=== block 1 ===
==> src/rtl/spectol_writer.sv <==
// spectol_writer: renders one spectrum column into the frame buffer, bottom row first.
// It sits at the far end of the StartSW/BusySW/EndSW handshake.
// Optional per-column peak-hold marker is enabled by defining SPECTOL_PEAK_HOLD_EN.
module spectol_writer #(
    parameter int HEIGHT   = 240,
    parameter int bw_level = 8
) (
    input  logic                Clock,
    input  logic                Reset,
    input  logic                StartSW,
    input  logic [8:0]          X,
    input  logic [bw_level-1:0] Level,
    output logic                BusySW,
    output logic                EndSW,
    output logic                FBWriteEn,
    input  logic                FBReady,
    output logic [16:0]         FBAddr,
    output logic [1:0]          FBData
);

    // Level is held one bit wider so that a clamp to HEIGHT=256 cannot wrap.
    localparam int LW = bw_level + 1;
    // The row counter and the level are compared at a common width.
    localparam int CW = (LW > 9) ? LW : 9;
    localparam logic [8:0] HM1 = 9'(HEIGHT - 1);

`ifdef SPECTOL_PEAK_HOLD_EN
    typedef enum logic [2:0] {IDLE, PKRD, WRITE, DONE, CLEAR} state_t;
    localparam state_t RST_STATE = CLEAR;
    localparam state_t RUN_STATE = PKRD;
`else
    typedef enum logic [1:0] {IDLE, WRITE, DONE} state_t;
    localparam state_t RST_STATE = IDLE;
    localparam state_t RUN_STATE = WRITE;
`endif

    state_t          state, stateNext;
    logic [8:0]      xReg;
    logic [LW-1:0]   lc, lcNext;
    logic [8:0]      r;
    logic [7:0]      row;
    logic [1:0]      pix;
    logic            canStart;
    logic            busyRaw;

`ifdef SPECTOL_PEAK_HOLD_EN
    logic [bw_level-1:0] peakRam [512];
    logic [bw_level-1:0] q, qm1, pSat;
    logic [LW-1:0]       pReg, pNext;
    logic [8:0]          clrCnt;
`endif

    assign canStart = (state == IDLE) || (state == DONE);
    assign lcNext   = (32'(Level) > HEIGHT) ? LW'(HEIGHT) : {1'b0, Level};
    assign row      = 8'(HM1 - r);

    // State register.
    always_ff @(posedge Clock or posedge Reset) begin
        if (Reset) state <= RST_STATE;
        else       state <= stateNext;
    end

    // Next-state decode and handshake outputs.
    always_comb begin
        stateNext = state;
        busyRaw   = 1'b0;
        EndSW     = 1'b0;
        FBWriteEn = 1'b0;
        case (state)
            IDLE: if (StartSW) stateNext = RUN_STATE;
`ifdef SPECTOL_PEAK_HOLD_EN
            PKRD: begin
                busyRaw   = 1'b1;
                stateNext = WRITE;
            end
            CLEAR: begin
                busyRaw = 1'b1;
                if (clrCnt == 9'd511) stateNext = IDLE;
            end
`endif
            WRITE: begin
                busyRaw   = 1'b1;
                FBWriteEn = 1'b1;
                if (FBReady && r == HM1) stateNext = DONE;
            end
            DONE: begin
                EndSW     = 1'b1;
                stateNext = StartSW ? RUN_STATE : IDLE;
            end
            default: stateNext = RST_STATE;
        endcase
        // The clear sweep starts only once Reset is released; busy stays low while held.
        BusySW = busyRaw && !Reset;
    end

    // Column latch and row counter; r only moves on an accepted write.
    always_ff @(posedge Clock or posedge Reset) begin
        if (Reset) begin
            xReg <= '0;
            lc   <= '0;
            r    <= '0;
        end else if (StartSW && canStart) begin
            xReg <= X;
            lc   <= lcNext;
            r    <= '0;
        end else if (state == WRITE && FBReady) begin
            r <= r + 9'd1;
        end
    end

    // Pixel code for the current row.
    always_comb begin
        pix = 2'd0;
        if (CW'(r) < CW'(lc)) pix = 2'd1;
`ifdef SPECTOL_PEAK_HOLD_EN
        else if (CW'(pReg) > CW'(lc) && CW'(r) == CW'(pReg) - CW'(1)) pix = 2'd2;
`endif
    end

    assign FBAddr = (state == WRITE) ? {row, xReg} : 17'd0;
    assign FBData = (state == WRITE) ? pix : 2'd0;

`ifdef SPECTOL_PEAK_HOLD_EN
    // Decaying peak: follow the bar upward, otherwise fall one row per column.
    assign q     = peakRam[xReg];
    assign qm1   = (q == '0) ? '0 : q - bw_level'(1);
    assign pNext = (lc >= {1'b0, q}) ? lc : {1'b0, qm1};
    assign pSat  = pReg[LW-1] ? '1 : pReg[bw_level-1:0];

    // Peak value for the column in flight, and the clear-sweep address.
    always_ff @(posedge Clock or posedge Reset) begin
        if (Reset) begin
            pReg   <= '0;
            clrCnt <= '0;
        end else begin
            if (state == PKRD)  pReg   <= pNext;
            if (state == CLEAR) clrCnt <= clrCnt + 9'd1;
        end
    end

    // Peak RAM: zeroed by the clear sweep, updated when a column completes.
    always_ff @(posedge Clock) begin
        if (state == CLEAR)     peakRam[clrCnt] <= '0;
        else if (state == DONE) peakRam[xReg]   <= pSat;
    end
`endif

endmodule

==> config.mk <==
export PLATFORM = sky130hd
export DESIGN_NAME = spectol_writer
export DESIGN_NICKNAME = d
export VERILOG_FILES = /design/src/rtl/spectol_writer.sv
export SDC_FILE = /design/constraint.sdc
export NUM_CORES = 1
export LEC_CHECK = 0
export CAP_MARGIN = 20
export CORE_ASPECT_RATIO = 0.7
export CORE_UTILIZATION = 40
export CTS_CLUSTER_DIAMETER = 30
export DETAILED_ROUTE_END_ITERATION = 10
export PLACE_DENSITY_LB_ADDON = 0.05
export SYNTH_ARGS = -nofsm -noshare
export SYNTH_HDL_FRONTEND = slang
export SYNTH_SLANG_ARGS = --single-unit
==> constraint.sdc <==
create_clock -name Clock -period 2.3 [get_ports Clock]
set_input_delay 0.46 -clock Clock [delete_from_list [all_inputs] [get_ports Clock]]
set_output_delay 0.46 -clock Clock [all_outputs]
set_load 0.1 [all_outputs]
=== block 2 ===
## src/rtl/dec_issue_ctrl_pkg.sv

```systemverilog
// rtl/dec_issue_ctrl_pkg.sv - shared types and defaults for the dec0->dec1 issue controller
package dec_issue_ctrl_pkg;

    localparam int NB_REGS_DEFAULT  = 32;
    localparam int LONG_LAT_DEFAULT = 34;

    typedef enum logic {
        ISS_IDLE,
        ISS_LONG_BUSY
    } issue_state_t;

    // x0 is hard-wired, so a zero address never participates in a dependency
    function automatic logic adr_match(input logic v, input logic [4:0] a, input logic [4:0] b);
        return v & (a != 5'd0) & (a == b);
    endfunction

endpackage

```

## src/rtl/dec_issue_ctrl_if.sv

```systemverilog
// rtl/dec_issue_ctrl_if.sv - dec0 request, writeback, flush and issue status bundle
interface dec_issue_ctrl_if #(
    parameter int NB_REGS = 32
);
    logic               dec0_v_i;
    logic               rs1_v_i;
    logic [4:0]         rs1_adr_i;
    logic               rs2_v_i;
    logic [4:0]         rs2_adr_i;
    logic               rd_v_i;
    logic [4:0]         rd_adr_i;
    logic               is_load_i;
    logic               is_long_i;
    logic               mem_wbk_v_i;
    logic [4:0]         mem_wbk_adr_i;
    logic               branch_v_q_i;
    logic               issue_v_o;
    logic               stall_o;
    logic               long_busy_o;
    logic               long_done_o;
    logic [NB_REGS-1:0] pending_o;

    modport master (
        output dec0_v_i, rs1_v_i, rs1_adr_i, rs2_v_i, rs2_adr_i, rd_v_i, rd_adr_i,
               is_load_i, is_long_i, mem_wbk_v_i, mem_wbk_adr_i, branch_v_q_i,
        input  issue_v_o, stall_o, long_busy_o, long_done_o, pending_o
    );

    modport slave (
        input  dec0_v_i, rs1_v_i, rs1_adr_i, rs2_v_i, rs2_adr_i, rd_v_i, rd_adr_i,
               is_load_i, is_long_i, mem_wbk_v_i, mem_wbk_adr_i, branch_v_q_i,
        output issue_v_o, stall_o, long_busy_o, long_done_o, pending_o
    );
endinterface

```

## src/rtl/dec_issue_ctrl_scoreboard.sv

```systemverilog
// rtl/dec_issue_ctrl_scoreboard.sv - pending-load register scoreboard with flush undo
module reg_scoreboard #(
    parameter int NB_REGS = 32
) (
    input  logic               clk,
    input  logic               reset_n,
    input  logic               set_v,
    input  logic [4:0]         set_adr,
    input  logic               clr_v,
    input  logic [4:0]         clr_adr,
    input  logic               undo_v,
    input  logic [4:0]         rd1_adr,
    input  logic [4:0]         rd2_adr,
    input  logic [4:0]         waw_adr,
    output logic               rd1_pend,
    output logic               rd2_pend,
    output logic               waw_pend,
    output logic [NB_REGS-1:0] pending
);
    logic [NB_REGS-1:0] pending_q;
    logic [NB_REGS-1:0] pending_d;
    logic [NB_REGS-1:0] last_set_q;
    logic [NB_REGS-1:0] set_mask;
    logic [NB_REGS-1:0] clr_mask;
    logic [NB_REGS-1:0] undo_mask;

    // set is applied last so a load issuing alongside a writeback of the same register stays pending
    always_comb begin
        set_mask  = set_v  ? (NB_REGS'(1) << set_adr) : '0;
        clr_mask  = clr_v  ? (NB_REGS'(1) << clr_adr) : '0;
        undo_mask = undo_v ? last_set_q : '0;
        pending_d = ((pending_q & ~clr_mask & ~undo_mask) | set_mask) & ~NB_REGS'(1);
    end

    always_ff @(posedge clk) begin
        if (!reset_n) begin
            pending_q  <= '0;
            last_set_q <= '0;
        end else begin
            pending_q  <= pending_d;
            last_set_q <= set_mask;
        end
    end

    assign rd1_pend = pending_q[rd1_adr];
    assign rd2_pend = pending_q[rd2_adr];
    assign waw_pend = pending_q[waw_adr];
    assign pending  = pending_q;
endmodule

```

## src/rtl/dec_issue_ctrl.sv

```systemverilog
// rtl/dec_issue_ctrl.sv - dec0->dec1 issue/hazard control with load scoreboard and long-unit sequencing
module dec_issue_ctrl
    import dec_issue_ctrl_pkg::*;
#(
    parameter int NB_REGS  = NB_REGS_DEFAULT,
    parameter int LONG_LAT = LONG_LAT_DEFAULT,
    parameter int CNT_W    = $clog2(LONG_LAT + 1)
) (
    input  logic             clk,
    input  logic             reset_n,
    dec_issue_ctrl_if.slave  bus
);
    issue_state_t       state_q, state_d;
    logic [CNT_W-1:0]   cnt_q, cnt_d;
    logic [4:0]         long_rd_q, long_rd_d;
    logic               long_new_q, long_new_d;
    logic               long_done_q, long_done_d;
    logic               rd1_pend, rd2_pend, waw_pend;
    logic [NB_REGS-1:0] pending;
    logic               busy, hz_sb, hz_long, hz, issue_v;

    reg_scoreboard #(.NB_REGS(NB_REGS)) u_sb (
        .clk      (clk),
        .reset_n  (reset_n),
        .set_v    (issue_v & bus.is_load_i & bus.rd_v_i & (bus.rd_adr_i != 5'd0)),
        .set_adr  (bus.rd_adr_i),
        .clr_v    (bus.mem_wbk_v_i),
        .clr_adr  (bus.mem_wbk_adr_i),
        .undo_v   (bus.branch_v_q_i),
        .rd1_adr  (bus.rs1_adr_i),
        .rd2_adr  (bus.rs2_adr_i),
        .waw_adr  (bus.rd_adr_i),
        .rd1_pend (rd1_pend),
        .rd2_pend (rd2_pend),
        .waw_pend (waw_pend),
        .pending  (pending)
    );

    assign busy  = (state_q == ISS_LONG_BUSY);
    assign hz_sb = (bus.rs1_v_i & rd1_pend) | (bus.rs2_v_i & rd2_pend) | (bus.rd_v_i & waw_pend);
    // the long result has no fast-forward path until the done pulse, so its rd is a hazard too
    assign hz_long = busy & (bus.is_long_i
                           | adr_match(bus.rs1_v_i, bus.rs1_adr_i, long_rd_q)
                           | adr_match(bus.rs2_v_i, bus.rs2_adr_i, long_rd_q)
                           | adr_match(bus.rd_v_i,  bus.rd_adr_i,  long_rd_q));
    assign hz      = hz_sb | hz_long;
    assign issue_v = reset_n & bus.dec0_v_i & ~hz & ~bus.branch_v_q_i;

    always_comb begin
        state_d     = state_q;
        cnt_d       = cnt_q;
        long_rd_d   = long_rd_q;
        long_new_d  = 1'b0;
        long_done_d = 1'b0;
        case (state_q)
            ISS_IDLE: begin
                if (issue_v && bus.is_long_i) begin
                    state_d    = ISS_LONG_BUSY;
                    cnt_d      = CNT_W'(LONG_LAT - 1);
                    long_rd_d  = bus.rd_v_i ? bus.rd_adr_i : 5'd0;
                    long_new_d = 1'b1;
                end
            end
            ISS_LONG_BUSY: begin
                // only the op squashed in dec1 is aborted; older ones run to completion
                if (bus.branch_v_q_i && long_new_q) begin
                    state_d = ISS_IDLE;
                    cnt_d   = '0;
                end else begin
                    cnt_d = (cnt_q != '0) ? cnt_q - CNT_W'(1) : '0;
                    if (cnt_q == CNT_W'(1)) begin
                        long_done_d = 1'b1;
                        state_d     = ISS_IDLE;
                    end
                end
            end
            default: state_d = ISS_IDLE;
        endcase
    end

    always_ff @(posedge clk) begin
        if (!reset_n) begin
            state_q     <= ISS_IDLE;
            cnt_q       <= '0;
            long_rd_q   <= 5'd0;
            long_new_q  <= 1'b0;
            long_done_q <= 1'b0;
        end else begin
            state_q     <= state_d;
            cnt_q       <= cnt_d;
            long_rd_q   <= long_rd_d;
            long_new_q  <= long_new_d;
            long_done_q <= long_done_d;
        end
    end

    assign bus.issue_v_o   = issue_v;
    assign bus.stall_o     = reset_n & bus.dec0_v_i & hz & ~bus.branch_v_q_i;
    assign bus.long_busy_o = reset_n & busy;
    assign bus.long_done_o = reset_n & long_done_q;
    assign bus.pending_o   = reset_n ? pending : '0;
endmodule
```

## src/flat_wrapper.sv

```systemverilog
// flat-port wrapper written by rule: the top's interface ports become plain ports
module dec_issue_ctrl_flat import dec_issue_ctrl_pkg::*;
#(
    parameter int NB_REGS  = NB_REGS_DEFAULT,
    parameter int LONG_LAT = LONG_LAT_DEFAULT,
    parameter int CNT_W    = $clog2(LONG_LAT + 1)
)
  (clk, reset_n, bus_dec0_v_i, bus_rs1_v_i, bus_rs1_adr_i, bus_rs2_v_i, bus_rs2_adr_i, bus_rd_v_i, bus_rd_adr_i, bus_is_load_i, bus_is_long_i, bus_mem_wbk_v_i, bus_mem_wbk_adr_i, bus_branch_v_q_i, bus_issue_v_o, bus_stall_o, bus_long_busy_o, bus_long_done_o, bus_pending_o);
  dec_issue_ctrl_if #(.NB_REGS(NB_REGS)) bus_i ();
  input  logic clk;
  input  logic reset_n;
  input wire logic [$bits(bus_i.dec0_v_i)-1:0] bus_dec0_v_i;
  input wire logic [$bits(bus_i.rs1_v_i)-1:0] bus_rs1_v_i;
  input wire logic [$bits(bus_i.rs1_adr_i)-1:0] bus_rs1_adr_i;
  input wire logic [$bits(bus_i.rs2_v_i)-1:0] bus_rs2_v_i;
  input wire logic [$bits(bus_i.rs2_adr_i)-1:0] bus_rs2_adr_i;
  input wire logic [$bits(bus_i.rd_v_i)-1:0] bus_rd_v_i;
  input wire logic [$bits(bus_i.rd_adr_i)-1:0] bus_rd_adr_i;
  input wire logic [$bits(bus_i.is_load_i)-1:0] bus_is_load_i;
  input wire logic [$bits(bus_i.is_long_i)-1:0] bus_is_long_i;
  input wire logic [$bits(bus_i.mem_wbk_v_i)-1:0] bus_mem_wbk_v_i;
  input wire logic [$bits(bus_i.mem_wbk_adr_i)-1:0] bus_mem_wbk_adr_i;
  input wire logic [$bits(bus_i.branch_v_q_i)-1:0] bus_branch_v_q_i;
  output wire logic [$bits(bus_i.issue_v_o)-1:0] bus_issue_v_o;
  output wire logic [$bits(bus_i.stall_o)-1:0] bus_stall_o;
  output wire logic [$bits(bus_i.long_busy_o)-1:0] bus_long_busy_o;
  output wire logic [$bits(bus_i.long_done_o)-1:0] bus_long_done_o;
  output wire logic [$bits(bus_i.pending_o)-1:0] bus_pending_o;
  assign bus_i.dec0_v_i = bus_dec0_v_i;
  assign bus_i.rs1_v_i = bus_rs1_v_i;
  assign bus_i.rs1_adr_i = bus_rs1_adr_i;
  assign bus_i.rs2_v_i = bus_rs2_v_i;
  assign bus_i.rs2_adr_i = bus_rs2_adr_i;
  assign bus_i.rd_v_i = bus_rd_v_i;
  assign bus_i.rd_adr_i = bus_rd_adr_i;
  assign bus_i.is_load_i = bus_is_load_i;
  assign bus_i.is_long_i = bus_is_long_i;
  assign bus_i.mem_wbk_v_i = bus_mem_wbk_v_i;
  assign bus_i.mem_wbk_adr_i = bus_mem_wbk_adr_i;
  assign bus_i.branch_v_q_i = bus_branch_v_q_i;
  assign bus_issue_v_o = bus_i.issue_v_o;
  assign bus_stall_o = bus_i.stall_o;
  assign bus_long_busy_o = bus_i.long_busy_o;
  assign bus_long_done_o = bus_i.long_done_o;
  assign bus_pending_o = bus_i.pending_o;
  dec_issue_ctrl #(.NB_REGS(NB_REGS), .LONG_LAT(LONG_LAT), .CNT_W(CNT_W)) u_core (.clk(clk), .reset_n(reset_n), .bus(bus_i));
endmodule
```

## config.mk

```make
export PLATFORM = sky130hd
export DESIGN_NAME = dec_issue_ctrl_flat
export DESIGN_NICKNAME = d
export VERILOG_FILES = /design/src/rtl/dec_issue_ctrl_pkg.sv /design/src/rtl/dec_issue_ctrl_if.sv /design/src/rtl/dec_issue_ctrl_scoreboard.sv /design/src/rtl/dec_issue_ctrl.sv /design/src/flat_wrapper.sv
export SDC_FILE = /design/constraint.sdc
export NUM_CORES = 1
export LEC_CHECK = 0
export CORE_MARGIN = 5
export CORE_UTILIZATION = 45
export CTS_BUF_LIST = sky130_fd_sc_hd__clkbuf_8
export CTS_CLUSTER_SIZE = 30
export DETAILED_ROUTE_END_ITERATION = 10
export GPL_ROUTABILITY_DRIVEN = 0
export PLACE_DENSITY = 0.69
export SLEW_MARGIN = 20
export SYNTH_ARGS = -nofsm -noshare
export SYNTH_HDL_FRONTEND = slang
export SYNTH_SLANG_ARGS = --single-unit
```

## constraint.sdc

```tcl
create_clock -name clk -period 9.67 [get_ports clk]
set_input_delay 1.4505 -clock clk [delete_from_list [all_inputs] [get_ports clk]]
set_output_delay 1.4505 -clock clk [all_outputs]
set_load 0.1 [all_outputs]
```

=== block 3 ===
===== src/rtl/addsub_pkg.sv =====
// Shared types for the two-requester add/subtract arbiter and its datapath.
package addsub_pkg;

  typedef logic [3:0] nibble_t;
  typedef logic       req_id_t;

  localparam req_id_t REQ0 = 1'b0;
  localparam req_id_t REQ1 = 1'b1;

  typedef enum logic {RSP_EMPTY, RSP_FULL} rsp_state_t;

  // Signed overflow: operands agree in sign but the result does not.
  function automatic logic calc_ovf(input nibble_t a, input nibble_t b2, input nibble_t s);
    return (a[3] == b2[3]) && (s[3] != a[3]);
  endfunction

endpackage


===== src/rtl/adder_subtractor.sv =====
// 4-bit ripple-carry adder/subtractor; m=1 inverts B and injects carry-in for A-B.
module adder_subtractor (
  input  logic [3:0] a,
  input  logic [3:0] b,
  input  logic       m,
  output logic [3:0] s,
  output logic       cout
);

  logic [4:0] c;
  logic [3:0] b2;

  assign c[0] = m;
  assign b2   = b ^ {4{m}};

  genvar gi;
  generate
    for (gi = 0; gi < 4; gi++) begin : g_bit
      assign s[gi]   = a[gi] ^ b2[gi] ^ c[gi];
      assign c[gi+1] = (a[gi] & b2[gi]) | (c[gi] & (a[gi] ^ b2[gi]));
    end
  endgenerate

  assign cout = c[4];

endmodule


===== src/rtl/addsub_arbiter.sv =====
// Two requesters share one adder_subtractor; winner's result lands in a
// one-entry output buffer with valid/ready backpressure.
module addsub_arbiter
  import addsub_pkg::*;
#(
  parameter bit RR = 1'b1
) (
  input  logic       clk,
  input  logic       rst_n,
  input  logic       req0_valid,
  output logic       req0_ready,
  input  logic [3:0] req0_a,
  input  logic [3:0] req0_b,
  input  logic       req0_m,
  input  logic       req1_valid,
  output logic       req1_ready,
  input  logic [3:0] req1_a,
  input  logic [3:0] req1_b,
  input  logic       req1_m,
  output logic       rsp_valid,
  input  logic       rsp_ready,
  output logic [3:0] rsp_sum,
  output logic       rsp_cout,
  output logic       rsp_ovf,
  output logic       rsp_id
);

  rsp_state_t state_reg;
  req_id_t    ptr_reg;
  req_id_t    id_reg;
  nibble_t    sum_reg;
  logic       cout_reg;
  logic       ovf_reg;

  req_id_t    gnt_id;
  logic       gnt_any;
  logic       free;
  logic       accept;
  nibble_t    op_a, op_b, op_b2, alu_s;
  logic       op_m, alu_cout;

  always_comb begin
    gnt_any = req0_valid | req1_valid;
    gnt_id  = REQ0;
    if (req0_valid && req1_valid)
      gnt_id = (RR && (ptr_reg == REQ1)) ? REQ1 : REQ0;
    else if (req1_valid)
      gnt_id = REQ1;
  end

  // Readiness is gated by rst_n so nothing is handshaken while reset is held.
  assign free       = (state_reg == RSP_EMPTY) || rsp_ready;
  assign accept     = gnt_any && free && rst_n;
  assign req0_ready = accept && (gnt_id == REQ0);
  assign req1_ready = accept && (gnt_id == REQ1);

  assign op_a  = (gnt_id == REQ1) ? req1_a : req0_a;
  assign op_b  = (gnt_id == REQ1) ? req1_b : req0_b;
  assign op_m  = (gnt_id == REQ1) ? req1_m : req0_m;
  assign op_b2 = op_b ^ {4{op_m}};

  adder_subtractor u_alu (
    .a   (op_a),
    .b   (op_b),
    .m   (op_m),
    .s   (alu_s),
    .cout(alu_cout)
  );

  always_ff @(posedge clk or negedge rst_n) begin
    if (!rst_n) begin
      state_reg <= RSP_EMPTY;
      ptr_reg   <= REQ0;
      id_reg    <= REQ0;
      sum_reg   <= '0;
      cout_reg  <= 1'b0;
      ovf_reg   <= 1'b0;
    end else begin
      if (accept) begin
        // Covers EMPTY->FULL and the back-to-back FULL->FULL refill.
        state_reg <= RSP_FULL;
        sum_reg   <= alu_s;
        cout_reg  <= alu_cout;
        ovf_reg   <= calc_ovf(op_a, op_b2, alu_s);
        id_reg    <= gnt_id;
        if (RR) ptr_reg <= ~gnt_id;
      end else if (state_reg == RSP_FULL && rsp_ready) begin
        state_reg <= RSP_EMPTY;
      end
    end
  end

  assign rsp_valid = (state_reg == RSP_FULL);
  assign rsp_sum   = sum_reg;
  assign rsp_cout  = cout_reg;
  assign rsp_ovf   = ovf_reg;
  assign rsp_id    = id_reg;

endmodule


===== config.mk =====
export PLATFORM = sky130hd
export DESIGN_NAME = addsub_arbiter
export DESIGN_NICKNAME = d
export VERILOG_FILES = /design/src/rtl/addsub_pkg.sv /design/src/rtl/adder_subtractor.sv /design/src/rtl/addsub_arbiter.sv
export SDC_FILE = /design/constraint.sdc
export NUM_CORES = 1
export LEC_CHECK = 0
export CORE_MARGIN = 1
export CORE_UTILIZATION = 44
export CTS_BUF_LIST = sky130_fd_sc_hd__clkbuf_2
export DETAILED_ROUTE_END_ITERATION = 6
export PLACE_DENSITY_LB_ADDON = 0.3
export SETUP_SLACK_MARGIN = 0.05
export SLEW_MARGIN = 10
export SYNTH_ARGS = -nofsm -noshare
export SYNTH_HDL_FRONTEND = slang
export SYNTH_HIERARCHICAL = 1
export SYNTH_SLANG_ARGS = --single-unit
export TNS_END_PERCENT = 30

===== constraint.sdc =====
create_clock -name clk -period 4.87 [get_ports clk]
set_input_delay 0.974 -clock clk [delete_from_list [all_inputs] [get_ports clk]]
set_output_delay 0.974 -clock clk [all_outputs]
set_load 0.005 [all_outputs]

### Gate-type map, block 3

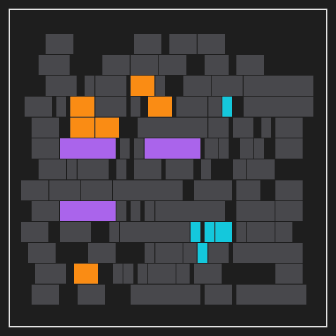
Cyan marks NOR gates, cells 5. Orange marks XOR/XNOR gates, cells 6. Purple marks adder and majority cells, cells 3.
fin cells: 117
Comb area share: 40.57%
Commonest Layout Cell: clkdlybuf4s50_1

==> qor.txt, block 3 <==
outcome: finished, final reports clean
Comb power frac: 48.4%
adder share: 8.905%
Design Area, Final: 1015 sq um
Worst Hold Class: reg -> reg
setup bufs post-CTS: 0
Sink Count: 9
Worst slew margin: 69.53%
n_diodes: 0
largest net degree at the start of global routing: 13
Final Hold Viols: 0
Critical Path Start: req0_valid
buffer share of cell area: 31.57%
crit-path cells: clkdlybuf4s50_1, nand2b_4, nand2_1, mux2_2, mux2_2, fa_1, inv_1, fa_1, inv_1, fa_1, inv_1, a211oi_1, o31ai_1
Post-synth mux share: 16.70%
wire length on met2: 728 um
Cell Rows: 13
fillcell total: 117
RD Place Congestion: 0.7250
DRT iter0 DRCs: 15
clk pwr: 0.0464 mW
All-Layer GR Usage: 19.26%
Main logic family: simple AND/OR/NAND/NOR gates
final setup violation count: 0
count leader, synth: nand2_1
Top-area cell share: 33.40%
FF/Latch Area: 225.2 sq um
cell accounting for the most synthesized area: dfrtp_1
Post-DP HPWL: 1106 um
Nets: 129
Worst Setup EP: rsp_ovf
VDD IR-drop max: 0.1469 mV
Worst Path Max Fanout: 12
TritonRoute pass-1 iters: 4
CP endpoint kind: register
Final ANT Viol Nets: 0
Reg2Reg Capture Point: rsp_ovf
met3 WL: 70 um
tap cells: 15
Comb gates: 52
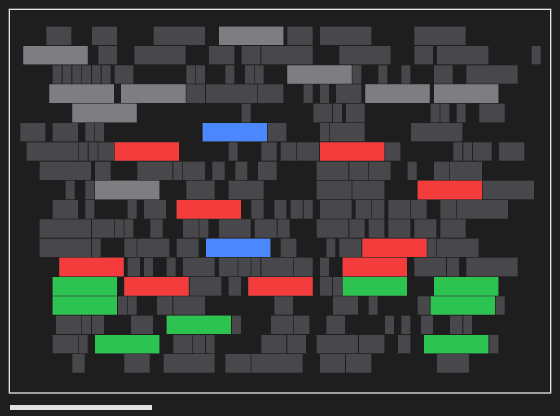
*Where the registers sit, block 1*
The bar under the picture is 20 um long. Other sequential cells in the stronger grey, the rest of the logic in the fainter grey.
Red marks r, sequential cells 9. Blue marks state, sequential cells 2. Green marks lc, sequential cells 8.
Another 9 sequential cells are not coloured.
FF/Latch Area: 700.7 sq um
Seq area share: 30.62%
P_seq: 0.730 mW
Final Util: 63.51%

==> qor.txt, block 1 <==
outcome: finished, final reports clean
sequential share of the synthesized area: 45.38%
Post-CTS Resized: 0
Reg2Reg Capture Point: r[8]
core area: 3603 sq um
VDD IR-drop max: 0.9492 mV
setup_tns: 0 ns
H-tree Lvls: 1
Main logic family: simple AND/OR/NAND/NOR gates
most frequent cells in the layout: nand2_1, dfrtp_1, clkdlybuf4s50_1
count leader, synth: nand2_1
Comb power: 1.81 mW
largest class: multi-input combinational cells
area growth from synthesis to layout: 48.22%
worst hold margin: 0.4752 ns
Critical Path Start: r[6]
critical path required time: 1.84 ns
Layout clock area frac: 2.406%
AND-OR/OR-AND share of the synthesized area: 8.347%
Overflow after GRT: 0
Latency at later pin: 0.27 ns
met3 Use GR: 4.407%
wire length on met2: 1590 um
GRT Max-Usage Layer: met2
Mapped Area: 1544 sq um
Residual DRC: 0
crit-path cells: ha_1, a21oi_1, o21ai_1, a41oi_2, buf_12
CTS buffer count: 3
setup bufs post-CTS: 0
Root Driver: clkbuf_8
routed len/inst: 12.80 um
OpenROAD warning count: 29
Buffers, non-clock: 47
XOR/XNOR Fraction of Synth Area: 5.105%
n_diodes: 0
yosys cell count: 171
worst setup margin: 0.09804 ns
fin cells: 265
RD Place Congestion: 0.7855
Post-DP HPWL: 2570 um
Worst Setup EP: FBData[0]
largest net degree at the start of global routing: 29
met3 WL: 140 um
tap cells: 50
Synth Flop Type: dfrtp_1
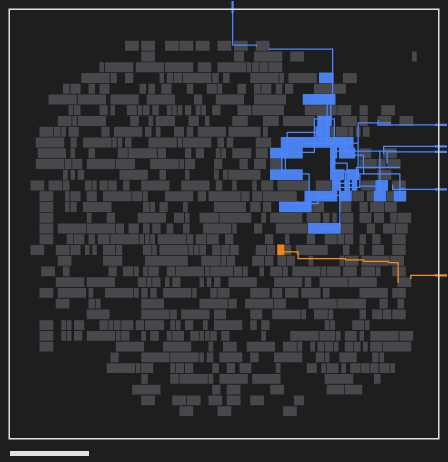
*I/O nets highlighted, block 2*
The bar under the picture is 20 um long.
Blue marks bus_rs2_adr_i, bits 5, direction input, end cells 26, buffers 5, wire 391 um. Orange marks bus_stall_o, bits 1, direction output, end cells 1, buffers 1, wire 45.7 um.
io pins: 66
port bufs: 64

==> qor.txt, block 2 <==
outcome: finished, final reports clean
Comb gates: 376
VDD IR-drop max: 0.09148 mV
Worst Hold Path EP: u_core.u_sb.pending[6]
Buf/Inv on CP: 3
drt via density: 5.991
Residual DRC: 0
fillcell total: 881
crit-path cells: clkdlybuf4s50_1, mux4_2, mux4_2, nand2b_1, o311a_1, nor4b_4, nand2_2, buf_4, nor2_1, clkdlybuf4s50_1
Final ANT Viol Nets: 0
Die Y: 108.3 um
syn nets: 535
Post-synth EDFFs: 0
Mapped Area: 4349 sq um
critical path required time: 8.22 ns
Leak: 1.748 nW
area growth from synthesis to layout: 18.90%
Layout clock area frac: 3.871%
RSZ-0062 raised after global routing: false
Switching Fraction: 28.20%
P per Cell Area: 125.6 nW/um^2
Post-synth top cells: nand2_1, dfxtp_1, nand3_1
count leader, synth: nand2_1
Worst-Margin Slew: 1.057 ns
sequential share of the synthesized area: 34.98%
die area: 11730 sq um
first-pass GRT wire length: 20580 um
Stages on worst setup path: 10
Clock transition at path regs: 0.08 ns
TritonRoute pass-1 iters: 5
Nets: 568
Post-CTS Resized: 0
Worst EP arrival: 5.71 ns
Worst Setup EP: bus_issue_v_o
DRT iter0 DRCs: 246
setup bufs post-CTS: 0
met1 Use GR: 30.88%

=== block 4 ===
### Gate-type map, block 4

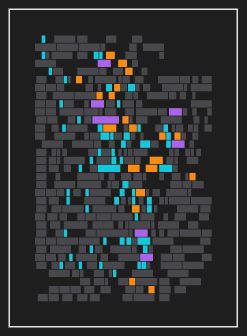

$ cat src/rtl/zl_bus_if.sv
// Requester handshake and serial-link signals shared by zl_bus_master and its environment.
interface zl_bus_if;
  logic [1:0] req;
  logic [1:0] we;
  logic [6:0] addr0;
  logic [6:0] addr1;
  logic [7:0] wdata0;
  logic [7:0] wdata1;
  logic [1:0] gnt;
  logic [1:0] done;
  logic [7:0] rdata;
  logic       err;
  logic       busy;
  logic       tx_o;
  logic       rx_i;

  modport master (
    input  req, we, addr0, addr1, wdata0, wdata1, rx_i,
    output gnt, done, rdata, err, busy, tx_o
  );

  modport slave (
    output req, we, addr0, addr1, wdata0, wdata1, rx_i,
    input  gnt, done, rdata, err, busy, tx_o
  );
endinterface

$ cat src/rtl/zl_bus_master.sv
// Round-robin two-requester sequencer for the bit-per-clock serial register link:
// sends address (and write-data) frames, captures read frames with a start-bit timeout.
module zl_bus_master #(
  parameter int unsigned GAP_CYCLES = 2,
  parameter int unsigned TIMEOUT    = 255
) (
  input  logic     clk,
  input  logic     reset,
  zl_bus_if.master bus
);

  localparam int unsigned DATA_W = 8;
  localparam int unsigned CNT_W  = 4;
  localparam int unsigned TMO_W  = 8;

  typedef enum logic [2:0] {
    S_IDLE  = 3'd0,
    S_ADDR  = 3'd1,
    S_GAP   = 3'd2,
    S_WDATA = 3'd3,
    S_RWAIT = 3'd4,
    S_RDATA = 3'd5,
    S_DONE  = 3'd6
  } state_t;

  state_t              r_state;
  logic                r_rx_s1;
  logic                r_rx_s2;
  logic                r_rr;
  logic                r_owner;
  logic                r_we;
  logic [DATA_W-1:0]   r_abyte;
  logic [DATA_W-1:0]   r_wdata;
  logic [DATA_W-1:0]   r_rdata;
  logic [CNT_W-1:0]    r_bit_cnt;
  logic [CNT_W-1:0]    r_gap_cnt;
  logic [TMO_W-1:0]    r_tmo_cnt;
  logic [1:0]          r_gnt;
  logic [1:0]          r_done;
  logic                r_err;
  logic                r_busy;
  logic                r_tx;
  logic                w_win;

  // On a tie the requester that was not served last wins.
  assign w_win = (bus.req == 2'b11) ? ~r_rr : bus.req[1];

  always_ff @(posedge clk) begin
    if (reset) begin
      r_state   <= S_IDLE;
      r_rx_s1   <= 1'b1;
      r_rx_s2   <= 1'b1;
      r_rr      <= 1'b1;
      r_owner   <= 1'b0;
      r_we      <= 1'b0;
      r_abyte   <= '0;
      r_wdata   <= '0;
      r_rdata   <= '0;
      r_bit_cnt <= '0;
      r_gap_cnt <= '0;
      r_tmo_cnt <= '0;
      r_gnt     <= '0;
      r_done    <= '0;
      r_err     <= 1'b0;
      r_busy    <= 1'b0;
      r_tx      <= 1'b1;
    end else begin
      r_rx_s1 <= bus.rx_i;
      r_rx_s2 <= r_rx_s1;
      r_gnt   <= '0;
      r_done  <= '0;
      case (r_state)
        S_IDLE: begin
          r_tx <= 1'b1;
          if (bus.req != 2'b00) begin
            r_rr      <= w_win;
            r_owner   <= w_win;
            r_we      <= bus.we[w_win];
            r_abyte   <= {(w_win ? bus.addr1 : bus.addr0), bus.we[w_win]};
            r_wdata   <= w_win ? bus.wdata1 : bus.wdata0;
            r_gnt     <= {w_win, ~w_win};
            r_tx      <= 1'b0;
            r_bit_cnt <= CNT_W'(DATA_W);
            r_busy    <= 1'b1;
            r_state   <= S_ADDR;
          end
        end
        // The grant cycle carries the start bit; the counter then walks bits 7..0.
        S_ADDR: begin
          if (r_bit_cnt != '0) begin
            r_tx      <= r_abyte[3'(r_bit_cnt - 4'd1)];
            r_bit_cnt <= r_bit_cnt - 4'd1;
          end else begin
            r_tx <= 1'b1;
            if (r_we) begin
              r_gap_cnt <= CNT_W'(GAP_CYCLES - 1);
              r_state   <= S_GAP;
            end else begin
              r_tmo_cnt <= '0;
              r_state   <= S_RWAIT;
            end
          end
        end
        S_GAP: begin
          if (r_gap_cnt != '0) begin
            r_gap_cnt <= r_gap_cnt - 4'd1;
          end else begin
            r_tx      <= 1'b0;
            r_bit_cnt <= CNT_W'(DATA_W);
            r_state   <= S_WDATA;
          end
        end
        S_WDATA: begin
          if (r_bit_cnt != '0) begin
            r_tx      <= r_wdata[3'(r_bit_cnt - 4'd1)];
            r_bit_cnt <= r_bit_cnt - 4'd1;
          end else begin
            r_tx    <= 1'b1;
            r_err   <= 1'b0;
            r_done  <= {r_owner, ~r_owner};
            r_state <= S_DONE;
          end
        end
        // A start bit seen on the last counted cycle still beats the timeout.
        S_RWAIT: begin
          if (!r_rx_s2) begin
            r_bit_cnt <= CNT_W'(DATA_W);
            r_state   <= S_RDATA;
          end else if (r_tmo_cnt == TMO_W'(TIMEOUT - 1)) begin
            r_err   <= 1'b1;
            r_rdata <= 8'hFF;
            r_done  <= {r_owner, ~r_owner};
            r_state <= S_DONE;
          end else begin
            r_tmo_cnt <= r_tmo_cnt + 8'd1;
          end
        end
        S_RDATA: begin
          r_rdata   <= {r_rdata[DATA_W-2:0], r_rx_s2};
          r_bit_cnt <= r_bit_cnt - 4'd1;
          if (r_bit_cnt == 4'd1) begin
            r_err   <= 1'b0;
            r_done  <= {r_owner, ~r_owner};
            r_state <= S_DONE;
          end
        end
        S_DONE: begin
          r_tx    <= 1'b1;
          r_busy  <= 1'b0;
          r_state <= S_IDLE;
        end
        default: begin
          r_tx    <= 1'b1;
          r_busy  <= 1'b0;
          r_state <= S_IDLE;
        end
      endcase
    end
  end

  assign bus.gnt   = r_gnt;
  assign bus.done  = r_done;
  assign bus.rdata = r_rdata;
  assign bus.err   = r_err;
  assign bus.busy  = r_busy;
  assign bus.tx_o  = r_tx;

endmodule
$ cat src/flat_wrapper.sv
// flat-port wrapper written by rule: the top's interface ports become plain ports
module zl_bus_master_flat 
#(
  parameter int unsigned GAP_CYCLES = 2,
  parameter int unsigned TIMEOUT    = 255
)
  (clk, reset, bus_req, bus_we, bus_addr0, bus_addr1, bus_wdata0, bus_wdata1, bus_rx_i, bus_gnt, bus_done, bus_rdata, bus_err, bus_busy, bus_tx_o);
  zl_bus_if bus_i ();
  input  logic clk;
  input  logic reset;
  input wire logic [$bits(bus_i.req)-1:0] bus_req;
  input wire logic [$bits(bus_i.we)-1:0] bus_we;
  input wire logic [$bits(bus_i.addr0)-1:0] bus_addr0;
  input wire logic [$bits(bus_i.addr1)-1:0] bus_addr1;
  input wire logic [$bits(bus_i.wdata0)-1:0] bus_wdata0;
  input wire logic [$bits(bus_i.wdata1)-1:0] bus_wdata1;
  input wire logic [$bits(bus_i.rx_i)-1:0] bus_rx_i;
  output wire logic [$bits(bus_i.gnt)-1:0] bus_gnt;
  output wire logic [$bits(bus_i.done)-1:0] bus_done;
  output wire logic [$bits(bus_i.rdata)-1:0] bus_rdata;
  output wire logic [$bits(bus_i.err)-1:0] bus_err;
  output wire logic [$bits(bus_i.busy)-1:0] bus_busy;
  output wire logic [$bits(bus_i.tx_o)-1:0] bus_tx_o;
  assign bus_i.req = bus_req;
  assign bus_i.we = bus_we;
  assign bus_i.addr0 = bus_addr0;
  assign bus_i.addr1 = bus_addr1;
  assign bus_i.wdata0 = bus_wdata0;
  assign bus_i.wdata1 = bus_wdata1;
  assign bus_i.rx_i = bus_rx_i;
  assign bus_gnt = bus_i.gnt;
  assign bus_done = bus_i.done;
  assign bus_rdata = bus_i.rdata;
  assign bus_err = bus_i.err;
  assign bus_busy = bus_i.busy;
  assign bus_tx_o = bus_i.tx_o;
  zl_bus_master #(.GAP_CYCLES(GAP_CYCLES), .TIMEOUT(TIMEOUT)) u_core (.clk(clk), .reset(reset), .bus(bus_i));
endmodule
$ cat config.mk
export PLATFORM = sky130hd
export DESIGN_NAME = zl_bus_master_flat
export DESIGN_NICKNAME = d
export VERILOG_FILES = /design/src/rtl/zl_bus_if.sv /design/src/rtl/zl_bus_master.sv /design/src/flat_wrapper.sv
export SDC_FILE = /design/constraint.sdc
export NUM_CORES = 1
export LEC_CHECK = 0
export CORE_ASPECT_RATIO = 1.5
export CORE_MARGIN = 8
export CORE_UTILIZATION = 52
export CTS_CLUSTER_SIZE = 8
export DETAILED_ROUTE_END_ITERATION = 6
export GPL_TIMING_DRIVEN = 0
export PLACE_DENSITY = 0.76
export SYNTH_ARGS = -nofsm -noshare
export SYNTH_HDL_FRONTEND = slang
export SYNTH_SLANG_ARGS = --single-unit
$ cat constraint.sdc
create_clock -name clk -period 2.15 [get_ports clk]
set_input_delay 0.43 -clock clk [delete_from_list [all_inputs] [get_ports clk]]
set_output_delay 0.43 -clock clk [all_outputs]
set_load 0.01 [all_outputs]
=== block 5 ===
File: src/rtl/micro_div_njp.sv
// micro_div_njp: sequential restoring divider, one quotient bit per clock.
// Unsigned WIDTH-bit dividend/divisor in; WIDTH-bit quotient and remainder out,
// plus a divide-by-zero flag. Results are registered and held until the next
// accepted request reaches its DONE cycle.
module micro_div_njp #(
  parameter int WIDTH = 4
) (
  input  logic             sys_clk,
  input  logic             sys_rst,
  input  logic             start,
  input  logic [WIDTH-1:0] dividend,
  input  logic [WIDTH-1:0] divisor,
  output logic             busy,
  output logic             done,
  output logic [WIDTH-1:0] quotient,
  output logic [WIDTH-1:0] remainder,
  output logic             div_by_zero
);

  localparam int CW = (WIDTH > 1) ? $clog2(WIDTH) : 1;

  typedef enum logic [1:0] {
    IDLE = 2'd0,
    ITER = 2'd1,
    DONE = 2'd2
  } state_t;

  state_t state, state_nxt;

  // Working registers. R is one bit wider than the operands so the shifted
  // partial remainder never loses its carry-out before the trial subtract.
  logic [WIDTH-1:0] d_q;
  logic [WIDTH:0]   r_q;
  logic [WIDTH-1:0] q_q;
  logic [CW-1:0]    cnt;

  logic [WIDTH+1:0] r_sh;
  logic [WIDTH+1:0] t_diff;
  logic             t_neg;
  logic [WIDTH:0]   r_nxt;
  logic [WIDTH-1:0] q_nxt;
  logic             last_iter;

  // One restoring step: shift {R,Q} left, trial-subtract D, keep or restore.
  always_comb begin
    r_sh      = {r_q, q_q[WIDTH-1]};
    t_diff    = r_sh - {2'b00, d_q};
    t_neg     = t_diff[WIDTH+1];
    r_nxt     = t_neg ? r_sh[WIDTH:0] : t_diff[WIDTH:0];
    q_nxt     = (q_q << 1) | WIDTH'(!t_neg);
    last_iter = (cnt == CW'(WIDTH - 1));
  end

  // State register.
  always_ff @(posedge sys_clk) begin
    if (sys_rst) state <= IDLE;
    else         state <= state_nxt;
  end

  // Next-state logic; start is only looked at in IDLE.
  always_comb begin
    state_nxt = state;
    case (state)
      IDLE: if (start) state_nxt = (divisor == '0) ? DONE : ITER;
      ITER: if (last_iter) state_nxt = DONE;
      DONE: state_nxt = IDLE;
      default: state_nxt = IDLE;
    endcase
  end

  // Status outputs decode straight from the state register.
  always_comb begin
    busy = (state != IDLE);
    done = (state == DONE);
  end

  // Datapath and result registers; results load only on the edge entering DONE.
  always_ff @(posedge sys_clk) begin
    if (sys_rst) begin
      d_q         <= '0;
      r_q         <= '0;
      q_q         <= '0;
      cnt         <= '0;
      quotient    <= '0;
      remainder   <= '0;
      div_by_zero <= 1'b0;
    end else begin
      case (state)
        IDLE: begin
          if (start) begin
            d_q <= divisor;
            r_q <= '0;
            q_q <= dividend;
            cnt <= '0;
            if (divisor == '0) begin
              quotient    <= '1;
              remainder   <= dividend;
              div_by_zero <= 1'b1;
            end
          end
        end
        ITER: begin
          r_q <= r_nxt;
          q_q <= q_nxt;
          cnt <= cnt + CW'(1);
          if (last_iter) begin
            quotient    <= q_nxt;
            remainder   <= r_nxt[WIDTH-1:0];
            div_by_zero <= 1'b0;
          end
        end
        default: ;
      endcase
    end
  end

endmodule
File: config.mk
export PLATFORM = sky130hd
export DESIGN_NAME = micro_div_njp
export DESIGN_NICKNAME = d
export VERILOG_FILES = /design/src/rtl/micro_div_njp.sv
export SDC_FILE = /design/constraint.sdc
export NUM_CORES = 1
export LEC_CHECK = 0
export ABC_AREA = 1
export CORE_MARGIN = 3
export CORE_UTILIZATION = 29
export DETAILED_ROUTE_END_ITERATION = 6
export MAX_ROUTING_LAYER = met4
export PLACE_DENSITY = 0.53
export SLEW_MARGIN = 10
export SYNTH_ARGS = -nofsm -noshare
export SYNTH_HDL_FRONTEND = slang
export SYNTH_SLANG_ARGS = --single-unit
File: constraint.sdc
create_clock -name sys_clk -period 3.2 [get_ports sys_clk]
set_clock_uncertainty 0.1 [all_clocks]
set_input_delay 0.64 -clock sys_clk [delete_from_list [all_inputs] [get_ports sys_clk]]
set_output_delay 0.64 -clock sys_clk [all_outputs]
set_load 0.05 [all_outputs]
=== block 6 ===
<file path="src/rtl/irq_priority_in_service.sv">
// IRR, priority resolver and ISR for IR0-IR7 of an 8259-style interrupt controller.
// Feeds the one-hot winning request to the control logic and tracks in-service levels.
module irq_priority_in_service #(
   parameter int unsigned SYNC_STAGES = 2
) (
   input  logic       clock,
   input  logic       reset,
   input  logic [7:0] interrupt_request_pin,
   input  logic       level_or_edge_triggered_config,
   input  logic       freeze,
   input  logic [7:0] clear_interrupt_request,
   input  logic [7:0] interrupt_mask,
   input  logic [2:0] priority_rotate,
   input  logic       latch_in_service,
   input  logic [7:0] end_of_interrupt,
   output logic [7:0] interrupt,
   output logic [7:0] highest_level_in_service,
   output logic [7:0] interrupt_request_register,
   output logic [7:0] in_service_register
);

   localparam int unsigned NUM_IRQ = 8;

   logic [SYNC_STAGES-1:0][NUM_IRQ-1:0] sync_q;
   logic [NUM_IRQ-1:0] s;
   logic [NUM_IRQ-1:0] p;
   logic [NUM_IRQ-1:0] rise_q;
   logic [NUM_IRQ-1:0] irr;
   logic [NUM_IRQ-1:0] isr;
   logic [NUM_IRQ-1:0] irr_next;
   logic [NUM_IRQ-1:0] req;
   logic [NUM_IRQ-1:0] winner;
   logic [NUM_IRQ-1:0] resolved;

   // One-hot of the first set bit of vec, scanning from lowest+1 cyclically down to lowest.
   function automatic logic [NUM_IRQ-1:0] first_in_order(input logic [NUM_IRQ-1:0] vec,
                                                          input logic [2:0] lowest);
      logic [2:0] lvl;
      logic       found;
      first_in_order = '0;
      found          = 1'b0;
      for (int i = 0; i < NUM_IRQ; i++) begin
         lvl = lowest + 3'd1 + 3'(i);
         if (!found && vec[lvl]) begin
            found               = 1'b1;
            first_in_order[lvl] = 1'b1;
         end
      end
   endfunction

   // Pin synchronizer chain.
   always_ff @(posedge clock) begin
      if (reset) begin
         sync_q <= '0;
      end else begin
         sync_q[0] <= interrupt_request_pin;
         for (int unsigned i = 1; i < SYNC_STAGES; i++) begin
            sync_q[i] <= sync_q[i-1];
         end
      end
   end

   assign s = sync_q[SYNC_STAGES-1];

   // Edge mode: a rising edge of s is captured a cycle after p catches up, then requests.
   always_comb begin
      irr_next = '0;
      if (level_or_edge_triggered_config) begin
         irr_next = s & ~clear_interrupt_request;
      end else begin
         irr_next = s & (irr | rise_q) & ~clear_interrupt_request;
      end
   end

   always_ff @(posedge clock) begin
      if (reset) begin
         p      <= '0;
         rise_q <= '0;
         irr    <= '0;
      end else begin
         p      <= s;
         rise_q <= s & ~p;
         irr    <= irr_next;
      end
   end

   // An in-service level at or above the top request blocks the whole resolver.
   always_comb begin
      req      = irr & ~interrupt_mask;
      winner   = first_in_order(req | isr, priority_rotate);
      resolved = ((winner & isr) != '0) ? '0 : winner;
   end

   always_ff @(posedge clock) begin
      if (reset) begin
         interrupt <= '0;
      end else if (!freeze) begin
         interrupt <= resolved;
      end
   end

   // A latch on the same bit as an EOI wins.
   always_ff @(posedge clock) begin
      if (reset) begin
         isr <= '0;
      end else begin
         isr <= (isr & ~end_of_interrupt) | (latch_in_service ? interrupt : '0);
      end
   end

   assign highest_level_in_service   = first_in_order(isr, priority_rotate);
   assign interrupt_request_register = irr;
   assign in_service_register        = isr;

endmodule

</file>
<file path="config.mk">
export PLATFORM = sky130hd
export DESIGN_NAME = irq_priority_in_service
export DESIGN_NICKNAME = d
export VERILOG_FILES = /design/src/rtl/irq_priority_in_service.sv
export SDC_FILE = /design/constraint.sdc
export NUM_CORES = 1
export LEC_CHECK = 0
export CAP_MARGIN = 20
export CORE_MARGIN = 8
export CORE_UTILIZATION = 40
export CTS_CLUSTER_DIAMETER = 120
export DETAILED_ROUTE_END_ITERATION = 16
export SYNTH_ARGS = -nofsm -noshare
export SYNTH_HDL_FRONTEND = slang
export SYNTH_SLANG_ARGS = --single-unit
</file>
<file path="constraint.sdc">
create_clock -name clock -period 8 [get_ports clock]
set_input_delay 2 -clock clock [delete_from_list [all_inputs] [get_ports clock]]
set_output_delay 2 -clock clock [all_outputs]
set_load 0.005 [all_outputs]
</file>
=== block 7 ===
[config.mk]
export PLATFORM = sky130hd
export DESIGN_NAME = rr_arb_4t1
export DESIGN_NICKNAME = d
export VERILOG_FILES = /design/src/rtl/rat_arb_pkg.sv /design/src/rtl/mux_4t1_nb.sv /design/src/rtl/rr_arb_4t1.sv
export SDC_FILE = /design/constraint.sdc
export NUM_CORES = 1
export LEC_CHECK = 0
export ABC_CLOCK_PERIOD_IN_PS = 1600
export CAP_MARGIN = 30
export CELL_PAD_IN_SITES_DETAIL_PLACEMENT = 0
export CELL_PAD_IN_SITES_GLOBAL_PLACEMENT = 1
export CORE_MARGIN = 5
export CORE_UTILIZATION = 26
export DETAILED_ROUTE_END_ITERATION = 8
export GPL_ROUTABILITY_DRIVEN = 0
export GPL_TIMING_DRIVEN = 0
export PLACE_DENSITY = 0.71
export SYNTH_ARGS = -nofsm -noshare
export SYNTH_HDL_FRONTEND = slang
export SYNTH_SLANG_ARGS = --single-unit
export TNS_END_PERCENT = 5
[constraint.sdc]
create_clock -name CLK -period 1.6 [get_ports CLK]
set_input_delay 0.24 -clock CLK [delete_from_list [all_inputs] [get_ports CLK]]
set_output_delay 0.24 -clock CLK [all_outputs]
set_load 0.02 [all_outputs]
[src/rtl/rat_arb_pkg.sv]
// Shared types, constants and the rotating-priority pick function for the
// four-requester mux arbiter.
package rat_arb_pkg;

    typedef enum logic {
        IDLE  = 1'b0,
        GRANT = 1'b1
    } arb_state_t;

    // Select code that steers the shared mux to its all-zero default branch.
    localparam logic [3:0] SEL_NONE = 4'd4;

    // Reset value of the last-owner pointer: requester 0 is scanned first.
    localparam logic [1:0] LAST_RESET = 2'd3;

    // Winner = first requester found scanning last+1, last+2, ... (mod 4).
    // The previous owner is scanned last, giving it lowest priority.
    // Only meaningful when req is non-zero.
    function automatic logic [1:0] rr_pick(input logic [3:0] req, input logic [1:0] last);
        logic [1:0] idx;
        logic [1:0] win;
        logic       found;
        win   = last;
        found = 1'b0;
        for (int k = 1; k <= 4; k++) begin
            idx = last + 2'(k);
            if (!found && req[idx]) begin
                win   = idx;
                found = 1'b1;
            end
        end
        return win;
    endfunction

    function automatic logic [3:0] onehot4(input logic [1:0] idx);
        return 4'b0001 << idx;
    endfunction

endpackage

[src/rtl/mux_4t1_nb.sv]
// n-bit 4-to-1 datapath mux. Any select code other than 0..3 drives zero,
// which the arbiter uses to blank the output while idle.
module mux_4t1_nb #(
    parameter int n = 8
) (
    input  logic [3:0]   SEL,
    input  logic [n-1:0] D0,
    input  logic [n-1:0] D1,
    input  logic [n-1:0] D2,
    input  logic [n-1:0] D3,
    output logic [n-1:0] D_OUT
);

    // Pure combinational selection; the default branch covers "no owner".
    always_comb begin
        D_OUT = '0;
        case (SEL)
            4'd0:    D_OUT = D0;
            4'd1:    D_OUT = D1;
            4'd2:    D_OUT = D2;
            4'd3:    D_OUT = D3;
            default: D_OUT = '0;
        endcase
    end

endmodule

[src/rtl/rr_arb_4t1.sv]
// Round-robin arbiter sharing one n-bit 4-to-1 mux among four requesters.
// Grant and select are registered; every release or forced rotation passes
// through exactly one idle cycle before the next grant.
module rr_arb_4t1
    import rat_arb_pkg::*;
#(
    parameter int n        = 8,
    parameter int MAX_HOLD = 4
) (
    input  logic         CLK,
    input  logic         RST,
    input  logic [3:0]   REQ,
    input  logic [n-1:0] D0,
    input  logic [n-1:0] D1,
    input  logic [n-1:0] D2,
    input  logic [n-1:0] D3,
    output logic [3:0]   GNT,
    output logic [3:0]   SEL,
    output logic [n-1:0] D_OUT,
    output logic         BUSY
);

    localparam logic [7:0] HOLD_LIMIT = 8'(MAX_HOLD);

    arb_state_t state_reg, state_next;
    logic [3:0] gnt_reg,   gnt_next;
    logic [3:0] sel_reg,   sel_next;
    logic [1:0] last_reg,  last_next;
    logic [7:0] cnt_reg,   cnt_next;

    logic [3:0] competitors;
    logic       owner_req;
    logic       hold_done;
    logic [1:0] winner;

    // Requests from anyone other than the current owner (gnt_reg is zero
    // while idle, so this is simply REQ then).
    genvar gi;
    generate
        for (gi = 0; gi < 4; gi++) begin : g_comp
            assign competitors[gi] = REQ[gi] & ~gnt_reg[gi];
        end
    endgenerate

    assign owner_req = |(REQ & gnt_reg);
    assign hold_done = (cnt_reg == HOLD_LIMIT);
    assign winner    = rr_pick(REQ, last_reg);

    // State register; reset overrides every other event on the edge.
    always_ff @(posedge CLK) begin
        if (RST) begin
            state_reg <= IDLE;
            gnt_reg   <= 4'b0000;
            sel_reg   <= SEL_NONE;
            last_reg  <= LAST_RESET;
            cnt_reg   <= 8'd0;
        end else begin
            state_reg <= state_next;
            gnt_reg   <= gnt_next;
            sel_reg   <= sel_next;
            last_reg  <= last_next;
            cnt_reg   <= cnt_next;
        end
    end

    // Next-state logic: pick a winner from idle, or decide hold/release/preempt.
    always_comb begin
        state_next = state_reg;
        gnt_next   = gnt_reg;
        sel_next   = sel_reg;
        last_next  = last_reg;
        cnt_next   = cnt_reg;
        case (state_reg)
            IDLE: begin
                if (REQ != 4'b0000) begin
                    state_next = GRANT;
                    gnt_next   = onehot4(winner);
                    sel_next   = {2'b00, winner};
                    last_next  = winner;
                    cnt_next   = 8'd1;
                end
            end
            GRANT: begin
                if (!owner_req || (hold_done && (competitors != 4'b0000))) begin
                    state_next = IDLE;
                    gnt_next   = 4'b0000;
                    sel_next   = SEL_NONE;
                    cnt_next   = 8'd0;
                end else if (!hold_done) begin
                    cnt_next = cnt_reg + 8'd1;
                end
            end
            default: begin
                state_next = IDLE;
                gnt_next   = 4'b0000;
                sel_next   = SEL_NONE;
                cnt_next   = 8'd0;
            end
        endcase
    end

    assign GNT  = gnt_reg;
    assign SEL  = sel_reg;
    assign BUSY = (state_reg == GRANT);

    mux_4t1_nb #(.n(n)) u_mux (
        .SEL   (sel_reg),
        .D0    (D0),
        .D1    (D1),
        .D2    (D2),
        .D3    (D3),
        .D_OUT (D_OUT)
    );

endmodule

=== block 8 ===
[config.mk]
export PLATFORM = sky130hd
export DESIGN_NAME = log2_stream
export DESIGN_NICKNAME = d
export VERILOG_FILES = /design/src/rtl/log2_stream.sv
export SDC_FILE = /design/constraint.sdc
export NUM_CORES = 1
export LEC_CHECK = 0
export ABC_CLOCK_PERIOD_IN_PS = 12100
export CAP_MARGIN = 20
export CELL_PAD_IN_SITES_DETAIL_PLACEMENT = 1
export CELL_PAD_IN_SITES_GLOBAL_PLACEMENT = 1
export CORE_MARGIN = 8
export CORE_UTILIZATION = 49
export CTS_BUF_LIST = sky130_fd_sc_hd__clkbuf_4
export DETAILED_ROUTE_END_ITERATION = 10
export DONT_BUFFER_PORTS = 1
export GPL_TIMING_DRIVEN = 1
export HOLD_SLACK_MARGIN = 0.12
export PLACE_DENSITY = 0.89
export REMOVE_ABC_BUFFERS = 1
export SYNTH_ARGS = -nofsm -noshare
export SYNTH_HDL_FRONTEND = slang
export SYNTH_SLANG_ARGS = --single-unit
[constraint.sdc]
create_clock -name clk -period 12.1 [get_ports clk]
set_input_delay 1.21 -clock clk [delete_from_list [all_inputs] [get_ports clk]]
set_output_delay 1.21 -clock clk [all_outputs]
set_load 0.01 [all_outputs]
[src/rtl/log2_stream.sv]
// Streaming fixed-point log2 engine: leading-one normalise, fractional bits by iterative squaring,
// noise-floor clip and a one-entry output register. Define LOG2_STREAM_DB_EN for 20*log10 (dB) output.
module log2_stream #(
    parameter int unsigned DATA_WIDTH = 16,
    parameter int unsigned FRAC_WIDTH = 8,
    parameter int unsigned LOG_WIDTH  = 16,
    parameter int unsigned CH_WIDTH   = 2
) (
    input  logic                  clk,
    input  logic                  reset,
    input  logic                  in_valid,
    output logic                  in_ready,
    input  logic [DATA_WIDTH-1:0] data_in,
    input  logic [CH_WIDTH-1:0]   ch_in,
    input  logic [LOG_WIDTH-1:0]  floor_lvl,
    output logic                  out_valid,
    input  logic                  out_ready,
    output logic [LOG_WIDTH-1:0]  log_out,
    output logic [CH_WIDTH-1:0]   ch_out,
    output logic                  zero_out
);
    localparam int unsigned KW      = $clog2(DATA_WIDTH);
    localparam int unsigned RAW_W   = KW + FRAC_WIDTH;
    localparam int unsigned EXT_W   = LOG_WIDTH + 16;
    localparam int unsigned SQ_W    = 2 * DATA_WIDTH;
    localparam int unsigned CW      = $clog2(FRAC_WIDTH + 1);
    localparam int unsigned DB_GAIN = 24660;

    typedef enum logic [2:0] {IDLE, NORM, FRAC, COMBINE, SCALE, DONE} state_t;

    state_t                 state_q;
    logic [DATA_WIDTH-1:0]  data_q;
    logic [CH_WIDTH-1:0]    ch_q;
    logic [LOG_WIDTH-1:0]   floor_q;
    logic [KW-1:0]          k_q;
    logic [DATA_WIDTH-1:0]  m_q;
    logic [FRAC_WIDTH-1:0]  frac_q;
    logic [CW-1:0]          cnt_q;
    logic [LOG_WIDTH-1:0]   res_q;
    logic                   zero_q;
`ifdef LOG2_STREAM_DB_EN
    logic [RAW_W-1:0]       raw_q;
`endif

    logic [KW-1:0]          norm_k;
    logic [DATA_WIDTH-1:0]  norm_m;
    logic [SQ_W-1:0]        sq;
    logic [DATA_WIDTH-1:0]  m_d;
    logic                   unused_sq_lo;

    assign in_ready = (state_q == IDLE) && !reset;

    // Leading-one position and mantissa normalised to Q1.(DATA_WIDTH-1)
    always_comb begin
        norm_k = '0;
        for (int i = 0; i < DATA_WIDTH; i++) begin
            if (data_q[i]) norm_k = KW'(i);
        end
        norm_m = data_q << (KW'(DATA_WIDTH - 1) - norm_k);
    end

    // One squaring step: the integer bit of m*m is the next fraction bit, then renormalise
    assign sq           = SQ_W'(m_q) * SQ_W'(m_q);
    assign m_d          = sq[SQ_W-1] ? sq[SQ_W-1:DATA_WIDTH] : sq[SQ_W-2:DATA_WIDTH-1];
    assign unused_sq_lo = ^sq[DATA_WIDTH-2:0];

    function automatic logic [LOG_WIDTH-1:0] clip_sat(input logic [EXT_W-1:0] v,
                                                      input logic [LOG_WIDTH-1:0] flr);
        logic [EXT_W-1:0] f;
        logic [EXT_W-1:0] d;
        f = EXT_W'(flr);
        d = (v <= f) ? '0 : v - f;
        if (d > EXT_W'({LOG_WIDTH{1'b1}})) return '1;
        return LOG_WIDTH'(d);
    endfunction

    always_ff @(posedge clk) begin
        if (reset) begin
            state_q   <= IDLE;
            out_valid <= 1'b0;
            log_out   <= '0;
            ch_out    <= '0;
            zero_out  <= 1'b0;
        end else begin
            if (out_valid && out_ready) out_valid <= 1'b0;
            case (state_q)
                IDLE: begin
                    if (in_valid) begin
                        data_q  <= data_in;
                        ch_q    <= ch_in;
                        floor_q <= floor_lvl;
                        state_q <= NORM;
                    end
                end
                NORM: begin
                    if (data_q == '0) begin
                        res_q   <= '0;
                        zero_q  <= 1'b1;
                        state_q <= DONE;
                    end else begin
                        k_q     <= norm_k;
                        m_q     <= norm_m;
                        frac_q  <= '0;
                        cnt_q   <= '0;
                        zero_q  <= 1'b0;
                        state_q <= FRAC;
                    end
                end
                FRAC: begin
                    m_q    <= m_d;
                    frac_q <= (frac_q << 1) | FRAC_WIDTH'(sq[SQ_W-1]);
                    cnt_q  <= cnt_q + CW'(1);
                    if (cnt_q == CW'(FRAC_WIDTH - 1)) state_q <= COMBINE;
                end
`ifdef LOG2_STREAM_DB_EN
                COMBINE: begin
                    raw_q   <= {k_q, frac_q};
                    state_q <= SCALE;
                end
                // Amplitude to dB: raw * 20*log10(2) in Q4.12
                SCALE: begin
                    res_q   <= clip_sat((EXT_W'(raw_q) * EXT_W'(DB_GAIN)) >> 12, floor_q);
                    state_q <= DONE;
                end
`else
                COMBINE: begin
                    res_q   <= clip_sat(EXT_W'({k_q, frac_q}), floor_q);
                    state_q <= DONE;
                end
`endif
                // Load the holding register when empty or draining this same cycle
                DONE: begin
                    if (!out_valid || out_ready) begin
                        out_valid <= 1'b1;
                        log_out   <= res_q;
                        ch_out    <= ch_q;
                        zero_out  <= zero_q;
                        state_q   <= IDLE;
                    end
                end
                default: state_q <= IDLE;
            endcase
        end
    end
endmodule

### Zoomed window, block 4

The bar under the picture is 10 um long. Region (7, 14) to (32, 39) um. Cells in grey, sequential cells in the stronger grey; small squares are vias.
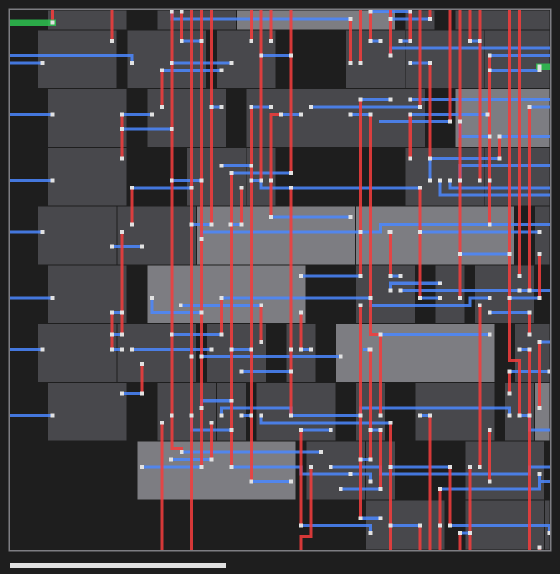
Green marks metal 3. Blue marks metal 1. Red marks metal 2.
Most frequent: clkdlybuf4s50_1 (12), a211oi_1 (9), nor2_1 (7). Sequential cells in the window: 6. 43 logic cells have their middle in the window. Netlist names of flops here include u_core.r_wdata (5), u_core.bus.tx_o (1).

Notes on 'Gate-type map' of block 4 above:
Cyan marks NOR gates, cells 56. Orange marks AND and OR gates, cells 20. Purple marks adder and majority cells, cells 7.
Commonest Layout Cell: dfxtp_1
Comb area share: 45.77%

==> qor.txt, block 4 <==
outcome: finished, final reports clean
Worst Setup EP: u_core.bus.tx_o
final wirelength: 7398 um
drt via density: 5.915
Die Y: 106.4 um
final setup violation count: 0
yosys cell count: 306
layout cells sized above 1: 11.51%
Slew Viols, Final: 0
Worst Hold Path EP: u_core.r_rx_s2
core area: 5368 sq um
Post-synth mux share: 10.30%
Residual DRC: 0
Post-CTS Resized: 0
Worst EP arrival: 2.20 ns
RSZ-0062 raised after global routing: false
sequential share of the synthesized area: 38.18%
Design Area, Final: 3562 sq um
Final ANT Viol Nets: 0
Nets: 408
Yosys warning count: 0
Place WS: -0.1352 ns
io pins: 52
Yosys Chip Area: 2831 sq um
vias post-DR: 2573
Synth Flop Type: dfxtp_1
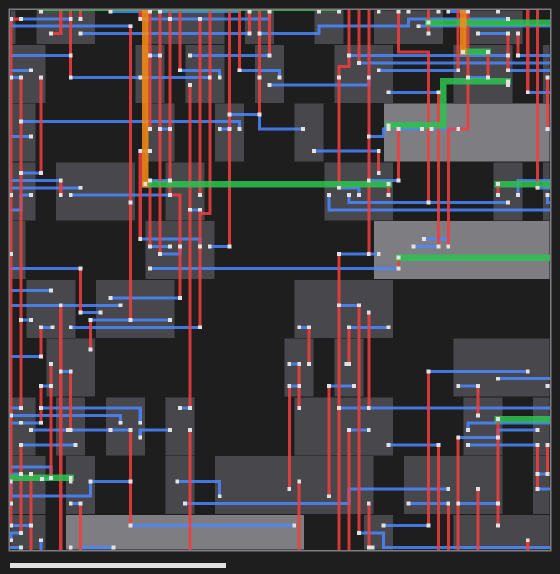
*Zoomed window, block 8*
The bar under the picture is 10 um long. Region (31, 31) to (56, 56) um. Cells in grey, sequential cells in the stronger grey; small squares are vias.
Red marks metal 2. Blue marks metal 1. Orange marks metal 4. Green marks metal 3.
Netlist names of flops here include m_q (2), data_q (1). 45 logic cells have their middle in the window. Sequential cells in the window: 3. Most frequent: nand2_1 (7), inv_1 (5), ha_1 (5).

==> qor.txt, block 8 <==
die width: 174.5 um
ys async rst share: 0%
routed len/inst: 20.08 um
OpenROAD warning count: 28
Worst slew margin: 39.78%
antenna violations before repair: 1
Cell area leaders: fa_1, edfxtp_1, ha_1
Slew Viols, Final: 0
yosys simple share: 13.37%
first-pass GRT wire length: 53030 um
Seq area share: 23.25%
Latency at later pin: 0.47 ns
Place WS: 4.717 ns
r2r setup slk: 4.68 ns
Max Cap Violations: 0
vias in the first global route: 10360
Reg2Reg Capture Point: m_q[9]
grt met2 use: 39.14%
hold path startpoint: log_out[7]
CTS Buffer Depth: 2
Overflow after GRT: 0
CP endpoint kind: register
number of library cell types mapped by synthesis: 76
met1 wire length: 12630 um
DRT iter0 DRCs: 497
largest class: multi-input combinational cells
crit start category: register
Avg Cell Area, Syn: 9.580 sq um
comb. cell area: 8099 sq um
Worst Setup EP: m_q[9]
final setup violation count: 0
TritonRoute pass-1 iters: 5
delay of the slowest critical-path stage: 0.72 ns
Nets: 1572
outcome: finished, final reports clean
adder share: 37.93%
setup bufs post-CTS: 0
n_diodes: 1
AND-OR/OR-AND share of the synthesized area: 9.310%
Max Freq: 134.8 MHz
fin cells: 1594
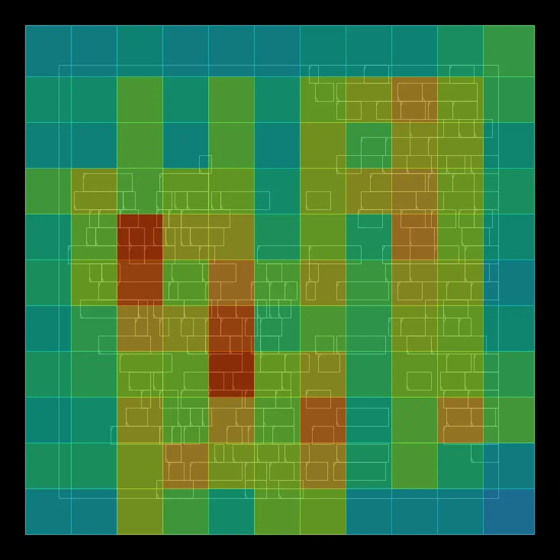
*Congestion heat map, block 7*
All-Layer GR Usage: 12.08%
met3 Use GR: 3.747%
GRT Max-Usage Layer: met2

==> qor.txt, block 7 <==
R2R depth: 6
FF/Latch Area: 371.6 sq um
fin cells: 235
delay of the slowest critical-path stage: 0.49 ns
final setup violation count: 9
crit-path cells: buf_6, mux4_2, nor2b_2, buf_6
Latency at later pin: 0.25 ns
Max Cap Violations: 0
CTS Buffer Depth: 2
Post-synth EDFFs: 0
n_diodes: 0
Top-area cell share: 31.14%
adder share: 2.162%
Worst Hold Class: in -> reg
outcome: complete, but fails checks
Synth Register Bits: 18
yosys cell count: 123
yosys simple share: 22.16%
Comb area share: 43.69%
violated checks: setup timing
worst setup margin: -0.1842 ns
Stages on worst setup path: 4
CP most frequent cell: buf_6
Critical Path Start: SEL[0]
Avg Cell Area, Syn: 9.409 sq um
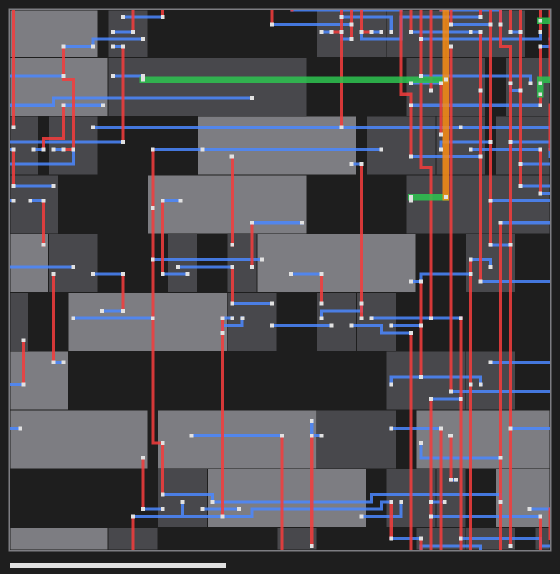
*Zoomed window, block 6*
The bar under the picture is 10 um long. Region (18, 18) to (43, 43) um. Cells in grey, sequential cells in the stronger grey; small squares are vias.
Orange marks metal 4. Green marks metal 3. Blue marks metal 1. Red marks metal 2.
Sequential cells in the window: 10. 37 logic cells have their middle in the window. Netlist names of flops here include interrupt_request_register (3), p (3), s (2). Most frequent: dfxtp_1 (10), nor2b_1 (4), nand2b_1 (4).

==> qor.txt, block 6 <==
Worst Hold Path EP: rise_q[2]
die width: 122.6 um
yosys cell count: 585
top sig layer: met4
CTS buffer count: 5
TritonRoute pass-1 iters: 7
Tmin final: 7.593 ns
Cell area leaders: dfxtp_1, nand2_1, nor2_1
critical path required time: 6.00 ns
Die Y: 122.6 um
Cells after DPL: 776
clock buffers: 5
Top-area cell share: 24.68%
Post-synth EDFFs: 0
Synth Register Bits: 56
placed inst area: 5351 sq um
sequential share of the synthesized area: 24.68%
XOR/XNOR Fraction of Synth Area: 1.763%
Post-synth mux share: 8.648%
Final Hold Viols: 0
AND-OR/OR-AND share of the synthesized area: 28.50%
Worst-Margin Slew: 0.7230 ns
Stages on worst setup path: 13
Slew Viols, Final: 0
n_diodes: 0
Post-CTS Resized: 0
Residual DRC: 0
fillcell total: 1119
Worst Skew: 0.003522 ns
crit-path cells: clkdlybuf4s50_1, ha_1, buf_4, xor2_4, buf_4, nand2_1, nand2_1, nor2_1, a222oi_1, nand2_1, a221oi_1, o221ai_1, clkdlybuf4s50_1
wire length on met2: 9016 um
antenna violations before repair: 0
GRT Max-Usage Layer: met2
routed len/inst: 25.05 um
largest class: multi-input combinational cells
worst setup margin: 0.4068 ns
buffer share of cell area: 15.29%
Commonest Layout Cell: nand2_1
Comb area share: 57.02%
outcome: finished, final reports clean
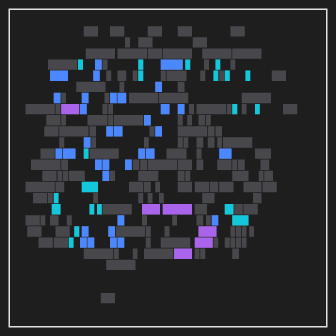
*Gate-type map, block 5*
Purple marks adder and majority cells, cells 6. Blue marks inverting AOI/OAI gates, cells 34. Cyan marks NOR gates, cells 20.
fin cells: 280
Commonest Layout Cell: nand2_1
Comb area share: 44.11%

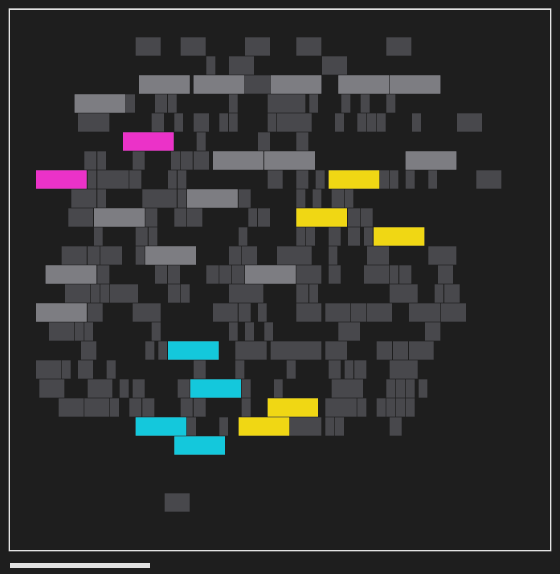
*Where the registers sit, block 5*
The bar under the picture is 20 um long. Other sequential cells in the stronger grey, the rest of the logic in the fainter grey.
Cyan marks d_q, sequential cells 4. Yellow marks r_q, sequential cells 5. Magenta marks cnt, sequential cells 2.
Another 15 sequential cells are not coloured.
Seq area share: 29.55%
FF/Latch Area: 520.5 sq um

==> qor.txt, block 5 <==
met1 wire length: 1499 um
Die Y: 77.29 um
Critical Path Slowest Stage Cell: clkdlybuf4s50_1
Latency at later pin: 0.27 ns
die area: 5974 sq um
Post-DP HPWL: 2335 um
Worst-Margin Slew: 0.5051 ns
Final ANT Viol Nets: 0
vias post-DR: 1216
Hold Path Cell Cnt: 2
fp util: 30.60%
Tmin final: 2.316 ns
critical path required time: 2.46 ns
setup_tns: 0 ns
yosys simple share: 32.34%
Worst Hold Path EP: cnt[1]
met3 WL: 76 um
Nets: 231
Main logic family: simple AND/OR/NAND/NOR gates
antenna violations before repair: 0
count leader, synth: nand2_1
CP top delay family: buffers and inverters
Yosys Chip Area: 1474 sq um
routed len/inst: 10.70 um
RD Place Congestion: 0.7416
Layout clock area frac: 3.125%
setup bufs post-CTS: 0
outcome: finished, final reports clean
Critical Path Start: state[1]
layout inverter count without the clock tree: 30

## Gallery

I/O nets highlighted.
Plate I
The bar under the picture is 20 um long.
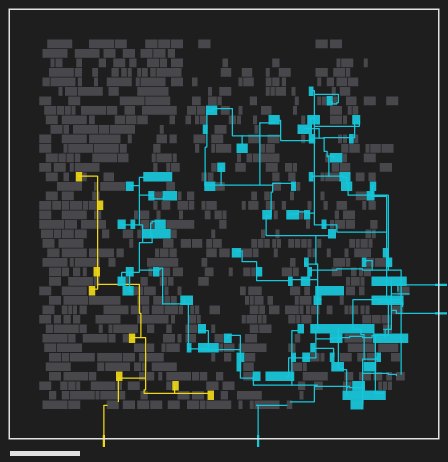
Plate II
The bar under the picture is 50 um long.
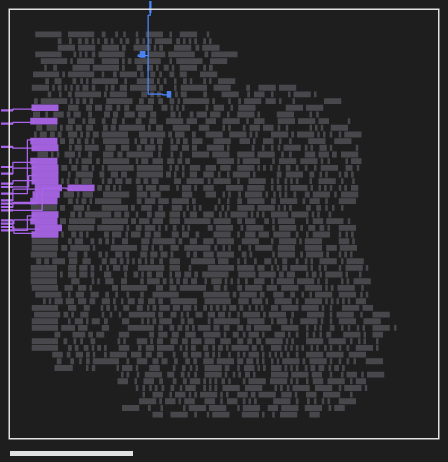
Plate III
The bar under the picture is 20 um long.
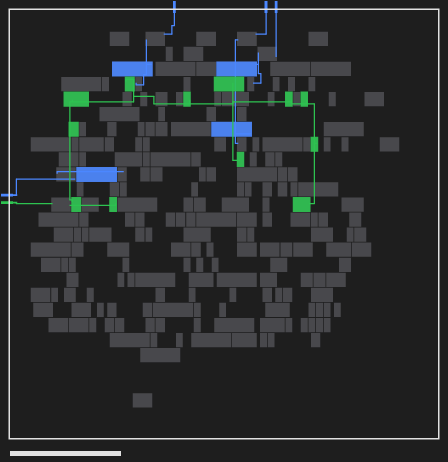
Plate IV
The bar under the picture is 20 um long.
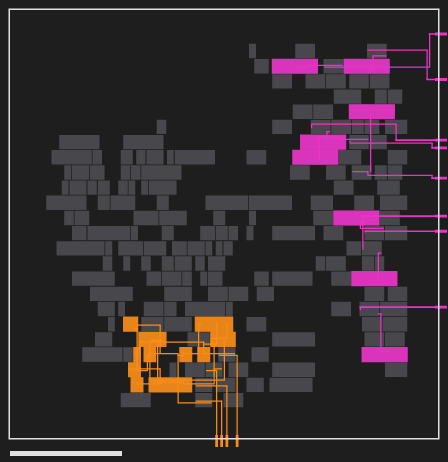
Plate V
The bar under the picture is 20 um long.
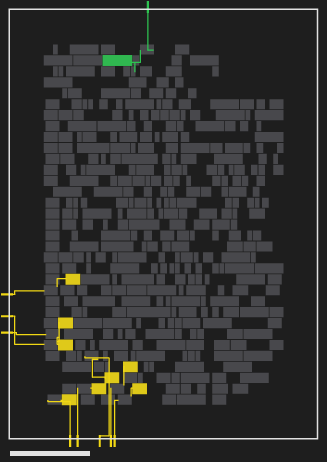
- most cells: Plate II
- largest die: Plate II
block 4: Plate V
block 8: Plate II
block 7: Plate IV
block 6: Plate I
block 5: Plate III

Key to Plate V:
Green marks bus_err, bits 1, direction output, end cells 1, buffers 1, wire 18.9 um. Yellow marks bus_wdata0, bits 8, direction input, end cells 8, buffers 8, wire 139 um.


=== block 9 ===
### I/O nets highlighted, block 9

The bar under the picture is 50 um long.
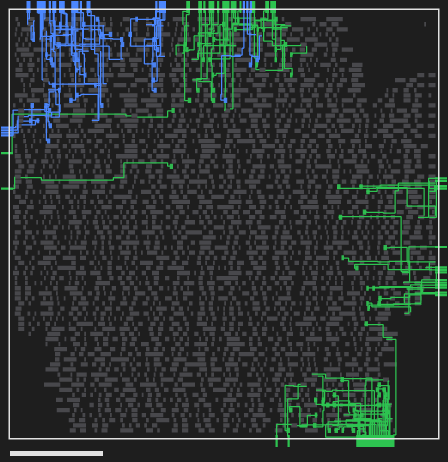

**config.mk**
```make
export PLATFORM = sky130hd
export DESIGN_NAME = lsu_mem_master
export DESIGN_NICKNAME = d
export VERILOG_FILES = /design/src/rtl/lsu_mem_master.sv
export SDC_FILE = /design/constraint.sdc
export NUM_CORES = 1
export LEC_CHECK = 0
export ABC_AREA = 1
export CELL_PAD_IN_SITES_DETAIL_PLACEMENT = 2
export CELL_PAD_IN_SITES_GLOBAL_PLACEMENT = 2
export CORE_UTILIZATION = 22
export CTS_BUF_LIST = sky130_fd_sc_hd__clkbuf_8 sky130_fd_sc_hd__clkbuf_16
export DETAILED_ROUTE_END_ITERATION = 7
export PLACE_DENSITY = 0.85
export SLEW_MARGIN = 40
export SYNTH_ARGS = -nofsm -noshare
export SYNTH_HDL_FRONTEND = slang
export SYNTH_SLANG_ARGS = --single-unit
```
**constraint.sdc**
```tcl
create_clock -name clk -period 1.7 [get_ports clk]
set_input_delay 0.34 -clock clk [delete_from_list [all_inputs] [get_ports clk]]
set_output_delay 0.34 -clock clk [all_outputs]
set_load 0.01 [all_outputs]
```
**src/rtl/lsu_mem_master.sv**
```systemverilog
// lsu_mem_master: byte-addressed load/store unit over a 64-bit word memory; define LSU_MISALIGN_TRAP_EN to fault misaligned accesses
module lsu_mem_master #(
  parameter int mem_size = 256,
  parameter int rom_size = 2
) (
  input  logic        clk,
  input  logic        rst,
  input  logic        req_valid,
  output logic        req_ready,
  input  logic        req_write,
  input  logic [1:0]  req_size,
  input  logic        req_signed,
  input  logic [31:0] req_addr,
  input  logic [63:0] req_wdata,
  output logic        resp_valid,
  output logic [63:0] resp_rdata,
  output logic        resp_fault,
  output logic [31:0] mem_addr,
  output logic [63:0] mem_wr_data,
  output logic        mem_wr_enable,
  output logic        mem_rd_enable,
  input  logic [63:0] mem_rd_data
);
  typedef enum logic [1:0] {IDLE, ACCESS, MERGE, RESP} state_t;
  state_t state, next;
  logic        write_q, signed_q, fault_q;
  logic [1:0]  size_q;
  logic [28:0] word_q;
  logic [2:0]  off_q;
  logic [63:0] wdata_q, rd_q;
  logic [31:0] word_in;
  logic [2:0]  align_in, off_in;
  logic        fault_in, dword_st;
  logic [63:0] sh, ext, bmask, merged;
  // request decode: word index, effective offset and fault classification
  always_comb begin
    word_in = {3'b0, req_addr[31:3]};
    align_in = req_size == 2'd0 ? 3'd0 : req_size == 2'd1 ? 3'd1 : req_size == 2'd2 ? 3'd3 : 3'd7;
`ifdef LSU_MISALIGN_TRAP_EN
    off_in = req_addr[2:0];
    fault_in = word_in >= $unsigned(mem_size) || (req_write && word_in < $unsigned(rom_size)) || (req_addr[2:0] & align_in) != 3'd0;
`else
    off_in = req_addr[2:0] & ~align_in;
    fault_in = word_in >= $unsigned(mem_size) || (req_write && word_in < $unsigned(rom_size));
`endif
  end
  // state register
  always_ff @(posedge clk)
    state <= !rst ? IDLE : next;
  // next-state logic
  always_comb
    next = state == IDLE ? (req_valid ? (fault_in ? RESP : ACCESS) : IDLE) :
           state == ACCESS ? ((write_q && size_q != 2'd3) ? MERGE : RESP) :
           state == MERGE ? RESP : IDLE;
  // capture the accepted request and the word read during ACCESS
  always_ff @(posedge clk)
    if (!rst) begin
      write_q <= 1'b0;
      signed_q <= 1'b0;
      fault_q <= 1'b0;
      size_q <= 2'd0;
      word_q <= '0;
      off_q <= 3'd0;
      wdata_q <= '0;
      rd_q <= '0;
    end else if (state == IDLE && req_valid) begin
      write_q <= req_write;
      signed_q <= req_signed;
      fault_q <= fault_in;
      size_q <= req_size;
      word_q <= req_addr[31:3];
      off_q <= off_in;
      wdata_q <= req_wdata;
    end else if (state == ACCESS)
      rd_q <= mem_rd_data;
  // outputs: load extraction, sub-word merge, memory strobes and response
  always_comb begin
    dword_st = write_q && size_q == 2'd3;
    sh = rd_q >> {off_q, 3'b0};
    ext = size_q == 2'd0 ? {{56{signed_q & sh[7]}}, sh[7:0]} :
          size_q == 2'd1 ? {{48{signed_q & sh[15]}}, sh[15:0]} :
          size_q == 2'd2 ? {{32{signed_q & sh[31]}}, sh[31:0]} : sh;
    bmask = (size_q == 2'd0 ? 64'hFF : size_q == 2'd1 ? 64'hFFFF : size_q == 2'd2 ? 64'hFFFF_FFFF : '1) << {off_q, 3'b0};
    merged = (rd_q & ~bmask) | ((wdata_q << {off_q, 3'b0}) & bmask);
    req_ready = state == IDLE;
    resp_valid = state == RESP;
    resp_fault = state == RESP && fault_q;
    resp_rdata = (state == RESP && !write_q && !fault_q) ? ext : '0;
    mem_addr = (state == ACCESS || state == MERGE) ? {3'b0, word_q} : '0;
    mem_rd_enable = rst && state == ACCESS && !dword_st;
    mem_wr_enable = rst && ((state == ACCESS && dword_st) || state == MERGE);
    mem_wr_data = state == MERGE ? merged : (state == ACCESS && dword_st) ? wdata_q : '0;
  end
endmodule

```
=== block 10 ===
File: config.mk
export PLATFORM = sky130hd
export DESIGN_NAME = fcsr_port_arbiter_flat
export DESIGN_NICKNAME = d
export VERILOG_FILES = /design/src/rtl/fcsr_port_arbiter_if.sv /design/src/rtl/fcsr_port_arbiter.sv /design/src/flat_wrapper.sv
export SDC_FILE = /design/constraint.sdc
export NUM_CORES = 1
export LEC_CHECK = 0
export CORE_MARGIN = 2
export CORE_UTILIZATION = 42
export DETAILED_ROUTE_END_ITERATION = 8
export PLACE_DENSITY = 0.85
export SYNTH_ARGS = -nofsm -noshare
export SYNTH_HDL_FRONTEND = slang
export SYNTH_SLANG_ARGS = --single-unit
export TNS_END_PERCENT = 30
File: constraint.sdc
create_clock -name i_clk -period 2.8 [get_ports i_clk]
set_input_delay 0.42 -clock i_clk [delete_from_list [all_inputs] [get_ports i_clk]]
set_output_delay 0.42 -clock i_clk [all_outputs]
set_load 0.005 [all_outputs]
File: src/rtl/fcsr_port_arbiter_if.sv
// Signal bundle around fcsr_port_arbiter: instruction request/response, FPU flag
// retire and the CSR register-file port. Names are from the arbiter's point of view.
interface fcsr_port_arbiter_if #(
    parameter int XLEN = 32
);
    logic            i_ins_valid;
    logic            o_ins_ready;
    logic [11:0]     i_ins_addr;
    logic [1:0]      i_ins_op;
    logic            i_ins_we;
    logic [XLEN-1:0] i_ins_wdata;
    logic [XLEN-1:0] o_ins_rdata;
    logic            o_ins_done;
    logic            i_fpu_valid;
    logic [4:0]      i_fpu_flags;
    logic [11:0]     o_csr_addr;
    logic [1:0]      o_csr_op;
    logic            o_csr_write;
    logic [XLEN-1:0] o_csr_wdata;
    logic [XLEN-1:0] i_csr_rdata;
    logic            o_busy;

    modport slave (
        input  i_ins_valid, i_ins_addr, i_ins_op, i_ins_we, i_ins_wdata,
        input  i_fpu_valid, i_fpu_flags, i_csr_rdata,
        output o_ins_ready, o_ins_rdata, o_ins_done,
        output o_csr_addr, o_csr_op, o_csr_write, o_csr_wdata, o_busy
    );

    modport master (
        output i_ins_valid, i_ins_addr, i_ins_op, i_ins_we, i_ins_wdata,
        output i_fpu_valid, i_fpu_flags, i_csr_rdata,
        input  o_ins_ready, o_ins_rdata, o_ins_done,
        input  o_csr_addr, o_csr_op, o_csr_write, o_csr_wdata, o_busy
    );
endinterface

File: src/rtl/fcsr_port_arbiter.sv
// Shares the single CSR register-file port between CSR instructions and the
// sticky FPU exception-flag accumulator, which is drained into fflags with CSRRS.
module fcsr_port_arbiter #(
    parameter int XLEN = 32
) (
    input  logic               i_clk,
    input  logic               i_rst_n,
    fcsr_port_arbiter_if.slave bus
);
    typedef enum logic [1:0] {
        ST_IDLE  = 2'd0,
        ST_DRAIN = 2'd1,
        ST_EXEC  = 2'd2,
        ST_RESP  = 2'd3
    } state_t;

    localparam logic [1:0]  OP_RW       = 2'b00;
    localparam logic [1:0]  OP_RS       = 2'b01;
    localparam logic [11:0] ADDR_FFLAGS = 12'h001;

    state_t          r_state;
    state_t          w_state_nxt;
    logic            w_grant;
    logic            w_drain;
    logic [4:0]      w_fpu_in;
    logic [4:0]      w_pend_eff;
    logic [4:0]      r_pend;
    logic            r_credit;
    logic [11:0]     w_csr_addr_nxt;
    logic [1:0]      w_csr_op_nxt;
    logic            w_csr_write_nxt;
    logic [XLEN-1:0] w_csr_wdata_nxt;
    logic [11:0]     r_csr_addr;
    logic [1:0]      r_csr_op;
    logic            r_csr_write;
    logic [XLEN-1:0] r_csr_wdata;
    logic [XLEN-1:0] r_rdata;
    logic            r_done;

    // Flags retiring this cycle count as pending for the IDLE decision, so a
    // drain snapshot includes them; flags arriving while in DRAIN go to the new pend.
    assign w_fpu_in   = bus.i_fpu_valid ? bus.i_fpu_flags : 5'd0;
    assign w_pend_eff = r_pend | w_fpu_in;

    // Next-state decode; the drain credit lets a waiting instruction pass after one drain.
    always_comb begin
        w_state_nxt = r_state;
        w_grant     = 1'b0;
        w_drain     = 1'b0;
        case (r_state)
            ST_IDLE: begin
                if (bus.i_ins_valid && (r_credit || (w_pend_eff == 5'd0))) begin
                    w_grant     = 1'b1;
                    w_state_nxt = ST_EXEC;
                end else if (w_pend_eff != 5'd0) begin
                    w_drain     = 1'b1;
                    w_state_nxt = ST_DRAIN;
                end else begin
                    w_state_nxt = ST_IDLE;
                end
            end
            ST_DRAIN: w_state_nxt = ST_IDLE;
            ST_EXEC:  w_state_nxt = ST_RESP;
            ST_RESP:  w_state_nxt = ST_IDLE;
            default:  w_state_nxt = ST_IDLE;
        endcase
    end

    // CSR port contents for the state being entered; zero whenever the port is not owned.
    always_comb begin
        w_csr_addr_nxt  = 12'h000;
        w_csr_op_nxt    = OP_RW;
        w_csr_write_nxt = 1'b0;
        w_csr_wdata_nxt = {XLEN{1'b0}};
        if (w_drain) begin
            w_csr_addr_nxt  = ADDR_FFLAGS;
            w_csr_op_nxt    = OP_RS;
            w_csr_write_nxt = 1'b1;
            w_csr_wdata_nxt = {{(XLEN-5){1'b0}}, w_pend_eff};
        end else if (w_grant) begin
            w_csr_addr_nxt  = bus.i_ins_addr;
            w_csr_op_nxt    = bus.i_ins_op;
            w_csr_write_nxt = bus.i_ins_we;
            w_csr_wdata_nxt = bus.i_ins_wdata;
        end else begin
            w_csr_addr_nxt  = 12'h000;
            w_csr_op_nxt    = OP_RW;
            w_csr_write_nxt = 1'b0;
            w_csr_wdata_nxt = {XLEN{1'b0}};
        end
    end

    // State register.
    always_ff @(posedge i_clk or negedge i_rst_n) begin
        if (!i_rst_n) begin
            r_state <= ST_IDLE;
        end else begin
            r_state <= w_state_nxt;
        end
    end

    // Pending-flag accumulator and drain credit.
    always_ff @(posedge i_clk or negedge i_rst_n) begin
        if (!i_rst_n) begin
            r_pend   <= 5'd0;
            r_credit <= 1'b0;
        end else begin
            r_pend <= w_drain ? 5'd0 : (r_pend | w_fpu_in);
            if (w_drain) begin
                r_credit <= 1'b1;
            end else if (w_grant) begin
                r_credit <= 1'b0;
            end
        end
    end

    // Registered CSR port; r_csr_wdata doubles as the drain snapshot, so reset discards it.
    always_ff @(posedge i_clk or negedge i_rst_n) begin
        if (!i_rst_n) begin
            r_csr_addr  <= 12'h000;
            r_csr_op    <= OP_RW;
            r_csr_write <= 1'b0;
            r_csr_wdata <= {XLEN{1'b0}};
        end else begin
            r_csr_addr  <= w_csr_addr_nxt;
            r_csr_op    <= w_csr_op_nxt;
            r_csr_write <= w_csr_write_nxt;
            r_csr_wdata <= w_csr_wdata_nxt;
        end
    end

    // Old CSR value captured at the end of EXEC and the RESP completion pulse.
    always_ff @(posedge i_clk or negedge i_rst_n) begin
        if (!i_rst_n) begin
            r_rdata <= {XLEN{1'b0}};
            r_done  <= 1'b0;
        end else begin
            if (r_state == ST_EXEC) begin
                r_rdata <= bus.i_csr_rdata;
            end
            r_done <= (w_state_nxt == ST_RESP);
        end
    end

    assign bus.o_ins_ready = w_grant & i_rst_n;
    assign bus.o_ins_rdata = r_rdata;
    assign bus.o_ins_done  = r_done;
    assign bus.o_csr_addr  = r_csr_addr;
    assign bus.o_csr_op    = r_csr_op;
    assign bus.o_csr_write = r_csr_write;
    assign bus.o_csr_wdata = r_csr_wdata;
    assign bus.o_busy      = (r_state != ST_IDLE) || (r_pend != 5'd0);
endmodule

File: src/flat_wrapper.sv
// flat-port wrapper written by rule: the top's interface ports become plain ports
module fcsr_port_arbiter_flat 
#(
    parameter int XLEN = 32
)
  (i_clk, i_rst_n, bus_i_ins_valid, bus_i_ins_addr, bus_i_ins_op, bus_i_ins_we, bus_i_ins_wdata, bus_i_fpu_valid, bus_i_fpu_flags, bus_i_csr_rdata, bus_o_ins_ready, bus_o_ins_rdata, bus_o_ins_done, bus_o_csr_addr, bus_o_csr_op, bus_o_csr_write, bus_o_csr_wdata, bus_o_busy);
  fcsr_port_arbiter_if #(.XLEN(XLEN)) bus_i ();
  input  logic i_clk;
  input  logic i_rst_n;
  input wire logic [$bits(bus_i.i_ins_valid)-1:0] bus_i_ins_valid;
  input wire logic [$bits(bus_i.i_ins_addr)-1:0] bus_i_ins_addr;
  input wire logic [$bits(bus_i.i_ins_op)-1:0] bus_i_ins_op;
  input wire logic [$bits(bus_i.i_ins_we)-1:0] bus_i_ins_we;
  input wire logic [$bits(bus_i.i_ins_wdata)-1:0] bus_i_ins_wdata;
  input wire logic [$bits(bus_i.i_fpu_valid)-1:0] bus_i_fpu_valid;
  input wire logic [$bits(bus_i.i_fpu_flags)-1:0] bus_i_fpu_flags;
  input wire logic [$bits(bus_i.i_csr_rdata)-1:0] bus_i_csr_rdata;
  output wire logic [$bits(bus_i.o_ins_ready)-1:0] bus_o_ins_ready;
  output wire logic [$bits(bus_i.o_ins_rdata)-1:0] bus_o_ins_rdata;
  output wire logic [$bits(bus_i.o_ins_done)-1:0] bus_o_ins_done;
  output wire logic [$bits(bus_i.o_csr_addr)-1:0] bus_o_csr_addr;
  output wire logic [$bits(bus_i.o_csr_op)-1:0] bus_o_csr_op;
  output wire logic [$bits(bus_i.o_csr_write)-1:0] bus_o_csr_write;
  output wire logic [$bits(bus_i.o_csr_wdata)-1:0] bus_o_csr_wdata;
  output wire logic [$bits(bus_i.o_busy)-1:0] bus_o_busy;
  assign bus_i.i_ins_valid = bus_i_ins_valid;
  assign bus_i.i_ins_addr = bus_i_ins_addr;
  assign bus_i.i_ins_op = bus_i_ins_op;
  assign bus_i.i_ins_we = bus_i_ins_we;
  assign bus_i.i_ins_wdata = bus_i_ins_wdata;
  assign bus_i.i_fpu_valid = bus_i_fpu_valid;
  assign bus_i.i_fpu_flags = bus_i_fpu_flags;
  assign bus_i.i_csr_rdata = bus_i_csr_rdata;
  assign bus_o_ins_ready = bus_i.o_ins_ready;
  assign bus_o_ins_rdata = bus_i.o_ins_rdata;
  assign bus_o_ins_done = bus_i.o_ins_done;
  assign bus_o_csr_addr = bus_i.o_csr_addr;
  assign bus_o_csr_op = bus_i.o_csr_op;
  assign bus_o_csr_write = bus_i.o_csr_write;
  assign bus_o_csr_wdata = bus_i.o_csr_wdata;
  assign bus_o_busy = bus_i.o_busy;
  fcsr_port_arbiter #(.XLEN(XLEN)) u_core (.i_clk(i_clk), .i_rst_n(i_rst_n), .bus(bus_i));
endmodule
=== block 11 ===
### src/rtl/kpn_fifo_channel.sv
// Bounded FIFO channel between two KPN processes; first-word fall-through head, 0-cycle read latency.
// No internal backpressure: writers stall on full, readers on empty; refused ops raise sticky flags.
module kpn_fifo_channel #(
  parameter int DATA_WIDTH = 16,
  parameter int DEPTH      = 8,
  parameter int CNT_W      = $clog2(DEPTH) + 1
) (
  input  logic                  clk,
  input  logic                  reset,
  input  logic                  flush,
  input  logic                  wr,
  input  logic [DATA_WIDTH-1:0] data_in,
  input  logic                  rd,
  output logic [DATA_WIDTH-1:0] data_out,
  output logic                  full,
  output logic                  empty,
  output logic [CNT_W-1:0]      count,
  output logic                  overflow,
  output logic                  underflow
);

  localparam int AW = $clog2(DEPTH);

  logic [DATA_WIDTH-1:0] mem [DEPTH];
  logic [AW-1:0]         wr_ptr;
  logic [AW-1:0]         rd_ptr;
  logic [CNT_W-1:0]      cnt;
  logic                  wr_acc;
  logic                  rd_acc;

  assign full  = (cnt == CNT_W'(DEPTH));
  assign empty = (cnt == '0);
  assign count = cnt;

  // A read frees a slot in the same cycle, so a full channel still takes a write alongside a read.
  assign wr_acc = wr && (!full || rd) && !flush;
  assign rd_acc = rd && !empty && !flush;

  assign data_out = empty ? '0 : mem[rd_ptr];

  always_ff @(posedge clk) begin
    if (wr_acc) begin
      mem[wr_ptr] <= data_in;
    end
  end

  always_ff @(posedge clk or posedge reset) begin
    if (reset) begin
      wr_ptr    <= '0;
      rd_ptr    <= '0;
      cnt       <= '0;
      overflow  <= 1'b0;
      underflow <= 1'b0;
    end else if (flush) begin
      wr_ptr    <= '0;
      rd_ptr    <= '0;
      cnt       <= '0;
      overflow  <= 1'b0;
      underflow <= 1'b0;
    end else begin
      if (wr_acc) begin
        wr_ptr <= wr_ptr + AW'(1);
      end
      if (rd_acc) begin
        rd_ptr <= rd_ptr + AW'(1);
      end
      case ({wr_acc, rd_acc})
        2'b10:   cnt <= cnt + CNT_W'(1);
        2'b01:   cnt <= cnt - CNT_W'(1);
        default: cnt <= cnt;
      endcase
      if (wr && full && !rd) begin
        overflow <= 1'b1;
      end
      if (rd && empty) begin
        underflow <= 1'b1;
      end
    end
  end

endmodule

### config.mk
export PLATFORM = sky130hd
export DESIGN_NAME = kpn_fifo_channel
export DESIGN_NICKNAME = d
export VERILOG_FILES = /design/src/rtl/kpn_fifo_channel.sv
export SDC_FILE = /design/constraint.sdc
export NUM_CORES = 1
export LEC_CHECK = 0
export CAP_MARGIN = 40
export CELL_PAD_IN_SITES_DETAIL_PLACEMENT = 1
export CELL_PAD_IN_SITES_GLOBAL_PLACEMENT = 2
export CORE_ASPECT_RATIO = 0.9
export CORE_MARGIN = 4
export CORE_UTILIZATION = 40
export CTS_CLUSTER_DIAMETER = 50
export DETAILED_ROUTE_END_ITERATION = 6
export PLACE_DENSITY_LB_ADDON = 0.3
export SLEW_MARGIN = 20
export SYNTH_ARGS = -nofsm -noshare
export SYNTH_HDL_FRONTEND = slang
export SYNTH_SLANG_ARGS = --single-unit
### constraint.sdc
create_clock -name clk -period 3.3 [get_ports clk]
set_clock_uncertainty 0.2 [all_clocks]
set_input_delay 0.66 -clock clk [delete_from_list [all_inputs] [get_ports clk]]
set_output_delay 0.66 -clock clk [all_outputs]
set_load 0.05 [all_outputs]
=== block 12 ===
===== src/rtl/fb_pkg.sv =====
// Shared frame-buffer geometry and capture-FSM state type for the write arbiter.
package fb_pkg;

  localparam int unsigned FB_DEPTH    = 307200;
  localparam int unsigned AW          = 19;
  localparam int unsigned DW          = 12;
  localparam int unsigned CAM_Q_DEPTH = 2;

  typedef enum logic [0:0] {
    StWaitSof = 1'b0,
    StActive  = 1'b1
  } cap_state_e;

endpackage


===== src/rtl/sync_fifo.sv =====
// Small synchronous FIFO with occupancy count; data output is the head entry.
module sync_fifo #(
  parameter int unsigned DEPTH = 2,
  parameter int unsigned WIDTH = 8,
  localparam int unsigned PW   = (DEPTH > 1) ? $clog2(DEPTH) : 1,
  localparam int unsigned CW   = $clog2(DEPTH + 1)
) (
  input  logic             i_clk,
  input  logic             i_rstn,
  input  logic             i_push,
  input  logic [WIDTH-1:0] i_data,
  input  logic             i_pop,
  output logic [WIDTH-1:0] o_data,
  output logic             o_empty,
  output logic [CW-1:0]    o_count
);

  logic [WIDTH-1:0] r_mem [DEPTH];
  logic [PW-1:0]    r_wptr;
  logic [PW-1:0]    r_rptr;
  logic [CW-1:0]    r_count;
  logic             w_full;
  logic             w_push;
  logic             w_pop;

  function automatic logic [PW-1:0] f_inc(input logic [PW-1:0] p);
    return (p == PW'(DEPTH - 1)) ? '0 : p + PW'(1);
  endfunction

  assign w_full  = (r_count == CW'(DEPTH));
  assign o_empty = (r_count == '0);
  assign o_count = r_count;
  assign o_data  = r_mem[r_rptr];
  // Overflow/underflow requests are dropped rather than corrupting state.
  assign w_push  = i_push && !w_full;
  assign w_pop   = i_pop && !o_empty;

  always_ff @(posedge i_clk or negedge i_rstn) begin
    if (!i_rstn) begin
      r_wptr  <= '0;
      r_rptr  <= '0;
      r_count <= '0;
    end else begin
      if (w_push) r_wptr <= f_inc(r_wptr);
      if (w_pop)  r_rptr <= f_inc(r_rptr);
      case ({w_push, w_pop})
        2'b10:   r_count <= r_count + CW'(1);
        2'b01:   r_count <= r_count - CW'(1);
        default: r_count <= r_count;
      endcase
    end
  end

  always_ff @(posedge i_clk) begin
    if (w_push) r_mem[r_wptr] <= i_data;
  end

endmodule


===== src/rtl/fb_wr_arbiter.sv =====
// Frame-buffer write arbiter: sequential camera capture into BRAM, with
// starvation-bounded random-access writes from the video-processing side.
module fb_wr_arbiter #(
  parameter int unsigned FB_DEPTH   = fb_pkg::FB_DEPTH,
  parameter int unsigned AW         = fb_pkg::AW,
  parameter int unsigned DW         = fb_pkg::DW,
  parameter int unsigned STARVE_MAX = 4
) (
  input  logic          i_clk,
  input  logic          i_rstn,
  input  logic          i_cam_valid,
  output logic          o_cam_ready,
  input  logic [DW-1:0] i_cam_data,
  input  logic          i_cam_sof,
  input  logic          i_vp_valid,
  output logic          o_vp_ready,
  input  logic [AW-1:0] i_vp_addr,
  input  logic [DW-1:0] i_vp_data,
  output logic          o_bram_we,
  output logic [AW-1:0] o_bram_addr,
  output logic [DW-1:0] o_bram_data,
  output logic          o_frame_done,
  output logic          o_frame_err,
  output logic          o_vp_addr_err
);

  import fb_pkg::*;

  localparam int unsigned QCW = $clog2(CAM_Q_DEPTH + 1);
  localparam int unsigned SW  = (STARVE_MAX > 0) ? $clog2(STARVE_MAX + 1) : 1;
  localparam logic [AW-1:0] LAST_ADDR = AW'(FB_DEPTH - 1);
  localparam logic [AW:0]   DEPTH_EXT = (AW + 1)'(FB_DEPTH);

  logic          w_push;
  logic          w_q_empty;
  logic [QCW-1:0] w_q_count;
  logic          w_q_sof;
  logic [DW-1:0] w_q_data;
  logic          w_starved;
  logic          w_cam_grant;
  logic          w_vp_grant;
  logic          w_vp_in_range;

  cap_state_e    r_state;
  logic [AW-1:0] r_wr_addr;
  logic [SW-1:0] r_starve;

  sync_fifo #(
    .DEPTH (CAM_Q_DEPTH),
    .WIDTH (DW + 1)
  ) u_cam_q (
    .i_clk   (i_clk),
    .i_rstn  (i_rstn),
    .i_push  (w_push),
    .i_data  ({i_cam_sof, i_cam_data}),
    .i_pop   (w_cam_grant),
    .o_data  ({w_q_sof, w_q_data}),
    .o_empty (w_q_empty),
    .o_count (w_q_count)
  );

  assign o_cam_ready   = (w_q_count < QCW'(CAM_Q_DEPTH));
  assign w_push        = i_cam_valid && o_cam_ready;
  assign w_starved     = (r_starve == SW'(STARVE_MAX)) && i_vp_valid;
  assign w_cam_grant   = !w_q_empty && !w_starved;
  assign w_vp_grant    = i_vp_valid && !w_cam_grant;
  assign o_vp_ready    = w_vp_grant;
  assign w_vp_in_range = ({1'b0, i_vp_addr} < DEPTH_EXT);

  always_ff @(posedge i_clk or negedge i_rstn) begin
    if (!i_rstn) begin
      r_starve <= '0;
    end else if (i_vp_valid && !w_vp_grant) begin
      if (r_starve != SW'(STARVE_MAX)) r_starve <= r_starve + SW'(1);
    end else begin
      r_starve <= '0;
    end
  end

  // Capture FSM and the registered BRAM port share one block so each cycle
  // issues at most one write from whichever side holds the grant.
  always_ff @(posedge i_clk or negedge i_rstn) begin
    if (!i_rstn) begin
      r_state       <= StWaitSof;
      r_wr_addr     <= '0;
      o_bram_we     <= 1'b0;
      o_bram_addr   <= '0;
      o_bram_data   <= '0;
      o_frame_done  <= 1'b0;
      o_frame_err   <= 1'b0;
      o_vp_addr_err <= 1'b0;
    end else begin
      o_bram_we     <= 1'b0;
      o_frame_done  <= 1'b0;
      o_frame_err   <= 1'b0;
      o_vp_addr_err <= 1'b0;
      if (w_cam_grant) begin
        if (w_q_sof) begin
          o_bram_we   <= 1'b1;
          o_bram_addr <= '0;
          o_bram_data <= w_q_data;
          r_wr_addr   <= AW'(1);
          r_state     <= StActive;
          o_frame_err <= (r_state == StActive);
        end else if (r_state == StActive) begin
          o_bram_we   <= 1'b1;
          o_bram_addr <= r_wr_addr;
          o_bram_data <= w_q_data;
          if (r_wr_addr == LAST_ADDR) begin
            o_frame_done <= 1'b1;
            r_wr_addr    <= '0;
            r_state      <= StWaitSof;
          end else begin
            r_wr_addr <= r_wr_addr + AW'(1);
          end
        end
      end else if (w_vp_grant) begin
        if (w_vp_in_range) begin
          o_bram_we   <= 1'b1;
          o_bram_addr <= i_vp_addr;
          o_bram_data <= i_vp_data;
        end else begin
          o_vp_addr_err <= 1'b1;
        end
      end
    end
  end

endmodule


===== config.mk =====
export PLATFORM = sky130hd
export DESIGN_NAME = fb_wr_arbiter
export DESIGN_NICKNAME = d
export VERILOG_FILES = /design/src/rtl/fb_pkg.sv /design/src/rtl/sync_fifo.sv /design/src/rtl/fb_wr_arbiter.sv
export SDC_FILE = /design/constraint.sdc
export NUM_CORES = 1
export LEC_CHECK = 0
export CAP_MARGIN = 20
export CORE_ASPECT_RATIO = 0.5
export CORE_MARGIN = 2
export CORE_UTILIZATION = 55
export CTS_BUF_LIST = sky130_fd_sc_hd__clkbuf_16
export DETAILED_ROUTE_END_ITERATION = 7
export PLACE_DENSITY = 0.93
export SYNTH_ARGS = -nofsm -noshare
export SYNTH_HDL_FRONTEND = slang
export SYNTH_SLANG_ARGS = --single-unit

===== constraint.sdc =====
create_clock -name i_clk -period 5.4 [get_ports i_clk]
set_input_delay 0.81 -clock i_clk [delete_from_list [all_inputs] [get_ports i_clk]]
set_output_delay 0.81 -clock i_clk [all_outputs]
set_load 0.01 [all_outputs]


==> screenshots <==
Zoomed window.
(a)
The bar under the picture is 10 um long. Region (19, 4) to (44, 29) um. Cells in grey, sequential cells in the stronger grey; small squares are vias.
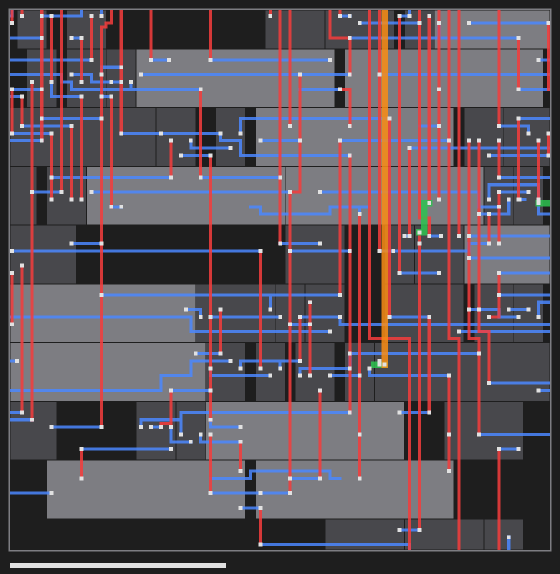
(b)
The bar under the picture is 10 um long. Region (10, 10) to (35, 35) um. Cells in grey, sequential cells in the stronger grey; small squares are vias.
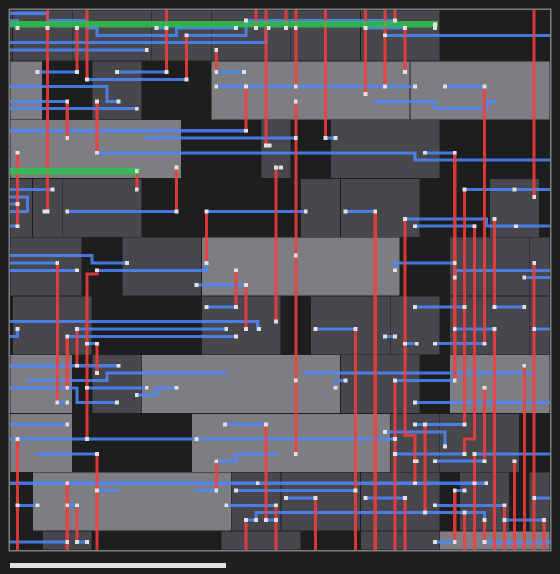
(c)
The bar under the picture is 10 um long. Region (21, 18) to (46, 43) um. Cells in grey, sequential cells in the stronger grey; small squares are vias.
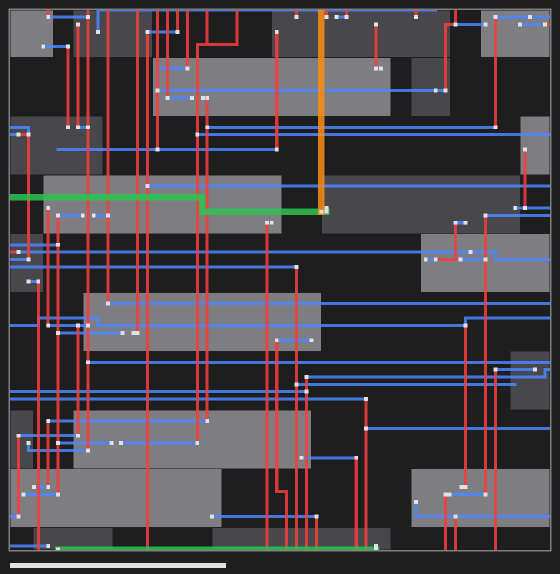
(d)
The bar under the picture is 10 um long. Region (45, 45) to (70, 70) um. Cells in grey, sequential cells in the stronger grey; small squares are vias.
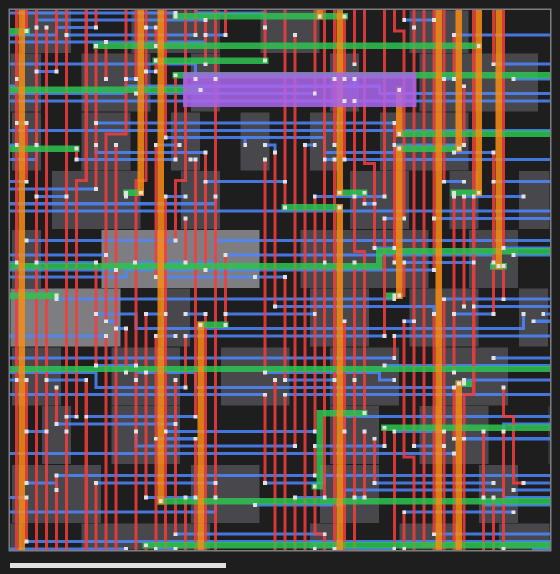
Of these, largest die: (d)
(d) comes from block 9.
(c) comes from block 11.
(a) comes from block 12.
(b) comes from block 10.

Key to (c):
Blue marks metal 1. Green marks metal 3. Red marks metal 2. Orange marks metal 4.
Most frequent: edfxtp_1 (7), mux4_2 (2). Netlist names of flops here include mem (7). Sequential cells in the window: 7. 13 logic cells have their middle in the window.

### Where the registers sit, block 10

The bar under the picture is 20 um long. Other sequential cells in the stronger grey, the rest of the logic in the fainter grey.
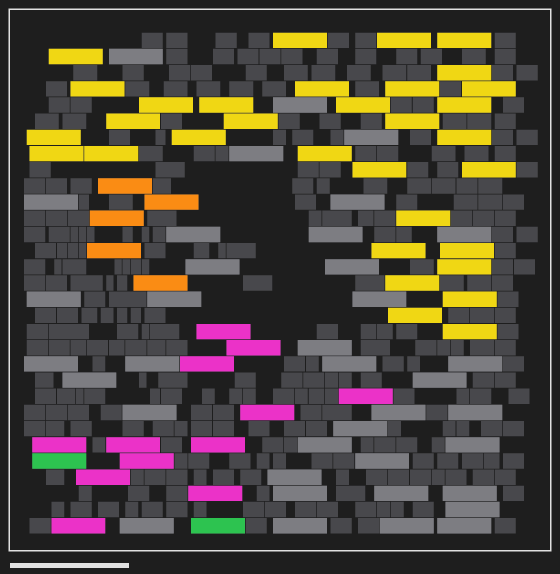
Orange marks u_core.r_pend, sequential cells 5, where middle left. Magenta marks u_core.bus.o_csr_addr, sequential cells 12. Yellow marks u_core.bus.o_ins_rdata, sequential cells 32. Green marks u_core.bus.o_csr_op, sequential cells 2.
Seq area share: 42.97%
P_seq: 1.91 mW
FF/Latch Area: 2202 sq um

==> qor.txt, block 10 <==
outcome: finished, final reports clean
Overflow after GRT: 0
Tmin final: 2.527 ns
setup_tns: 0 ns
drt via density: 4.755
crit start category: input pin
Worst-Margin Slew: 0.5648 ns
Layout clock area frac: 3.516%
GRT Max-Usage Layer: met2
comb. cell area: 867.1 sq um
Synth Register Bits: 88
crit-path cells: clkdlybuf4s50_1, or4_4, o21a_4, o21bai_4, and3_1, dlygate4sd2_1
top sig layer: met4
number of library cell types mapped by synthesis: 24
fin cells: 489
clock buffers: 10
sequential share of the synthesized area: 69.62%
CP top delay family: simple AND/OR/NAND/NOR gates
largest net degree at the start of global routing: 50
die width: 90.78 um
Cell Rows: 31
largest class: sequential cells
Synth Flop Type: dfrtp_1
All-Layer GR Usage: 19.97%
Top pwr grp: registers
Commonest Layout Cell: clkdlybuf4s50_1
H-tree Lvls: 3
Tot Pwr: 4.582 mW
final setup violation count: 0
AND-OR/OR-AND share of the synthesized area: 5.222%
Worst EP arrival: 2.11 ns
Tcrit/Tclk final: 90.27%
Top-area cell share: 69.62%
Comb power: 1.89 mW
yosys simple share: 10.25%
placed inst area: 4946 sq um
Final ANT Viol Nets: 0
first-pass GRT wire length: 12940 um
port bufs: 169
grt met2 use: 34.20%
Post-DP HPWL: 5910 um
Worst Setup EP: bus_o_ins_ready
Int Pwr: 3.258 mW
Worst Skew: 0.01506 ns
Clock transition at path regs: 0.10 ns
Max Freq: 395.7 MHz
Residual DRC: 0
met1 Use GR: 24.33%
TritonCTS clock tree: done
Comb power frac: 41.2%
Place WS: 0.01218 ns
seq_cells: 88
Final Util: 70.28%
Avg Cell Area, Syn: 14.78 sq um
Reg2Reg Capture Point: u_core.bus.o_csr_wdata[25]
most frequent cells in the layout: clkdlybuf4s50_1, dfrtp_1, and3_1
Yosys warning count: 0
layout cells sized above 1: 15.64%
net load switching power: 1.324 mW
fp util: 43.38%
DRT iter0 DRCs: 75
RSZ-0062 raised after global routing: false
buffer share of cell area: 33.81%
cells after synthesis: 214
Stages on worst setup path: 6
Leak: 2.356 nW
Post-CTS Resized: 1
Post-synth top cells: dfrtp_1, and3_1, mux2_2
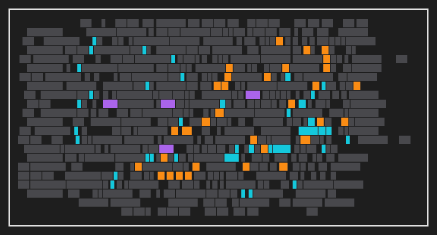
*Gate-type map, block 12*
Cyan marks NOR gates, cells 37. Orange marks AND and OR gates, cells 32. Purple marks adder and majority cells, cells 4.
Commonest Layout Cell: clkdlybuf4s50_1
fin cells: 575
Comb area share: 30.95%

==> qor.txt, block 12 <==
clk pwr: 0.606 mW
Synth Flop Type: dfrtp_1
CP endpoint kind: output port
CP most frequent cell: clkdlybuf4s50_1
Reg2Reg Capture Point: o_bram_addr[18]
vias post-DR: 3332
Yosys warning count: 0
outcome: finished, final reports clean
Mapped Area: 4116 sq um
Residual DRC: 0
placed inst area: 4979 sq um
comb. cell area: 1633 sq um
Switching Fraction: 35.59%
layout cells sized above 1: 7.516%
cells after synthesis: 398
io pins: 85
part of the power in registers: 38.5%
Latency at later pin: 0.34 ns
TritonCTS clock tree: done
AND-OR/OR-AND share of the synthesized area: 15.68%
CTS Buffer Depth: 2
net load switching power: 0.9353 mW
GRT Max-Usage Layer: met2
XOR/XNOR Fraction of Synth Area: 1.277%
ys async rst share: 70.45%
final wirelength: 9591 um
sequential share of the synthesized area: 56.66%
first-pass GRT wire length: 16050 um
crit-path cells: clkdlybuf4s50_1, nand3_1, nand2_2, and2_1, clkdlybuf4s50_1
Cell Rows: 22
P per Cell Area: 498.0 nW/um^2
Sink Count: 88
Post-synth mux share: 3.678%
worst setup margin: 2.125 ns
largest net degree at the start of global routing: 63
Tmin final: 3.275 ns
Critical Path Start: i_vp_valid
Worst slew margin: 47.27%
CP top delay family: buffers and inverters
FF/Latch Area: 2332 sq um
DRT iter0 DRCs: 360
Slew Viols, Final: 0
Place WS: 1.886 ns
most frequent cells in the layout: clkdlybuf4s50_1, dfrtp_1, nand2_1
Clk pwr share: 23.1%
Max Cap Violations: 0
grt met2 use: 41.64%
die width: 126.3 um
Top-area cell share: 37.69%
Worst EP arrival: 2.47 ns
P_seq: 1.01 mW
Worst Skew: 0.008842 ns
r2r setup slk: 2.43 ns
largest class: sequential cells
n_diodes: 0
cell accounting for the most synthesized area: dfrtp_1
setup_tns: 0 ns
clock buffers: 9
Yosys Chip Area: 4116 sq um
drt via density: 5.795
Synth Register Bits: 88
# hold bufs at CTS: 0
antenna violations before repair: 0
routed len/inst: 16.68 um
Setup CP Type: in -> out
Post-CTS Resized: 0
met1 wire length: 4068 um
fp util: 56.43%
count leader, synth: dfrtp_1
Post-DP HPWL: 6401 um
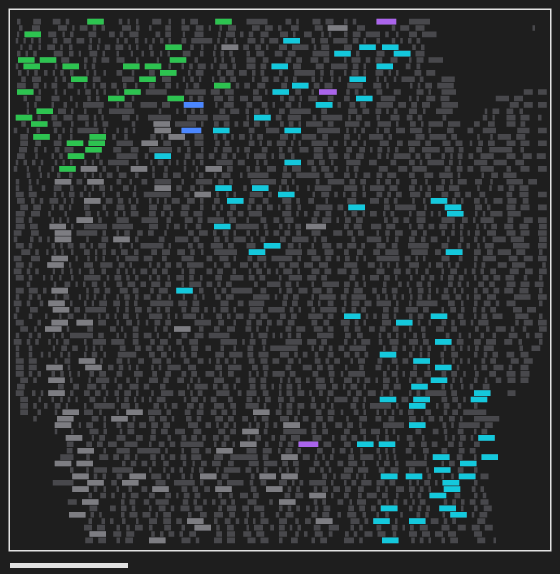
*Where the registers sit, block 9*
The bar under the picture is 50 um long. Other sequential cells in the stronger grey, the rest of the logic in the fainter grey.
Purple marks off_q, sequential cells 3. Blue marks state, sequential cells 2. Green marks word_q, sequential cells 29, where upper left. Cyan marks rd_q, sequential cells 64.
P_seq: 5.07 mW
Final Util: 46.68%
FF/Latch Area: 3367 sq um
Seq area share: 14.26%

About 'I/O nets highlighted' of block 9:
Green marks mem_rd_data, bits 64, direction input, end cells 64, buffers 64, wire 3210 um. Blue marks req_addr, bits 32, direction input, end cells 41, buffers 34, wire 1540 um.
io pins: 332
port bufs: 328

==> qor.txt, block 9 <==
worst hold margin: 0.4233 ns
largest class: multi-input combinational cells
Top-area cell share: 29.41%
Worst slew margin: 54.49%
placed inst area: 18900 sq um
Root Driver: clkbuf_16
TritonCTS clock tree: done
Cell Rows: 82
Mapped Area: 11370 sq um
clock buffers: 18
Tcrit/Tclk final: 189.7%
Worst-Margin Slew: 0.6817 ns
antenna violations before repair: 7
routed len/inst: 32.87 um
Commonest Layout Cell: buf_4
Yosys Chip Area: 11370 sq um
Comb gates: 1466
outcome: complete, but fails checks
Comb area share: 39.97%
Main logic family: simple AND/OR/NAND/NOR gates
DRT iter0 DRCs: 1802
XOR/XNOR Fraction of Synth Area: 0%
Top pwr grp: combinational cells
Worst Skew: 0.01046 ns
cell accounting for the most synthesized area: dfxtp_1
violated checks: setup timing
Worst Hold Path EP: word_q[18]
Critical Path Slowest Stage Cell: o211ai_1
Hold Path Cell Cnt: 3
fp util: 22.48%
Worst EP arrival: 2.89 ns
wire length on met2: 52950 um
final setup violation count: 171
Int Pwr: 11.24 mW
Critical Path Start: off_q[0]
met3 Use GR: 5.204%
Switching Fraction: 45.40%
worst setup margin: -1.525 ns
met3 WL: 8113 um
cells after synthesis: 1934
net load switching power: 9.343 mW
Worst Hold Class: in -> reg
Final ANT Viol Nets: 0
sequential share of the synthesized area: 29.41%
hold path startpoint: req_addr[21]
n_diodes: 2
tap cells: 672
All-Layer GR Usage: 34.72%
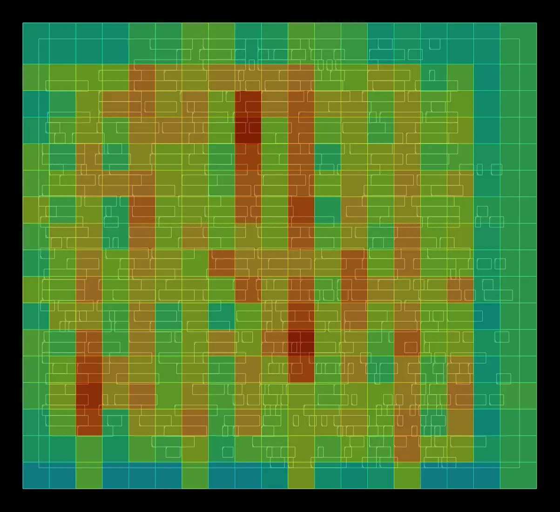
*Congestion heat map, block 11*
GRT Max-Usage Layer: met2
met3 Use GR: 5.058%
All-Layer GR Usage: 16.23%

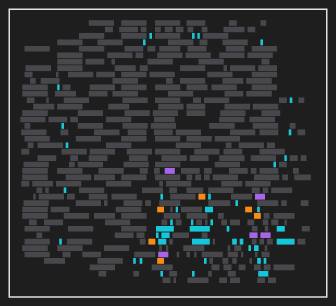
*Gate-type map, block 11*
Orange marks XOR/XNOR gates, cells 6. Purple marks adder and majority cells, cells 5, where lower right. Cyan marks NOR gates, cells 44, where widely spread.
Comb area share: 20.98%
Commonest Layout Cell: edfxtp_1

==> qor.txt, block 11 <==
final setup violation count: 0
XOR/XNOR Fraction of Synth Area: 0.9239%
Yosys Chip Area: 5688 sq um
Critical Path Start: rd_ptr[0]
area growth from synthesis to layout: 24.68%
Post-DP HPWL: 7145 um
Cell Rows: 41
drt via density: 5.185
met1 wire length: 5191 um
setup_tns: 0 ns
CTS buffer count: 17
yosys cell count: 297
n_diodes: 0
RSZ-0062 raised after global routing: false
H-tree Lvls: 4
largest net degree at the start of global routing: 27
io pins: 45
syn nets: 322
seq_cells: 140
Die Y: 121.1 um
worst setup margin: 0.1806 ns
Int Pwr: 3.982 mW
Main logic family: multiplexers
VDD IR-drop max: 0.5480 mV
R2R depth: 9
Clock transition at path regs: 0.06 ns
Comb power: 1.90 mW
Tmin final: 3.119 ns
Latency at later pin: 0.42 ns
Worst Path Max Fanout: 10
layout cells sized above 1: 29.87%
Synth Flop Type: edfxtp_1
part of the power in registers: 35.3%
TritonCTS clock tree: done
Cell area leaders: edfxtp_1, mux4_2, dfrtp_1
outcome: finished, final reports clean
RD Place Congestion: 0.7471
placed inst area: 6484 sq um
Final ANT Viol Nets: 0

=== block 13 ===
### Gate-type map, block 13

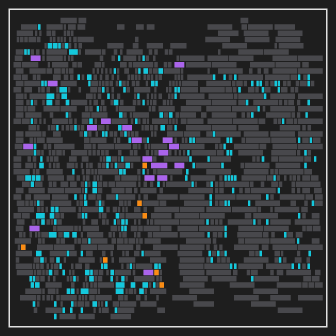

--- src/rtl/uart_rx_cmd_ctrl.sv ---
// Turns the UART receiver's byte stream into register writes: finds SYNC, parses ADDR/LEN/payload/XOR-checksum
// frames, buffers the payload and replays a verified frame as a burst over a valid/ready write port.
//
// state   | meaning
// HUNT    | idle, waiting for SYNC_BYTE
// ADDR    | expecting base address byte
// LEN     | expecting payload length byte
// PAYLOAD | collecting payload bytes into the buffer
// CHECK   | expecting XOR checksum byte
// DRAIN   | issuing buffered writes, one per handshake
module uart_rx_cmd_ctrl #(
    parameter logic [7:0] SYNC_BYTE      = 8'hA5,
    parameter int         MAX_LEN        = 16,
    parameter int         TIMEOUT_CYCLES = 14000000
) (
    input  logic       clk,
    input  logic       r_reset,
    input  logic [7:0] i_byte,
    input  logic       i_byte_valid,
    output logic       o_wr_valid,
    output logic [7:0] o_wr_addr,
    output logic [7:0] o_wr_data,
    input  logic       i_wr_ready,
    output logic       o_busy,
    output logic [7:0] o_frames_ok,
    output logic [7:0] o_err_chk,
    output logic [7:0] o_err_timeout,
    output logic [7:0] o_err_overrun
);

    localparam int IW = (MAX_LEN > 1) ? $clog2(MAX_LEN) : 1;
    localparam int TW = $clog2(TIMEOUT_CYCLES + 1);

    typedef enum logic [2:0] {HUNT, ADDR, LEN, PAYLOAD, CHECK, DRAIN} state_t;

    state_t          r_state, w_state_n;
    logic [7:0]      r_base, r_len, r_idx, r_chk;
    logic [TW-1:0]   r_idle;
    logic [7:0]      r_buf [2**IW];
    logic [7:0]      r_frames_ok, r_err_chk, r_err_timeout, r_err_overrun;
    logic            w_in_frame, w_expired, w_last;
    logic            w_inc_ok, w_inc_chk, w_inc_to, w_inc_ovr;
    logic            w_drain;

    assign w_in_frame = (r_state == ADDR) || (r_state == LEN) || (r_state == PAYLOAD) || (r_state == CHECK);
    assign w_expired  = (r_idle == TW'(TIMEOUT_CYCLES - 1));
    assign w_last     = (r_idx == r_len - 8'd1);
    assign w_drain    = (r_state == DRAIN);

    always_comb begin
        w_state_n = r_state;
        w_inc_ok  = 1'b0;
        w_inc_chk = 1'b0;
        w_inc_to  = 1'b0;
        w_inc_ovr = 1'b0;
        case (r_state)
            HUNT: begin
                if (i_byte_valid && i_byte == SYNC_BYTE) w_state_n = ADDR;
            end
            ADDR: begin
                if (i_byte_valid) w_state_n = LEN;
            end
            LEN: begin
                if (i_byte_valid) begin
                    if (i_byte == 8'd0 || int'(i_byte) > MAX_LEN) begin
                        w_inc_chk = 1'b1;
                        w_state_n = HUNT;
                    end else begin
                        w_state_n = PAYLOAD;
                    end
                end
            end
            PAYLOAD: begin
                if (i_byte_valid && w_last) w_state_n = CHECK;
            end
            CHECK: begin
                if (i_byte_valid) begin
                    if (i_byte == r_chk) begin
                        w_state_n = DRAIN;
                    end else begin
                        w_inc_chk = 1'b1;
                        w_state_n = HUNT;
                    end
                end
            end
            DRAIN: begin
                w_inc_ovr = i_byte_valid;
                if (i_wr_ready && w_last) begin
                    w_inc_ok  = 1'b1;
                    w_state_n = HUNT;
                end
            end
            default: w_state_n = HUNT;
        endcase
        // A byte landing on the expiry cycle takes priority over the timeout.
        if (w_in_frame && !i_byte_valid && w_expired) begin
            w_inc_to  = 1'b1;
            w_state_n = HUNT;
        end
    end

    always_ff @(posedge clk) begin
        if (r_reset) begin
            r_state       <= HUNT;
            r_base        <= 8'd0;
            r_len         <= 8'd0;
            r_idx         <= 8'd0;
            r_chk         <= 8'd0;
            r_idle        <= '0;
            r_frames_ok   <= 8'd0;
            r_err_chk     <= 8'd0;
            r_err_timeout <= 8'd0;
            r_err_overrun <= 8'd0;
        end else begin
            r_state <= w_state_n;
            if (w_in_frame && !i_byte_valid && !w_expired) r_idle <= r_idle + TW'(1);
            else                                           r_idle <= '0;
            case (r_state)
                ADDR: if (i_byte_valid) begin
                    r_base <= i_byte;
                    r_chk  <= i_byte;
                end
                LEN: if (i_byte_valid) begin
                    r_len <= i_byte;
                    r_chk <= r_chk ^ i_byte;
                    r_idx <= 8'd0;
                end
                PAYLOAD: if (i_byte_valid) begin
                    r_chk <= r_chk ^ i_byte;
                    r_idx <= r_idx + 8'd1;
                end
                CHECK: if (i_byte_valid) r_idx <= 8'd0;
                DRAIN: if (i_wr_ready) r_idx <= r_idx + 8'd1;
                default: ;
            endcase
            if (w_inc_ok  && r_frames_ok   != 8'hFF) r_frames_ok   <= r_frames_ok + 8'd1;
            if (w_inc_chk && r_err_chk     != 8'hFF) r_err_chk     <= r_err_chk + 8'd1;
            if (w_inc_to  && r_err_timeout != 8'hFF) r_err_timeout <= r_err_timeout + 8'd1;
            if (w_inc_ovr && r_err_overrun != 8'hFF) r_err_overrun <= r_err_overrun + 8'd1;
        end
    end

    // Payload storage needs no reset; its contents are only visible while draining.
    always_ff @(posedge clk) begin
        if (r_state == PAYLOAD && i_byte_valid) r_buf[r_idx[IW-1:0]] <= i_byte;
    end

    assign o_wr_valid    = w_drain;
    assign o_wr_addr     = w_drain ? r_base + r_idx : 8'd0;
    assign o_wr_data     = w_drain ? r_buf[r_idx[IW-1:0]] : 8'd0;
    assign o_busy        = (r_state != HUNT);
    assign o_frames_ok   = r_frames_ok;
    assign o_err_chk     = r_err_chk;
    assign o_err_timeout = r_err_timeout;
    assign o_err_overrun = r_err_overrun;

endmodule
--- config.mk ---
export PLATFORM = sky130hd
export DESIGN_NAME = uart_rx_cmd_ctrl
export DESIGN_NICKNAME = d
export VERILOG_FILES = /design/src/rtl/uart_rx_cmd_ctrl.sv
export SDC_FILE = /design/constraint.sdc
export NUM_CORES = 1
export LEC_CHECK = 0
export ABC_AREA = 1
export ABC_CLOCK_PERIOD_IN_PS = 7400
export CAP_MARGIN = 10
export CORE_UTILIZATION = 57
export CTS_BUF_LIST = sky130_fd_sc_hd__clkbuf_4 sky130_fd_sc_hd__clkbuf_8 sky130_fd_sc_hd__clkbuf_16
export DETAILED_ROUTE_END_ITERATION = 6
export PLACE_DENSITY = 0.79
export SKIP_LAST_GASP = 1
export SYNTH_ARGS = -nofsm -noshare
export SYNTH_HDL_FRONTEND = slang
export SYNTH_SLANG_ARGS = --single-unit
--- constraint.sdc ---
create_clock -name clk -period 7.4 [get_ports clk]
set_clock_uncertainty 0.15 [all_clocks]
set_input_delay 1.48 -clock clk [delete_from_list [all_inputs] [get_ports clk]]
set_output_delay 1.48 -clock clk [all_outputs]
set_load 0.03 [all_outputs]
=== block 14 ===
## src/rtl/exe.sv

```systemverilog
// Execute stage: ALU, shifter, branch resolution and a multi-cycle restoring
// divider. Produces the combinational fast-forward result for dec1 and
// registers results, rd control and branch redirects toward the next stage.
module exe #(
    parameter int XLEN         = 32,
    parameter int DIV_CYCLES   = 32,
    parameter int NB_UNIT      = 4,
    parameter int NB_OPERATION = 4
) (
    input  logic                    clk,
    input  logic                    reset_n,
    input  logic [XLEN-1:0]         pc_q_i,
    input  logic                    rd_v_q_i,
    input  logic [4:0]              rd_adr_q_i,
    input  logic [XLEN:0]           rs1_data_qual_q_i,
    input  logic [XLEN:0]           rs2_data_qual_q_i,
    input  logic [XLEN-1:0]         branch_imm_q_i,
    input  logic                    unsign_ext_q_i,
    input  logic [NB_UNIT-1:0]      unit_q_i,
    input  logic [NB_OPERATION-1:0] operation_q_i,
    output logic [XLEN-1:0]         exe_ff_res_data_o,
    output logic                    stall_o,
    output logic                    branch_v_q_o,
    output logic [XLEN-1:0]         branch_target_q_o,
    output logic                    rd_v_q_o,
    output logic [4:0]              rd_adr_q_o,
    output logic [XLEN-1:0]         res_data_q_o
);

    // Operation encodings within each unit
    localparam logic [NB_OPERATION-1:0] ALU_ADD   = 4'd0;
    localparam logic [NB_OPERATION-1:0] ALU_SLT   = 4'd1;
    localparam logic [NB_OPERATION-1:0] ALU_SLTU  = 4'd2;
    localparam logic [NB_OPERATION-1:0] ALU_AND   = 4'd3;
    localparam logic [NB_OPERATION-1:0] ALU_OR    = 4'd4;
    localparam logic [NB_OPERATION-1:0] ALU_XOR   = 4'd5;
    localparam logic [NB_OPERATION-1:0] ALU_LUI   = 4'd6;
    localparam logic [NB_OPERATION-1:0] ALU_AUIPC = 4'd7;
    localparam logic [NB_OPERATION-1:0] SH_SLL    = 4'd0;
    localparam logic [NB_OPERATION-1:0] SH_SRL    = 4'd1;
    localparam logic [NB_OPERATION-1:0] SH_SRA    = 4'd2;
    localparam logic [NB_OPERATION-1:0] BR_BEQ    = 4'd0;
    localparam logic [NB_OPERATION-1:0] BR_BNE    = 4'd1;
    localparam logic [NB_OPERATION-1:0] BR_BLT    = 4'd2;
    localparam logic [NB_OPERATION-1:0] BR_BGE    = 4'd3;
    localparam logic [NB_OPERATION-1:0] BR_BLTU   = 4'd4;
    localparam logic [NB_OPERATION-1:0] BR_BGEU   = 4'd5;
    localparam logic [NB_OPERATION-1:0] BR_JAL    = 4'd6;
    localparam logic [NB_OPERATION-1:0] BR_JALR   = 4'd7;
    // Divider ops: bit 1 selects the remainder (DIV=0, DIVU=1, REM=2, REMU=3)

    localparam int CNT_W = $clog2(DIV_CYCLES);
    localparam int SH_W  = $clog2(XLEN);

    typedef enum logic [1:0] {DIV_IDLE, DIV_BUSY, DIV_DONE} div_state_t;

    div_state_t        state_reg, state_next;
    logic [CNT_W-1:0]  count_reg;
    logic [XLEN-1:0]   quo_reg, rem_reg, dvs_reg;
    logic              q_neg_reg, r_neg_reg, rem_sel_reg;

    logic              killed, div_start, stall_raw, stall;
    logic [XLEN:0]     sum;
    logic [XLEN-1:0]   alu_res, shift_res, res_comb, target_comb;
    logic              branch_cond, branch_taken;
    logic [SH_W-1:0]   shamt;
    logic signed [XLEN:0] sra_full;
    logic              s1, s2;
    logic [XLEN-1:0]   mag1, mag2, quo_fix, rem_fix, div_res;
    logic [XLEN:0]     r_shift;
    logic [XLEN+1:0]   diff;
    logic              ge;

    assign killed = branch_v_q_o;
    assign sum    = rs1_data_qual_q_i + rs2_data_qual_q_i;
    assign shamt  = rs2_data_qual_q_i[SH_W-1:0];
    assign sra_full = $signed(rs1_data_qual_q_i) >>> shamt;

    // ALU result selection
    always_comb begin
        alu_res = '0;
        case (operation_q_i)
            ALU_ADD, ALU_LUI, ALU_AUIPC: alu_res = sum[XLEN-1:0];
            ALU_SLT, ALU_SLTU:           alu_res = {{(XLEN-1){1'b0}}, sum[XLEN]};
            ALU_AND: alu_res = rs1_data_qual_q_i[XLEN-1:0] & rs2_data_qual_q_i[XLEN-1:0];
            ALU_OR:  alu_res = rs1_data_qual_q_i[XLEN-1:0] | rs2_data_qual_q_i[XLEN-1:0];
            ALU_XOR: alu_res = rs1_data_qual_q_i[XLEN-1:0] ^ rs2_data_qual_q_i[XLEN-1:0];
            default: alu_res = '0;
        endcase
    end

    // Shifter result selection; SRA fills with the 33rd (sign) bit
    always_comb begin
        shift_res = '0;
        case (operation_q_i)
            SH_SLL:  shift_res = rs1_data_qual_q_i[XLEN-1:0] << shamt;
            SH_SRL:  shift_res = rs1_data_qual_q_i[XLEN-1:0] >> shamt;
            SH_SRA:  shift_res = sra_full[XLEN-1:0];
            default: shift_res = '0;
        endcase
    end

    // Branch condition from the shared adder; jumps are unconditional
    always_comb begin
        branch_cond = 1'b0;
        case (operation_q_i)
            BR_BEQ:          branch_cond = (sum[XLEN-1:0] == '0);
            BR_BNE:          branch_cond = (sum[XLEN-1:0] != '0);
            BR_BLT, BR_BLTU: branch_cond = sum[XLEN];
            BR_BGE, BR_BGEU: branch_cond = ~sum[XLEN];
            BR_JAL, BR_JALR: branch_cond = 1'b1;
            default:         branch_cond = 1'b0;
        endcase
    end

    assign target_comb  = (operation_q_i == BR_JALR) ? {sum[XLEN-1:1], 1'b0}
                                                     : pc_q_i + branch_imm_q_i;
    assign branch_taken = unit_q_i[2] & branch_cond & ~killed & ~stall;

    // Divider operand magnitudes and one restoring step
    assign s1   = ~unsign_ext_q_i & rs1_data_qual_q_i[XLEN];
    assign s2   = ~unsign_ext_q_i & rs2_data_qual_q_i[XLEN];
    assign mag1 = s1 ? -rs1_data_qual_q_i[XLEN-1:0] : rs1_data_qual_q_i[XLEN-1:0];
    assign mag2 = s2 ? -rs2_data_qual_q_i[XLEN-1:0] : rs2_data_qual_q_i[XLEN-1:0];
    assign r_shift = {rem_reg, quo_reg[XLEN-1]};
    assign diff    = {1'b0, r_shift} - {2'b00, dvs_reg};
    assign ge      = ~diff[XLEN+1];
    assign quo_fix = q_neg_reg ? -quo_reg : quo_reg;
    assign rem_fix = r_neg_reg ? -rem_reg : rem_reg;
    assign div_res = rem_sel_reg ? rem_fix : quo_fix;

    assign div_start = unit_q_i[3] & ~killed & (state_reg == DIV_IDLE);

    // Divider next-state and stall generation
    always_comb begin
        state_next = state_reg;
        stall_raw  = 1'b0;
        case (state_reg)
            DIV_IDLE: if (div_start) begin
                stall_raw  = 1'b1;
                state_next = DIV_BUSY;
            end
            DIV_BUSY: begin
                stall_raw = 1'b1;
                if (count_reg == '0) state_next = DIV_DONE;
            end
            DIV_DONE: state_next = DIV_IDLE;
            default:  state_next = DIV_IDLE;
        endcase
    end

    // Stall drops as soon as reset is applied, even with a DIV still presented
    assign stall   = stall_raw & reset_n;
    assign stall_o = stall;

    // Result mux feeding both the fast-forward path and the output flops
    always_comb begin
        res_comb = '0;
        if (state_reg == DIV_DONE) res_comb = div_res;
        else if (unit_q_i[0])      res_comb = alu_res;
        else if (unit_q_i[1])      res_comb = shift_res;
        else if (unit_q_i[2])      res_comb = pc_q_i + XLEN'(4);
    end
    assign exe_ff_res_data_o = res_comb;

    // Divider state register
    always_ff @(posedge clk or negedge reset_n) begin
        if (!reset_n) state_reg <= DIV_IDLE;
        else          state_reg <= state_next;
    end

    // Divider datapath: operand capture on start, one step per busy cycle
    always_ff @(posedge clk or negedge reset_n) begin
        if (!reset_n) begin
            count_reg   <= '0;
            quo_reg     <= '0;
            rem_reg     <= '0;
            dvs_reg     <= '0;
            q_neg_reg   <= 1'b0;
            r_neg_reg   <= 1'b0;
            rem_sel_reg <= 1'b0;
        end else if (div_start) begin
            count_reg   <= CNT_W'(DIV_CYCLES - 1);
            quo_reg     <= mag1;
            rem_reg     <= '0;
            dvs_reg     <= mag2;
            // Divide by zero keeps the all-ones quotient unsigned-looking
            q_neg_reg   <= (s1 ^ s2) & (rs2_data_qual_q_i[XLEN-1:0] != '0);
            r_neg_reg   <= s1;
            rem_sel_reg <= operation_q_i[1];
        end else if (state_reg == DIV_BUSY) begin
            quo_reg <= {quo_reg[XLEN-2:0], ge};
            rem_reg <= ge ? diff[XLEN-1:0] : r_shift[XLEN-1:0];
            if (count_reg != '0) count_reg <= count_reg - 1'b1;
        end
    end

    // Output flops: bubble while stalled, only rd_v is qualified by the kill
    always_ff @(posedge clk or negedge reset_n) begin
        if (!reset_n) begin
            branch_v_q_o      <= 1'b0;
            branch_target_q_o <= '0;
            rd_v_q_o          <= 1'b0;
            rd_adr_q_o        <= '0;
            res_data_q_o      <= '0;
        end else begin
            branch_v_q_o <= branch_taken;
            if (stall) begin
                rd_v_q_o <= 1'b0;
            end else begin
                rd_v_q_o          <= rd_v_q_i & ~killed;
                rd_adr_q_o        <= rd_adr_q_i;
                res_data_q_o      <= res_comb;
                branch_target_q_o <= target_comb;
            end
        end
    end

endmodule

```

## config.mk

```make
export PLATFORM = sky130hd
export DESIGN_NAME = exe
export DESIGN_NICKNAME = d
export VERILOG_FILES = /design/src/rtl/exe.sv
export SDC_FILE = /design/constraint.sdc
export NUM_CORES = 1
export LEC_CHECK = 0
export CAP_MARGIN = 10
export CORE_ASPECT_RATIO = 0.9
export CORE_MARGIN = 8
export CORE_UTILIZATION = 45
export DETAILED_ROUTE_END_ITERATION = 10
export HOLD_SLACK_MARGIN = 0.15
export PLACE_DENSITY = 0.68
export SYNTH_ARGS = -nofsm -noshare
export SYNTH_HDL_FRONTEND = slang
export SYNTH_SLANG_ARGS = --single-unit
```

## constraint.sdc

```tcl
create_clock -name clk -period 5.25 [get_ports clk]
set_input_delay 1.05 -clock clk [delete_from_list [all_inputs] [get_ports clk]]
set_output_delay 1.05 -clock clk [all_outputs]
set_load 0.01 [all_outputs]
```

=== block 15 ===
`src/rtl/awg_seq_ctrl_pkg.sv`:
```
// Shared waveform codes and sequencer state encoding for the AWG sequence controller.
package awg_seq_ctrl_pkg;

  localparam logic [1:0] WAVE_SAW  = 2'd0;
  localparam logic [1:0] WAVE_TRI  = 2'd1;
  localparam logic [1:0] WAVE_SQR  = 2'd2;
  localparam logic [1:0] WAVE_MUTE = 2'd3;

  typedef enum logic {
    ST_IDLE = 1'b0,
    ST_RUN  = 1'b1
  } seq_state_t;

endpackage

```
`src/rtl/awg_seg_table.sv`:
```
// Segment table: SEGS entries of {wave, ftw, dwell}, one synchronous write port and
// one combinational read port; synchronous reset clears every entry to a muted zero-length segment.
module awg_seg_table
  import awg_seq_ctrl_pkg::*;
#(
  parameter int SEGS    = 8,
  parameter int FTW_W   = 14,
  parameter int DWELL_W = 24
) (
  input  logic                     clk,
  input  logic                     rst,
  input  logic                     we,
  input  logic [$clog2(SEGS)-1:0]  waddr,
  input  logic [1:0]               wdat_wave,
  input  logic [FTW_W-1:0]         wdat_ftw,
  input  logic [DWELL_W-1:0]       wdat_dwell,
  input  logic [$clog2(SEGS)-1:0]  raddr,
  output logic [1:0]               rd_wave,
  output logic [FTW_W-1:0]         rd_ftw,
  output logic [DWELL_W-1:0]       rd_dwell
);

  logic [1:0]         wave_q  [SEGS];
  logic [1:0]         wave_d  [SEGS];
  logic [FTW_W-1:0]   ftw_q   [SEGS];
  logic [FTW_W-1:0]   ftw_d   [SEGS];
  logic [DWELL_W-1:0] dwell_q [SEGS];
  logic [DWELL_W-1:0] dwell_d [SEGS];

  always_comb begin
    wave_d  = wave_q;
    ftw_d   = ftw_q;
    dwell_d = dwell_q;
    if (we) begin
      wave_d[waddr]  = wdat_wave;
      ftw_d[waddr]   = wdat_ftw;
      dwell_d[waddr] = wdat_dwell;
    end
  end

  always_ff @(posedge clk) begin
    if (rst) begin
      for (int i = 0; i < SEGS; i++) begin
        wave_q[i]  <= WAVE_MUTE;
        ftw_q[i]   <= '0;
        dwell_q[i] <= '0;
      end
    end else begin
      wave_q  <= wave_d;
      ftw_q   <= ftw_d;
      dwell_q <= dwell_d;
    end
  end

  assign rd_wave  = wave_q[raddr];
  assign rd_ftw   = ftw_q[raddr];
  assign rd_dwell = dwell_q[raddr];

endmodule

```
`src/rtl/awg_seq_ctrl.sv`:
```
// AWG sequencer: steps through table segments, each held max(dwell,1) cycles, driving the DDS.
// All outputs registered; a new segment appears the cycle after its predecessor's count hits 0.
module awg_seq_ctrl
  import awg_seq_ctrl_pkg::*;
#(
  parameter int SEGS    = 8,
  parameter int FTW_W   = 14,
  parameter int DWELL_W = 24
) (
  input  logic                     clk,
  input  logic                     rst,
  input  logic                     cfg_we,
  input  logic [$clog2(SEGS)-1:0]  cfg_addr,
  input  logic [1:0]               cfg_wave,
  input  logic [FTW_W-1:0]         cfg_ftw,
  input  logic [DWELL_W-1:0]       cfg_dwell,
  output logic                     cfg_err,
  input  logic                     start,
  input  logic                     stop,
  input  logic [$clog2(SEGS)-1:0]  last_seg,
  input  logic                     loop_en,
  output logic [1:0]               wave_sel,
  output logic [FTW_W-1:0]         ftw,
  output logic                     seg_strobe,
  output logic [$clog2(SEGS)-1:0]  seg_idx,
  output logic                     running,
  output logic                     done
);

  localparam int AW = $clog2(SEGS);

  seq_state_t         state_q, state_d;
  logic [1:0]         wave_sel_q, wave_sel_d;
  logic [FTW_W-1:0]   ftw_q, ftw_d;
  logic [AW-1:0]      seg_idx_q, seg_idx_d;
  logic               seg_strobe_q, seg_strobe_d;
  logic               done_q, done_d;
  logic               cfg_err_q, cfg_err_d;
  logic [DWELL_W-1:0] cnt_q, cnt_d;
  logic [AW-1:0]      last_q, last_d;
  logic               loop_q, loop_d;

  logic [AW-1:0]      rd_addr;
  logic [1:0]         rd_wave;
  logic [FTW_W-1:0]   rd_ftw;
  logic [DWELL_W-1:0] rd_dwell;
  logic               load_seg;
  logic               go_idle;
  logic               tbl_we;

  // The table is frozen while a sequence plays so the active segment can never change under us.
  assign tbl_we = cfg_we && (state_q == ST_IDLE);

  awg_seg_table #(
    .SEGS    (SEGS),
    .FTW_W   (FTW_W),
    .DWELL_W (DWELL_W)
  ) u_table (
    .clk        (clk),
    .rst        (rst),
    .we         (tbl_we),
    .waddr      (cfg_addr),
    .wdat_wave  (cfg_wave),
    .wdat_ftw   (cfg_ftw),
    .wdat_dwell (cfg_dwell),
    .raddr      (rd_addr),
    .rd_wave    (rd_wave),
    .rd_ftw     (rd_ftw),
    .rd_dwell   (rd_dwell)
  );

  always_comb begin
    state_d      = state_q;
    wave_sel_d   = wave_sel_q;
    ftw_d        = ftw_q;
    seg_idx_d    = seg_idx_q;
    cnt_d        = cnt_q;
    last_d       = last_q;
    loop_d       = loop_q;
    seg_strobe_d = 1'b0;
    done_d       = 1'b0;
    cfg_err_d    = cfg_we && (state_q == ST_RUN);
    rd_addr      = '0;
    load_seg     = 1'b0;
    go_idle      = 1'b0;

    case (state_q)
      ST_IDLE: begin
        if (start && !stop) begin
          load_seg = 1'b1;
          last_d   = last_seg;
          loop_d   = loop_en;
          state_d  = ST_RUN;
        end
      end
      ST_RUN: begin
        if (stop) begin
          go_idle = 1'b1;
        end else if (cnt_q == '0) begin
          if (seg_idx_q != last_q) begin
            rd_addr  = seg_idx_q + 1'b1;
            load_seg = 1'b1;
          end else if (loop_q) begin
            load_seg = 1'b1;
          end else begin
            go_idle = 1'b1;
            done_d  = 1'b1;
          end
        end else begin
          cnt_d = cnt_q - 1'b1;
        end
      end
      default: state_d = ST_IDLE;
    endcase

    // Counter holds remaining cycles after this one, so dwell 0 and 1 both give a single cycle.
    if (load_seg) begin
      wave_sel_d   = rd_wave;
      ftw_d        = rd_ftw;
      seg_idx_d    = rd_addr;
      cnt_d        = (rd_dwell == '0) ? '0 : rd_dwell - 1'b1;
      seg_strobe_d = 1'b1;
    end

    if (go_idle) begin
      state_d    = ST_IDLE;
      wave_sel_d = WAVE_MUTE;
      ftw_d      = '0;
      seg_idx_d  = '0;
      cnt_d      = '0;
    end
  end

  always_ff @(posedge clk) begin
    if (rst) begin
      state_q      <= ST_IDLE;
      wave_sel_q   <= WAVE_MUTE;
      ftw_q        <= '0;
      seg_idx_q    <= '0;
      seg_strobe_q <= 1'b0;
      done_q       <= 1'b0;
      cfg_err_q    <= 1'b0;
      cnt_q        <= '0;
      last_q       <= '0;
      loop_q       <= 1'b0;
    end else begin
      state_q      <= state_d;
      wave_sel_q   <= wave_sel_d;
      ftw_q        <= ftw_d;
      seg_idx_q    <= seg_idx_d;
      seg_strobe_q <= seg_strobe_d;
      done_q       <= done_d;
      cfg_err_q    <= cfg_err_d;
      cnt_q        <= cnt_d;
      last_q       <= last_d;
      loop_q       <= loop_d;
    end
  end

  assign wave_sel   = wave_sel_q;
  assign ftw        = ftw_q;
  assign seg_idx    = seg_idx_q;
  assign seg_strobe = seg_strobe_q;
  assign done       = done_q;
  assign cfg_err    = cfg_err_q;
  assign running    = (state_q == ST_RUN);

endmodule
```
`config.mk`:
```
export PLATFORM = sky130hd
export DESIGN_NAME = awg_seq_ctrl
export DESIGN_NICKNAME = d
export VERILOG_FILES = /design/src/rtl/awg_seq_ctrl_pkg.sv /design/src/rtl/awg_seg_table.sv /design/src/rtl/awg_seq_ctrl.sv
export SDC_FILE = /design/constraint.sdc
export NUM_CORES = 1
export LEC_CHECK = 0
export ABC_AREA = 1
export CORE_AREA = 2 2 137 272
export DETAILED_ROUTE_END_ITERATION = 12
export DIE_AREA = 0 0 139 274
export GPL_TIMING_DRIVEN = 1
export HOLD_SLACK_MARGIN = 0.02
export MAX_ROUTING_LAYER = met4
export PLACE_DENSITY_LB_ADDON = 0.2
export SLEW_MARGIN = 20
export SYNTH_ARGS = -nofsm -noshare
export SYNTH_HDL_FRONTEND = slang
export SYNTH_SLANG_ARGS = --single-unit
```
`constraint.sdc`:
```
create_clock -name clk -period 5.45 [get_ports clk]
set_input_delay 1.09 -clock clk [delete_from_list [all_inputs] [get_ports clk]]
set_output_delay 1.09 -clock clk [all_outputs]
set_load 0.05 [all_outputs]
```
### Congestion heat map, block 15

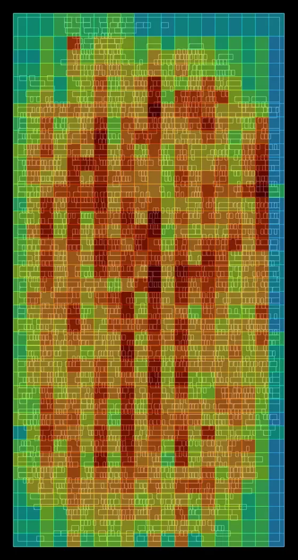
routed len/inst: 18.62 um
met1 Use GR: 36.58%
GRT Max-Usage Layer: met2
All-Layer GR Usage: 30.29%
met3 Use GR: 3.633%

==> qor.txt, block 15 <==
outcome: finished, final reports clean
Stages on worst setup path: 20
Mapped Area: 17690 sq um
CTS Buffer Depth: 3
Worst Hold Class: reg -> reg
setup bufs post-CTS: 0
Avg Cell Area, Syn: 6.661 sq um
buffer share of cell area: 5.720%
setup_tns: 0 ns
sequential share of the synthesized area: 41.98%
Main logic family: simple AND/OR/NAND/NOR gates
Synth Flop Type: dfxtp_1
Cells after DPL: 3027
Crit Reg-Reg Startpoint: cnt_q[0]
Worst Path Max Fanout: 34
adder share: 0.3536%
fp util: 48.91%
FF/Latch Area: 7427 sq um
Worst slew margin: 42.95%
TritonRoute pass-1 iters: 7
Critical Path Slowest Stage Cell: clkdlybuf4s50_1
Max Cap Violations: 0
Leak: 8.576 nW
yosys simple share: 29.54%
Top-area cell share: 41.98%
crit-path cells: clkdlybuf4s50_1, nor2_4, nand2_1, nor2_4, nand2_4, buf_4, nand2_1, nand3_1, nand3_1, nand2_1, ha_1, inv_1, nor2_1, nand2_1, nor2_1, nand3_1, nand2_2, inv_2, o21ai_0, a21oi_1
Synth Register Bits: 371
fin cells: 3089
Worst-Margin Slew: 0.8545 ns
# hold bufs at CTS: 0
AND-OR/OR-AND share of the synthesized area: 18.18%
Worst Hold Path EP: u_table.ftw_q[46]
registers with the most flip-flops: u_table.dwell_q x192, u_table.ftw_q x112, cnt_q x24
Latency at later pin: 0.54 ns
CTS buffer count: 35
largest class: multi-input combinational cells
Worst Setup EP: cnt_q[2]
Critical Path Start: stop
Reg2Reg Capture Point: cnt_q[2]
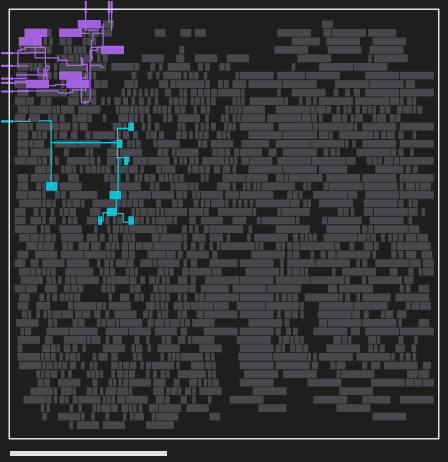
*I/O nets highlighted, block 13*
The bar under the picture is 50 um long.
Cyan marks i_byte_valid, bits 1, direction input, end cells 8, buffers 1, wire 107 um. Purple marks o_frames_ok, bits 8, direction output, end cells 8, buffers 8, wire 270 um.
port bufs: 61
io pins: 62

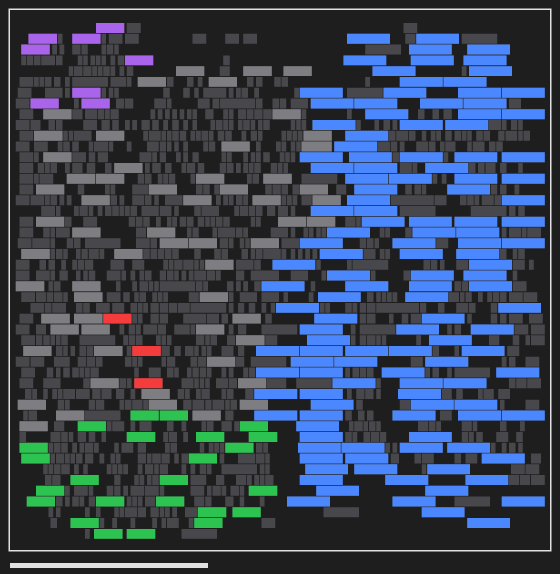
*Where the registers sit, block 13*
The bar under the picture is 50 um long. Other sequential cells in the stronger grey, the rest of the logic in the fainter grey.
Blue marks r_buf, sequential cells 128. Red marks r_state, sequential cells 3. Purple marks o_frames_ok, sequential cells 8, where upper left. Green marks r_idle, sequential cells 24.
Another 60 sequential cells are not coloured.
P_seq: 1.41 mW
FF/Latch Area: 5747 sq um
Seq area share: 48.53%
Final Util: 67.76%

Notes on 'Gate-type map' of block 13 above:
Orange marks AND and OR gates, cells 7, where bottom centre. Cyan marks NOR gates, cells 227, where widely spread. Purple marks adder and majority cells, cells 18.
Comb area share: 33.82%
Commonest Layout Cell: nor2_1
fin cells: 1422

==> qor.txt, block 13 <==
outcome: finished, final reports clean
Comb gates: 759
wire length on met2: 11210 um
Cells after DPL: 1382
Mapped Area: 10310 sq um
Worst Hold Class: reg -> reg
Place WS: 2.843 ns
CTS buffer count: 23
yosys cell count: 1125
Worst EP arrival: 3.56 ns
Main logic family: simple AND/OR/NAND/NOR gates
routed len/inst: 16.87 um
RSZ-0062 raised after global routing: false
R2R depth: 11
met3 Use GR: 3.889%
Cell Rows: 48
GRT Max-Usage Layer: met2
TritonCTS clock tree: done
net load switching power: 1.058 mW
Worst slew margin: 32.47%
P per Cell Area: 282.9 nW/um^2
All-Layer GR Usage: 26.39%
fp util: 58.99%
crit-path cells: buf_4, inv_2, o21ai_0, o221ai_1, nand3_1, a21oi_1, clkdlybuf4s50_1
hold path startpoint: r_idle[0]
Avg Cell Area, Syn: 9.164 sq um
n_diodes: 0
Layout clock area frac: 6.202%
CP endpoint kind: output port
Post-synth EDFFs: 128
Overflow after GRT: 0
Switching Fraction: 31.59%
Leak: 4.230 nW
Crit Reg-Reg Startpoint: r_state[2]
Final Hold Viols: 0
syn nets: 1155
Root Driver: clkbuf_16
Top-area cell share: 37.28%
Reg2Reg Capture Point: r_idle[13]
Comb power frac: 24.0%
cell accounting for the most synthesized area: edfxtp_1
yosys simple share: 20.87%
sequential share of the synthesized area: 55.73%
DRT iter0 DRCs: 754
vias in the first global route: 7816
Critical Path Slowest Stage Cell: inv_2
Tmin final: 5.192 ns
adder share: 2.257%
RD Place Congestion: 0.8512
Design Area, Final: 11840 sq um
cells after synthesis: 1125
Yosys Chip Area: 10310 sq um
clock buffers: 31
first-pass GRT wire length: 38610 um
die area: 18630 sq um
r2r setup slk: 4.87 ns
layout cells sized above 1: 8.438%
Worst Setup EP: o_wr_data[6]
Top pwr grp: registers
Max Cap Violations: 0
Int Pwr: 2.292 mW
largest class: sequential cells
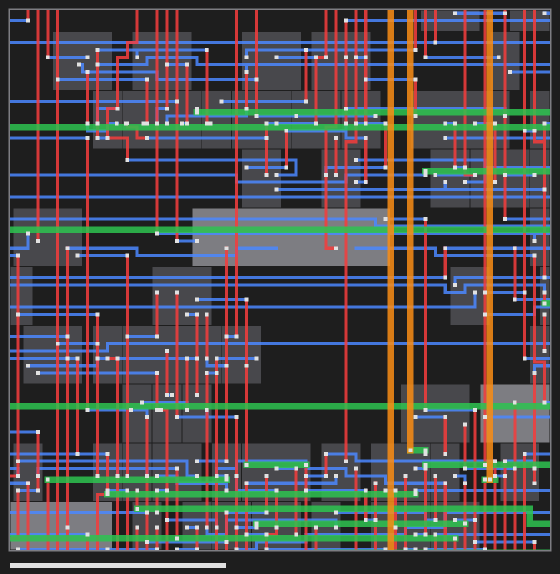
*Zoomed window, block 14*
The bar under the picture is 10 um long. Region (50, 44) to (75, 69) um. Cells in grey, sequential cells in the stronger grey; small squares are vias.
Orange marks metal 4. Red marks metal 2. Blue marks metal 1. Green marks metal 3.
Sequential cells in the window: 2. 46 logic cells have their middle in the window. Most frequent: nor2_1 (6), nand2_1 (5), a211oi_1 (5). Netlist names of flops here include quo_reg (2).

==> qor.txt, block 14 <==
Final Util: 63.74%
violated checks: setup timing
final setup violation count: 1
vias in the first global route: 24820
Design Area, Final: 30490 sq um
Post-synth top cells: nand2_1, nor2_1, o21ai_0
RD Place Congestion: 1.066
part of the power in registers: 22.2%
Root Driver: clkbuf_16
Worst Setup EP: exe_ff_res_data_o[25]
Post-DP HPWL: 88960 um
adder share: 8.063%
area growth from synthesis to layout: 39.74%
AND-OR/OR-AND share of the synthesized area: 25.96%
Comb area share: 55.90%
Layout clock area frac: 1.929%
OpenROAD warning count: 62
Synth Flop Type: dfrtp_1
Critical Path Slowest Stage Cell: clkdlybuf4s50_1
cell accounting for the most synthesized area: dfrtp_1
routed len/inst: 26.31 um
CP most frequent cell: buf_4
Buffers, non-clock: 852
Worst-Margin Slew: 1.010 ns
TritonRoute pass-1 iters: 6
R2R depth: 13
Residual DRC: 0
layout inverter count without the clock tree: 140
worst setup margin: -0.01491 ns
net load switching power: 5.893 mW
Top pwr grp: combinational cells
outcome: complete, but fails checks
setup_tns: -0.01491 ns
clk pwr: 1.34 mW
fillcell total: 4261
Commonest Layout Cell: buf_4
VDD IR-drop max: 0.5211 mV
Die Y: 224.9 um
Clock transition at path regs: 0.08 ns
clock buffers: 18
tap cells: 624
Cell Rows: 76
Comb power: 8.01 mW
grt met2 use: 54.99%
Synth Register Bits: 177
Leak: 13.44 nW
Seq area share: 14.53%

=== block 16 ===
### Gate-type map, block 16

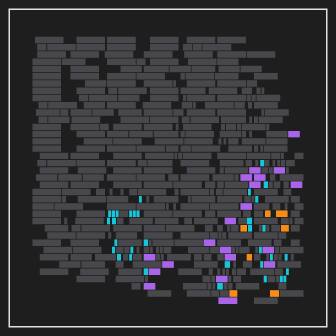

==> src/rtl/uart_tx_fifo.sv <==
// rtl/uart_tx_fifo.sv - buffered UART transmitter: byte FIFO feeding an 8N1-style serialiser
// Optional even parity bit after the data bits: define UART_TX_PARITY_EN.
module uart_tx_fifo #(
   parameter int BaudRate     = 115200,
   parameter int DataBitsSize = 8,
   parameter int StopBitsSize = 1,
   parameter int BufferSize   = 16,
   parameter int ClockFreqHz  = 10000000
) (
   input  logic                          clk,
   input  logic                          rst_n,
   input  logic                          wr_en,
   input  logic [DataBitsSize-1:0]       wr_data,
   input  logic                          clr_overflow,
   output logic                          full,
   output logic                          empty,
   output logic [$clog2(BufferSize):0]   level,
   output logic                          overflow,
   output logic                          busy,
   output logic                          tx_sig
);

   localparam int ClkPerBit = ClockFreqHz / BaudRate;
   localparam int PtrW      = $clog2(BufferSize);
   localparam int LvlW      = PtrW + 1;
   localparam int CntW      = $clog2(ClkPerBit);
   localparam int IdxW      = $clog2(DataBitsSize);

   if (ClkPerBit < 2) begin : g_bad_clk_per_bit
      $error("uart_tx_fifo: ClockFreqHz/BaudRate must be at least 2");
   end

`ifdef UART_TX_PARITY_EN
   typedef enum logic [2:0] {IDLE, START, DATA, PARITY, STOP} state_t;
`else
   typedef enum logic [1:0] {IDLE, START, DATA, STOP} state_t;
`endif

   state_t                  state, state_n;
   logic [CntW-1:0]         baud_cnt, baud_cnt_n;
   logic [IdxW-1:0]         bit_idx, bit_idx_n;
   logic [DataBitsSize-1:0] tx_data, tx_data_n;
   logic [DataBitsSize-1:0] mem [BufferSize];
   logic [PtrW-1:0]         wr_ptr, rd_ptr;
   logic                    push, pop, bit_done, last_data, last_stop;

   assign full      = (level == LvlW'(BufferSize));
   assign empty     = (level == '0);
   assign busy      = (state != IDLE);
   assign push      = wr_en && !full;
   assign bit_done  = (baud_cnt == CntW'(ClkPerBit - 1));
   assign last_data = (bit_idx == IdxW'(DataBitsSize - 1));
   assign last_stop = (bit_idx == IdxW'(StopBitsSize - 1));

   // Storage carries no reset; only the pointers define what is valid.
   always_ff @(posedge clk) begin
      if (push) mem[wr_ptr] <= wr_data;
   end

   always_ff @(posedge clk or negedge rst_n) begin
      if (!rst_n) begin
         wr_ptr   <= '0;
         rd_ptr   <= '0;
         level    <= '0;
         overflow <= 1'b0;
      end else begin
         if (push) wr_ptr <= wr_ptr + PtrW'(1);
         if (pop)  rd_ptr <= rd_ptr + PtrW'(1);
         case ({push, pop})
            2'b10:   level <= level + LvlW'(1);
            2'b01:   level <= level - LvlW'(1);
            default: level <= level;
         endcase
         // A drop in the same cycle as a clear must leave the flag set.
         if (wr_en && full)     overflow <= 1'b1;
         else if (clr_overflow) overflow <= 1'b0;
      end
   end

   always_ff @(posedge clk or negedge rst_n) begin
      if (!rst_n) begin
         state    <= IDLE;
         baud_cnt <= '0;
         bit_idx  <= '0;
         tx_data  <= '0;
      end else begin
         state    <= state_n;
         baud_cnt <= baud_cnt_n;
         bit_idx  <= bit_idx_n;
         tx_data  <= tx_data_n;
      end
   end

   always_comb begin
      state_n    = state;
      baud_cnt_n = bit_done ? '0 : baud_cnt + CntW'(1);
      bit_idx_n  = bit_idx;
      tx_data_n  = tx_data;
      pop        = 1'b0;
      tx_sig     = 1'b1;
      case (state)
         IDLE: begin
            baud_cnt_n = '0;
            bit_idx_n  = '0;
            if (!empty) begin
               pop       = 1'b1;
               tx_data_n = mem[rd_ptr];
               state_n   = START;
            end
         end
         START: begin
            tx_sig = 1'b0;
            if (bit_done) state_n = DATA;
         end
         DATA: begin
            tx_sig = tx_data[bit_idx];
            if (bit_done) begin
               if (last_data) begin
                  bit_idx_n = '0;
`ifdef UART_TX_PARITY_EN
                  state_n   = PARITY;
`else
                  state_n   = STOP;
`endif
               end else begin
                  bit_idx_n = bit_idx + IdxW'(1);
               end
            end
         end
`ifdef UART_TX_PARITY_EN
         PARITY: begin
            tx_sig = ^tx_data;
            if (bit_done) state_n = STOP;
         end
`endif
         STOP: begin
            if (bit_done) begin
               if (last_stop) begin
                  bit_idx_n = '0;
                  // Chain straight into the next start bit when data is waiting.
                  if (!empty) begin
                     pop       = 1'b1;
                     tx_data_n = mem[rd_ptr];
                     state_n   = START;
                  end else begin
                     state_n   = IDLE;
                  end
               end else begin
                  bit_idx_n = bit_idx + IdxW'(1);
               end
            end
         end
         default: state_n = IDLE;
      endcase
   end

endmodule

==> config.mk <==
export PLATFORM = sky130hd
export DESIGN_NAME = uart_tx_fifo
export DESIGN_NICKNAME = d
export VERILOG_FILES = /design/src/rtl/uart_tx_fifo.sv
export SDC_FILE = /design/constraint.sdc
export NUM_CORES = 1
export LEC_CHECK = 0
export CAP_MARGIN = 10
export CORE_MARGIN = 8
export CORE_UTILIZATION = 65
export DETAILED_ROUTE_END_ITERATION = 6
export PLACE_DENSITY = 0.91
export RECOVER_POWER = 100
export REMOVE_ABC_BUFFERS = 1
export SLEW_MARGIN = 20
export SYNTH_ARGS = -nofsm -noshare
export SYNTH_HDL_FRONTEND = slang
export SYNTH_SLANG_ARGS = --single-unit
==> constraint.sdc <==
create_clock -name clk -period 4.9 [get_ports clk]
set_input_delay 0.49 -clock clk [delete_from_list [all_inputs] [get_ports clk]]
set_output_delay 0.49 -clock clk [all_outputs]
set_load 0.005 [all_outputs]
=== block 17 ===
[src/rtl/a_seq_pkg.sv]
// Shared constants, FSM state encoding and skid-buffer entry layout for the A-matrix ROM sequencer.
package a_seq_pkg;

  localparam int ADDR_W        = 4;
  localparam int DATA_W        = 14;
  localparam int ELEM_W        = 7;
  localparam int N_COLS        = 4;
  localparam int WORDS_PER_COL = (2 ** ADDR_W) / N_COLS;
  localparam int ROWP_W        = $clog2(WORDS_PER_COL);
  localparam int COL_W         = ADDR_W - ROWP_W;

  typedef enum logic [1:0] {
    IDLE  = 2'd0,
    RUN   = 2'd1,
    DRAIN = 2'd2,
    DONE  = 2'd3
  } seqState_e;

  typedef struct packed {
    logic              last;
    logic [ADDR_W-1:0] addr;
    logic [DATA_W-1:0] data;
  } seqEntry_t;

  localparam int ENTRY_W = $bits(seqEntry_t);

  function automatic logic [ADDR_W-1:0] colFirstAddr(input logic [N_COLS-1:0] mask);
    logic [ADDR_W-1:0] a;
    a = '0;
    for (int c = N_COLS - 1; c >= 0; c--) begin
      if (mask[c[COL_W-1:0]]) a = ADDR_W'(c * WORDS_PER_COL);
    end
    return a;
  endfunction

  function automatic logic [ADDR_W-1:0] colLastAddr(input logic [N_COLS-1:0] mask);
    logic [ADDR_W-1:0] a;
    a = '0;
    for (int c = 0; c < N_COLS; c++) begin
      if (mask[c[COL_W-1:0]]) a = ADDR_W'(c * WORDS_PER_COL + WORDS_PER_COL - 1);
    end
    return a;
  endfunction

  // Step down the current column; at its bottom jump to the top of the next enabled column.
  function automatic logic [ADDR_W-1:0] colNextAddr(input logic [ADDR_W-1:0] addr,
                                                    input logic [N_COLS-1:0] mask);
    logic [ADDR_W-1:0] n;
    n = addr;
    if (addr[ROWP_W-1:0] != ROWP_W'(WORDS_PER_COL - 1)) begin
      n = addr + ADDR_W'(1);
    end else begin
      for (int c = N_COLS - 1; c >= 0; c--) begin
        if (mask[c[COL_W-1:0]] && (c > int'(addr[ADDR_W-1:ROWP_W]))) n = ADDR_W'(c * WORDS_PER_COL);
      end
    end
    return n;
  endfunction

endpackage

[src/rtl/a_seq_skid.sv]
// Two-entry FIFO skid buffer. When empty, the entry being pushed is presented at the head
// in the same cycle so a word arriving from the ROM can be consumed without a bubble.
module a_seq_skid #(
  parameter int WIDTH = 8
) (
  input  logic             clk_i,
  input  logic             rst_i,
  input  logic             flush_i,
  input  logic             push_i,
  input  logic [WIDTH-1:0] pushData_i,
  input  logic             pop_i,
  output logic             headValid_o,
  output logic [WIDTH-1:0] headData_o,
  output logic [1:0]       count_o
);

  logic [WIDTH-1:0] mem_q [2];
  logic             rdPtr_q, rdPtr_d;
  logic             wrPtr_q, wrPtr_d;
  logic [1:0]       count_q, count_d;
  logic             empty, store, drain;

  // A push that is popped straight through while empty never occupies a slot.
  always_comb begin
    empty   = (count_q == 2'd0);
    store   = push_i && !(empty && pop_i);
    drain   = pop_i && !empty;
    rdPtr_d = rdPtr_q ^ drain;
    wrPtr_d = wrPtr_q ^ store;
    count_d = count_q + {1'b0, store} - {1'b0, drain};
    if (flush_i) begin
      rdPtr_d = 1'b0;
      wrPtr_d = 1'b0;
      count_d = 2'd0;
    end
  end

  always_ff @(posedge clk_i) begin
    if (rst_i) begin
      rdPtr_q <= 1'b0;
      wrPtr_q <= 1'b0;
      count_q <= 2'd0;
    end else begin
      rdPtr_q <= rdPtr_d;
      wrPtr_q <= wrPtr_d;
      count_q <= count_d;
    end
  end

  always_ff @(posedge clk_i) begin
    if (store) mem_q[wrPtr_q] <= pushData_i;
  end

  assign headValid_o = !empty || push_i;
  assign headData_o  = empty ? pushData_i : mem_q[rdPtr_q];
  assign count_o     = count_q;

endmodule

[src/rtl/a_rom_seq.sv]
// Column-major sequencer for the 16-word A-matrix ROM, streaming unpacked element pairs.
// Define A_SEQ_COLMASK_EN to add col_mask_i, which skips disabled columns of a pass.
module a_rom_seq
  import a_seq_pkg::*;
(
  input  logic              clk_i,
  input  logic              rst_i,
  input  logic              start_i,
  input  logic              abort_i,
`ifdef A_SEQ_COLMASK_EN
  input  logic [N_COLS-1:0] col_mask_i,
`endif
  output logic              busy_o,
  output logic              done_o,
  output logic [ADDR_W-1:0] rom_addr_o,
  input  logic [DATA_W-1:0] rom_data_i,
  output logic              out_valid_o,
  input  logic              out_ready_i,
  output logic [ELEM_W-1:0] out_elem_hi_o,
  output logic [ELEM_W-1:0] out_elem_lo_o,
  output logic [COL_W-1:0]  out_col_o,
  output logic [ROWP_W-1:0] out_rowp_o,
  output logic              out_last_o
);

  seqState_e         state_q, state_d;
  logic [N_COLS-1:0] colMask, mask_q, mask_d;
  logic [ADDR_W-1:0] nextAddr_q, nextAddr_d;
  logic [ADDR_W-1:0] lastAddr_q, lastAddr_d;
  logic [ADDR_W-1:0] romAddr_q;
  logic              pending_q, pending_d;
  logic              inflight_q, inflightLast_q;
  logic [ADDR_W-1:0] inflightAddr_q;
  logic              startAcc, issue, issueLast, pop;
  logic [2:0]        fill;
  logic              headValid;
  logic [ENTRY_W-1:0] headData;
  logic [1:0]        skidCount;
  seqEntry_t         pushEntry, headEntry;

`ifdef A_SEQ_COLMASK_EN
  assign colMask = col_mask_i;
`else
  assign colMask = '1;
`endif

  // fill is the buffer occupancy next cycle; only issue if the returning word will still fit.
  assign pop        = headValid && out_ready_i;
  assign fill       = {1'b0, skidCount} + {2'b0, inflight_q} - {2'b0, pop};
  assign startAcc   = (state_q == IDLE) && start_i && !abort_i;
  assign issue      = (state_q == RUN) && pending_q && !abort_i && (fill < 3'd2);
  assign issueLast  = issue && (nextAddr_q == lastAddr_q);
  assign rom_addr_o = issue ? nextAddr_q : romAddr_q;

  always_comb begin
    state_d = state_q;
    busy_o  = 1'b0;
    done_o  = 1'b0;
    case (state_q)
      IDLE: begin
        if (startAcc) state_d = RUN;
      end
      RUN: begin
        busy_o = 1'b1;
        if (issueLast) state_d = DRAIN;
        else if (!pending_q) state_d = (fill == 3'd0) ? DONE : DRAIN;
      end
      DRAIN: begin
        busy_o = 1'b1;
        if (fill == 3'd0) state_d = DONE;
      end
      DONE: begin
        done_o  = 1'b1;
        state_d = IDLE;
      end
      default: state_d = IDLE;
    endcase
    if (abort_i) state_d = IDLE;
  end

  always_comb begin
    mask_d     = mask_q;
    nextAddr_d = nextAddr_q;
    lastAddr_d = lastAddr_q;
    pending_d  = pending_q;
    if (startAcc) begin
      mask_d     = colMask;
      nextAddr_d = colFirstAddr(colMask);
      lastAddr_d = colLastAddr(colMask);
      pending_d  = |colMask;
    end else if (issue) begin
      nextAddr_d = colNextAddr(nextAddr_q, mask_q);
      pending_d  = !issueLast;
    end
    if (abort_i) pending_d = 1'b0;
  end

  always_ff @(posedge clk_i) begin
    if (rst_i) begin
      state_q        <= IDLE;
      mask_q         <= '0;
      nextAddr_q     <= '0;
      lastAddr_q     <= '0;
      pending_q      <= 1'b0;
      romAddr_q      <= '0;
      inflight_q     <= 1'b0;
      inflightAddr_q <= '0;
      inflightLast_q <= 1'b0;
    end else begin
      state_q        <= state_d;
      mask_q         <= mask_d;
      nextAddr_q     <= nextAddr_d;
      lastAddr_q     <= lastAddr_d;
      pending_q      <= pending_d;
      romAddr_q      <= rom_addr_o;
      inflight_q     <= issue;
      inflightLast_q <= issueLast;
      if (issue) inflightAddr_q <= nextAddr_q;
    end
  end

  assign pushEntry = '{last: inflightLast_q, addr: inflightAddr_q, data: rom_data_i};

  a_seq_skid #(
    .WIDTH(ENTRY_W)
  ) u_skid (
    .clk_i      (clk_i),
    .rst_i      (rst_i),
    .flush_i    (abort_i),
    .push_i     (inflight_q),
    .pushData_i (pushEntry),
    .pop_i      (pop),
    .headValid_o(headValid),
    .headData_o (headData),
    .count_o    (skidCount)
  );

  // Fields are forced to zero when nothing is offered so idle outputs read as 0.
  assign headEntry     = headValid ? seqEntry_t'(headData) : '0;
  assign out_valid_o   = headValid;
  assign out_elem_hi_o = headEntry.data[DATA_W-1:ELEM_W];
  assign out_elem_lo_o = headEntry.data[ELEM_W-1:0];
  assign out_col_o     = headEntry.addr[ADDR_W-1:ROWP_W];
  assign out_rowp_o    = headEntry.addr[ROWP_W-1:0];
  assign out_last_o    = headEntry.last;

endmodule
[config.mk]
export PLATFORM = sky130hd
export DESIGN_NAME = a_rom_seq
export DESIGN_NICKNAME = d
export VERILOG_FILES = /design/src/rtl/a_seq_pkg.sv /design/src/rtl/a_seq_skid.sv /design/src/rtl/a_rom_seq.sv
export SDC_FILE = /design/constraint.sdc
export NUM_CORES = 1
export LEC_CHECK = 0
export ABC_AREA = 0
export CAP_MARGIN = 20
export CORE_MARGIN = 3
export CORE_UTILIZATION = 44
export DETAILED_ROUTE_END_ITERATION = 10
export PLACE_DENSITY = 0.68
export SETUP_SLACK_MARGIN = 0.02
export SLEW_MARGIN = 20
export SYNTH_ARGS = -nofsm -noshare
export SYNTH_HDL_FRONTEND = slang
export SYNTH_SLANG_ARGS = --single-unit
export TNS_END_PERCENT = 30
[constraint.sdc]
create_clock -name clk_i -period 6.3 [get_ports clk_i]
set_clock_uncertainty 0.15 [all_clocks]
set_input_delay 1.26 -clock clk_i [delete_from_list [all_inputs] [get_ports clk_i]]
set_output_delay 1.26 -clock clk_i [all_outputs]
set_load 0.01 [all_outputs]
### Where the registers sit, block 16

The bar under the picture is 20 um long. Other sequential cells in the stronger grey, the rest of the logic in the fainter grey.
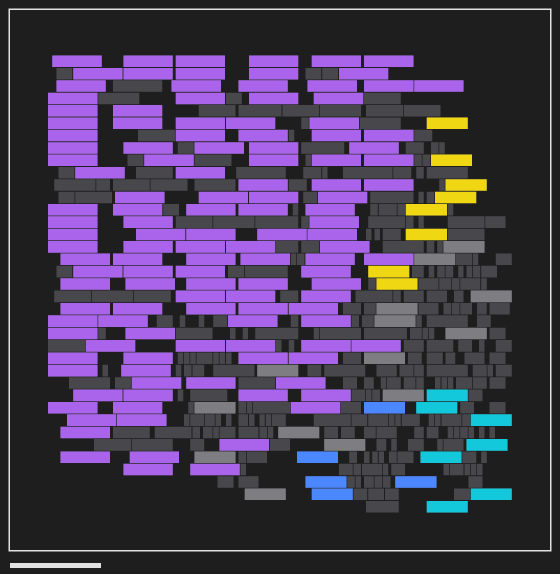
Blue marks level, sequential cells 5, where bottom centre. Yellow marks tx_data, sequential cells 8. Cyan marks baud_cnt, sequential cells 7, where lower right. Purple marks mem, sequential cells 128.
Another 14 sequential cells are not coloured.
FF/Latch Area: 4695 sq um
P_seq: 2.02 mW
Seq area share: 60.51%

About 'Gate-type map' of block 16:
Purple marks adder and majority cells, cells 20. Orange marks AND and OR gates, cells 7. Cyan marks NOR gates, cells 33.
Comb area share: 25.59%
fin cells: 580

==> qor.txt, block 16 <==
Post-synth top cells: edfxtp_1, dfrtp_1, nand2_1
Switching Fraction: 32.61%
Root Driver: clkbuf_8
yosys cell count: 403
die width: 118.7 um
core area: 10280 sq um
violated checks: capacitance limit, slew limit
Setup CP Type: reg -> reg
TritonRoute pass-1 iters: 4
# hold bufs at CTS: 0
tap cells: 136
crit-path cells: inv_1, ha_1, and4bb_2, a31oi_1, nor3_1, ha_1, inv_1, fa_1, nor2b_1, o21ai_0, nand3_1, or3b_2, xnor2_1
Leak: 2.798 nW
largest net degree at the start of global routing: 35
Residual DRC: 0
Max Cap Violations: 2
Buffers, non-clock: 27
All-Layer GR Usage: 21.24%
RSZ-0062 raised after global routing: false
CP endpoint kind: register
outcome: complete, but fails checks
Cells after DPL: 548
final setup violation count: 0
fp util: 66.74%
Worst Hold Path EP: tx_data[2]
vias in the first global route: 3871
met1 wire length: 5571 um
number of library cell types mapped by synthesis: 46
Clk pwr share: 28.6%
net load switching power: 1.548 mW
Clock transition at path regs: 0.07 ns
yosys simple share: 5.472%
Critical Path Slowest Stage Cell: nor3_1
setup_tns: 0 ns
Final ANT Viol Nets: 0
Hold Path Cell Cnt: 2
Place WS: 1.651 ns
setup bufs post-CTS: 0
vias post-DR: 3645
first-pass GRT wire length: 22160 um
Post-synth mux share: 14.65%
worst setup margin: 1.279 ns
Comb power frac: 28.9%
worst hold margin: 0.4860 ns
adder share: 3.758%
H-tree Lvls: 4
comb. cell area: 1986 sq um
P per Cell Area: 612.0 nW/um^2
Worst slew margin: -35.45%
Slew Viols, Final: 70
clock buffers: 17
Overflow after GRT: 0
registers with the most flip-flops: mem x128, tx_data x8, baud_cnt x7
buffer share of cell area: 3.048%
grt met2 use: 35.82%
Worst Setup EP: level[4]
Yosys Chip Area: 6859 sq um
crit start category: register
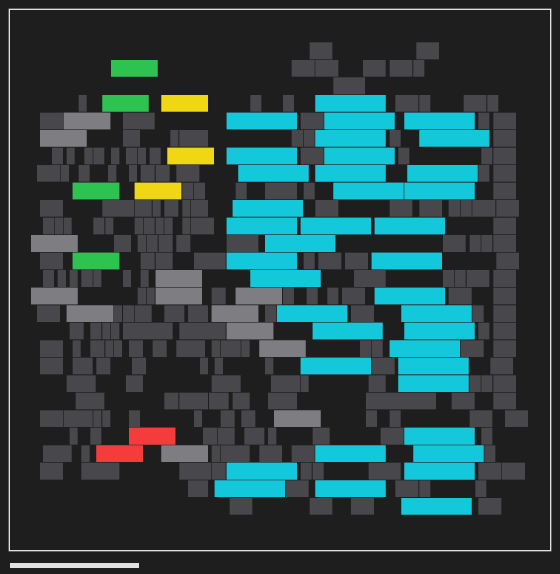
*Where the registers sit, block 17*
The bar under the picture is 20 um long. Other sequential cells in the stronger grey, the rest of the logic in the fainter grey.
Cyan marks u_skid.mem_q, sequential cells 38. Red marks state_q, sequential cells 2. Yellow marks nextAddr_q, sequential cells 3. Green marks inflightAddr_q, sequential cells 4, where upper left.
Another 13 sequential cells are not coloured.
Seq area share: 46.83%
FF/Latch Area: 1582 sq um
Final Util: 59.50%
P_seq: 0.419 mW

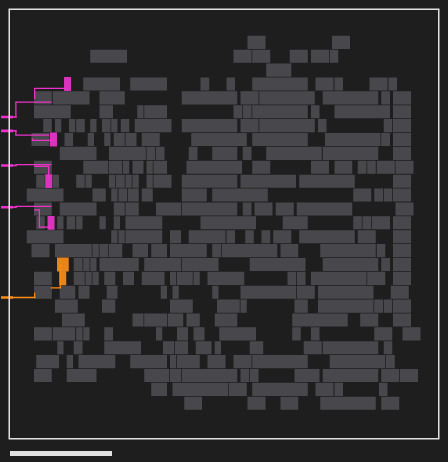
*I/O nets highlighted, block 17*
The bar under the picture is 20 um long.
Magenta marks rom_addr_o, bits 4, direction output, end cells 4, buffers 4, wire 58.7 um. Orange marks start_i, bits 1, direction input, end cells 2, buffers 1, wire 11.5 um.
io pins: 45
port bufs: 44

==> qor.txt, block 17 <==
crit start category: input pin
Synth Register Bits: 60
Critical Path Start: out_ready_i
Buffers, non-clock: 46
Commonest Layout Cell: clkdlybuf4s50_1
clock buffers: 9
yosys cell count: 234
Layout clock area frac: 5.891%
placed inst area: 3178 sq um
Final ANT Viol Nets: 0
Int Pwr: 0.6168 mW
OpenROAD warning count: 30
worst hold margin: 0.3143 ns
Design Area, Final: 3377 sq um
Overflow after GRT: 0
hold path startpoint: romAddr_q[2]
ys async rst share: 0%
final setup violation count: 0
core area: 5675 sq um
Worst Setup EP: rom_addr_o[1]
cells after synthesis: 234
clk pwr: 0.343 mW
r2r setup slk: 2.50 ns
Post-synth EDFFs: 38
n_diodes: 0
RD Place Congestion: 0.7948
CTS buffer count: 9
Cells after DPL: 342
H-tree Lvls: 3
die area: 7033 sq um
Worst-Margin Slew: 0.8786 ns
Stages on worst setup path: 10
Die Y: 83.86 um
Comb area share: 30.12%
met3 WL: 302 um
number of library cell types mapped by synthesis: 31
Worst Hold Class: reg -> reg
All-Layer GR Usage: 14.69%
met1 Use GR: 17.48%
largest net degree at the start of global routing: 41
final wirelength: 4880 um
antenna violations before repair: 0
Worst EP arrival: 4.30 ns
AND-OR/OR-AND share of the synthesized area: 9.334%
Post-DP HPWL: 3203 um
outcome: finished, final reports clean
syn nets: 265

==> layout pictures side by side <==
Congestion heat map.
image #1
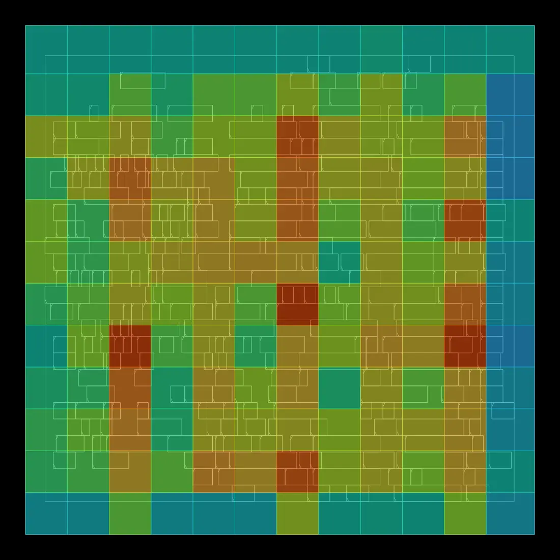
image #2
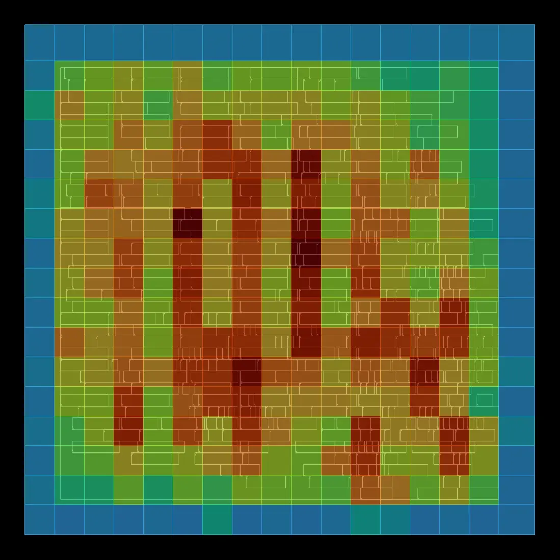
Of these, most wire per cell: image #2
Of these, highest utilization: image #2
| picture | from |
|---|---|
| image #2 | block 16 |
| image #1 | block 17 |


=== block 18 ===
File: src/rtl/loader_pkg.sv
// ============================================================================
// Module  : loader_pkg
// Brief   : Shared state encoding and width defaults for the program loader.
// Revision: 1.0 - initial release
// ============================================================================
`default_nettype none

package loader_pkg;

  localparam int LOADER_D = 12;
  localparam int LOADER_W = 9;

  typedef enum logic [2:0] {
    ST_IDLE  = 3'd0,
    ST_LOAD  = 3'd1,
    ST_START = 3'd2,
    ST_RUN   = 3'd3,
    ST_DONE  = 3'd4
  } loader_state_t;

endpackage

`default_nettype wire

File: src/rtl/sat_counter.sv
// ============================================================================
// Module  : sat_counter
// Brief   : Up-counter that saturates at a run-time limit; clear has priority.
// Revision: 1.0 - initial release
// ============================================================================
`default_nettype none

module sat_counter #(
  parameter int WIDTH = 16
) (
  input  logic             clk,
  input  logic             rst_n,
  input  logic             clr,
  input  logic             en,
  input  logic [WIDTH-1:0] max,
  output logic [WIDTH-1:0] count,
  output logic             at_max
);

  logic [WIDTH-1:0] r_count;
  logic             w_at_max;

  assign w_at_max = (r_count == max);

  always_ff @(posedge clk or negedge rst_n) begin
    if (!rst_n) begin
      r_count <= '0;
    end else if (clr) begin
      r_count <= '0;
    end else if (en && !w_at_max) begin
      r_count <= r_count + WIDTH'(1);
    end
  end

  assign count  = r_count;
  assign at_max = w_at_max;

endmodule

`default_nettype wire

File: src/rtl/prog_loader.sv
// ============================================================================
// Module  : prog_loader
// Brief   : Streams machine code into instruction memory, starts the core and
//           times the run until done or timeout.
// Revision: 1.0 - initial release
// ============================================================================
`default_nettype none

module prog_loader
  import loader_pkg::*;
#(
  parameter int D         = LOADER_D,
  parameter int W         = LOADER_W,
  parameter int START_CYC = 2,
  parameter int MAX_CYC   = 65535,
  parameter int CW        = 16
) (
  input  logic          clk,
  input  logic          rst_n,
  input  logic          in_valid,
  output logic          in_ready,
  input  logic [W-1:0]  in_data,
  input  logic          in_last,
  output logic          imem_wr_en,
  output logic [D-1:0]  imem_wr_addr,
  output logic [W-1:0]  imem_wr_data,
  output logic          start,
  input  logic          core_done,
  output logic          busy,
  output logic          run_done,
  input  logic          ack,
  output logic [CW-1:0] cycle_count,
  output logic          err_ovf,
  output logic          err_tmo
);

  localparam int SW = $clog2(START_CYC + 1);

  loader_state_t r_state;
  logic [D-1:0]  r_addr;
  logic          r_ready;
  logic          r_wr_en;
  logic [D-1:0]  r_wr_addr;
  logic [W-1:0]  r_wr_data;
  logic          r_start;
  logic          r_busy;
  logic          r_run_done;
  logic          r_err_ovf;
  logic          r_err_tmo;

  logic          w_accept;
  logic          w_last;
  logic          w_hold_at_max;
  logic          w_cyc_at_max;
  logic [SW-1:0] w_hold_cnt_unused;

  assign w_accept = in_valid && r_ready;
  // The top address is forced to be the final word so the address never wraps.
  assign w_last   = in_last || (&r_addr);

  sat_counter #(.WIDTH(SW)) u_hold_cnt (
    .clk    (clk),
    .rst_n  (rst_n),
    .clr    (r_state != ST_START),
    .en     (r_state == ST_START),
    .max    (SW'(START_CYC - 1)),
    .count  (w_hold_cnt_unused),
    .at_max (w_hold_at_max)
  );

  sat_counter #(.WIDTH(CW)) u_cycle_cnt (
    .clk    (clk),
    .rst_n  (rst_n),
    .clr    (w_accept && (r_state == ST_IDLE)),
    .en     ((r_state == ST_RUN) && !core_done),
    .max    (CW'(MAX_CYC)),
    .count  (cycle_count),
    .at_max (w_cyc_at_max)
  );

  always_ff @(posedge clk or negedge rst_n) begin
    if (!rst_n) begin
      r_state    <= ST_IDLE;
      r_addr     <= '0;
      r_ready    <= 1'b0;
      r_wr_en    <= 1'b0;
      r_wr_addr  <= '0;
      r_wr_data  <= '0;
      r_start    <= 1'b0;
      r_busy     <= 1'b0;
      r_run_done <= 1'b0;
      r_err_ovf  <= 1'b0;
      r_err_tmo  <= 1'b0;
    end else begin
      r_wr_en <= w_accept;
      if (w_accept) begin
        r_wr_addr <= r_addr;
        r_wr_data <= in_data;
      end

      case (r_state)
        ST_IDLE, ST_LOAD: begin
          r_ready <= !(w_accept && w_last);
          if (w_accept) begin
            r_busy <= 1'b1;
            if (r_state == ST_IDLE) begin
              r_err_ovf <= 1'b0;
              r_err_tmo <= 1'b0;
            end
            if (w_last) begin
              r_state <= ST_START;
              r_start <= 1'b1;
              r_addr  <= '0;
              if (!in_last) begin
                r_err_ovf <= 1'b1;
              end
            end else begin
              r_state <= ST_LOAD;
              r_addr  <= r_addr + D'(1);
            end
          end
        end

        ST_START: begin
          if (w_hold_at_max) begin
            r_state <= ST_RUN;
            r_start <= 1'b0;
          end
        end

        ST_RUN: begin
          // core_done takes priority over a coincident timeout.
          if (core_done) begin
            r_state    <= ST_DONE;
            r_run_done <= 1'b1;
            r_busy     <= 1'b0;
          end else if (w_cyc_at_max) begin
            r_state    <= ST_DONE;
            r_run_done <= 1'b1;
            r_busy     <= 1'b0;
            r_err_tmo  <= 1'b1;
          end
        end

        ST_DONE: begin
          if (ack) begin
            r_state    <= ST_IDLE;
            r_run_done <= 1'b0;
            r_ready    <= 1'b1;
          end
        end

        default: begin
          r_state <= ST_IDLE;
        end
      endcase
    end
  end

  assign in_ready     = r_ready;
  assign imem_wr_en   = r_wr_en;
  assign imem_wr_addr = r_wr_addr;
  assign imem_wr_data = r_wr_data;
  assign start        = r_start;
  assign busy         = r_busy;
  assign run_done     = r_run_done;
  assign err_ovf      = r_err_ovf;
  assign err_tmo      = r_err_tmo;

endmodule

`default_nettype wire

File: config.mk
export PLATFORM = sky130hd
export DESIGN_NAME = prog_loader
export DESIGN_NICKNAME = d
export VERILOG_FILES = /design/src/rtl/loader_pkg.sv /design/src/rtl/sat_counter.sv /design/src/rtl/prog_loader.sv
export SDC_FILE = /design/constraint.sdc
export NUM_CORES = 1
export LEC_CHECK = 0
export CAP_MARGIN = 0
export CORE_UTILIZATION = 52
export DETAILED_ROUTE_END_ITERATION = 10
export MAX_ROUTING_LAYER = met4
export PLACE_DENSITY = 0.77
export RECOVER_POWER = 100
export SYNTH_ARGS = -nofsm -noshare
export SYNTH_HDL_FRONTEND = slang
export SYNTH_HIERARCHICAL = 1
export SYNTH_SLANG_ARGS = --single-unit
export TNS_END_PERCENT = 10
File: constraint.sdc
create_clock -name clk -period 2.4 [get_ports clk]
set_input_delay 0.6 -clock clk [delete_from_list [all_inputs] [get_ports clk]]
set_output_delay 0.6 -clock clk [all_outputs]
set_load 0.02 [all_outputs]
=== block 19 ===
File: config.mk
export PLATFORM = sky130hd
export DESIGN_NAME = jk_seq_driver
export DESIGN_NICKNAME = d
export VERILOG_FILES = /design/src/rtl/jk_seq_driver.sv
export SDC_FILE = /design/constraint.sdc
export NUM_CORES = 1
export LEC_CHECK = 0
export CORE_UTILIZATION = 40
export DETAILED_ROUTE_END_ITERATION = 16
export HOLD_SLACK_MARGIN = 0.08
export PLACE_DENSITY = 0.68
export SLEW_MARGIN = 40
export SYNTH_ARGS = -nofsm -noshare
export SYNTH_HDL_FRONTEND = slang
export SYNTH_SLANG_ARGS = --single-unit
File: constraint.sdc
create_clock -name clk -period 1.95 [get_ports clk]
set_input_delay 0.195 -clock clk [delete_from_list [all_inputs] [get_ports clk]]
set_output_delay 0.195 -clock clk [all_outputs]
set_load 0.03 [all_outputs]
File: src/rtl/jk_seq_driver.sv
// J/K excitation driver: queues target Q bits, drives J/K so an external jk_ff
// follows them, and checks the flip-flop's Q feedback against an internal model.
module jk_seq_driver #(
   parameter int DEPTH      = 4,
   parameter int USE_TOGGLE = 0,
   parameter int INIT_CYC   = 1,
   parameter int ERR_W      = 8
) (
   input  logic             clk,
   input  logic             rst_n,
   input  logic             tgt_valid,
   input  logic             tgt_bit,
   output logic             tgt_ready,
   output logic             J,
   output logic             K,
   input  logic             q_fb,
   output logic             drv_valid,
   output logic             mismatch,
   output logic [ERR_W-1:0] err_cnt,
   output logic             busy
);

   localparam int AW = $clog2(DEPTH);
   localparam int CW = AW + 1;
   localparam int IW = $clog2(INIT_CYC + 1);

   typedef enum logic {INIT, RUN} state_t;

   state_t           state;
   logic [DEPTH-1:0] mem;
   logic [AW-1:0]    wr_ptr;
   logic [AW-1:0]    rd_ptr;
   logic [CW-1:0]    count;
   logic [IW-1:0]    init_cnt;
   logic             qm;
   logic             s1_v, s1_e, s2_v, s2_e;
   logic             push, pop, head;

   assign tgt_ready = (state == RUN) && (count != CW'(DEPTH));
   assign push      = tgt_valid && tgt_ready;
   assign pop       = (state == RUN) && (count != '0);
   assign head      = mem[rd_ptr];
   assign busy      = (state == INIT) || (count != '0) || s1_v || s2_v;

   always_ff @(posedge clk or negedge rst_n) begin
      if (!rst_n) begin
         state     <= INIT;
         mem       <= '0;
         wr_ptr    <= '0;
         rd_ptr    <= '0;
         count     <= '0;
         init_cnt  <= '0;
         qm        <= 1'b0;
         J         <= 1'b0;
         K         <= 1'b1;
         drv_valid <= 1'b0;
         mismatch  <= 1'b0;
         err_cnt   <= '0;
         s1_v      <= 1'b0;
         s1_e      <= 1'b0;
         s2_v      <= 1'b0;
         s2_e      <= 1'b0;
      end else begin
         // Two-stage check pipe: J/K edge, then Q update edge, then compare.
         s2_v <= s1_v;
         s2_e <= s1_e;
         s1_v <= 1'b0;
         s1_e <= 1'b0;
         if (s2_v) begin
            mismatch <= (q_fb != s2_e);
            if ((q_fb != s2_e) && (err_cnt != '1))
               err_cnt <= err_cnt + ERR_W'(1);
         end else begin
            mismatch <= 1'b0;
         end

         if (push) begin
            mem[wr_ptr] <= tgt_bit;
            wr_ptr      <= wr_ptr + AW'(1);
         end
         if (pop)
            rd_ptr <= rd_ptr + AW'(1);
         if (push && !pop)
            count <= count + CW'(1);
         else if (pop && !push)
            count <= count - CW'(1);

         case (state)
            INIT: begin
               J         <= 1'b0;
               K         <= 1'b1;
               drv_valid <= 1'b0;
               if (init_cnt == IW'(INIT_CYC - 1)) begin
                  state <= RUN;
                  s1_v  <= 1'b1;
                  s1_e  <= 1'b0;
               end else begin
                  init_cnt <= init_cnt + IW'(1);
               end
            end
            RUN: begin
               if (pop) begin
                  drv_valid <= 1'b1;
                  qm        <= head;
                  s1_v      <= 1'b1;
                  s1_e      <= head;
                  if (qm != head) begin
                     J <= (USE_TOGGLE != 0) ? 1'b1 : head;
                     K <= (USE_TOGGLE != 0) ? 1'b1 : !head;
                  end else begin
                     J <= 1'b0;
                     K <= 1'b0;
                  end
               end else begin
                  J         <= 1'b0;
                  K         <= 1'b0;
                  drv_valid <= 1'b0;
               end
            end
            default: state <= INIT;
         endcase
      end
   end

endmodule

=== block 20 ===
<file path="src/rtl/fetch_instr_queue.sv">
`default_nettype none
// ============================================================================
// fetch_instr_queue: splits 2-slot fetch packets into a DEPTH-entry circular
// instruction queue feeding the decoder one instruction per cycle.
// Revision: 1.0
// ============================================================================
module fetch_instr_queue #(
  parameter int DEPTH       = 8,
  parameter int VADDR_WIDTH = 32
) (
  input  logic                       i_clk,
  input  logic                       i_rst,
  input  logic                       i_flush,
  input  logic                       i_fetch_valid,
  output logic                       o_fetch_ready,
  input  logic [VADDR_WIDTH-1:0]     i_fetch_pc,
  input  logic [63:0]                i_fetch_data,
  input  logic [1:0]                 i_fetch_mask,
  output logic                       o_instr_valid,
  input  logic                       i_decode_ready,
  output logic [31:0]                o_instr,
  output logic [VADDR_WIDTH-1:0]     o_pc,
  output logic [$clog2(DEPTH):0]     o_count
);

  localparam int PTR_W = $clog2(DEPTH);
  localparam int CNT_W = PTR_W + 1;
  localparam logic [CNT_W-1:0]       c_ready_max = CNT_W'(DEPTH - 2);
  localparam logic [VADDR_WIDTH-1:0] c_slot_step = VADDR_WIDTH'(4);

  logic [31:0]            r_instr [DEPTH];
  logic [VADDR_WIDTH-1:0] r_pc    [DEPTH];
  logic [PTR_W-1:0]       r_rd_ptr;
  logic [PTR_W-1:0]       r_wr_ptr;
  logic [CNT_W-1:0]       r_count;

  logic                   w_enq;
  logic                   w_deq;
  logic                   w_two_slots;
  logic                   w_any_slot;
  logic [CNT_W-1:0]       w_n_enq;
  logic [CNT_W-1:0]       w_n_deq;
  logic [PTR_W-1:0]       w_wr_ptr_p1;
  logic [31:0]            w_first_instr;
  logic [VADDR_WIDTH-1:0] w_first_pc;
  logic [VADDR_WIDTH-1:0] w_slot1_pc;

  // Ready only looks at registered occupancy so decode never feeds back into fetch.
  assign o_fetch_ready = (r_count <= c_ready_max);
  assign o_instr_valid = (r_count != '0);
  assign o_count       = r_count;
  assign o_instr       = r_instr[r_rd_ptr];
  assign o_pc          = r_pc[r_rd_ptr];

  assign w_enq       = i_fetch_valid & o_fetch_ready & ~i_flush;
  assign w_deq       = o_instr_valid & i_decode_ready & ~i_flush;
  assign w_two_slots = i_fetch_mask[0] & i_fetch_mask[1];
  assign w_any_slot  = i_fetch_mask[0] | i_fetch_mask[1];
  assign w_wr_ptr_p1 = r_wr_ptr + PTR_W'(1);
  assign w_slot1_pc  = i_fetch_pc + c_slot_step;

  // The first written entry is slot 0 if present, otherwise slot 1.
  assign w_first_instr = i_fetch_mask[0] ? i_fetch_data[31:0] : i_fetch_data[63:32];
  assign w_first_pc    = i_fetch_mask[0] ? i_fetch_pc : w_slot1_pc;

  always_comb begin
    w_n_enq = '0;
    if (w_enq) begin
      w_n_enq = CNT_W'(i_fetch_mask[0]) + CNT_W'(i_fetch_mask[1]);
    end
    w_n_deq = CNT_W'(w_deq);
  end

  // Storage carries no reset; validity is tracked solely by r_count.
  always_ff @(posedge i_clk) begin
    if (w_enq && w_any_slot) begin
      r_instr[r_wr_ptr] <= w_first_instr;
      r_pc[r_wr_ptr]    <= w_first_pc;
      if (w_two_slots) begin
        r_instr[w_wr_ptr_p1] <= i_fetch_data[63:32];
        r_pc[w_wr_ptr_p1]    <= w_slot1_pc;
      end
    end
  end

  always_ff @(posedge i_clk or posedge i_rst) begin
    if (i_rst) begin
      r_rd_ptr <= '0;
      r_wr_ptr <= '0;
      r_count  <= '0;
    end else if (i_flush) begin
      r_rd_ptr <= '0;
      r_wr_ptr <= '0;
      r_count  <= '0;
    end else begin
      r_wr_ptr <= r_wr_ptr + PTR_W'(w_n_enq);
      r_rd_ptr <= r_rd_ptr + PTR_W'(w_n_deq);
      r_count  <= r_count + w_n_enq - w_n_deq;
    end
  end

endmodule
`default_nettype wire

</file>
<file path="config.mk">
export PLATFORM = sky130hd
export DESIGN_NAME = fetch_instr_queue
export DESIGN_NICKNAME = d
export VERILOG_FILES = /design/src/rtl/fetch_instr_queue.sv
export SDC_FILE = /design/constraint.sdc
export NUM_CORES = 1
export LEC_CHECK = 0
export CORE_MARGIN = 3
export CORE_UTILIZATION = 54
export CTS_BUF_LIST = sky130_fd_sc_hd__clkbuf_4 sky130_fd_sc_hd__clkbuf_8 sky130_fd_sc_hd__clkbuf_16
export DETAILED_ROUTE_END_ITERATION = 8
export HOLD_SLACK_MARGIN = 0.03
export PLACE_DENSITY = 0.77
export SETUP_SLACK_MARGIN = 0.15
export SLEW_MARGIN = 20
export SYNTH_ARGS = -nofsm -noshare
export SYNTH_HDL_FRONTEND = slang
export SYNTH_SLANG_ARGS = --single-unit
</file>
<file path="constraint.sdc">
create_clock -name i_clk -period 8.7 [get_ports i_clk]
set_clock_uncertainty 0.2 [all_clocks]
set_input_delay 0.87 -clock i_clk [delete_from_list [all_inputs] [get_ports i_clk]]
set_output_delay 0.87 -clock i_clk [all_outputs]
set_load 0.005 [all_outputs]
</file>
=== block 21 ===
## config.mk

```make
export PLATFORM = sky130hd
export DESIGN_NAME = keypad_scanner
export DESIGN_NICKNAME = d
export VERILOG_FILES = /design/src/rtl/keypad_scanner.sv
export SDC_FILE = /design/constraint.sdc
export NUM_CORES = 1
export LEC_CHECK = 0
export ABC_CLOCK_PERIOD_IN_PS = 3050
export CAP_MARGIN = 20
export CORE_MARGIN = 5
export CORE_UTILIZATION = 58
export DETAILED_ROUTE_END_ITERATION = 7
export PLACE_DENSITY = 0.79
export RECOVER_POWER = 25
export REMOVE_ABC_BUFFERS = 1
export SLEW_MARGIN = 20
export SYNTH_ARGS = -nofsm -noshare
export SYNTH_HDL_FRONTEND = slang
export SYNTH_SLANG_ARGS = --single-unit
```

## constraint.sdc

```tcl
create_clock -name clock -period 3.05 [get_ports clock]
set_input_delay 0.305 -clock clock [delete_from_list [all_inputs] [get_ports clock]]
set_output_delay 0.305 -clock clock [all_outputs]
set_load 0.02 [all_outputs]
```

## src/rtl/keypad_scanner.sv

```systemverilog
// keypad_scanner: scans a 4x4 active-low matrix keypad one column at a time,
// synchronises and debounces the rows, and emits a single key_valid pulse with a
// 4-bit key code per accepted press. A new key is only accepted after the
// previous one has been released (debounced).
module keypad_scanner #(
  parameter int SCAN_DIV        = 4096,
  parameter int DEBOUNCE_CYCLES = 8
) (
  input  logic       clock,
  input  logic       reset,
  input  logic [3:0] row_in,
  output logic [3:0] col_out,
  output logic [3:0] key,
  output logic       key_valid,
  output logic       key_held
);

  localparam int DW = (SCAN_DIV > 1) ? $clog2(SCAN_DIV) : 1;
  localparam int CW = $clog2(DEBOUNCE_CYCLES + 1);
  localparam logic [DW-1:0] DIV_LAST = DW'(SCAN_DIV - 1);
  localparam logic [CW-1:0] DEB_LAST = CW'(DEBOUNCE_CYCLES - 1);
  localparam logic [CW-1:0] DEB_FULL = CW'(DEBOUNCE_CYCLES);

  typedef enum logic [1:0] {
    SCAN,
    DEBOUNCE,
    EMIT,
    WAIT_RELEASE
  } state_t;

  state_t        state;
  logic [3:0]    sync_meta;
  logic [3:0]    rows_s;
  logic [DW-1:0] div;
  logic          tick;
  logic [1:0]    col_idx;
  logic [1:0]    row_idx;
  logic [CW-1:0] deb_cnt;
  logic [CW-1:0] rel_cnt;
  logic          sample_single;
  logic [1:0]    sample_row;
  logic          all_high;

  // Keypad code for a (row, col) position; columns run left to right.
  function automatic logic [3:0] key_code(input logic [1:0] row, input logic [1:0] col);
    logic [3:0] code;
    code = 4'd0;
    case ({row, col})
      4'h0: code = 4'd1;
      4'h1: code = 4'd2;
      4'h2: code = 4'd3;
      4'h3: code = 4'd10;
      4'h4: code = 4'd4;
      4'h5: code = 4'd5;
      4'h6: code = 4'd6;
      4'h7: code = 4'd11;
      4'h8: code = 4'd7;
      4'h9: code = 4'd8;
      4'hA: code = 4'd9;
      4'hB: code = 4'd12;
      4'hC: code = 4'd14;
      4'hD: code = 4'd0;
      4'hE: code = 4'd15;
      4'hF: code = 4'd13;
      default: code = 4'd0;
    endcase
    return code;
  endfunction

  // Two-flop synchroniser for the asynchronous keypad rows.
  always_ff @(posedge clock or posedge reset) begin
    if (reset) begin
      sync_meta <= 4'hF;
      rows_s    <= 4'hF;
    end else begin
      sync_meta <= row_in;
      rows_s    <= sync_meta;
    end
  end

  // Free-running scan divider; the last count of each period is the scan tick.
  always_ff @(posedge clock or posedge reset) begin
    if (reset) begin
      div <= '0;
    end else if (div == DIV_LAST) begin
      div <= '0;
    end else begin
      div <= div + DW'(1);
    end
  end

  assign tick    = (div == DIV_LAST);
  assign col_out = ~(4'b0001 << col_idx);
  assign all_high = (rows_s == 4'hF);

  // Classify the synchronised rows: exactly one low row is a usable sample,
  // anything else (none or a ghost/multi-press) counts as nothing pressed.
  always_comb begin
    sample_single = 1'b0;
    sample_row    = 2'd0;
    case (rows_s)
      4'b1110: begin sample_single = 1'b1; sample_row = 2'd0; end
      4'b1101: begin sample_single = 1'b1; sample_row = 2'd1; end
      4'b1011: begin sample_single = 1'b1; sample_row = 2'd2; end
      4'b0111: begin sample_single = 1'b1; sample_row = 2'd3; end
      default: begin sample_single = 1'b0; sample_row = 2'd0; end
    endcase
  end

  // Scan/debounce/emit/release state machine with registered outputs.
  always_ff @(posedge clock or posedge reset) begin
    if (reset) begin
      state     <= SCAN;
      col_idx   <= 2'd0;
      row_idx   <= 2'd0;
      deb_cnt   <= '0;
      rel_cnt   <= '0;
      key       <= 4'd0;
      key_valid <= 1'b0;
      key_held  <= 1'b0;
    end else begin
      key_valid <= 1'b0;
      case (state)
        SCAN: begin
          if (tick) begin
            if (sample_single) begin
              row_idx <= sample_row;
              deb_cnt <= '0;
              if (DEBOUNCE_CYCLES == 1) begin
                key       <= key_code(sample_row, col_idx);
                key_valid <= 1'b1;
                key_held  <= 1'b1;
                state     <= EMIT;
              end else begin
                state <= DEBOUNCE;
              end
            end else begin
              col_idx <= col_idx + 2'd1;
            end
          end
        end
        DEBOUNCE: begin
          if (tick) begin
            if (sample_single && (sample_row == row_idx)) begin
              deb_cnt <= deb_cnt + CW'(1);
              if (deb_cnt + CW'(1) == DEB_LAST) begin
                key       <= key_code(row_idx, col_idx);
                key_valid <= 1'b1;
                key_held  <= 1'b1;
                state     <= EMIT;
              end
            end else begin
              col_idx <= col_idx + 2'd1;
              state   <= SCAN;
            end
          end
        end
        EMIT: begin
          rel_cnt <= '0;
          state   <= WAIT_RELEASE;
        end
        WAIT_RELEASE: begin
          if (tick) begin
            if (all_high) begin
              if (rel_cnt + CW'(1) == DEB_FULL) begin
                rel_cnt  <= '0;
                key_held <= 1'b0;
                col_idx  <= col_idx + 2'd1;
                state    <= SCAN;
              end else begin
                rel_cnt <= rel_cnt + CW'(1);
              end
            end else begin
              rel_cnt <= '0;
            end
          end
        end
        default: state <= SCAN;
      endcase
    end
  end

endmodule
```

### Where the registers sit, block 18

The bar under the picture is 20 um long. Other sequential cells in the stronger grey, the rest of the logic in the fainter grey.
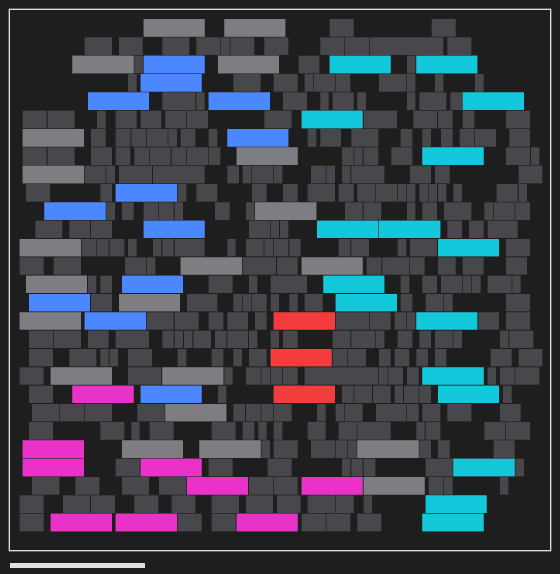
Blue marks r_addr, sequential cells 12. Red marks r_state, sequential cells 3. Magenta marks imem_wr_data, sequential cells 9. Cyan marks u_cycle_cnt/count, sequential cells 16.
Another 21 sequential cells are not coloured.
Final Util: 69.42%
FF/Latch Area: 1526 sq um
P_seq: 1.34 mW
Seq area share: 37.14%

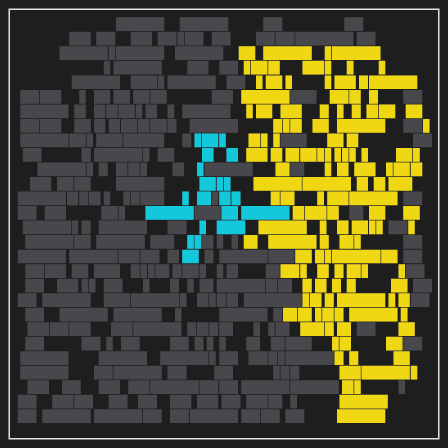
*Placement by RTL instance, block 18*
Other cells in grey.
Yellow marks u_cycle_cnt, cells 135. Cyan marks u_hold_cnt, cells 21, where centre.
Another 240 cells are not coloured.
fin cells: 471
die area: 6428 sq um

==> qor.txt, block 18 <==
seq_cells: 61
Int Pwr: 2.301 mW
die width: 80.18 um
CP top delay family: simple AND/OR/NAND/NOR gates
count leader, synth: dfrtp_1
outcome: finished, final reports clean
Overflow after GRT: 0
largest net degree at the start of global routing: 27
number of library cell types mapped by synthesis: 51
Cell Rows: 28
Post-synth mux share: 10.75%
first-pass GRT wire length: 10980 um
fp util: 53.68%
adder share: 0.7874%
Post-synth EDFFs: 0
Layout clock area frac: 5.053%
sequential share of the synthesized area: 48.03%
Top pwr grp: registers
Sink Count: 61
Place WS: -0.2121 ns
TritonRoute pass-1 iters: 4
crit-path cells: clkdlybuf4s50_1, nor3b_1, buf_4, nand4_1, nor2_1, nor4b_1, mux2_2
routed len/inst: 13.71 um
Clk pwr share: 28.2%
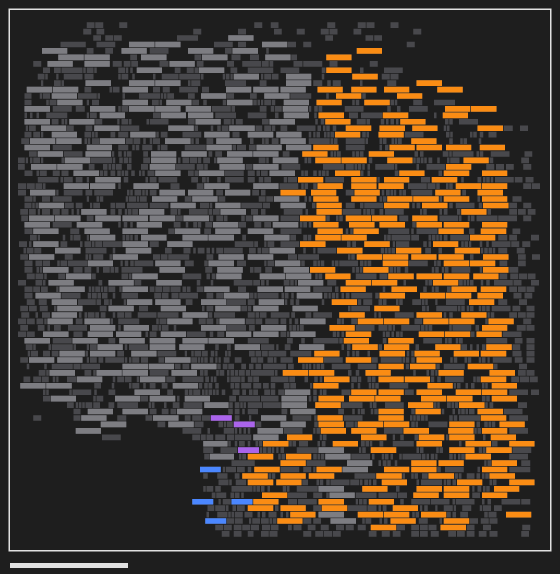
*Where the registers sit, block 20*
The bar under the picture is 50 um long. Other sequential cells in the stronger grey, the rest of the logic in the fainter grey.
Blue marks o_count, sequential cells 4. Orange marks r_instr, sequential cells 256. Purple marks r_wr_ptr, sequential cells 3.
Another 259 sequential cells are not coloured.
FF/Latch Area: 15640 sq um
Final Util: 63.46%

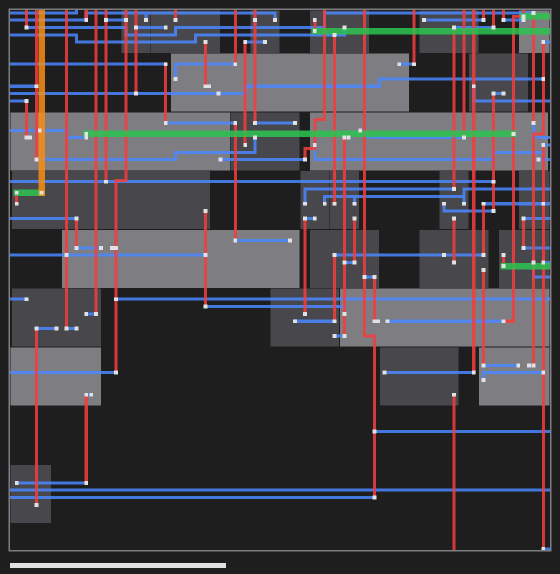
*Zoomed window, block 20*
The bar under the picture is 10 um long. Region (45, 45) to (70, 70) um. Cells in grey, sequential cells in the stronger grey; small squares are vias.
Red marks metal 2. Blue marks metal 1. Green marks metal 3. Orange marks metal 4.
Sequential cells in the window: 5. Netlist names of flops here include r_pc (5). 22 logic cells have their middle in the window. Most frequent: nand2_1 (5), xnor2_1 (5), edfxtp_1 (5).

==> qor.txt, block 20 <==
Main logic family: multiplexers
Yosys Chip Area: 26640 sq um
met3 Use GR: 4.304%
Worst EP arrival: 3.93 ns
# hold bufs at CTS: 0
CP endpoint kind: output port
Reg2Reg Capture Point: r_pc[6][30]
Top pwr grp: registers
io pins: 173
Critical Path Start: r_rd_ptr[1]
largest class: sequential cells
P per Cell Area: 201.6 nW/um^2
fin cells: 2868
P_seq: 2.88 mW
Worst-Margin Slew: 1.055 ns
Avg Cell Area, Syn: 12.71 sq um
sequential share of the synthesized area: 58.66%
GRT Max-Usage Layer: met2
fillcell total: 3588
antenna violations before repair: 2
Tot Pwr: 6.174 mW
port bufs: 172
Buffers, non-clock: 213
TritonCTS clock tree: done
Switching Fraction: 24.17%
adder share: 0.8080%
Worst Hold Class: in -> async
drt via density: 6.117
worst setup margin: 3.701 ns
buffer share of cell area: 6.710%
OpenROAD warning count: 30
CTS buffer count: 54
Setup CP Type: reg -> out
Buf/Inv on CP: 2
Stages on worst setup path: 4
outcome: finished, final reports clean
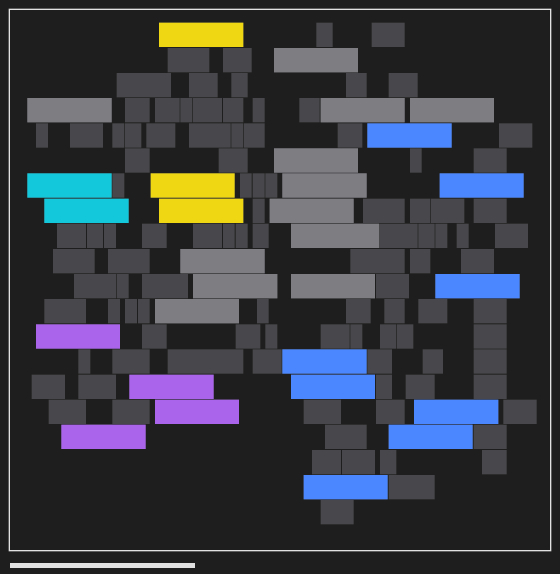
*Where the registers sit, block 19*
The bar under the picture is 20 um long. Other sequential cells in the stronger grey, the rest of the logic in the fainter grey.
Yellow marks count, sequential cells 3. Blue marks err_cnt, sequential cells 8. Purple marks mem, sequential cells 4, where lower left. Cyan marks wr_ptr, sequential cells 2.
Final Util: 52.85%
Seq area share: 45.43%
FF/Latch Area: 726.9 sq um
P_seq: 1.06 mW

==> qor.txt, block 19 <==
Worst EP arrival: 1.53 ns
Synth Register Bits: 29
outcome: finished, final reports clean
Critical Path Start: count[1]
Comb gates: 69
GRT Max-Usage Layer: met2
CP top delay family: simple AND/OR/NAND/NOR gates
Int Pwr: 1.527 mW
Most flops, register: err_cnt
syn nets: 114
Leak: 0.7305 nW
Final Hold Viols: 0
Worst Path Max Fanout: 3
die width: 58.46 um
largest class: sequential cells
layout cells sized above 1: 18.18%
Worst Skew: 0.01041 ns
Buf/Inv on CP: 1
RSZ-0062 raised after global routing: false
area growth from synthesis to layout: 25.51%
Sink Count: 29
Mapped Area: 1275 sq um
OpenROAD warning count: 29
comb. cell area: 529.3 sq um
Post-synth top cells: dfrtp_1, nand2_1, xor2_1
r2r setup slk: 0.39 ns
Clock transition at path regs: 0.09 ns
CP endpoint kind: output port
worst setup margin: 0.2239 ns
met1 wire length: 890 um
largest net degree at the start of global routing: 30
Worst Hold Class: in -> async
XOR/XNOR Fraction of Synth Area: 9.617%
Top pwr grp: registers
CTS Buffer Depth: 2
Cell Rows: 20
# hold bufs at CTS: 0
Post-synth EDFFs: 0
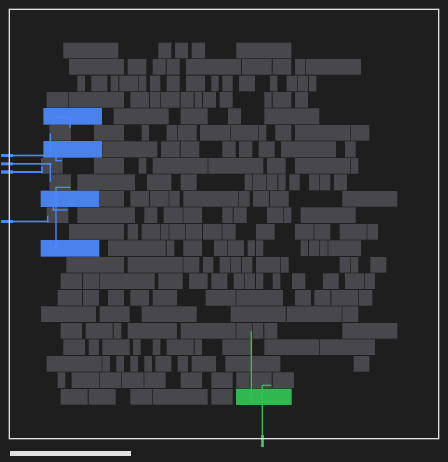
*I/O nets highlighted, block 21*
The bar under the picture is 20 um long.
Green marks key_held, bits 1, direction output, end cells 1, buffers 1, wire 27.7 um. Blue marks row_in, bits 4, direction input, end cells 4, buffers 4, wire 54.4 um.
io pins: 16
port bufs: 15

==> qor.txt, block 21 <==
GRT Max-Usage Layer: met2
net load switching power: 0.1908 mW
Largest register FFs: 12
crit-path cells: ha_1, nand4_1, nor3_1, buf_4, nand2_1, nor4_4, mux2_2
n_diodes: 0
routed len/inst: 14.77 um
outcome: finished, final reports clean
P per Cell Area: 392.4 nW/um^2
drt via density: 5.783
Mapped Area: 2128 sq um
ys async rst share: 100.0%
comb. cell area: 1031 sq um
Tmin final: 2.373 ns
Residual DRC: 0
largest class: multi-input combinational cells
Nets: 234
core area: 3606 sq um
first-pass GRT wire length: 7031 um
Max Freq: 421.5 MHz
# hold bufs at CTS: 0
die area: 4981 sq um
Final Util: 67.00%
CTS buffer count: 5
grt met2 use: 28.59%
Sink Count: 40
Cells after DPL: 259
final setup violation count: 0
Reg2Reg Capture Point: key[1]
CTS Buffer Depth: 2
tap cells: 48
Final Hold Viols: 0
Worst Setup EP: key[1]
Stages on worst setup path: 7
Post-synth EDFFs: 0
Layout clock area frac: 4.143%
CP top delay family: simple AND/OR/NAND/NOR gates
Commonest Layout Cell: dfrtp_1
fillcell total: 293
Tcrit/Tclk final: 77.79%
Post-synth top cells: dfrtp_1, inv_1, nor2_1
Worst EP arrival: 2.54 ns
count leader, synth: dfrtp_1
Hold Path Cell Cnt: 0
placed inst area: 2316 sq um
met3 Use GR: 3.977%
All-Layer GR Usage: 17.25%
Cell area leaders: dfrtp_1, dfstp_2, ha_1
seq_cells: 40
Clock transition at path regs: 0.08 ns
Root Driver: clkbuf_8
met1 Use GR: 22.79%
Seq area share: 41.84%
Cell Rows: 22
RSZ-0062 raised after global routing: false
P_seq: 0.547 mW
buffer share of cell area: 6.836%
TritonRoute pass-1 iters: 4
Final ANT Viol Nets: 0
largest net degree at the start of global routing: 41
Post-DP HPWL: 2809 um
RD Place Congestion: 0.7748
sequential share of the synthesized area: 47.50%
Tot Pwr: 0.9481 mW
Post-synth mux share: 5.879%

=== block 22 ===
### Where the registers sit, block 22

The bar under the picture is 20 um long. Other sequential cells in the stronger grey, the rest of the logic in the fainter grey.
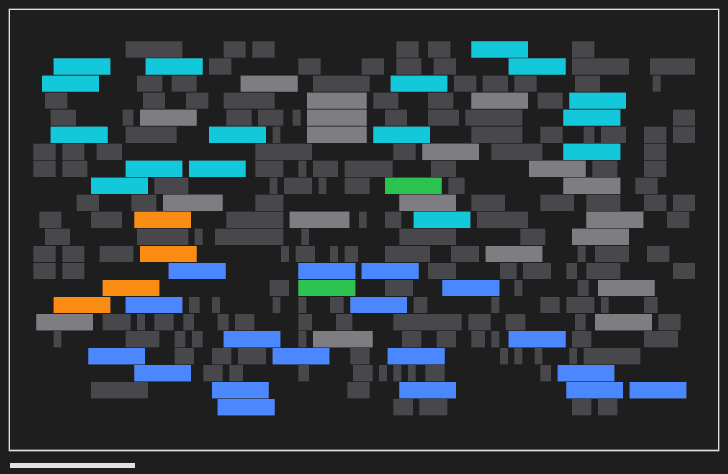

## config.mk

```make
export PLATFORM = sky130hd
export DESIGN_NAME = scan_display_mux
export DESIGN_NICKNAME = d
export VERILOG_FILES = /design/src/rtl/scan_display_mux.sv
export SDC_FILE = /design/constraint.sdc
export NUM_CORES = 1
export LEC_CHECK = 0
export CELL_PAD_IN_SITES_DETAIL_PLACEMENT = 1
export CELL_PAD_IN_SITES_GLOBAL_PLACEMENT = 2
export CORE_ASPECT_RATIO = 0.6
export CORE_MARGIN = 3
export CORE_UTILIZATION = 37
export CTS_CLUSTER_SIZE = 28
export DETAILED_ROUTE_END_ITERATION = 12
export PLACE_DENSITY_LB_ADDON = 0.1
export SYNTH_ARGS = -nofsm -noshare
export SYNTH_HDL_FRONTEND = slang
export SYNTH_SLANG_ARGS = --single-unit
```

## constraint.sdc

```tcl
create_clock -name clk -period 2.4 [get_ports clk]
set_input_delay 0.48 -clock clk [delete_from_list [all_inputs] [get_ports clk]]
set_output_delay 0.48 -clock clk [all_outputs]
set_load 0.02 [all_outputs]
```

## src/rtl/scan_display_mux.sv

```systemverilog
// scan_display_mux
//   Time-multiplexes NDIG hex digits onto a shared nibble bus and an
//   active-low anode vector. Inputs are snapshotted once per frame into
//   shadow registers. Per-digit blanking, decimal points and PWM brightness
//   are supported.
//
//   Optional build macro: LEADING_ZERO_BLANK_EN
//     When it is defined, leading-zero digits (never digit 0) are blanked.
//     The mask is captured together with the shadow registers.
//
// Parameters
//   NDIG      number of digits scanned (>= 2, any value)
//   DWELL_W   dwell counter width; each digit is selected for 2^DWELL_W clocks
//   BRIGHT_W  brightness width (<= DWELL_W)
//
// Ports
//   clk         system clock
//   rst         asynchronous active-high reset
//   data_in     packed nibbles, digit i = data_in[4i+3:4i], digit 0 rightmost
//   dp_in       per-digit decimal point request, 1 = lit
//   blank_in    per-digit blank, 1 = anode held off
//   bright      PWM duty level, 0 = dark
//   digit       nibble of the selected digit
//   anode       active-low digit enables, at most one bit low
//   dp_n        active-low decimal point of the selected digit
//   frame_tick  one-clock pulse after each shadow load
module scan_display_mux #(
    parameter int NDIG     = 4,
    parameter int DWELL_W  = 18,
    parameter int BRIGHT_W = 4
) (
    input  logic                clk,
    input  logic                rst,
    input  logic [4*NDIG-1:0]   data_in,
    input  logic [NDIG-1:0]     dp_in,
    input  logic [NDIG-1:0]     blank_in,
    input  logic [BRIGHT_W-1:0] bright,
    output logic [3:0]          digit,
    output logic [NDIG-1:0]     anode,
    output logic                dp_n,
    output logic                frame_tick
);

    localparam int IDX_W = $clog2(NDIG);
    localparam logic [IDX_W-1:0] IDX_LAST = IDX_W'(NDIG - 1);

    logic [DWELL_W-1:0]  dwell_q, dwell_d;
    logic [IDX_W-1:0]    idx_q, idx_d;
    logic                load_pending_q;
    logic [4*NDIG-1:0]   sh_data_q;
    logic [NDIG-1:0]     sh_dp_q;
    logic [NDIG-1:0]     sh_blank_q;
    logic [BRIGHT_W-1:0] sh_bright_q;

    logic [3:0]          digit_q, digit_d;
    logic [NDIG-1:0]     anode_q, anode_d;
    logic                dp_n_q, dp_n_d;
    logic                frame_tick_q;

    logic                dwell_wrap;
    logic                load;
    logic                lit;
    logic                en;
    logic [NDIG-1:0]     eff_blank;

`ifdef LEADING_ZERO_BLANK_EN
    logic [NDIG-1:0]     lz_q, lz_d;

    // Walk from the most significant digit down; a digit is masked while
    // it and everything above it are zero. Digit 0 always stays visible.
    always_comb begin
        logic run;
        lz_d = '0;
        run  = 1'b1;
        for (int unsigned k = NDIG - 1; k >= 1; k--) begin
            run     = run & (data_in[4*k +: 4] == 4'h0);
            lz_d[k] = run;
        end
    end
`endif

    always_comb begin
        dwell_wrap = &dwell_q;
        // Shadow load on the frame-boundary edge or the first edge after reset
        load       = (dwell_wrap && (idx_q == IDX_LAST)) || load_pending_q;
        dwell_d    = dwell_q + 1'b1;
        idx_d      = idx_q;
        if (dwell_wrap) begin
            idx_d = (idx_q == IDX_LAST) ? '0 : idx_q + 1'b1;
        end

`ifdef LEADING_ZERO_BLANK_EN
        eff_blank = sh_blank_q | lz_q;
`else
        eff_blank = sh_blank_q;
`endif

        lit     = dwell_q[DWELL_W-1 -: BRIGHT_W] < sh_bright_q;
        en      = lit && !eff_blank[idx_q];
        digit_d = sh_data_q[4*int'(idx_q) +: 4];
        anode_d = en ? ~(NDIG'(1) << idx_q) : '1;
        dp_n_d  = en ? ~sh_dp_q[idx_q] : 1'b1;
    end

    always_ff @(posedge clk or posedge rst) begin
        if (rst) begin
            dwell_q        <= '0;
            idx_q          <= '0;
            load_pending_q <= 1'b1;
            sh_data_q      <= '0;
            sh_dp_q        <= '0;
            sh_blank_q     <= '0;
            sh_bright_q    <= '0;
`ifdef LEADING_ZERO_BLANK_EN
            lz_q           <= '0;
`endif
            digit_q        <= '0;
            anode_q        <= '1;
            dp_n_q         <= 1'b1;
            frame_tick_q   <= 1'b0;
        end else begin
            dwell_q        <= dwell_d;
            idx_q          <= idx_d;
            load_pending_q <= 1'b0;
            frame_tick_q   <= load;
            if (load) begin
                sh_data_q   <= data_in;
                sh_dp_q     <= dp_in;
                sh_blank_q  <= blank_in;
                sh_bright_q <= bright;
`ifdef LEADING_ZERO_BLANK_EN
                lz_q        <= lz_d;
`endif
            end
            digit_q <= digit_d;
            anode_q <= anode_d;
            dp_n_q  <= dp_n_d;
        end
    end

    assign digit      = digit_q;
    assign anode      = anode_q;
    assign dp_n       = dp_n_q;
    assign frame_tick = frame_tick_q;

endmodule

```

=== block 23 ===
==> src/rtl/opb_register_ppc2simulink.sv <==
// OPB slave register: PPC writes a word that is held for user fabric logic.
// Ports: OPB slave bus in/out, user_data_out/strobe out, user_ack in.
// Optional write counter at offset 0x8 when OPB_P2S_WRCOUNT_EN is defined.
module opb_register_ppc2simulink #(
  parameter logic [31:0] C_BASEADDR = 32'h0108B400,
  parameter logic [31:0] C_HIGHADDR = 32'h0108B4FF,
  parameter int C_OPB_AWIDTH = 32,
  parameter int C_OPB_DWIDTH = 32,
  parameter logic [31:0] C_DEFAULT = 32'h00000000
) (
  input  logic                      OPB_Clk,
  input  logic                      OPB_Rst_n,
  input  logic [0:C_OPB_AWIDTH-1]   OPB_ABus,
  input  logic [0:C_OPB_DWIDTH/8-1] OPB_BE,
  input  logic [0:C_OPB_DWIDTH-1]   OPB_DBus,
  input  logic                      OPB_RNW,
  input  logic                      OPB_select,
  input  logic                      OPB_seqAddr,
  output logic [0:C_OPB_DWIDTH-1]   Sl_DBus,
  output logic                      Sl_xferAck,
  output logic                      Sl_errAck,
  output logic                      Sl_retry,
  output logic                      Sl_toutSup,
  output logic [31:0]               user_data_out,
  output logic                      user_data_strobe,
  input  logic                      user_ack
);

  typedef enum logic [1:0] {
    S_IDLE,
    S_ACK,
    S_WAIT
  } state_t;

  state_t state;
  state_t state_n;

  logic        hit;
  logic        accept;
  logic [1:0]  off;
  logic        wr_en;
  logic [31:0] wdata;
  logic [31:0] data_n;
  logic [31:0] rd_word;
  logic [31:0] rd_q;
  logic [31:0] count_word;
  logic        pending;
  logic        unused_ok;

  assign unused_ok = OPB_seqAddr;

  assign Sl_errAck  = 1'b0;
  assign Sl_retry   = 1'b0;
  assign Sl_toutSup = 1'b0;

  assign hit = OPB_select
            && (OPB_ABus >= C_BASEADDR)
            && (OPB_ABus <= C_HIGHADDR);

  // Only a fresh request from IDLE is serviced; a held select
  // after the ack must not produce a second transfer.
  assign accept = (state == S_IDLE) && hit;
  assign off    = OPB_ABus[28:29];
  assign wdata  = OPB_DBus;

  assign wr_en = accept && !OPB_RNW
              && (off == 2'd0) && (|OPB_BE);

  // OPB byte lane b (big-endian) maps to bits [31-8b -: 8].
  always_comb begin
    data_n = user_data_out;
    for (int b = 0; b < 4; b++) begin
      if (OPB_BE[b]) begin
        data_n[31-8*b -: 8] = wdata[31-8*b -: 8];
      end
    end
  end

`ifdef OPB_P2S_WRCOUNT_EN
  logic [15:0] wr_count;

  always_ff @(posedge OPB_Clk or negedge OPB_Rst_n) begin
    if (!OPB_Rst_n) begin
      wr_count <= 16'h0000;
    end else if (wr_en) begin
      wr_count <= wr_count + 16'h0001;
    end
  end

  assign count_word = {16'h0000, wr_count};
`else
  assign count_word = 32'h00000000;
`endif

  always_comb begin
    rd_word = 32'h00000000;
    case (off)
      2'd0:    rd_word = user_data_out;
      2'd1:    rd_word = {31'b0, pending};
      2'd2:    rd_word = count_word;
      default: rd_word = 32'h00000000;
    endcase
  end

  // FSM: state register
  always_ff @(posedge OPB_Clk or negedge OPB_Rst_n) begin
    if (!OPB_Rst_n) begin
      state <= S_IDLE;
    end else begin
      state <= state_n;
    end
  end

  // FSM: next state
  always_comb begin
    state_n = state;
    case (state)
      S_IDLE: if (hit) state_n = S_ACK;
      S_ACK:  state_n = S_WAIT;
      S_WAIT: if (!OPB_select) state_n = S_IDLE;
      default: state_n = S_IDLE;
    endcase
  end

  // FSM: outputs
  always_comb begin
    Sl_xferAck = (state == S_ACK);
  end

  // Read data is captured on the accepting edge and cleared
  // on the next, so the bus is non-zero only in the ack cycle.
  always_ff @(posedge OPB_Clk or negedge OPB_Rst_n) begin
    if (!OPB_Rst_n) begin
      rd_q <= 32'h00000000;
    end else if (accept && OPB_RNW) begin
      rd_q <= rd_word;
    end else begin
      rd_q <= 32'h00000000;
    end
  end

  assign Sl_DBus = rd_q;

  always_ff @(posedge OPB_Clk or negedge OPB_Rst_n) begin
    if (!OPB_Rst_n) begin
      user_data_out    <= C_DEFAULT;
      user_data_strobe <= 1'b0;
      pending          <= 1'b0;
    end else begin
      user_data_strobe <= wr_en;
      if (wr_en) begin
        user_data_out <= data_n;
      end
      // A new write outranks a simultaneous acknowledge.
      if (wr_en) begin
        pending <= 1'b1;
      end else if (user_ack) begin
        pending <= 1'b0;
      end
    end
  end

endmodule
==> config.mk <==
export PLATFORM = sky130hd
export DESIGN_NAME = opb_register_ppc2simulink
export DESIGN_NICKNAME = d
export VERILOG_FILES = /design/src/rtl/opb_register_ppc2simulink.sv
export SDC_FILE = /design/constraint.sdc
export NUM_CORES = 1
export LEC_CHECK = 0
export CAP_MARGIN = 30
export CORE_ASPECT_RATIO = 1.25
export CORE_UTILIZATION = 43
export CTS_CLUSTER_SIZE = 14
export DETAILED_ROUTE_END_ITERATION = 8
export GPL_TIMING_DRIVEN = 0
export PLACE_DENSITY = 0.86
export SYNTH_ARGS = -nofsm -noshare
export SYNTH_HDL_FRONTEND = slang
export SYNTH_SLANG_ARGS = --single-unit
export TNS_END_PERCENT = 50
==> constraint.sdc <==
create_clock -name OPB_Clk -period 4.8 [get_ports OPB_Clk]
set_input_delay 0.96 -clock OPB_Clk [delete_from_list [all_inputs] [get_ports OPB_Clk]]
set_output_delay 0.96 -clock OPB_Clk [all_outputs]
set_load 0.005 [all_outputs]
=== block 24 ===
[config.mk]
export PLATFORM = sky130hd
export DESIGN_NAME = ctrl_sequencer_flat
export DESIGN_NICKNAME = d
export VERILOG_FILES = /design/src/rtl/ctrl_pkg.sv /design/src/rtl/ctrl_sequencer_if.sv /design/src/rtl/ctrl_seq_timer.sv /design/src/rtl/ctrl_sequencer.sv /design/src/flat_wrapper.sv
export SDC_FILE = /design/constraint.sdc
export NUM_CORES = 1
export LEC_CHECK = 0
export CAP_MARGIN = 15
export CORE_MARGIN = 2
export CORE_UTILIZATION = 37
export CTS_CLUSTER_DIAMETER = 80
export DETAILED_ROUTE_END_ITERATION = 16
export PLACE_DENSITY = 0.75
export SYNTH_ARGS = -nofsm -noshare
export SYNTH_HDL_FRONTEND = slang
export SYNTH_SLANG_ARGS = --single-unit
export TNS_END_PERCENT = 5
[constraint.sdc]
create_clock -name clk -period 2.05 [get_ports clk]
set_input_delay 0.5125 -clock clk [delete_from_list [all_inputs] [get_ports clk]]
set_output_delay 0.5125 -clock clk [all_outputs]
set_load 0.01 [all_outputs]
[src/rtl/ctrl_pkg.sv]
// Shared types and control-word field layout for the issue sequencer.
// Field LSB/width constants cover every control-word field, including ones the sequencer never reads.
package ctrl_pkg;

    localparam int unsigned CW_W        = 33;
    localparam int unsigned MEM_TIMEOUT = 15;

    localparam int unsigned ALU_OP_LSB        = 29;
    localparam int unsigned ALU_OP_W          = 4;
    localparam int unsigned ALU_REG1_LSB      = 26;
    localparam int unsigned ALU_REG1_W        = 3;
    localparam int unsigned ALU_REG2_LSB      = 23;
    localparam int unsigned ALU_REG2_W        = 3;
    localparam int unsigned ALU_OP_SRC1_LSB   = 21;
    localparam int unsigned ALU_OP_SRC1_W     = 2;
    localparam int unsigned ALU_OP_SRC2_LSB   = 19;
    localparam int unsigned ALU_OP_SRC2_W     = 2;
    localparam int unsigned ALU_DEST_LSB      = 18;
    localparam int unsigned ALU_DEST_W        = 1;
    localparam int unsigned REG_DEST_LSB      = 15;
    localparam int unsigned REG_DEST_W        = 3;
    localparam int unsigned REG_SET_H_LSB     = 14;
    localparam int unsigned REG_SET_H_W       = 1;
    localparam int unsigned REG_SET_L_LSB     = 13;
    localparam int unsigned REG_SET_L_W       = 1;
    localparam int unsigned REG_ADDR_LSB      = 10;
    localparam int unsigned REG_ADDR_W        = 3;
    localparam int unsigned MEM_READ_B_LSB    = 9;
    localparam int unsigned MEM_READ_B_W      = 1;
    localparam int unsigned MEM_READ_W_LSB    = 8;
    localparam int unsigned MEM_READ_W_W      = 1;
    localparam int unsigned MEM_WRITE_B_LSB   = 7;
    localparam int unsigned MEM_WRITE_B_W     = 1;
    localparam int unsigned MEM_WRITE_W_LSB   = 6;
    localparam int unsigned MEM_WRITE_W_W     = 1;
    localparam int unsigned SET_REG_COND_LSB  = 0;
    localparam int unsigned SET_REG_COND_W    = 6;

    typedef enum logic [1:0] {IDLE, MEM_LO, MEM_HI, EXEC} seq_state_e;

    typedef enum logic [2:0] {NONE, RD_B, RD_W, WR_B, WR_W} acc_e;

    // Highest-priority access wins when several memory bits are set.
    function automatic acc_e sel_access(input logic [CW_W-1:0] cw);
        if (cw[MEM_READ_W_LSB])       return RD_W;
        else if (cw[MEM_READ_B_LSB])  return RD_B;
        else if (cw[MEM_WRITE_W_LSB]) return WR_W;
        else if (cw[MEM_WRITE_B_LSB]) return WR_B;
        else                          return NONE;
    endfunction

    function automatic logic mem_conflict(input logic [CW_W-1:0] cw);
        logic [3:0] bits;
        bits = {cw[MEM_READ_B_LSB], cw[MEM_READ_W_LSB], cw[MEM_WRITE_B_LSB], cw[MEM_WRITE_W_LSB]};
        return $countones(bits) > 1;
    endfunction

endpackage

[src/rtl/ctrl_sequencer_if.sv]
// Decoder handshake, datapath commit and byte-bus signals of the issue sequencer.
interface ctrl_sequencer_if;
    import ctrl_pkg::*;

    logic [CW_W-1:0] cw_in;
    logic            cw_valid;
    logic            cw_ready;
    logic [CW_W-1:0] exec_cw;
    logic            exec_en;
    logic            cw_illegal;
    logic            mem_req;
    logic            mem_we;
    logic            mem_hi;
    logic            mem_ack;
    logic            mem_timeout;
    logic            busy;

    modport slave (
        input  cw_in, cw_valid, mem_ack,
        output cw_ready, exec_cw, exec_en, cw_illegal, mem_req, mem_we, mem_hi,
               mem_timeout, busy
    );

    modport master (
        output cw_in, cw_valid, mem_ack,
        input  cw_ready, exec_cw, exec_en, cw_illegal, mem_req, mem_we, mem_hi,
               mem_timeout, busy
    );

endinterface

[src/rtl/ctrl_seq_timer.sv]
// Bus-phase watchdog: counts unacknowledged request cycles, flags the last allowed one.
module ctrl_seq_timer
    import ctrl_pkg::*;
#(
    parameter int unsigned Timeout = MEM_TIMEOUT
) (
    input  logic clk,
    input  logic rst,
    input  logic inc,
    output logic expire
);
    localparam int unsigned CntW = $clog2(Timeout + 1);

    logic [CntW-1:0] cnt_q;

    // Any non-counting cycle is either idle or an ack, i.e. a phase boundary.
    always_ff @(posedge clk) begin
        if (rst || !inc) cnt_q <= '0;
        else             cnt_q <= cnt_q + 1'b1;
    end

    assign expire = inc && (cnt_q == CntW'(Timeout - 1));

endmodule

[src/rtl/ctrl_sequencer.sv]
// Multi-cycle issue controller: latches a control word, runs its byte-bus phases, then commits.
// Optional bus-phase timeout enabled by defining CTRL_SEQ_TIMEOUT_EN.
module ctrl_sequencer
    import ctrl_pkg::*;
(
    input  logic             clk,
    input  logic             rst,
    ctrl_sequencer_if.slave  bus
);
    seq_state_e      state_q;
    acc_e            acc_q;
    logic            illegal_q;
    logic [CW_W-1:0] exec_cw_q;
    logic            exec_en_q, cw_illegal_q, mem_req_q, mem_we_q, mem_hi_q, mem_timeout_q;
    logic            tmo_expire;
    acc_e            acc_new;

    assign acc_new = sel_access(bus.cw_in);

`ifdef CTRL_SEQ_TIMEOUT_EN
    ctrl_seq_timer #(
        .Timeout (MEM_TIMEOUT)
    ) u_timer (
        .clk    (clk),
        .rst    (rst),
        .inc    (mem_req_q && !bus.mem_ack),
        .expire (tmo_expire)
    );
`else
    assign tmo_expire = 1'b0;
`endif

    always_ff @(posedge clk) begin
        if (rst) begin
            state_q       <= IDLE;
            acc_q         <= NONE;
            illegal_q     <= 1'b0;
            exec_cw_q     <= '0;
            exec_en_q     <= 1'b0;
            cw_illegal_q  <= 1'b0;
            mem_req_q     <= 1'b0;
            mem_we_q      <= 1'b0;
            mem_hi_q      <= 1'b0;
            mem_timeout_q <= 1'b0;
        end else begin
            exec_en_q     <= 1'b0;
            cw_illegal_q  <= 1'b0;
            mem_timeout_q <= 1'b0;
            unique case (state_q)
                IDLE: begin
                    if (bus.cw_valid) begin
                        exec_cw_q <= bus.cw_in;
                        acc_q     <= acc_new;
                        illegal_q <= mem_conflict(bus.cw_in);
                        if (acc_new == NONE) begin
                            state_q   <= EXEC;
                            exec_en_q <= 1'b1;
                        end else begin
                            state_q   <= MEM_LO;
                            mem_req_q <= 1'b1;
                            mem_we_q  <= (acc_new == WR_B) || (acc_new == WR_W);
                            mem_hi_q  <= 1'b0;
                        end
                    end
                end
                MEM_LO, MEM_HI: begin
                    if (bus.mem_ack) begin
                        if (state_q == MEM_LO && (acc_q == RD_W || acc_q == WR_W)) begin
                            state_q  <= MEM_HI;
                            mem_hi_q <= 1'b1;
                        end else begin
                            state_q      <= EXEC;
                            mem_req_q    <= 1'b0;
                            mem_we_q     <= 1'b0;
                            mem_hi_q     <= 1'b0;
                            exec_en_q    <= 1'b1;
                            cw_illegal_q <= illegal_q;
                        end
                    end else if (tmo_expire) begin
                        state_q       <= IDLE;
                        mem_req_q     <= 1'b0;
                        mem_we_q      <= 1'b0;
                        mem_hi_q      <= 1'b0;
                        mem_timeout_q <= 1'b1;
                    end
                end
                EXEC: state_q <= IDLE;
                default: state_q <= IDLE;
            endcase
        end
    end

    assign bus.cw_ready    = (state_q == IDLE) && !rst;
    assign bus.busy        = (state_q != IDLE);
    assign bus.exec_cw     = exec_cw_q;
    assign bus.exec_en     = exec_en_q;
    assign bus.cw_illegal  = cw_illegal_q;
    assign bus.mem_req     = mem_req_q;
    assign bus.mem_we      = mem_we_q;
    assign bus.mem_hi      = mem_hi_q;
    assign bus.mem_timeout = mem_timeout_q;

endmodule

[src/flat_wrapper.sv]
// flat-port wrapper written by rule: the top's interface ports become plain ports
module ctrl_sequencer_flat import ctrl_pkg::*;
  (clk, rst, bus_cw_in, bus_cw_valid, bus_mem_ack, bus_cw_ready, bus_exec_cw, bus_exec_en, bus_cw_illegal, bus_mem_req, bus_mem_we, bus_mem_hi, bus_mem_timeout, bus_busy);
  ctrl_sequencer_if bus_i ();
  input  logic clk;
  input  logic rst;
  input wire logic [$bits(bus_i.cw_in)-1:0] bus_cw_in;
  input wire logic [$bits(bus_i.cw_valid)-1:0] bus_cw_valid;
  input wire logic [$bits(bus_i.mem_ack)-1:0] bus_mem_ack;
  output wire logic [$bits(bus_i.cw_ready)-1:0] bus_cw_ready;
  output wire logic [$bits(bus_i.exec_cw)-1:0] bus_exec_cw;
  output wire logic [$bits(bus_i.exec_en)-1:0] bus_exec_en;
  output wire logic [$bits(bus_i.cw_illegal)-1:0] bus_cw_illegal;
  output wire logic [$bits(bus_i.mem_req)-1:0] bus_mem_req;
  output wire logic [$bits(bus_i.mem_we)-1:0] bus_mem_we;
  output wire logic [$bits(bus_i.mem_hi)-1:0] bus_mem_hi;
  output wire logic [$bits(bus_i.mem_timeout)-1:0] bus_mem_timeout;
  output wire logic [$bits(bus_i.busy)-1:0] bus_busy;
  assign bus_i.cw_in = bus_cw_in;
  assign bus_i.cw_valid = bus_cw_valid;
  assign bus_i.mem_ack = bus_mem_ack;
  assign bus_cw_ready = bus_i.cw_ready;
  assign bus_exec_cw = bus_i.exec_cw;
  assign bus_exec_en = bus_i.exec_en;
  assign bus_cw_illegal = bus_i.cw_illegal;
  assign bus_mem_req = bus_i.mem_req;
  assign bus_mem_we = bus_i.mem_we;
  assign bus_mem_hi = bus_i.mem_hi;
  assign bus_mem_timeout = bus_i.mem_timeout;
  assign bus_busy = bus_i.busy;
  ctrl_sequencer u_core (.clk(clk), .rst(rst), .bus(bus_i));
endmodule
=== block 25 ===
## src/rtl/route_interlock_pkg.sv

```systemverilog
// Shared types and elaboration helpers for the route interlock controller.
// Holds the per-route state encoding, counter sizing and conflict folding.
package route_interlock_pkg;

    localparam int MAX_ROUTES = 32;
    localparam int MAX_BITS   = MAX_ROUTES * MAX_ROUTES;

    typedef enum logic [1:0] {
        ST_IDLE    = 2'd0,
        ST_SETUP   = 2'd1,
        ST_CLEAR   = 2'd2,
        ST_RELEASE = 2'd3
    } route_state_e;

    // Width able to hold the larger of the two hold counts.
    function automatic int cnt_width(input int a, input int b);
        int m;
        m = (a > b) ? a : b;
        return (m < 1) ? 1 : $clog2(m + 1);
    endfunction

    // Fold the matrix so i->j implies j->i; self-conflicts are dropped.
    function automatic logic [MAX_BITS-1:0] conflict_sym(
        input logic [MAX_BITS-1:0] c,
        input int                  n
    );
        logic [MAX_BITS-1:0] m;
        m = '0;
        for (int i = 0; i < n; i++) begin
            for (int j = 0; j < n; j++) begin
                if ((i != j) && (c[i*n+j] || c[j*n+i])) begin
                    m[i*n+j] = 1'b1;
                end
            end
        end
        return m;
    endfunction

endpackage

```

## src/rtl/route_interlock_ctrl_route_fsm.sv

```systemverilog
// Single-route sequencer: setup, clear, approach release, idle.
// Owns its state and hold counter; outputs are registered.
module route_fsm
    import route_interlock_pkg::*;
#(
    parameter int SETUP_CYCLES   = 4,
    parameter int RELEASE_CYCLES = 16,
    parameter int CW             = 5
) (
    input  logic i_clk,
    input  logic i_rst_n,
    input  logic i_admit,
    input  logic i_req,
    input  logic i_occupied,
    output logic o_locked,
    output logic o_grant
);

    localparam logic [CW-1:0] C_SETUP = CW'(SETUP_CYCLES - 1);
    localparam logic [CW-1:0] C_REL   = CW'(RELEASE_CYCLES - 1);

    route_state_e  r_state;
    logic [CW-1:0] r_cnt;
    logic          r_locked;
    logic          r_grant;

    // Route sequencer; the signal only clears from an unoccupied section.
    always_ff @(posedge i_clk or negedge i_rst_n) begin
        if (!i_rst_n) begin
            r_state  <= ST_IDLE;
            r_cnt    <= '0;
            r_locked <= 1'b0;
            r_grant  <= 1'b0;
        end else begin
            unique case (r_state)
                ST_IDLE: begin
                    if (i_admit) begin
                        r_state  <= ST_SETUP;
                        r_cnt    <= C_SETUP;
                        r_locked <= 1'b1;
                    end
                end
                ST_SETUP: begin
                    if (!i_req) begin
                        r_state  <= ST_IDLE;
                        r_cnt    <= '0;
                        r_locked <= 1'b0;
                    end else if (r_cnt != '0) begin
                        r_cnt <= r_cnt - 1'b1;
                    end else if (!i_occupied) begin
                        r_state <= ST_CLEAR;
                        r_grant <= 1'b1;
                    end
                end
                ST_CLEAR: begin
                    if (!i_req || i_occupied) begin
                        r_state <= ST_RELEASE;
                        r_cnt   <= C_REL;
                        r_grant <= 1'b0;
                    end
                end
                ST_RELEASE: begin
                    if (i_occupied) begin
                        r_cnt <= C_REL;
                    end else if (r_cnt != '0) begin
                        r_cnt <= r_cnt - 1'b1;
                    end else begin
                        r_state  <= ST_IDLE;
                        r_locked <= 1'b0;
                    end
                end
                default: begin
                    r_state  <= ST_IDLE;
                    r_cnt    <= '0;
                    r_locked <= 1'b0;
                    r_grant  <= 1'b0;
                end
            endcase
        end
    end

    assign o_locked = r_locked;
    assign o_grant  = r_grant;

endmodule

```

## src/rtl/route_interlock_ctrl.sv

```systemverilog
// Clocked route interlock: conflict blocking, round-robin admission
// of one route per cycle, and one sequencer per route.
module route_interlock_ctrl
    import route_interlock_pkg::*;
#(
    parameter int                          N_ROUTES       = 8,
    parameter logic [N_ROUTES*N_ROUTES-1:0] CONFLICT      = '0,
    parameter int                          SETUP_CYCLES   = 4,
    parameter int                          RELEASE_CYCLES = 16
) (
    input  logic                i_clk,
    input  logic                i_rst_n,
    input  logic [N_ROUTES-1:0] i_req,
    input  logic [N_ROUTES-1:0] i_occupied,
    output logic [N_ROUTES-1:0] o_locked,
    output logic [N_ROUTES-1:0] o_grant,
    output logic                o_busy
);

    localparam int CW = cnt_width(SETUP_CYCLES, RELEASE_CYCLES);
    localparam int PW = (N_ROUTES > 1) ? $clog2(N_ROUTES) : 1;
    localparam logic [MAX_BITS-1:0] CMASK =
        conflict_sym(MAX_BITS'(CONFLICT), N_ROUTES);

    logic [N_ROUTES-1:0] w_locked;
    logic [N_ROUTES-1:0] w_grant;
    logic [N_ROUTES-1:0] w_blocked;
    logic [N_ROUTES-1:0] w_cand;
    logic [N_ROUTES-1:0] w_admit;
    logic                w_win_vld;
    logic [PW-1:0]       w_win_idx;
    logic [PW-1:0]       r_ptr;

    // A route is blocked while any conflicting route holds a reservation.
    always_comb begin
        w_blocked = '0;
        for (int r = 0; r < N_ROUTES; r++) begin
            for (int j = 0; j < N_ROUTES; j++) begin
                if (CMASK[r*N_ROUTES+j] && w_locked[j]) begin
                    w_blocked[r] = 1'b1;
                end
            end
        end
    end

    assign w_cand = i_req & ~w_locked & ~i_occupied & ~w_blocked;

    // First candidate at or after the pointer, wrapping, wins.
    always_comb begin
        int idx;
        idx       = 0;
        w_win_vld = 1'b0;
        w_win_idx = '0;
        for (int k = 0; k < N_ROUTES; k++) begin
            idx = int'(r_ptr) + k;
            if (idx >= N_ROUTES) begin
                idx = idx - N_ROUTES;
            end
            if (!w_win_vld && w_cand[idx]) begin
                w_win_vld = 1'b1;
                w_win_idx = PW'(idx);
            end
        end
    end

    // One-hot admit pulse to the winning sequencer.
    always_comb begin
        w_admit = '0;
        for (int r = 0; r < N_ROUTES; r++) begin
            if (w_win_vld && (w_win_idx == PW'(r))) begin
                w_admit[r] = 1'b1;
            end
        end
    end

    // Pointer moves past each winner; idle cycles leave it in place.
    always_ff @(posedge i_clk or negedge i_rst_n) begin
        if (!i_rst_n) begin
            r_ptr <= '0;
        end else if (w_win_vld) begin
            if (w_win_idx == PW'(N_ROUTES - 1)) begin
                r_ptr <= '0;
            end else begin
                r_ptr <= w_win_idx + 1'b1;
            end
        end
    end

    for (genvar g = 0; g < N_ROUTES; g++) begin : g_route
        route_fsm #(
            .SETUP_CYCLES   (SETUP_CYCLES),
            .RELEASE_CYCLES (RELEASE_CYCLES),
            .CW             (CW)
        ) u_fsm (
            .i_clk      (i_clk),
            .i_rst_n    (i_rst_n),
            .i_admit    (w_admit[g]),
            .i_req      (i_req[g]),
            .i_occupied (i_occupied[g]),
            .o_locked   (w_locked[g]),
            .o_grant    (w_grant[g])
        );
    end

    assign o_locked = w_locked;
    assign o_grant  = w_grant;
    // OR of the registered per-route locks.
    assign o_busy   = |w_locked;

endmodule

```

## config.mk

```make
export PLATFORM = sky130hd
export DESIGN_NAME = route_interlock_ctrl
export DESIGN_NICKNAME = d
export VERILOG_FILES = /design/src/rtl/route_interlock_pkg.sv /design/src/rtl/route_interlock_ctrl_route_fsm.sv /design/src/rtl/route_interlock_ctrl.sv
export SDC_FILE = /design/constraint.sdc
export NUM_CORES = 1
export LEC_CHECK = 0
export ABC_AREA = 1
export CELL_PAD_IN_SITES_DETAIL_PLACEMENT = 0
export CELL_PAD_IN_SITES_GLOBAL_PLACEMENT = 1
export CORE_ASPECT_RATIO = 0.7
export CORE_MARGIN = 4
export CORE_UTILIZATION = 45
export CTS_CLUSTER_DIAMETER = 150
export DETAILED_ROUTE_END_ITERATION = 6
export GPL_ROUTABILITY_DRIVEN = 0
export PLACE_DENSITY_LB_ADDON = 0.2
export SYNTH_ARGS = -nofsm -noshare
export SYNTH_HDL_FRONTEND = slang
export SYNTH_SLANG_ARGS = --single-unit
```

## constraint.sdc

```tcl
create_clock -name i_clk -period 4 [get_ports i_clk]
set_clock_uncertainty 0.15 [all_clocks]
set_input_delay 0.4 -clock i_clk [delete_from_list [all_inputs] [get_ports i_clk]]
set_output_delay 0.4 -clock i_clk [all_outputs]
set_load 0.1 [all_outputs]
```

### I/O nets highlighted, block 25

The bar under the picture is 50 um long.
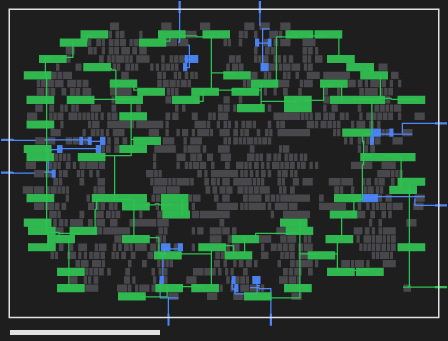
Green marks i_rst_n, bits 1, direction input, end cells 75, buffers 1, wire 686 um. Blue marks i_req, bits 8, direction input, end cells 25, buffers 8, wire 246 um.
port bufs: 34
io pins: 35

==> qor.txt, block 25 <==
fillcell total: 1172
Residual DRC: 0
Crit Reg-Reg Startpoint: r_ptr[0]
routed len/inst: 13.31 um
Nets: 831
Post-CTS Resized: 0
drt via density: 5.176
Critical Path Start: r_ptr[0]
Sink Count: 75
comb. cell area: 3172 sq um
# hold bufs at CTS: 0
Cell area leaders: dfrtp_1, nand2_1, inv_1
antenna violations before repair: 0
All-Layer GR Usage: 18.66%
Final ANT Viol Nets: 0
Buffers, non-clock: 38
Mapped Area: 5675 sq um
Final Util: 51.52%
number of library cell types mapped by synthesis: 54
crit-path cells: inv_2, ha_1, inv_1, nand2_1, nand3_1, nand2_1, nor2_8, inv_1, or2_2, nor2_1, nor3_1, nand3_1, nor2_1, inv_1, ha_1, inv_1, nor2_1, nand3_2, nand2_2, nand2_4, inv_4, nand2_1, o21ai_1
met3 WL: 572 um
CP most frequent cell: inv_1
Die Y: 102.0 um
Synth Flop Type: dfrtp_1
cells after synthesis: 771
r2r setup slk: 0.37 ns
FF/Latch Area: 1877 sq um
count leader, synth: nand2_1
worst hold margin: 0.06047 ns
crit start category: register
final setup violation count: 0
adder share: 3.086%
yosys simple share: 32.80%
core area: 12380 sq um
Tmin final: 3.626 ns
Main logic family: simple AND/OR/NAND/NOR gates
clock buffers: 11
RSZ-0062 raised after global routing: false
first-pass GRT wire length: 22320 um
Reg2Reg Capture Point: g_route[3].u_fsm.r_cnt[2]
Cells after DPL: 950
CTS Buffer Depth: 2
GRT Max-Usage Layer: met2
buffer share of cell area: 5.768%
sequential share of the synthesized area: 33.07%
Commonest Layout Cell: nand2_1
Layout clock area frac: 4.493%
AND-OR/OR-AND share of the synthesized area: 15.65%
Comb area share: 49.74%
Worst Hold Class: in -> async
Design Area, Final: 6377 sq um
CTS buffer count: 9
outcome: finished, final reports clean
Max Cap Violations: 0
Top-area cell share: 33.07%
Seq area share: 29.43%
Post-synth top cells: nand2_1, inv_1, dfrtp_1
R2R depth: 23
Avg Cell Area, Syn: 7.361 sq um
final wirelength: 12860 um
cell accounting for the most synthesized area: dfrtp_1
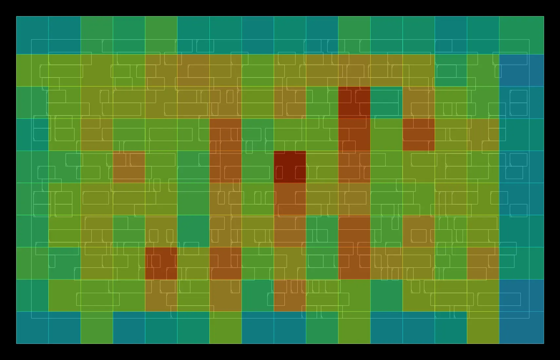
*Congestion heat map, block 22*
routed len/inst: 16.52 um
grt met2 use: 21.06%

About 'Where the registers sit' of block 22:
Cyan marks sh_data_q, sequential cells 16. Green marks idx_q, sequential cells 2. Orange marks sh_dp_q, sequential cells 4, where middle left. Blue marks dwell_q, sequential cells 18.
Seq area share: 43.54%
Final Util: 53.37%
FF/Latch Area: 1484 sq um

==> qor.txt, block 22 <==
most frequent cells in the layout: dfrtp_1, clkdlybuf4s50_1, mux2_2
Slew Viols, Final: 0
AND-OR/OR-AND share of the synthesized area: 1.377%
cells after synthesis: 178
comb. cell area: 1005 sq um
Reg2Reg Capture Point: sh_data_q[9]
OpenROAD warning count: 29
Max Freq: 516.1 MHz
delay of the slowest critical-path stage: 0.62 ns
Buffers, non-clock: 44
fin cells: 316
Design Area, Final: 3408 sq um
Critical Path Slowest Stage Cell: clkdlybuf4s50_1
crit-path cells: clkdlybuf4s50_1
TritonCTS clock tree: done
Critical Path Start: anode[1]
Synth Flop Type: dfrtp_1
critical path required time: 1.92 ns
area growth from synthesis to layout: 33.92%
outcome: finished, final reports clean
cell accounting for the most synthesized area: dfrtp_1
Crit Reg-Reg Startpoint: idx_q[0]
setup bufs post-CTS: 0
Comb area share: 29.48%
final setup violation count: 0
Tmin final: 1.937 ns
number of library cell types mapped by synthesis: 31
Cell Rows: 22
count leader, synth: dfrtp_1
CP endpoint kind: output port
die width: 113.1 um
largest net degree at the start of global routing: 60
seq_cells: 59
Buf/Inv on CP: 1
Sink Count: 59
registers with the most flip-flops: dwell_q x18, sh_data_q x16
CTS buffer count: 9
Cells after DPL: 300
die area: 7942 sq um
Post-synth top cells: dfrtp_1, mux2_2, nand2_1
drt via density: 4.788
syn nets: 216
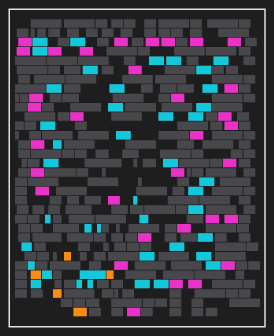
*Gate-type map, block 23*
Magenta marks multiplexers, cells 33, where widely spread. Orange marks AND and OR gates, cells 5, where lower left. Cyan marks NOR gates, cells 42, where widely spread.
Commonest Layout Cell: clkdlybuf4s50_1
Comb area share: 23.32%
fin cells: 405

==> qor.txt, block 23 <==
RD Place Congestion: 0.7146
Tmin final: 2.964 ns
port bufs: 131
R2R depth: 4
Worst Skew: 0.003774 ns
setup bufs post-CTS: 0
met3 Use GR: 6.746%
placed inst area: 4237 sq um
layout inverter count without the clock tree: 1
layout cells sized above 1: 28.44%
Worst EP arrival: 3.17 ns
met1 Use GR: 22.96%
XOR/XNOR Fraction of Synth Area: 0%
Worst Hold Class: reg -> reg
Overflow after GRT: 0
# hold bufs at CTS: 0
Main logic family: simple AND/OR/NAND/NOR gates
Nets: 391
met3 WL: 506 um
Critical Path Slowest Stage Cell: nor4_4
vias in the first global route: 2038
worst setup margin: 1.836 ns
Design Area, Final: 4427 sq um
Comb gates: 94
Tcrit/Tclk final: 61.75%
adder share: 0%
Setup CP Type: in -> reg
Post-synth top cells: dfrtp_1, mux2_2, nor3b_2
critical path required time: 5.00 ns
Cell Rows: 32
fp util: 44.93%
Synth Register Bits: 68
Reg2Reg Capture Point: user_data_out[10]
Place WS: 1.474 ns
die width: 74.26 um
final wirelength: 6236 um
largest net degree at the start of global routing: 69
H-tree Lvls: 3
Post-synth EDFFs: 0
AND-OR/OR-AND share of the synthesized area: 0.2229%
Avg Cell Area, Syn: 16.32 sq um
first-pass GRT wire length: 9956 um
TritonCTS clock tree: done
outcome: finished, final reports clean
core area: 6246 sq um
sequential share of the synthesized area: 60.63%
CP endpoint kind: register
cells after synthesis: 172
comb. cell area: 1032 sq um
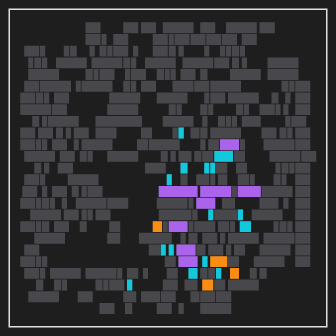
*Gate-type map, block 24*
Orange marks AND and OR gates, cells 4. Cyan marks NOR gates, cells 15. Purple marks adder and majority cells, cells 8, where centre.
Comb area share: 29.24%
fin cells: 361
Commonest Layout Cell: clkdlybuf4s50_1

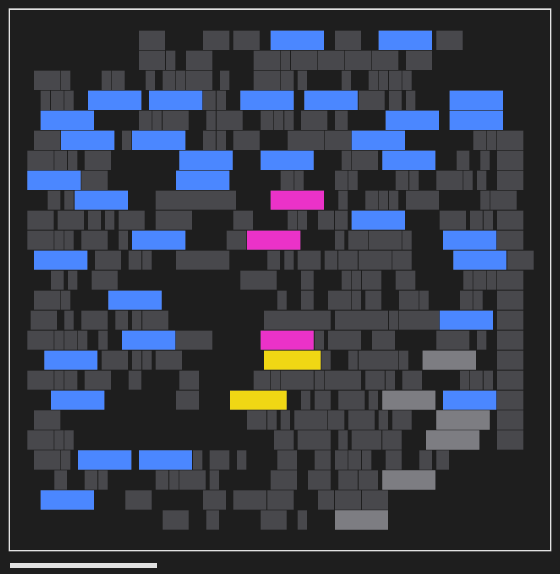
*Where the registers sit, block 24*
The bar under the picture is 20 um long. Other sequential cells in the stronger grey, the rest of the logic in the fainter grey.
Magenta marks u_core.acc_q, sequential cells 3. Yellow marks u_core.state_q, sequential cells 2. Blue marks u_core.bus.exec_cw, sequential cells 33.
FF/Latch Area: 883.3 sq um
Seq area share: 31.38%
Final Util: 60.00%

==> qor.txt, block 24 <==
outcome: finished, final reports clean
Latency at later pin: 0.29 ns
Worst Setup EP: u_core.bus.mem_req
antenna violations before repair: 0
Yosys warning count: 0
Cell Rows: 25
Post-synth top cells: nand2_1, dfxtp_1, a21oi_1
port bufs: 76
Design Area, Final: 2815 sq um
met1 Use GR: 19.93%
delay of the slowest critical-path stage: 0.42 ns
yosys simple share: 22.13%
count leader, synth: nand2_1
area growth from synthesis to layout: 57.56%
Worst EP arrival: 2.18 ns
Root Driver: clkbuf_8
Cells after DPL: 352
fp util: 38.08%
final setup violation count: 0
met3 Use GR: 5.898%
ys async rst share: 0%
most frequent cells in the layout: clkdlybuf4s50_1, nand2_1, dfxtp_1
CP endpoint kind: register
cells after synthesis: 221
largest class: non-clock buffers
RD Place Congestion: 0.8398
setup_tns: 0 ns
worst setup margin: 0.05260 ns
All-Layer GR Usage: 16.14%
sequential share of the synthesized area: 49.30%
final wirelength: 4223 um
Buffers, non-clock: 91
Comb gates: 154
Post-CTS Resized: 8
Post-synth EDFFs: 0
Max Cap Violations: 0
Reg2Reg Capture Point: u_core.bus.mem_req
Avg Cell Area, Syn: 8.085 sq um
CTS buffer count: 5
critical path required time: 2.24 ns
layout inverter count without the clock tree: 10
wire length on met2: 2012 um
Crit Reg-Reg Startpoint: u_core.state_q[0]
Synth Flop Type: dfxtp_1
met3 WL: 287 um
setup bufs post-CTS: 0
Slew Viols, Final: 0
Worst Hold Class: reg -> reg
hold path startpoint: u_core.bus.exec_cw[19]
met1 wire length: 1858 um
Final ANT Viol Nets: 0
Overflow after GRT: 0
top sig layer: met4

==> screenshots <==
Zoomed window.
picture 1
The bar under the picture is 10 um long. Region (6, 6) to (31, 31) um. Cells in grey, sequential cells in the stronger grey; small squares are vias.
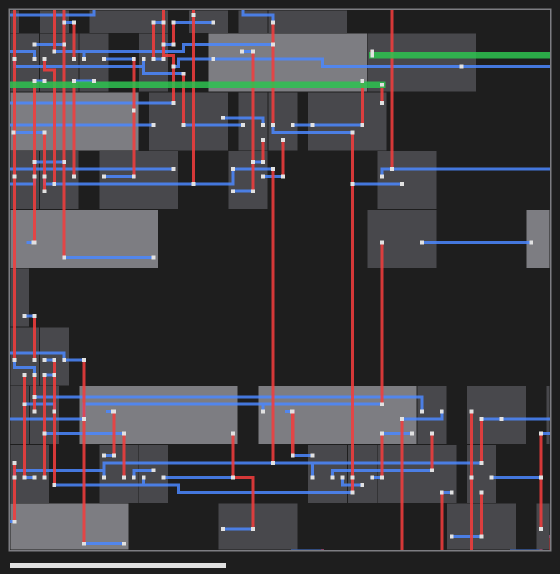
picture 2
The bar under the picture is 10 um long. Region (23, 13) to (48, 38) um. Cells in grey, sequential cells in the stronger grey; small squares are vias.
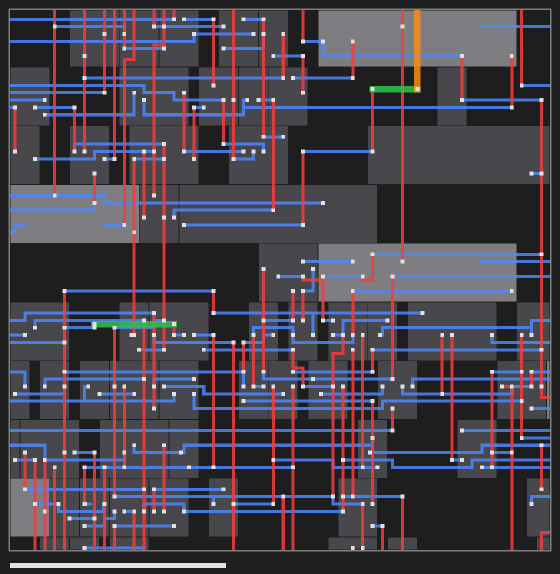
picture 3
The bar under the picture is 10 um long. Region (16, 5) to (41, 30) um. Cells in grey, sequential cells in the stronger grey; small squares are vias.
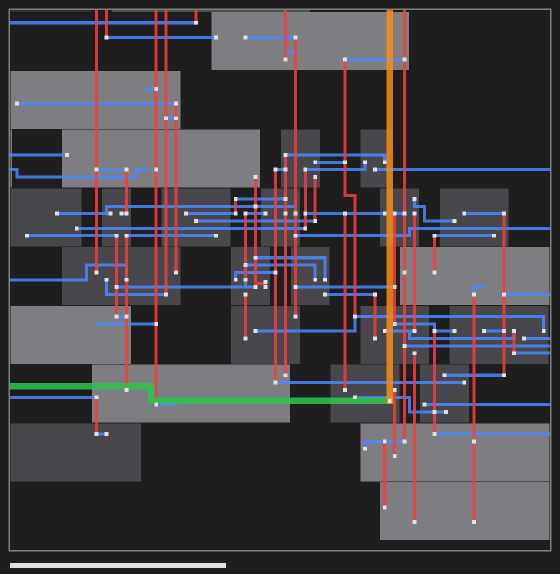
picture 4
The bar under the picture is 10 um long. Region (6, 11) to (31, 36) um. Cells in grey, sequential cells in the stronger grey; small squares are vias.
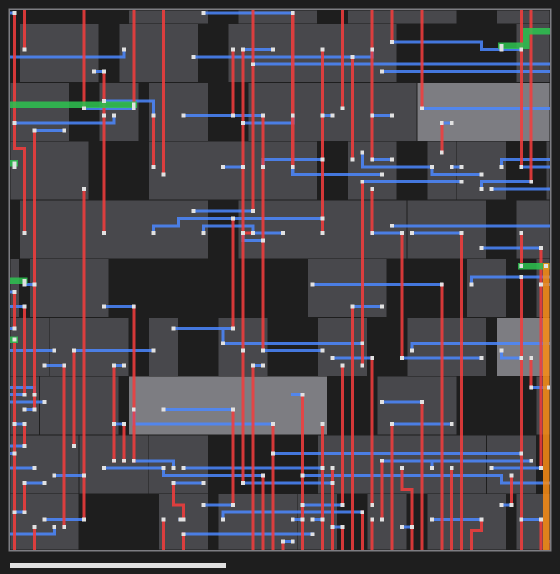
- smallest die: picture 1
- largest die: picture 2
| from | picture |
|---|---|
| block 23 | picture 4 |
| block 25 | picture 2 |
| block 22 | picture 3 |
| block 24 | picture 1 |



==> gallery <==
I/O nets highlighted.
shot_01.png
The bar under the picture is 50 um long.
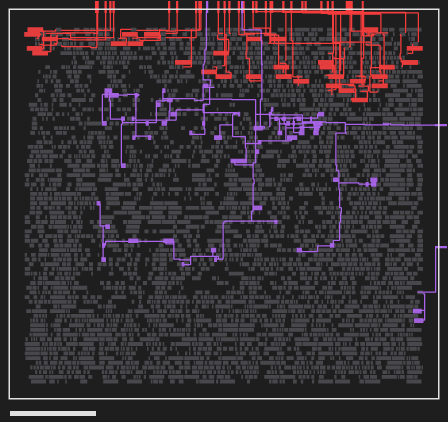
shot_02.png
The bar under the picture is 20 um long.
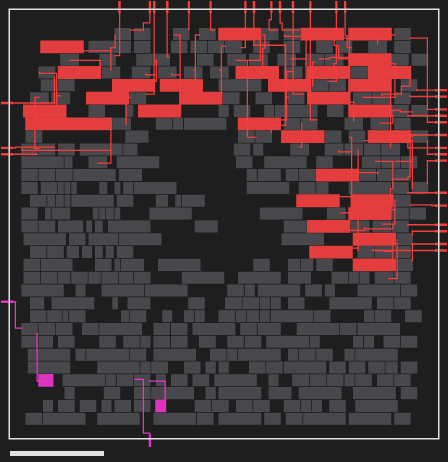
shot_03.png
The bar under the picture is 20 um long.
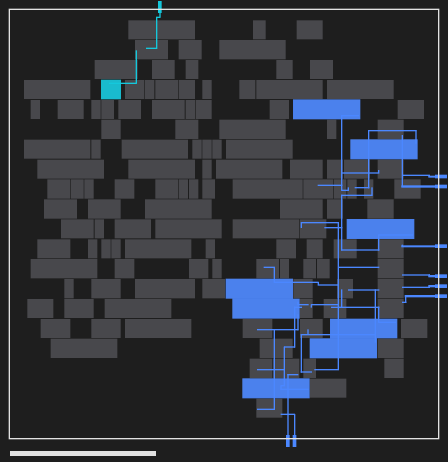
shot_04.png
The bar under the picture is 50 um long.
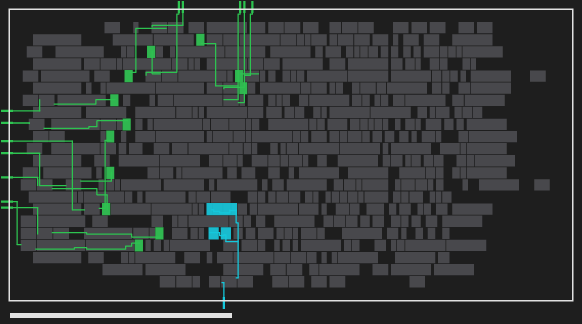
shot_05.png
The bar under the picture is 20 um long.
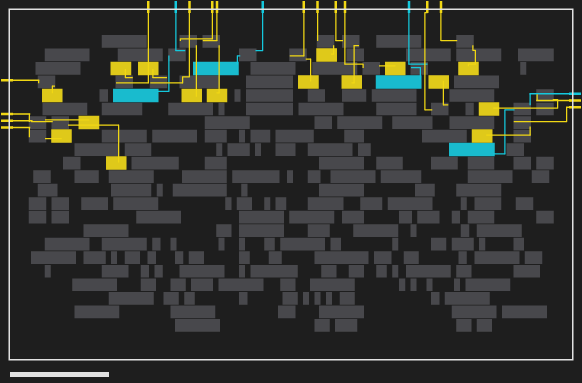
shot_06.png
The bar under the picture is 20 um long.
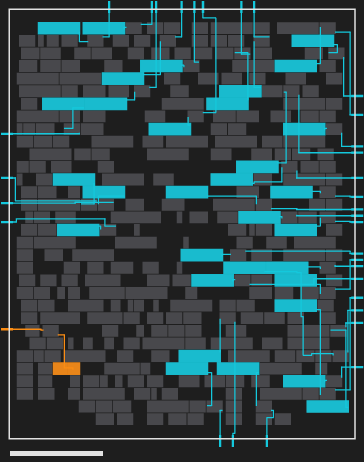
Block 22 is shot_05.png.
Block 14 is shot_01.png.
Block 19 is shot_03.png.
Block 10 is shot_02.png.
Block 23 is shot_06.png.
Block 12 is shot_04.png.
Of these, fewest cells: shot_03.png
Of these, largest die: shot_01.png


==> screenshots <==
I/O nets highlighted.
panel A
The bar under the picture is 50 um long.
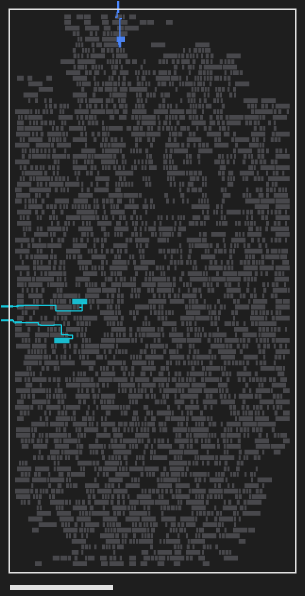
panel B
The bar under the picture is 20 um long.
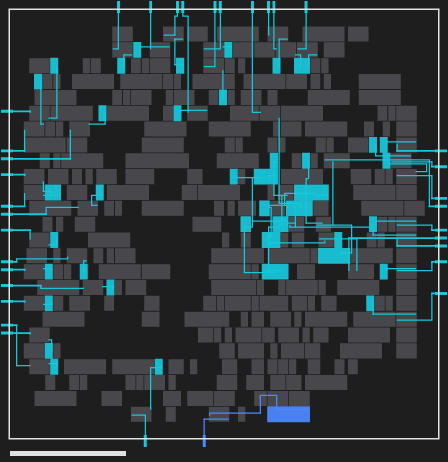
panel C
The bar under the picture is 10 um long.
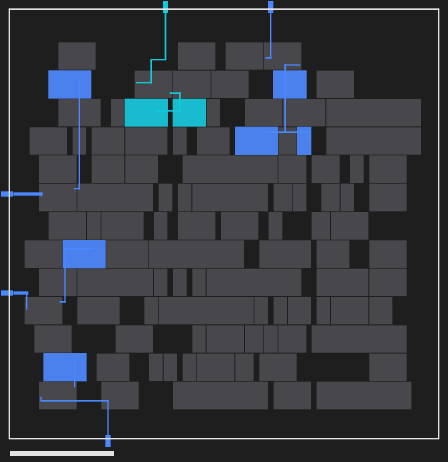
panel D
The bar under the picture is 50 um long.
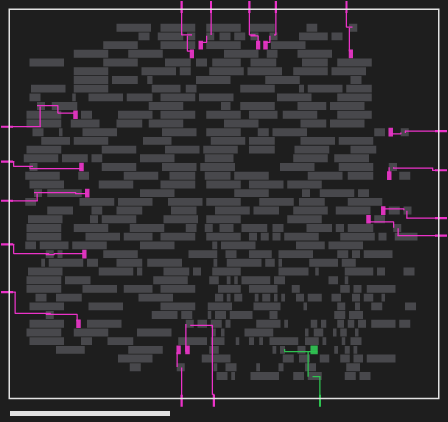
panel E
The bar under the picture is 50 um long.
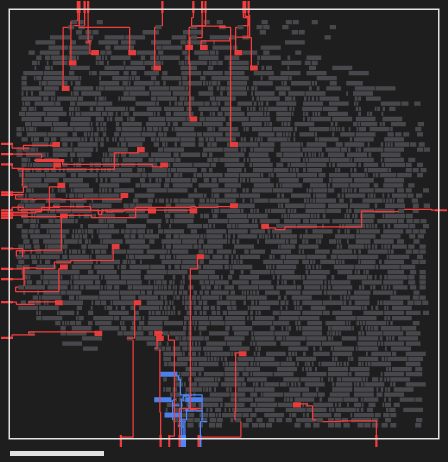
panel F
The bar under the picture is 20 um long.
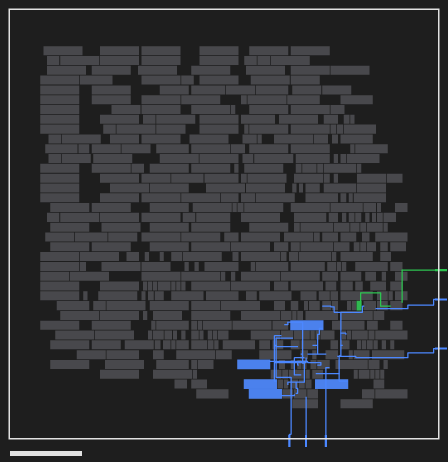
panel F -> block 16
panel B -> block 24
panel C -> block 3
panel A -> block 15
panel D -> block 11
panel E -> block 20
Of these, smallest die: panel C
Of these, largest die: panel E

Power figures rest on the tool's default switching activity, not on a simulated workload.
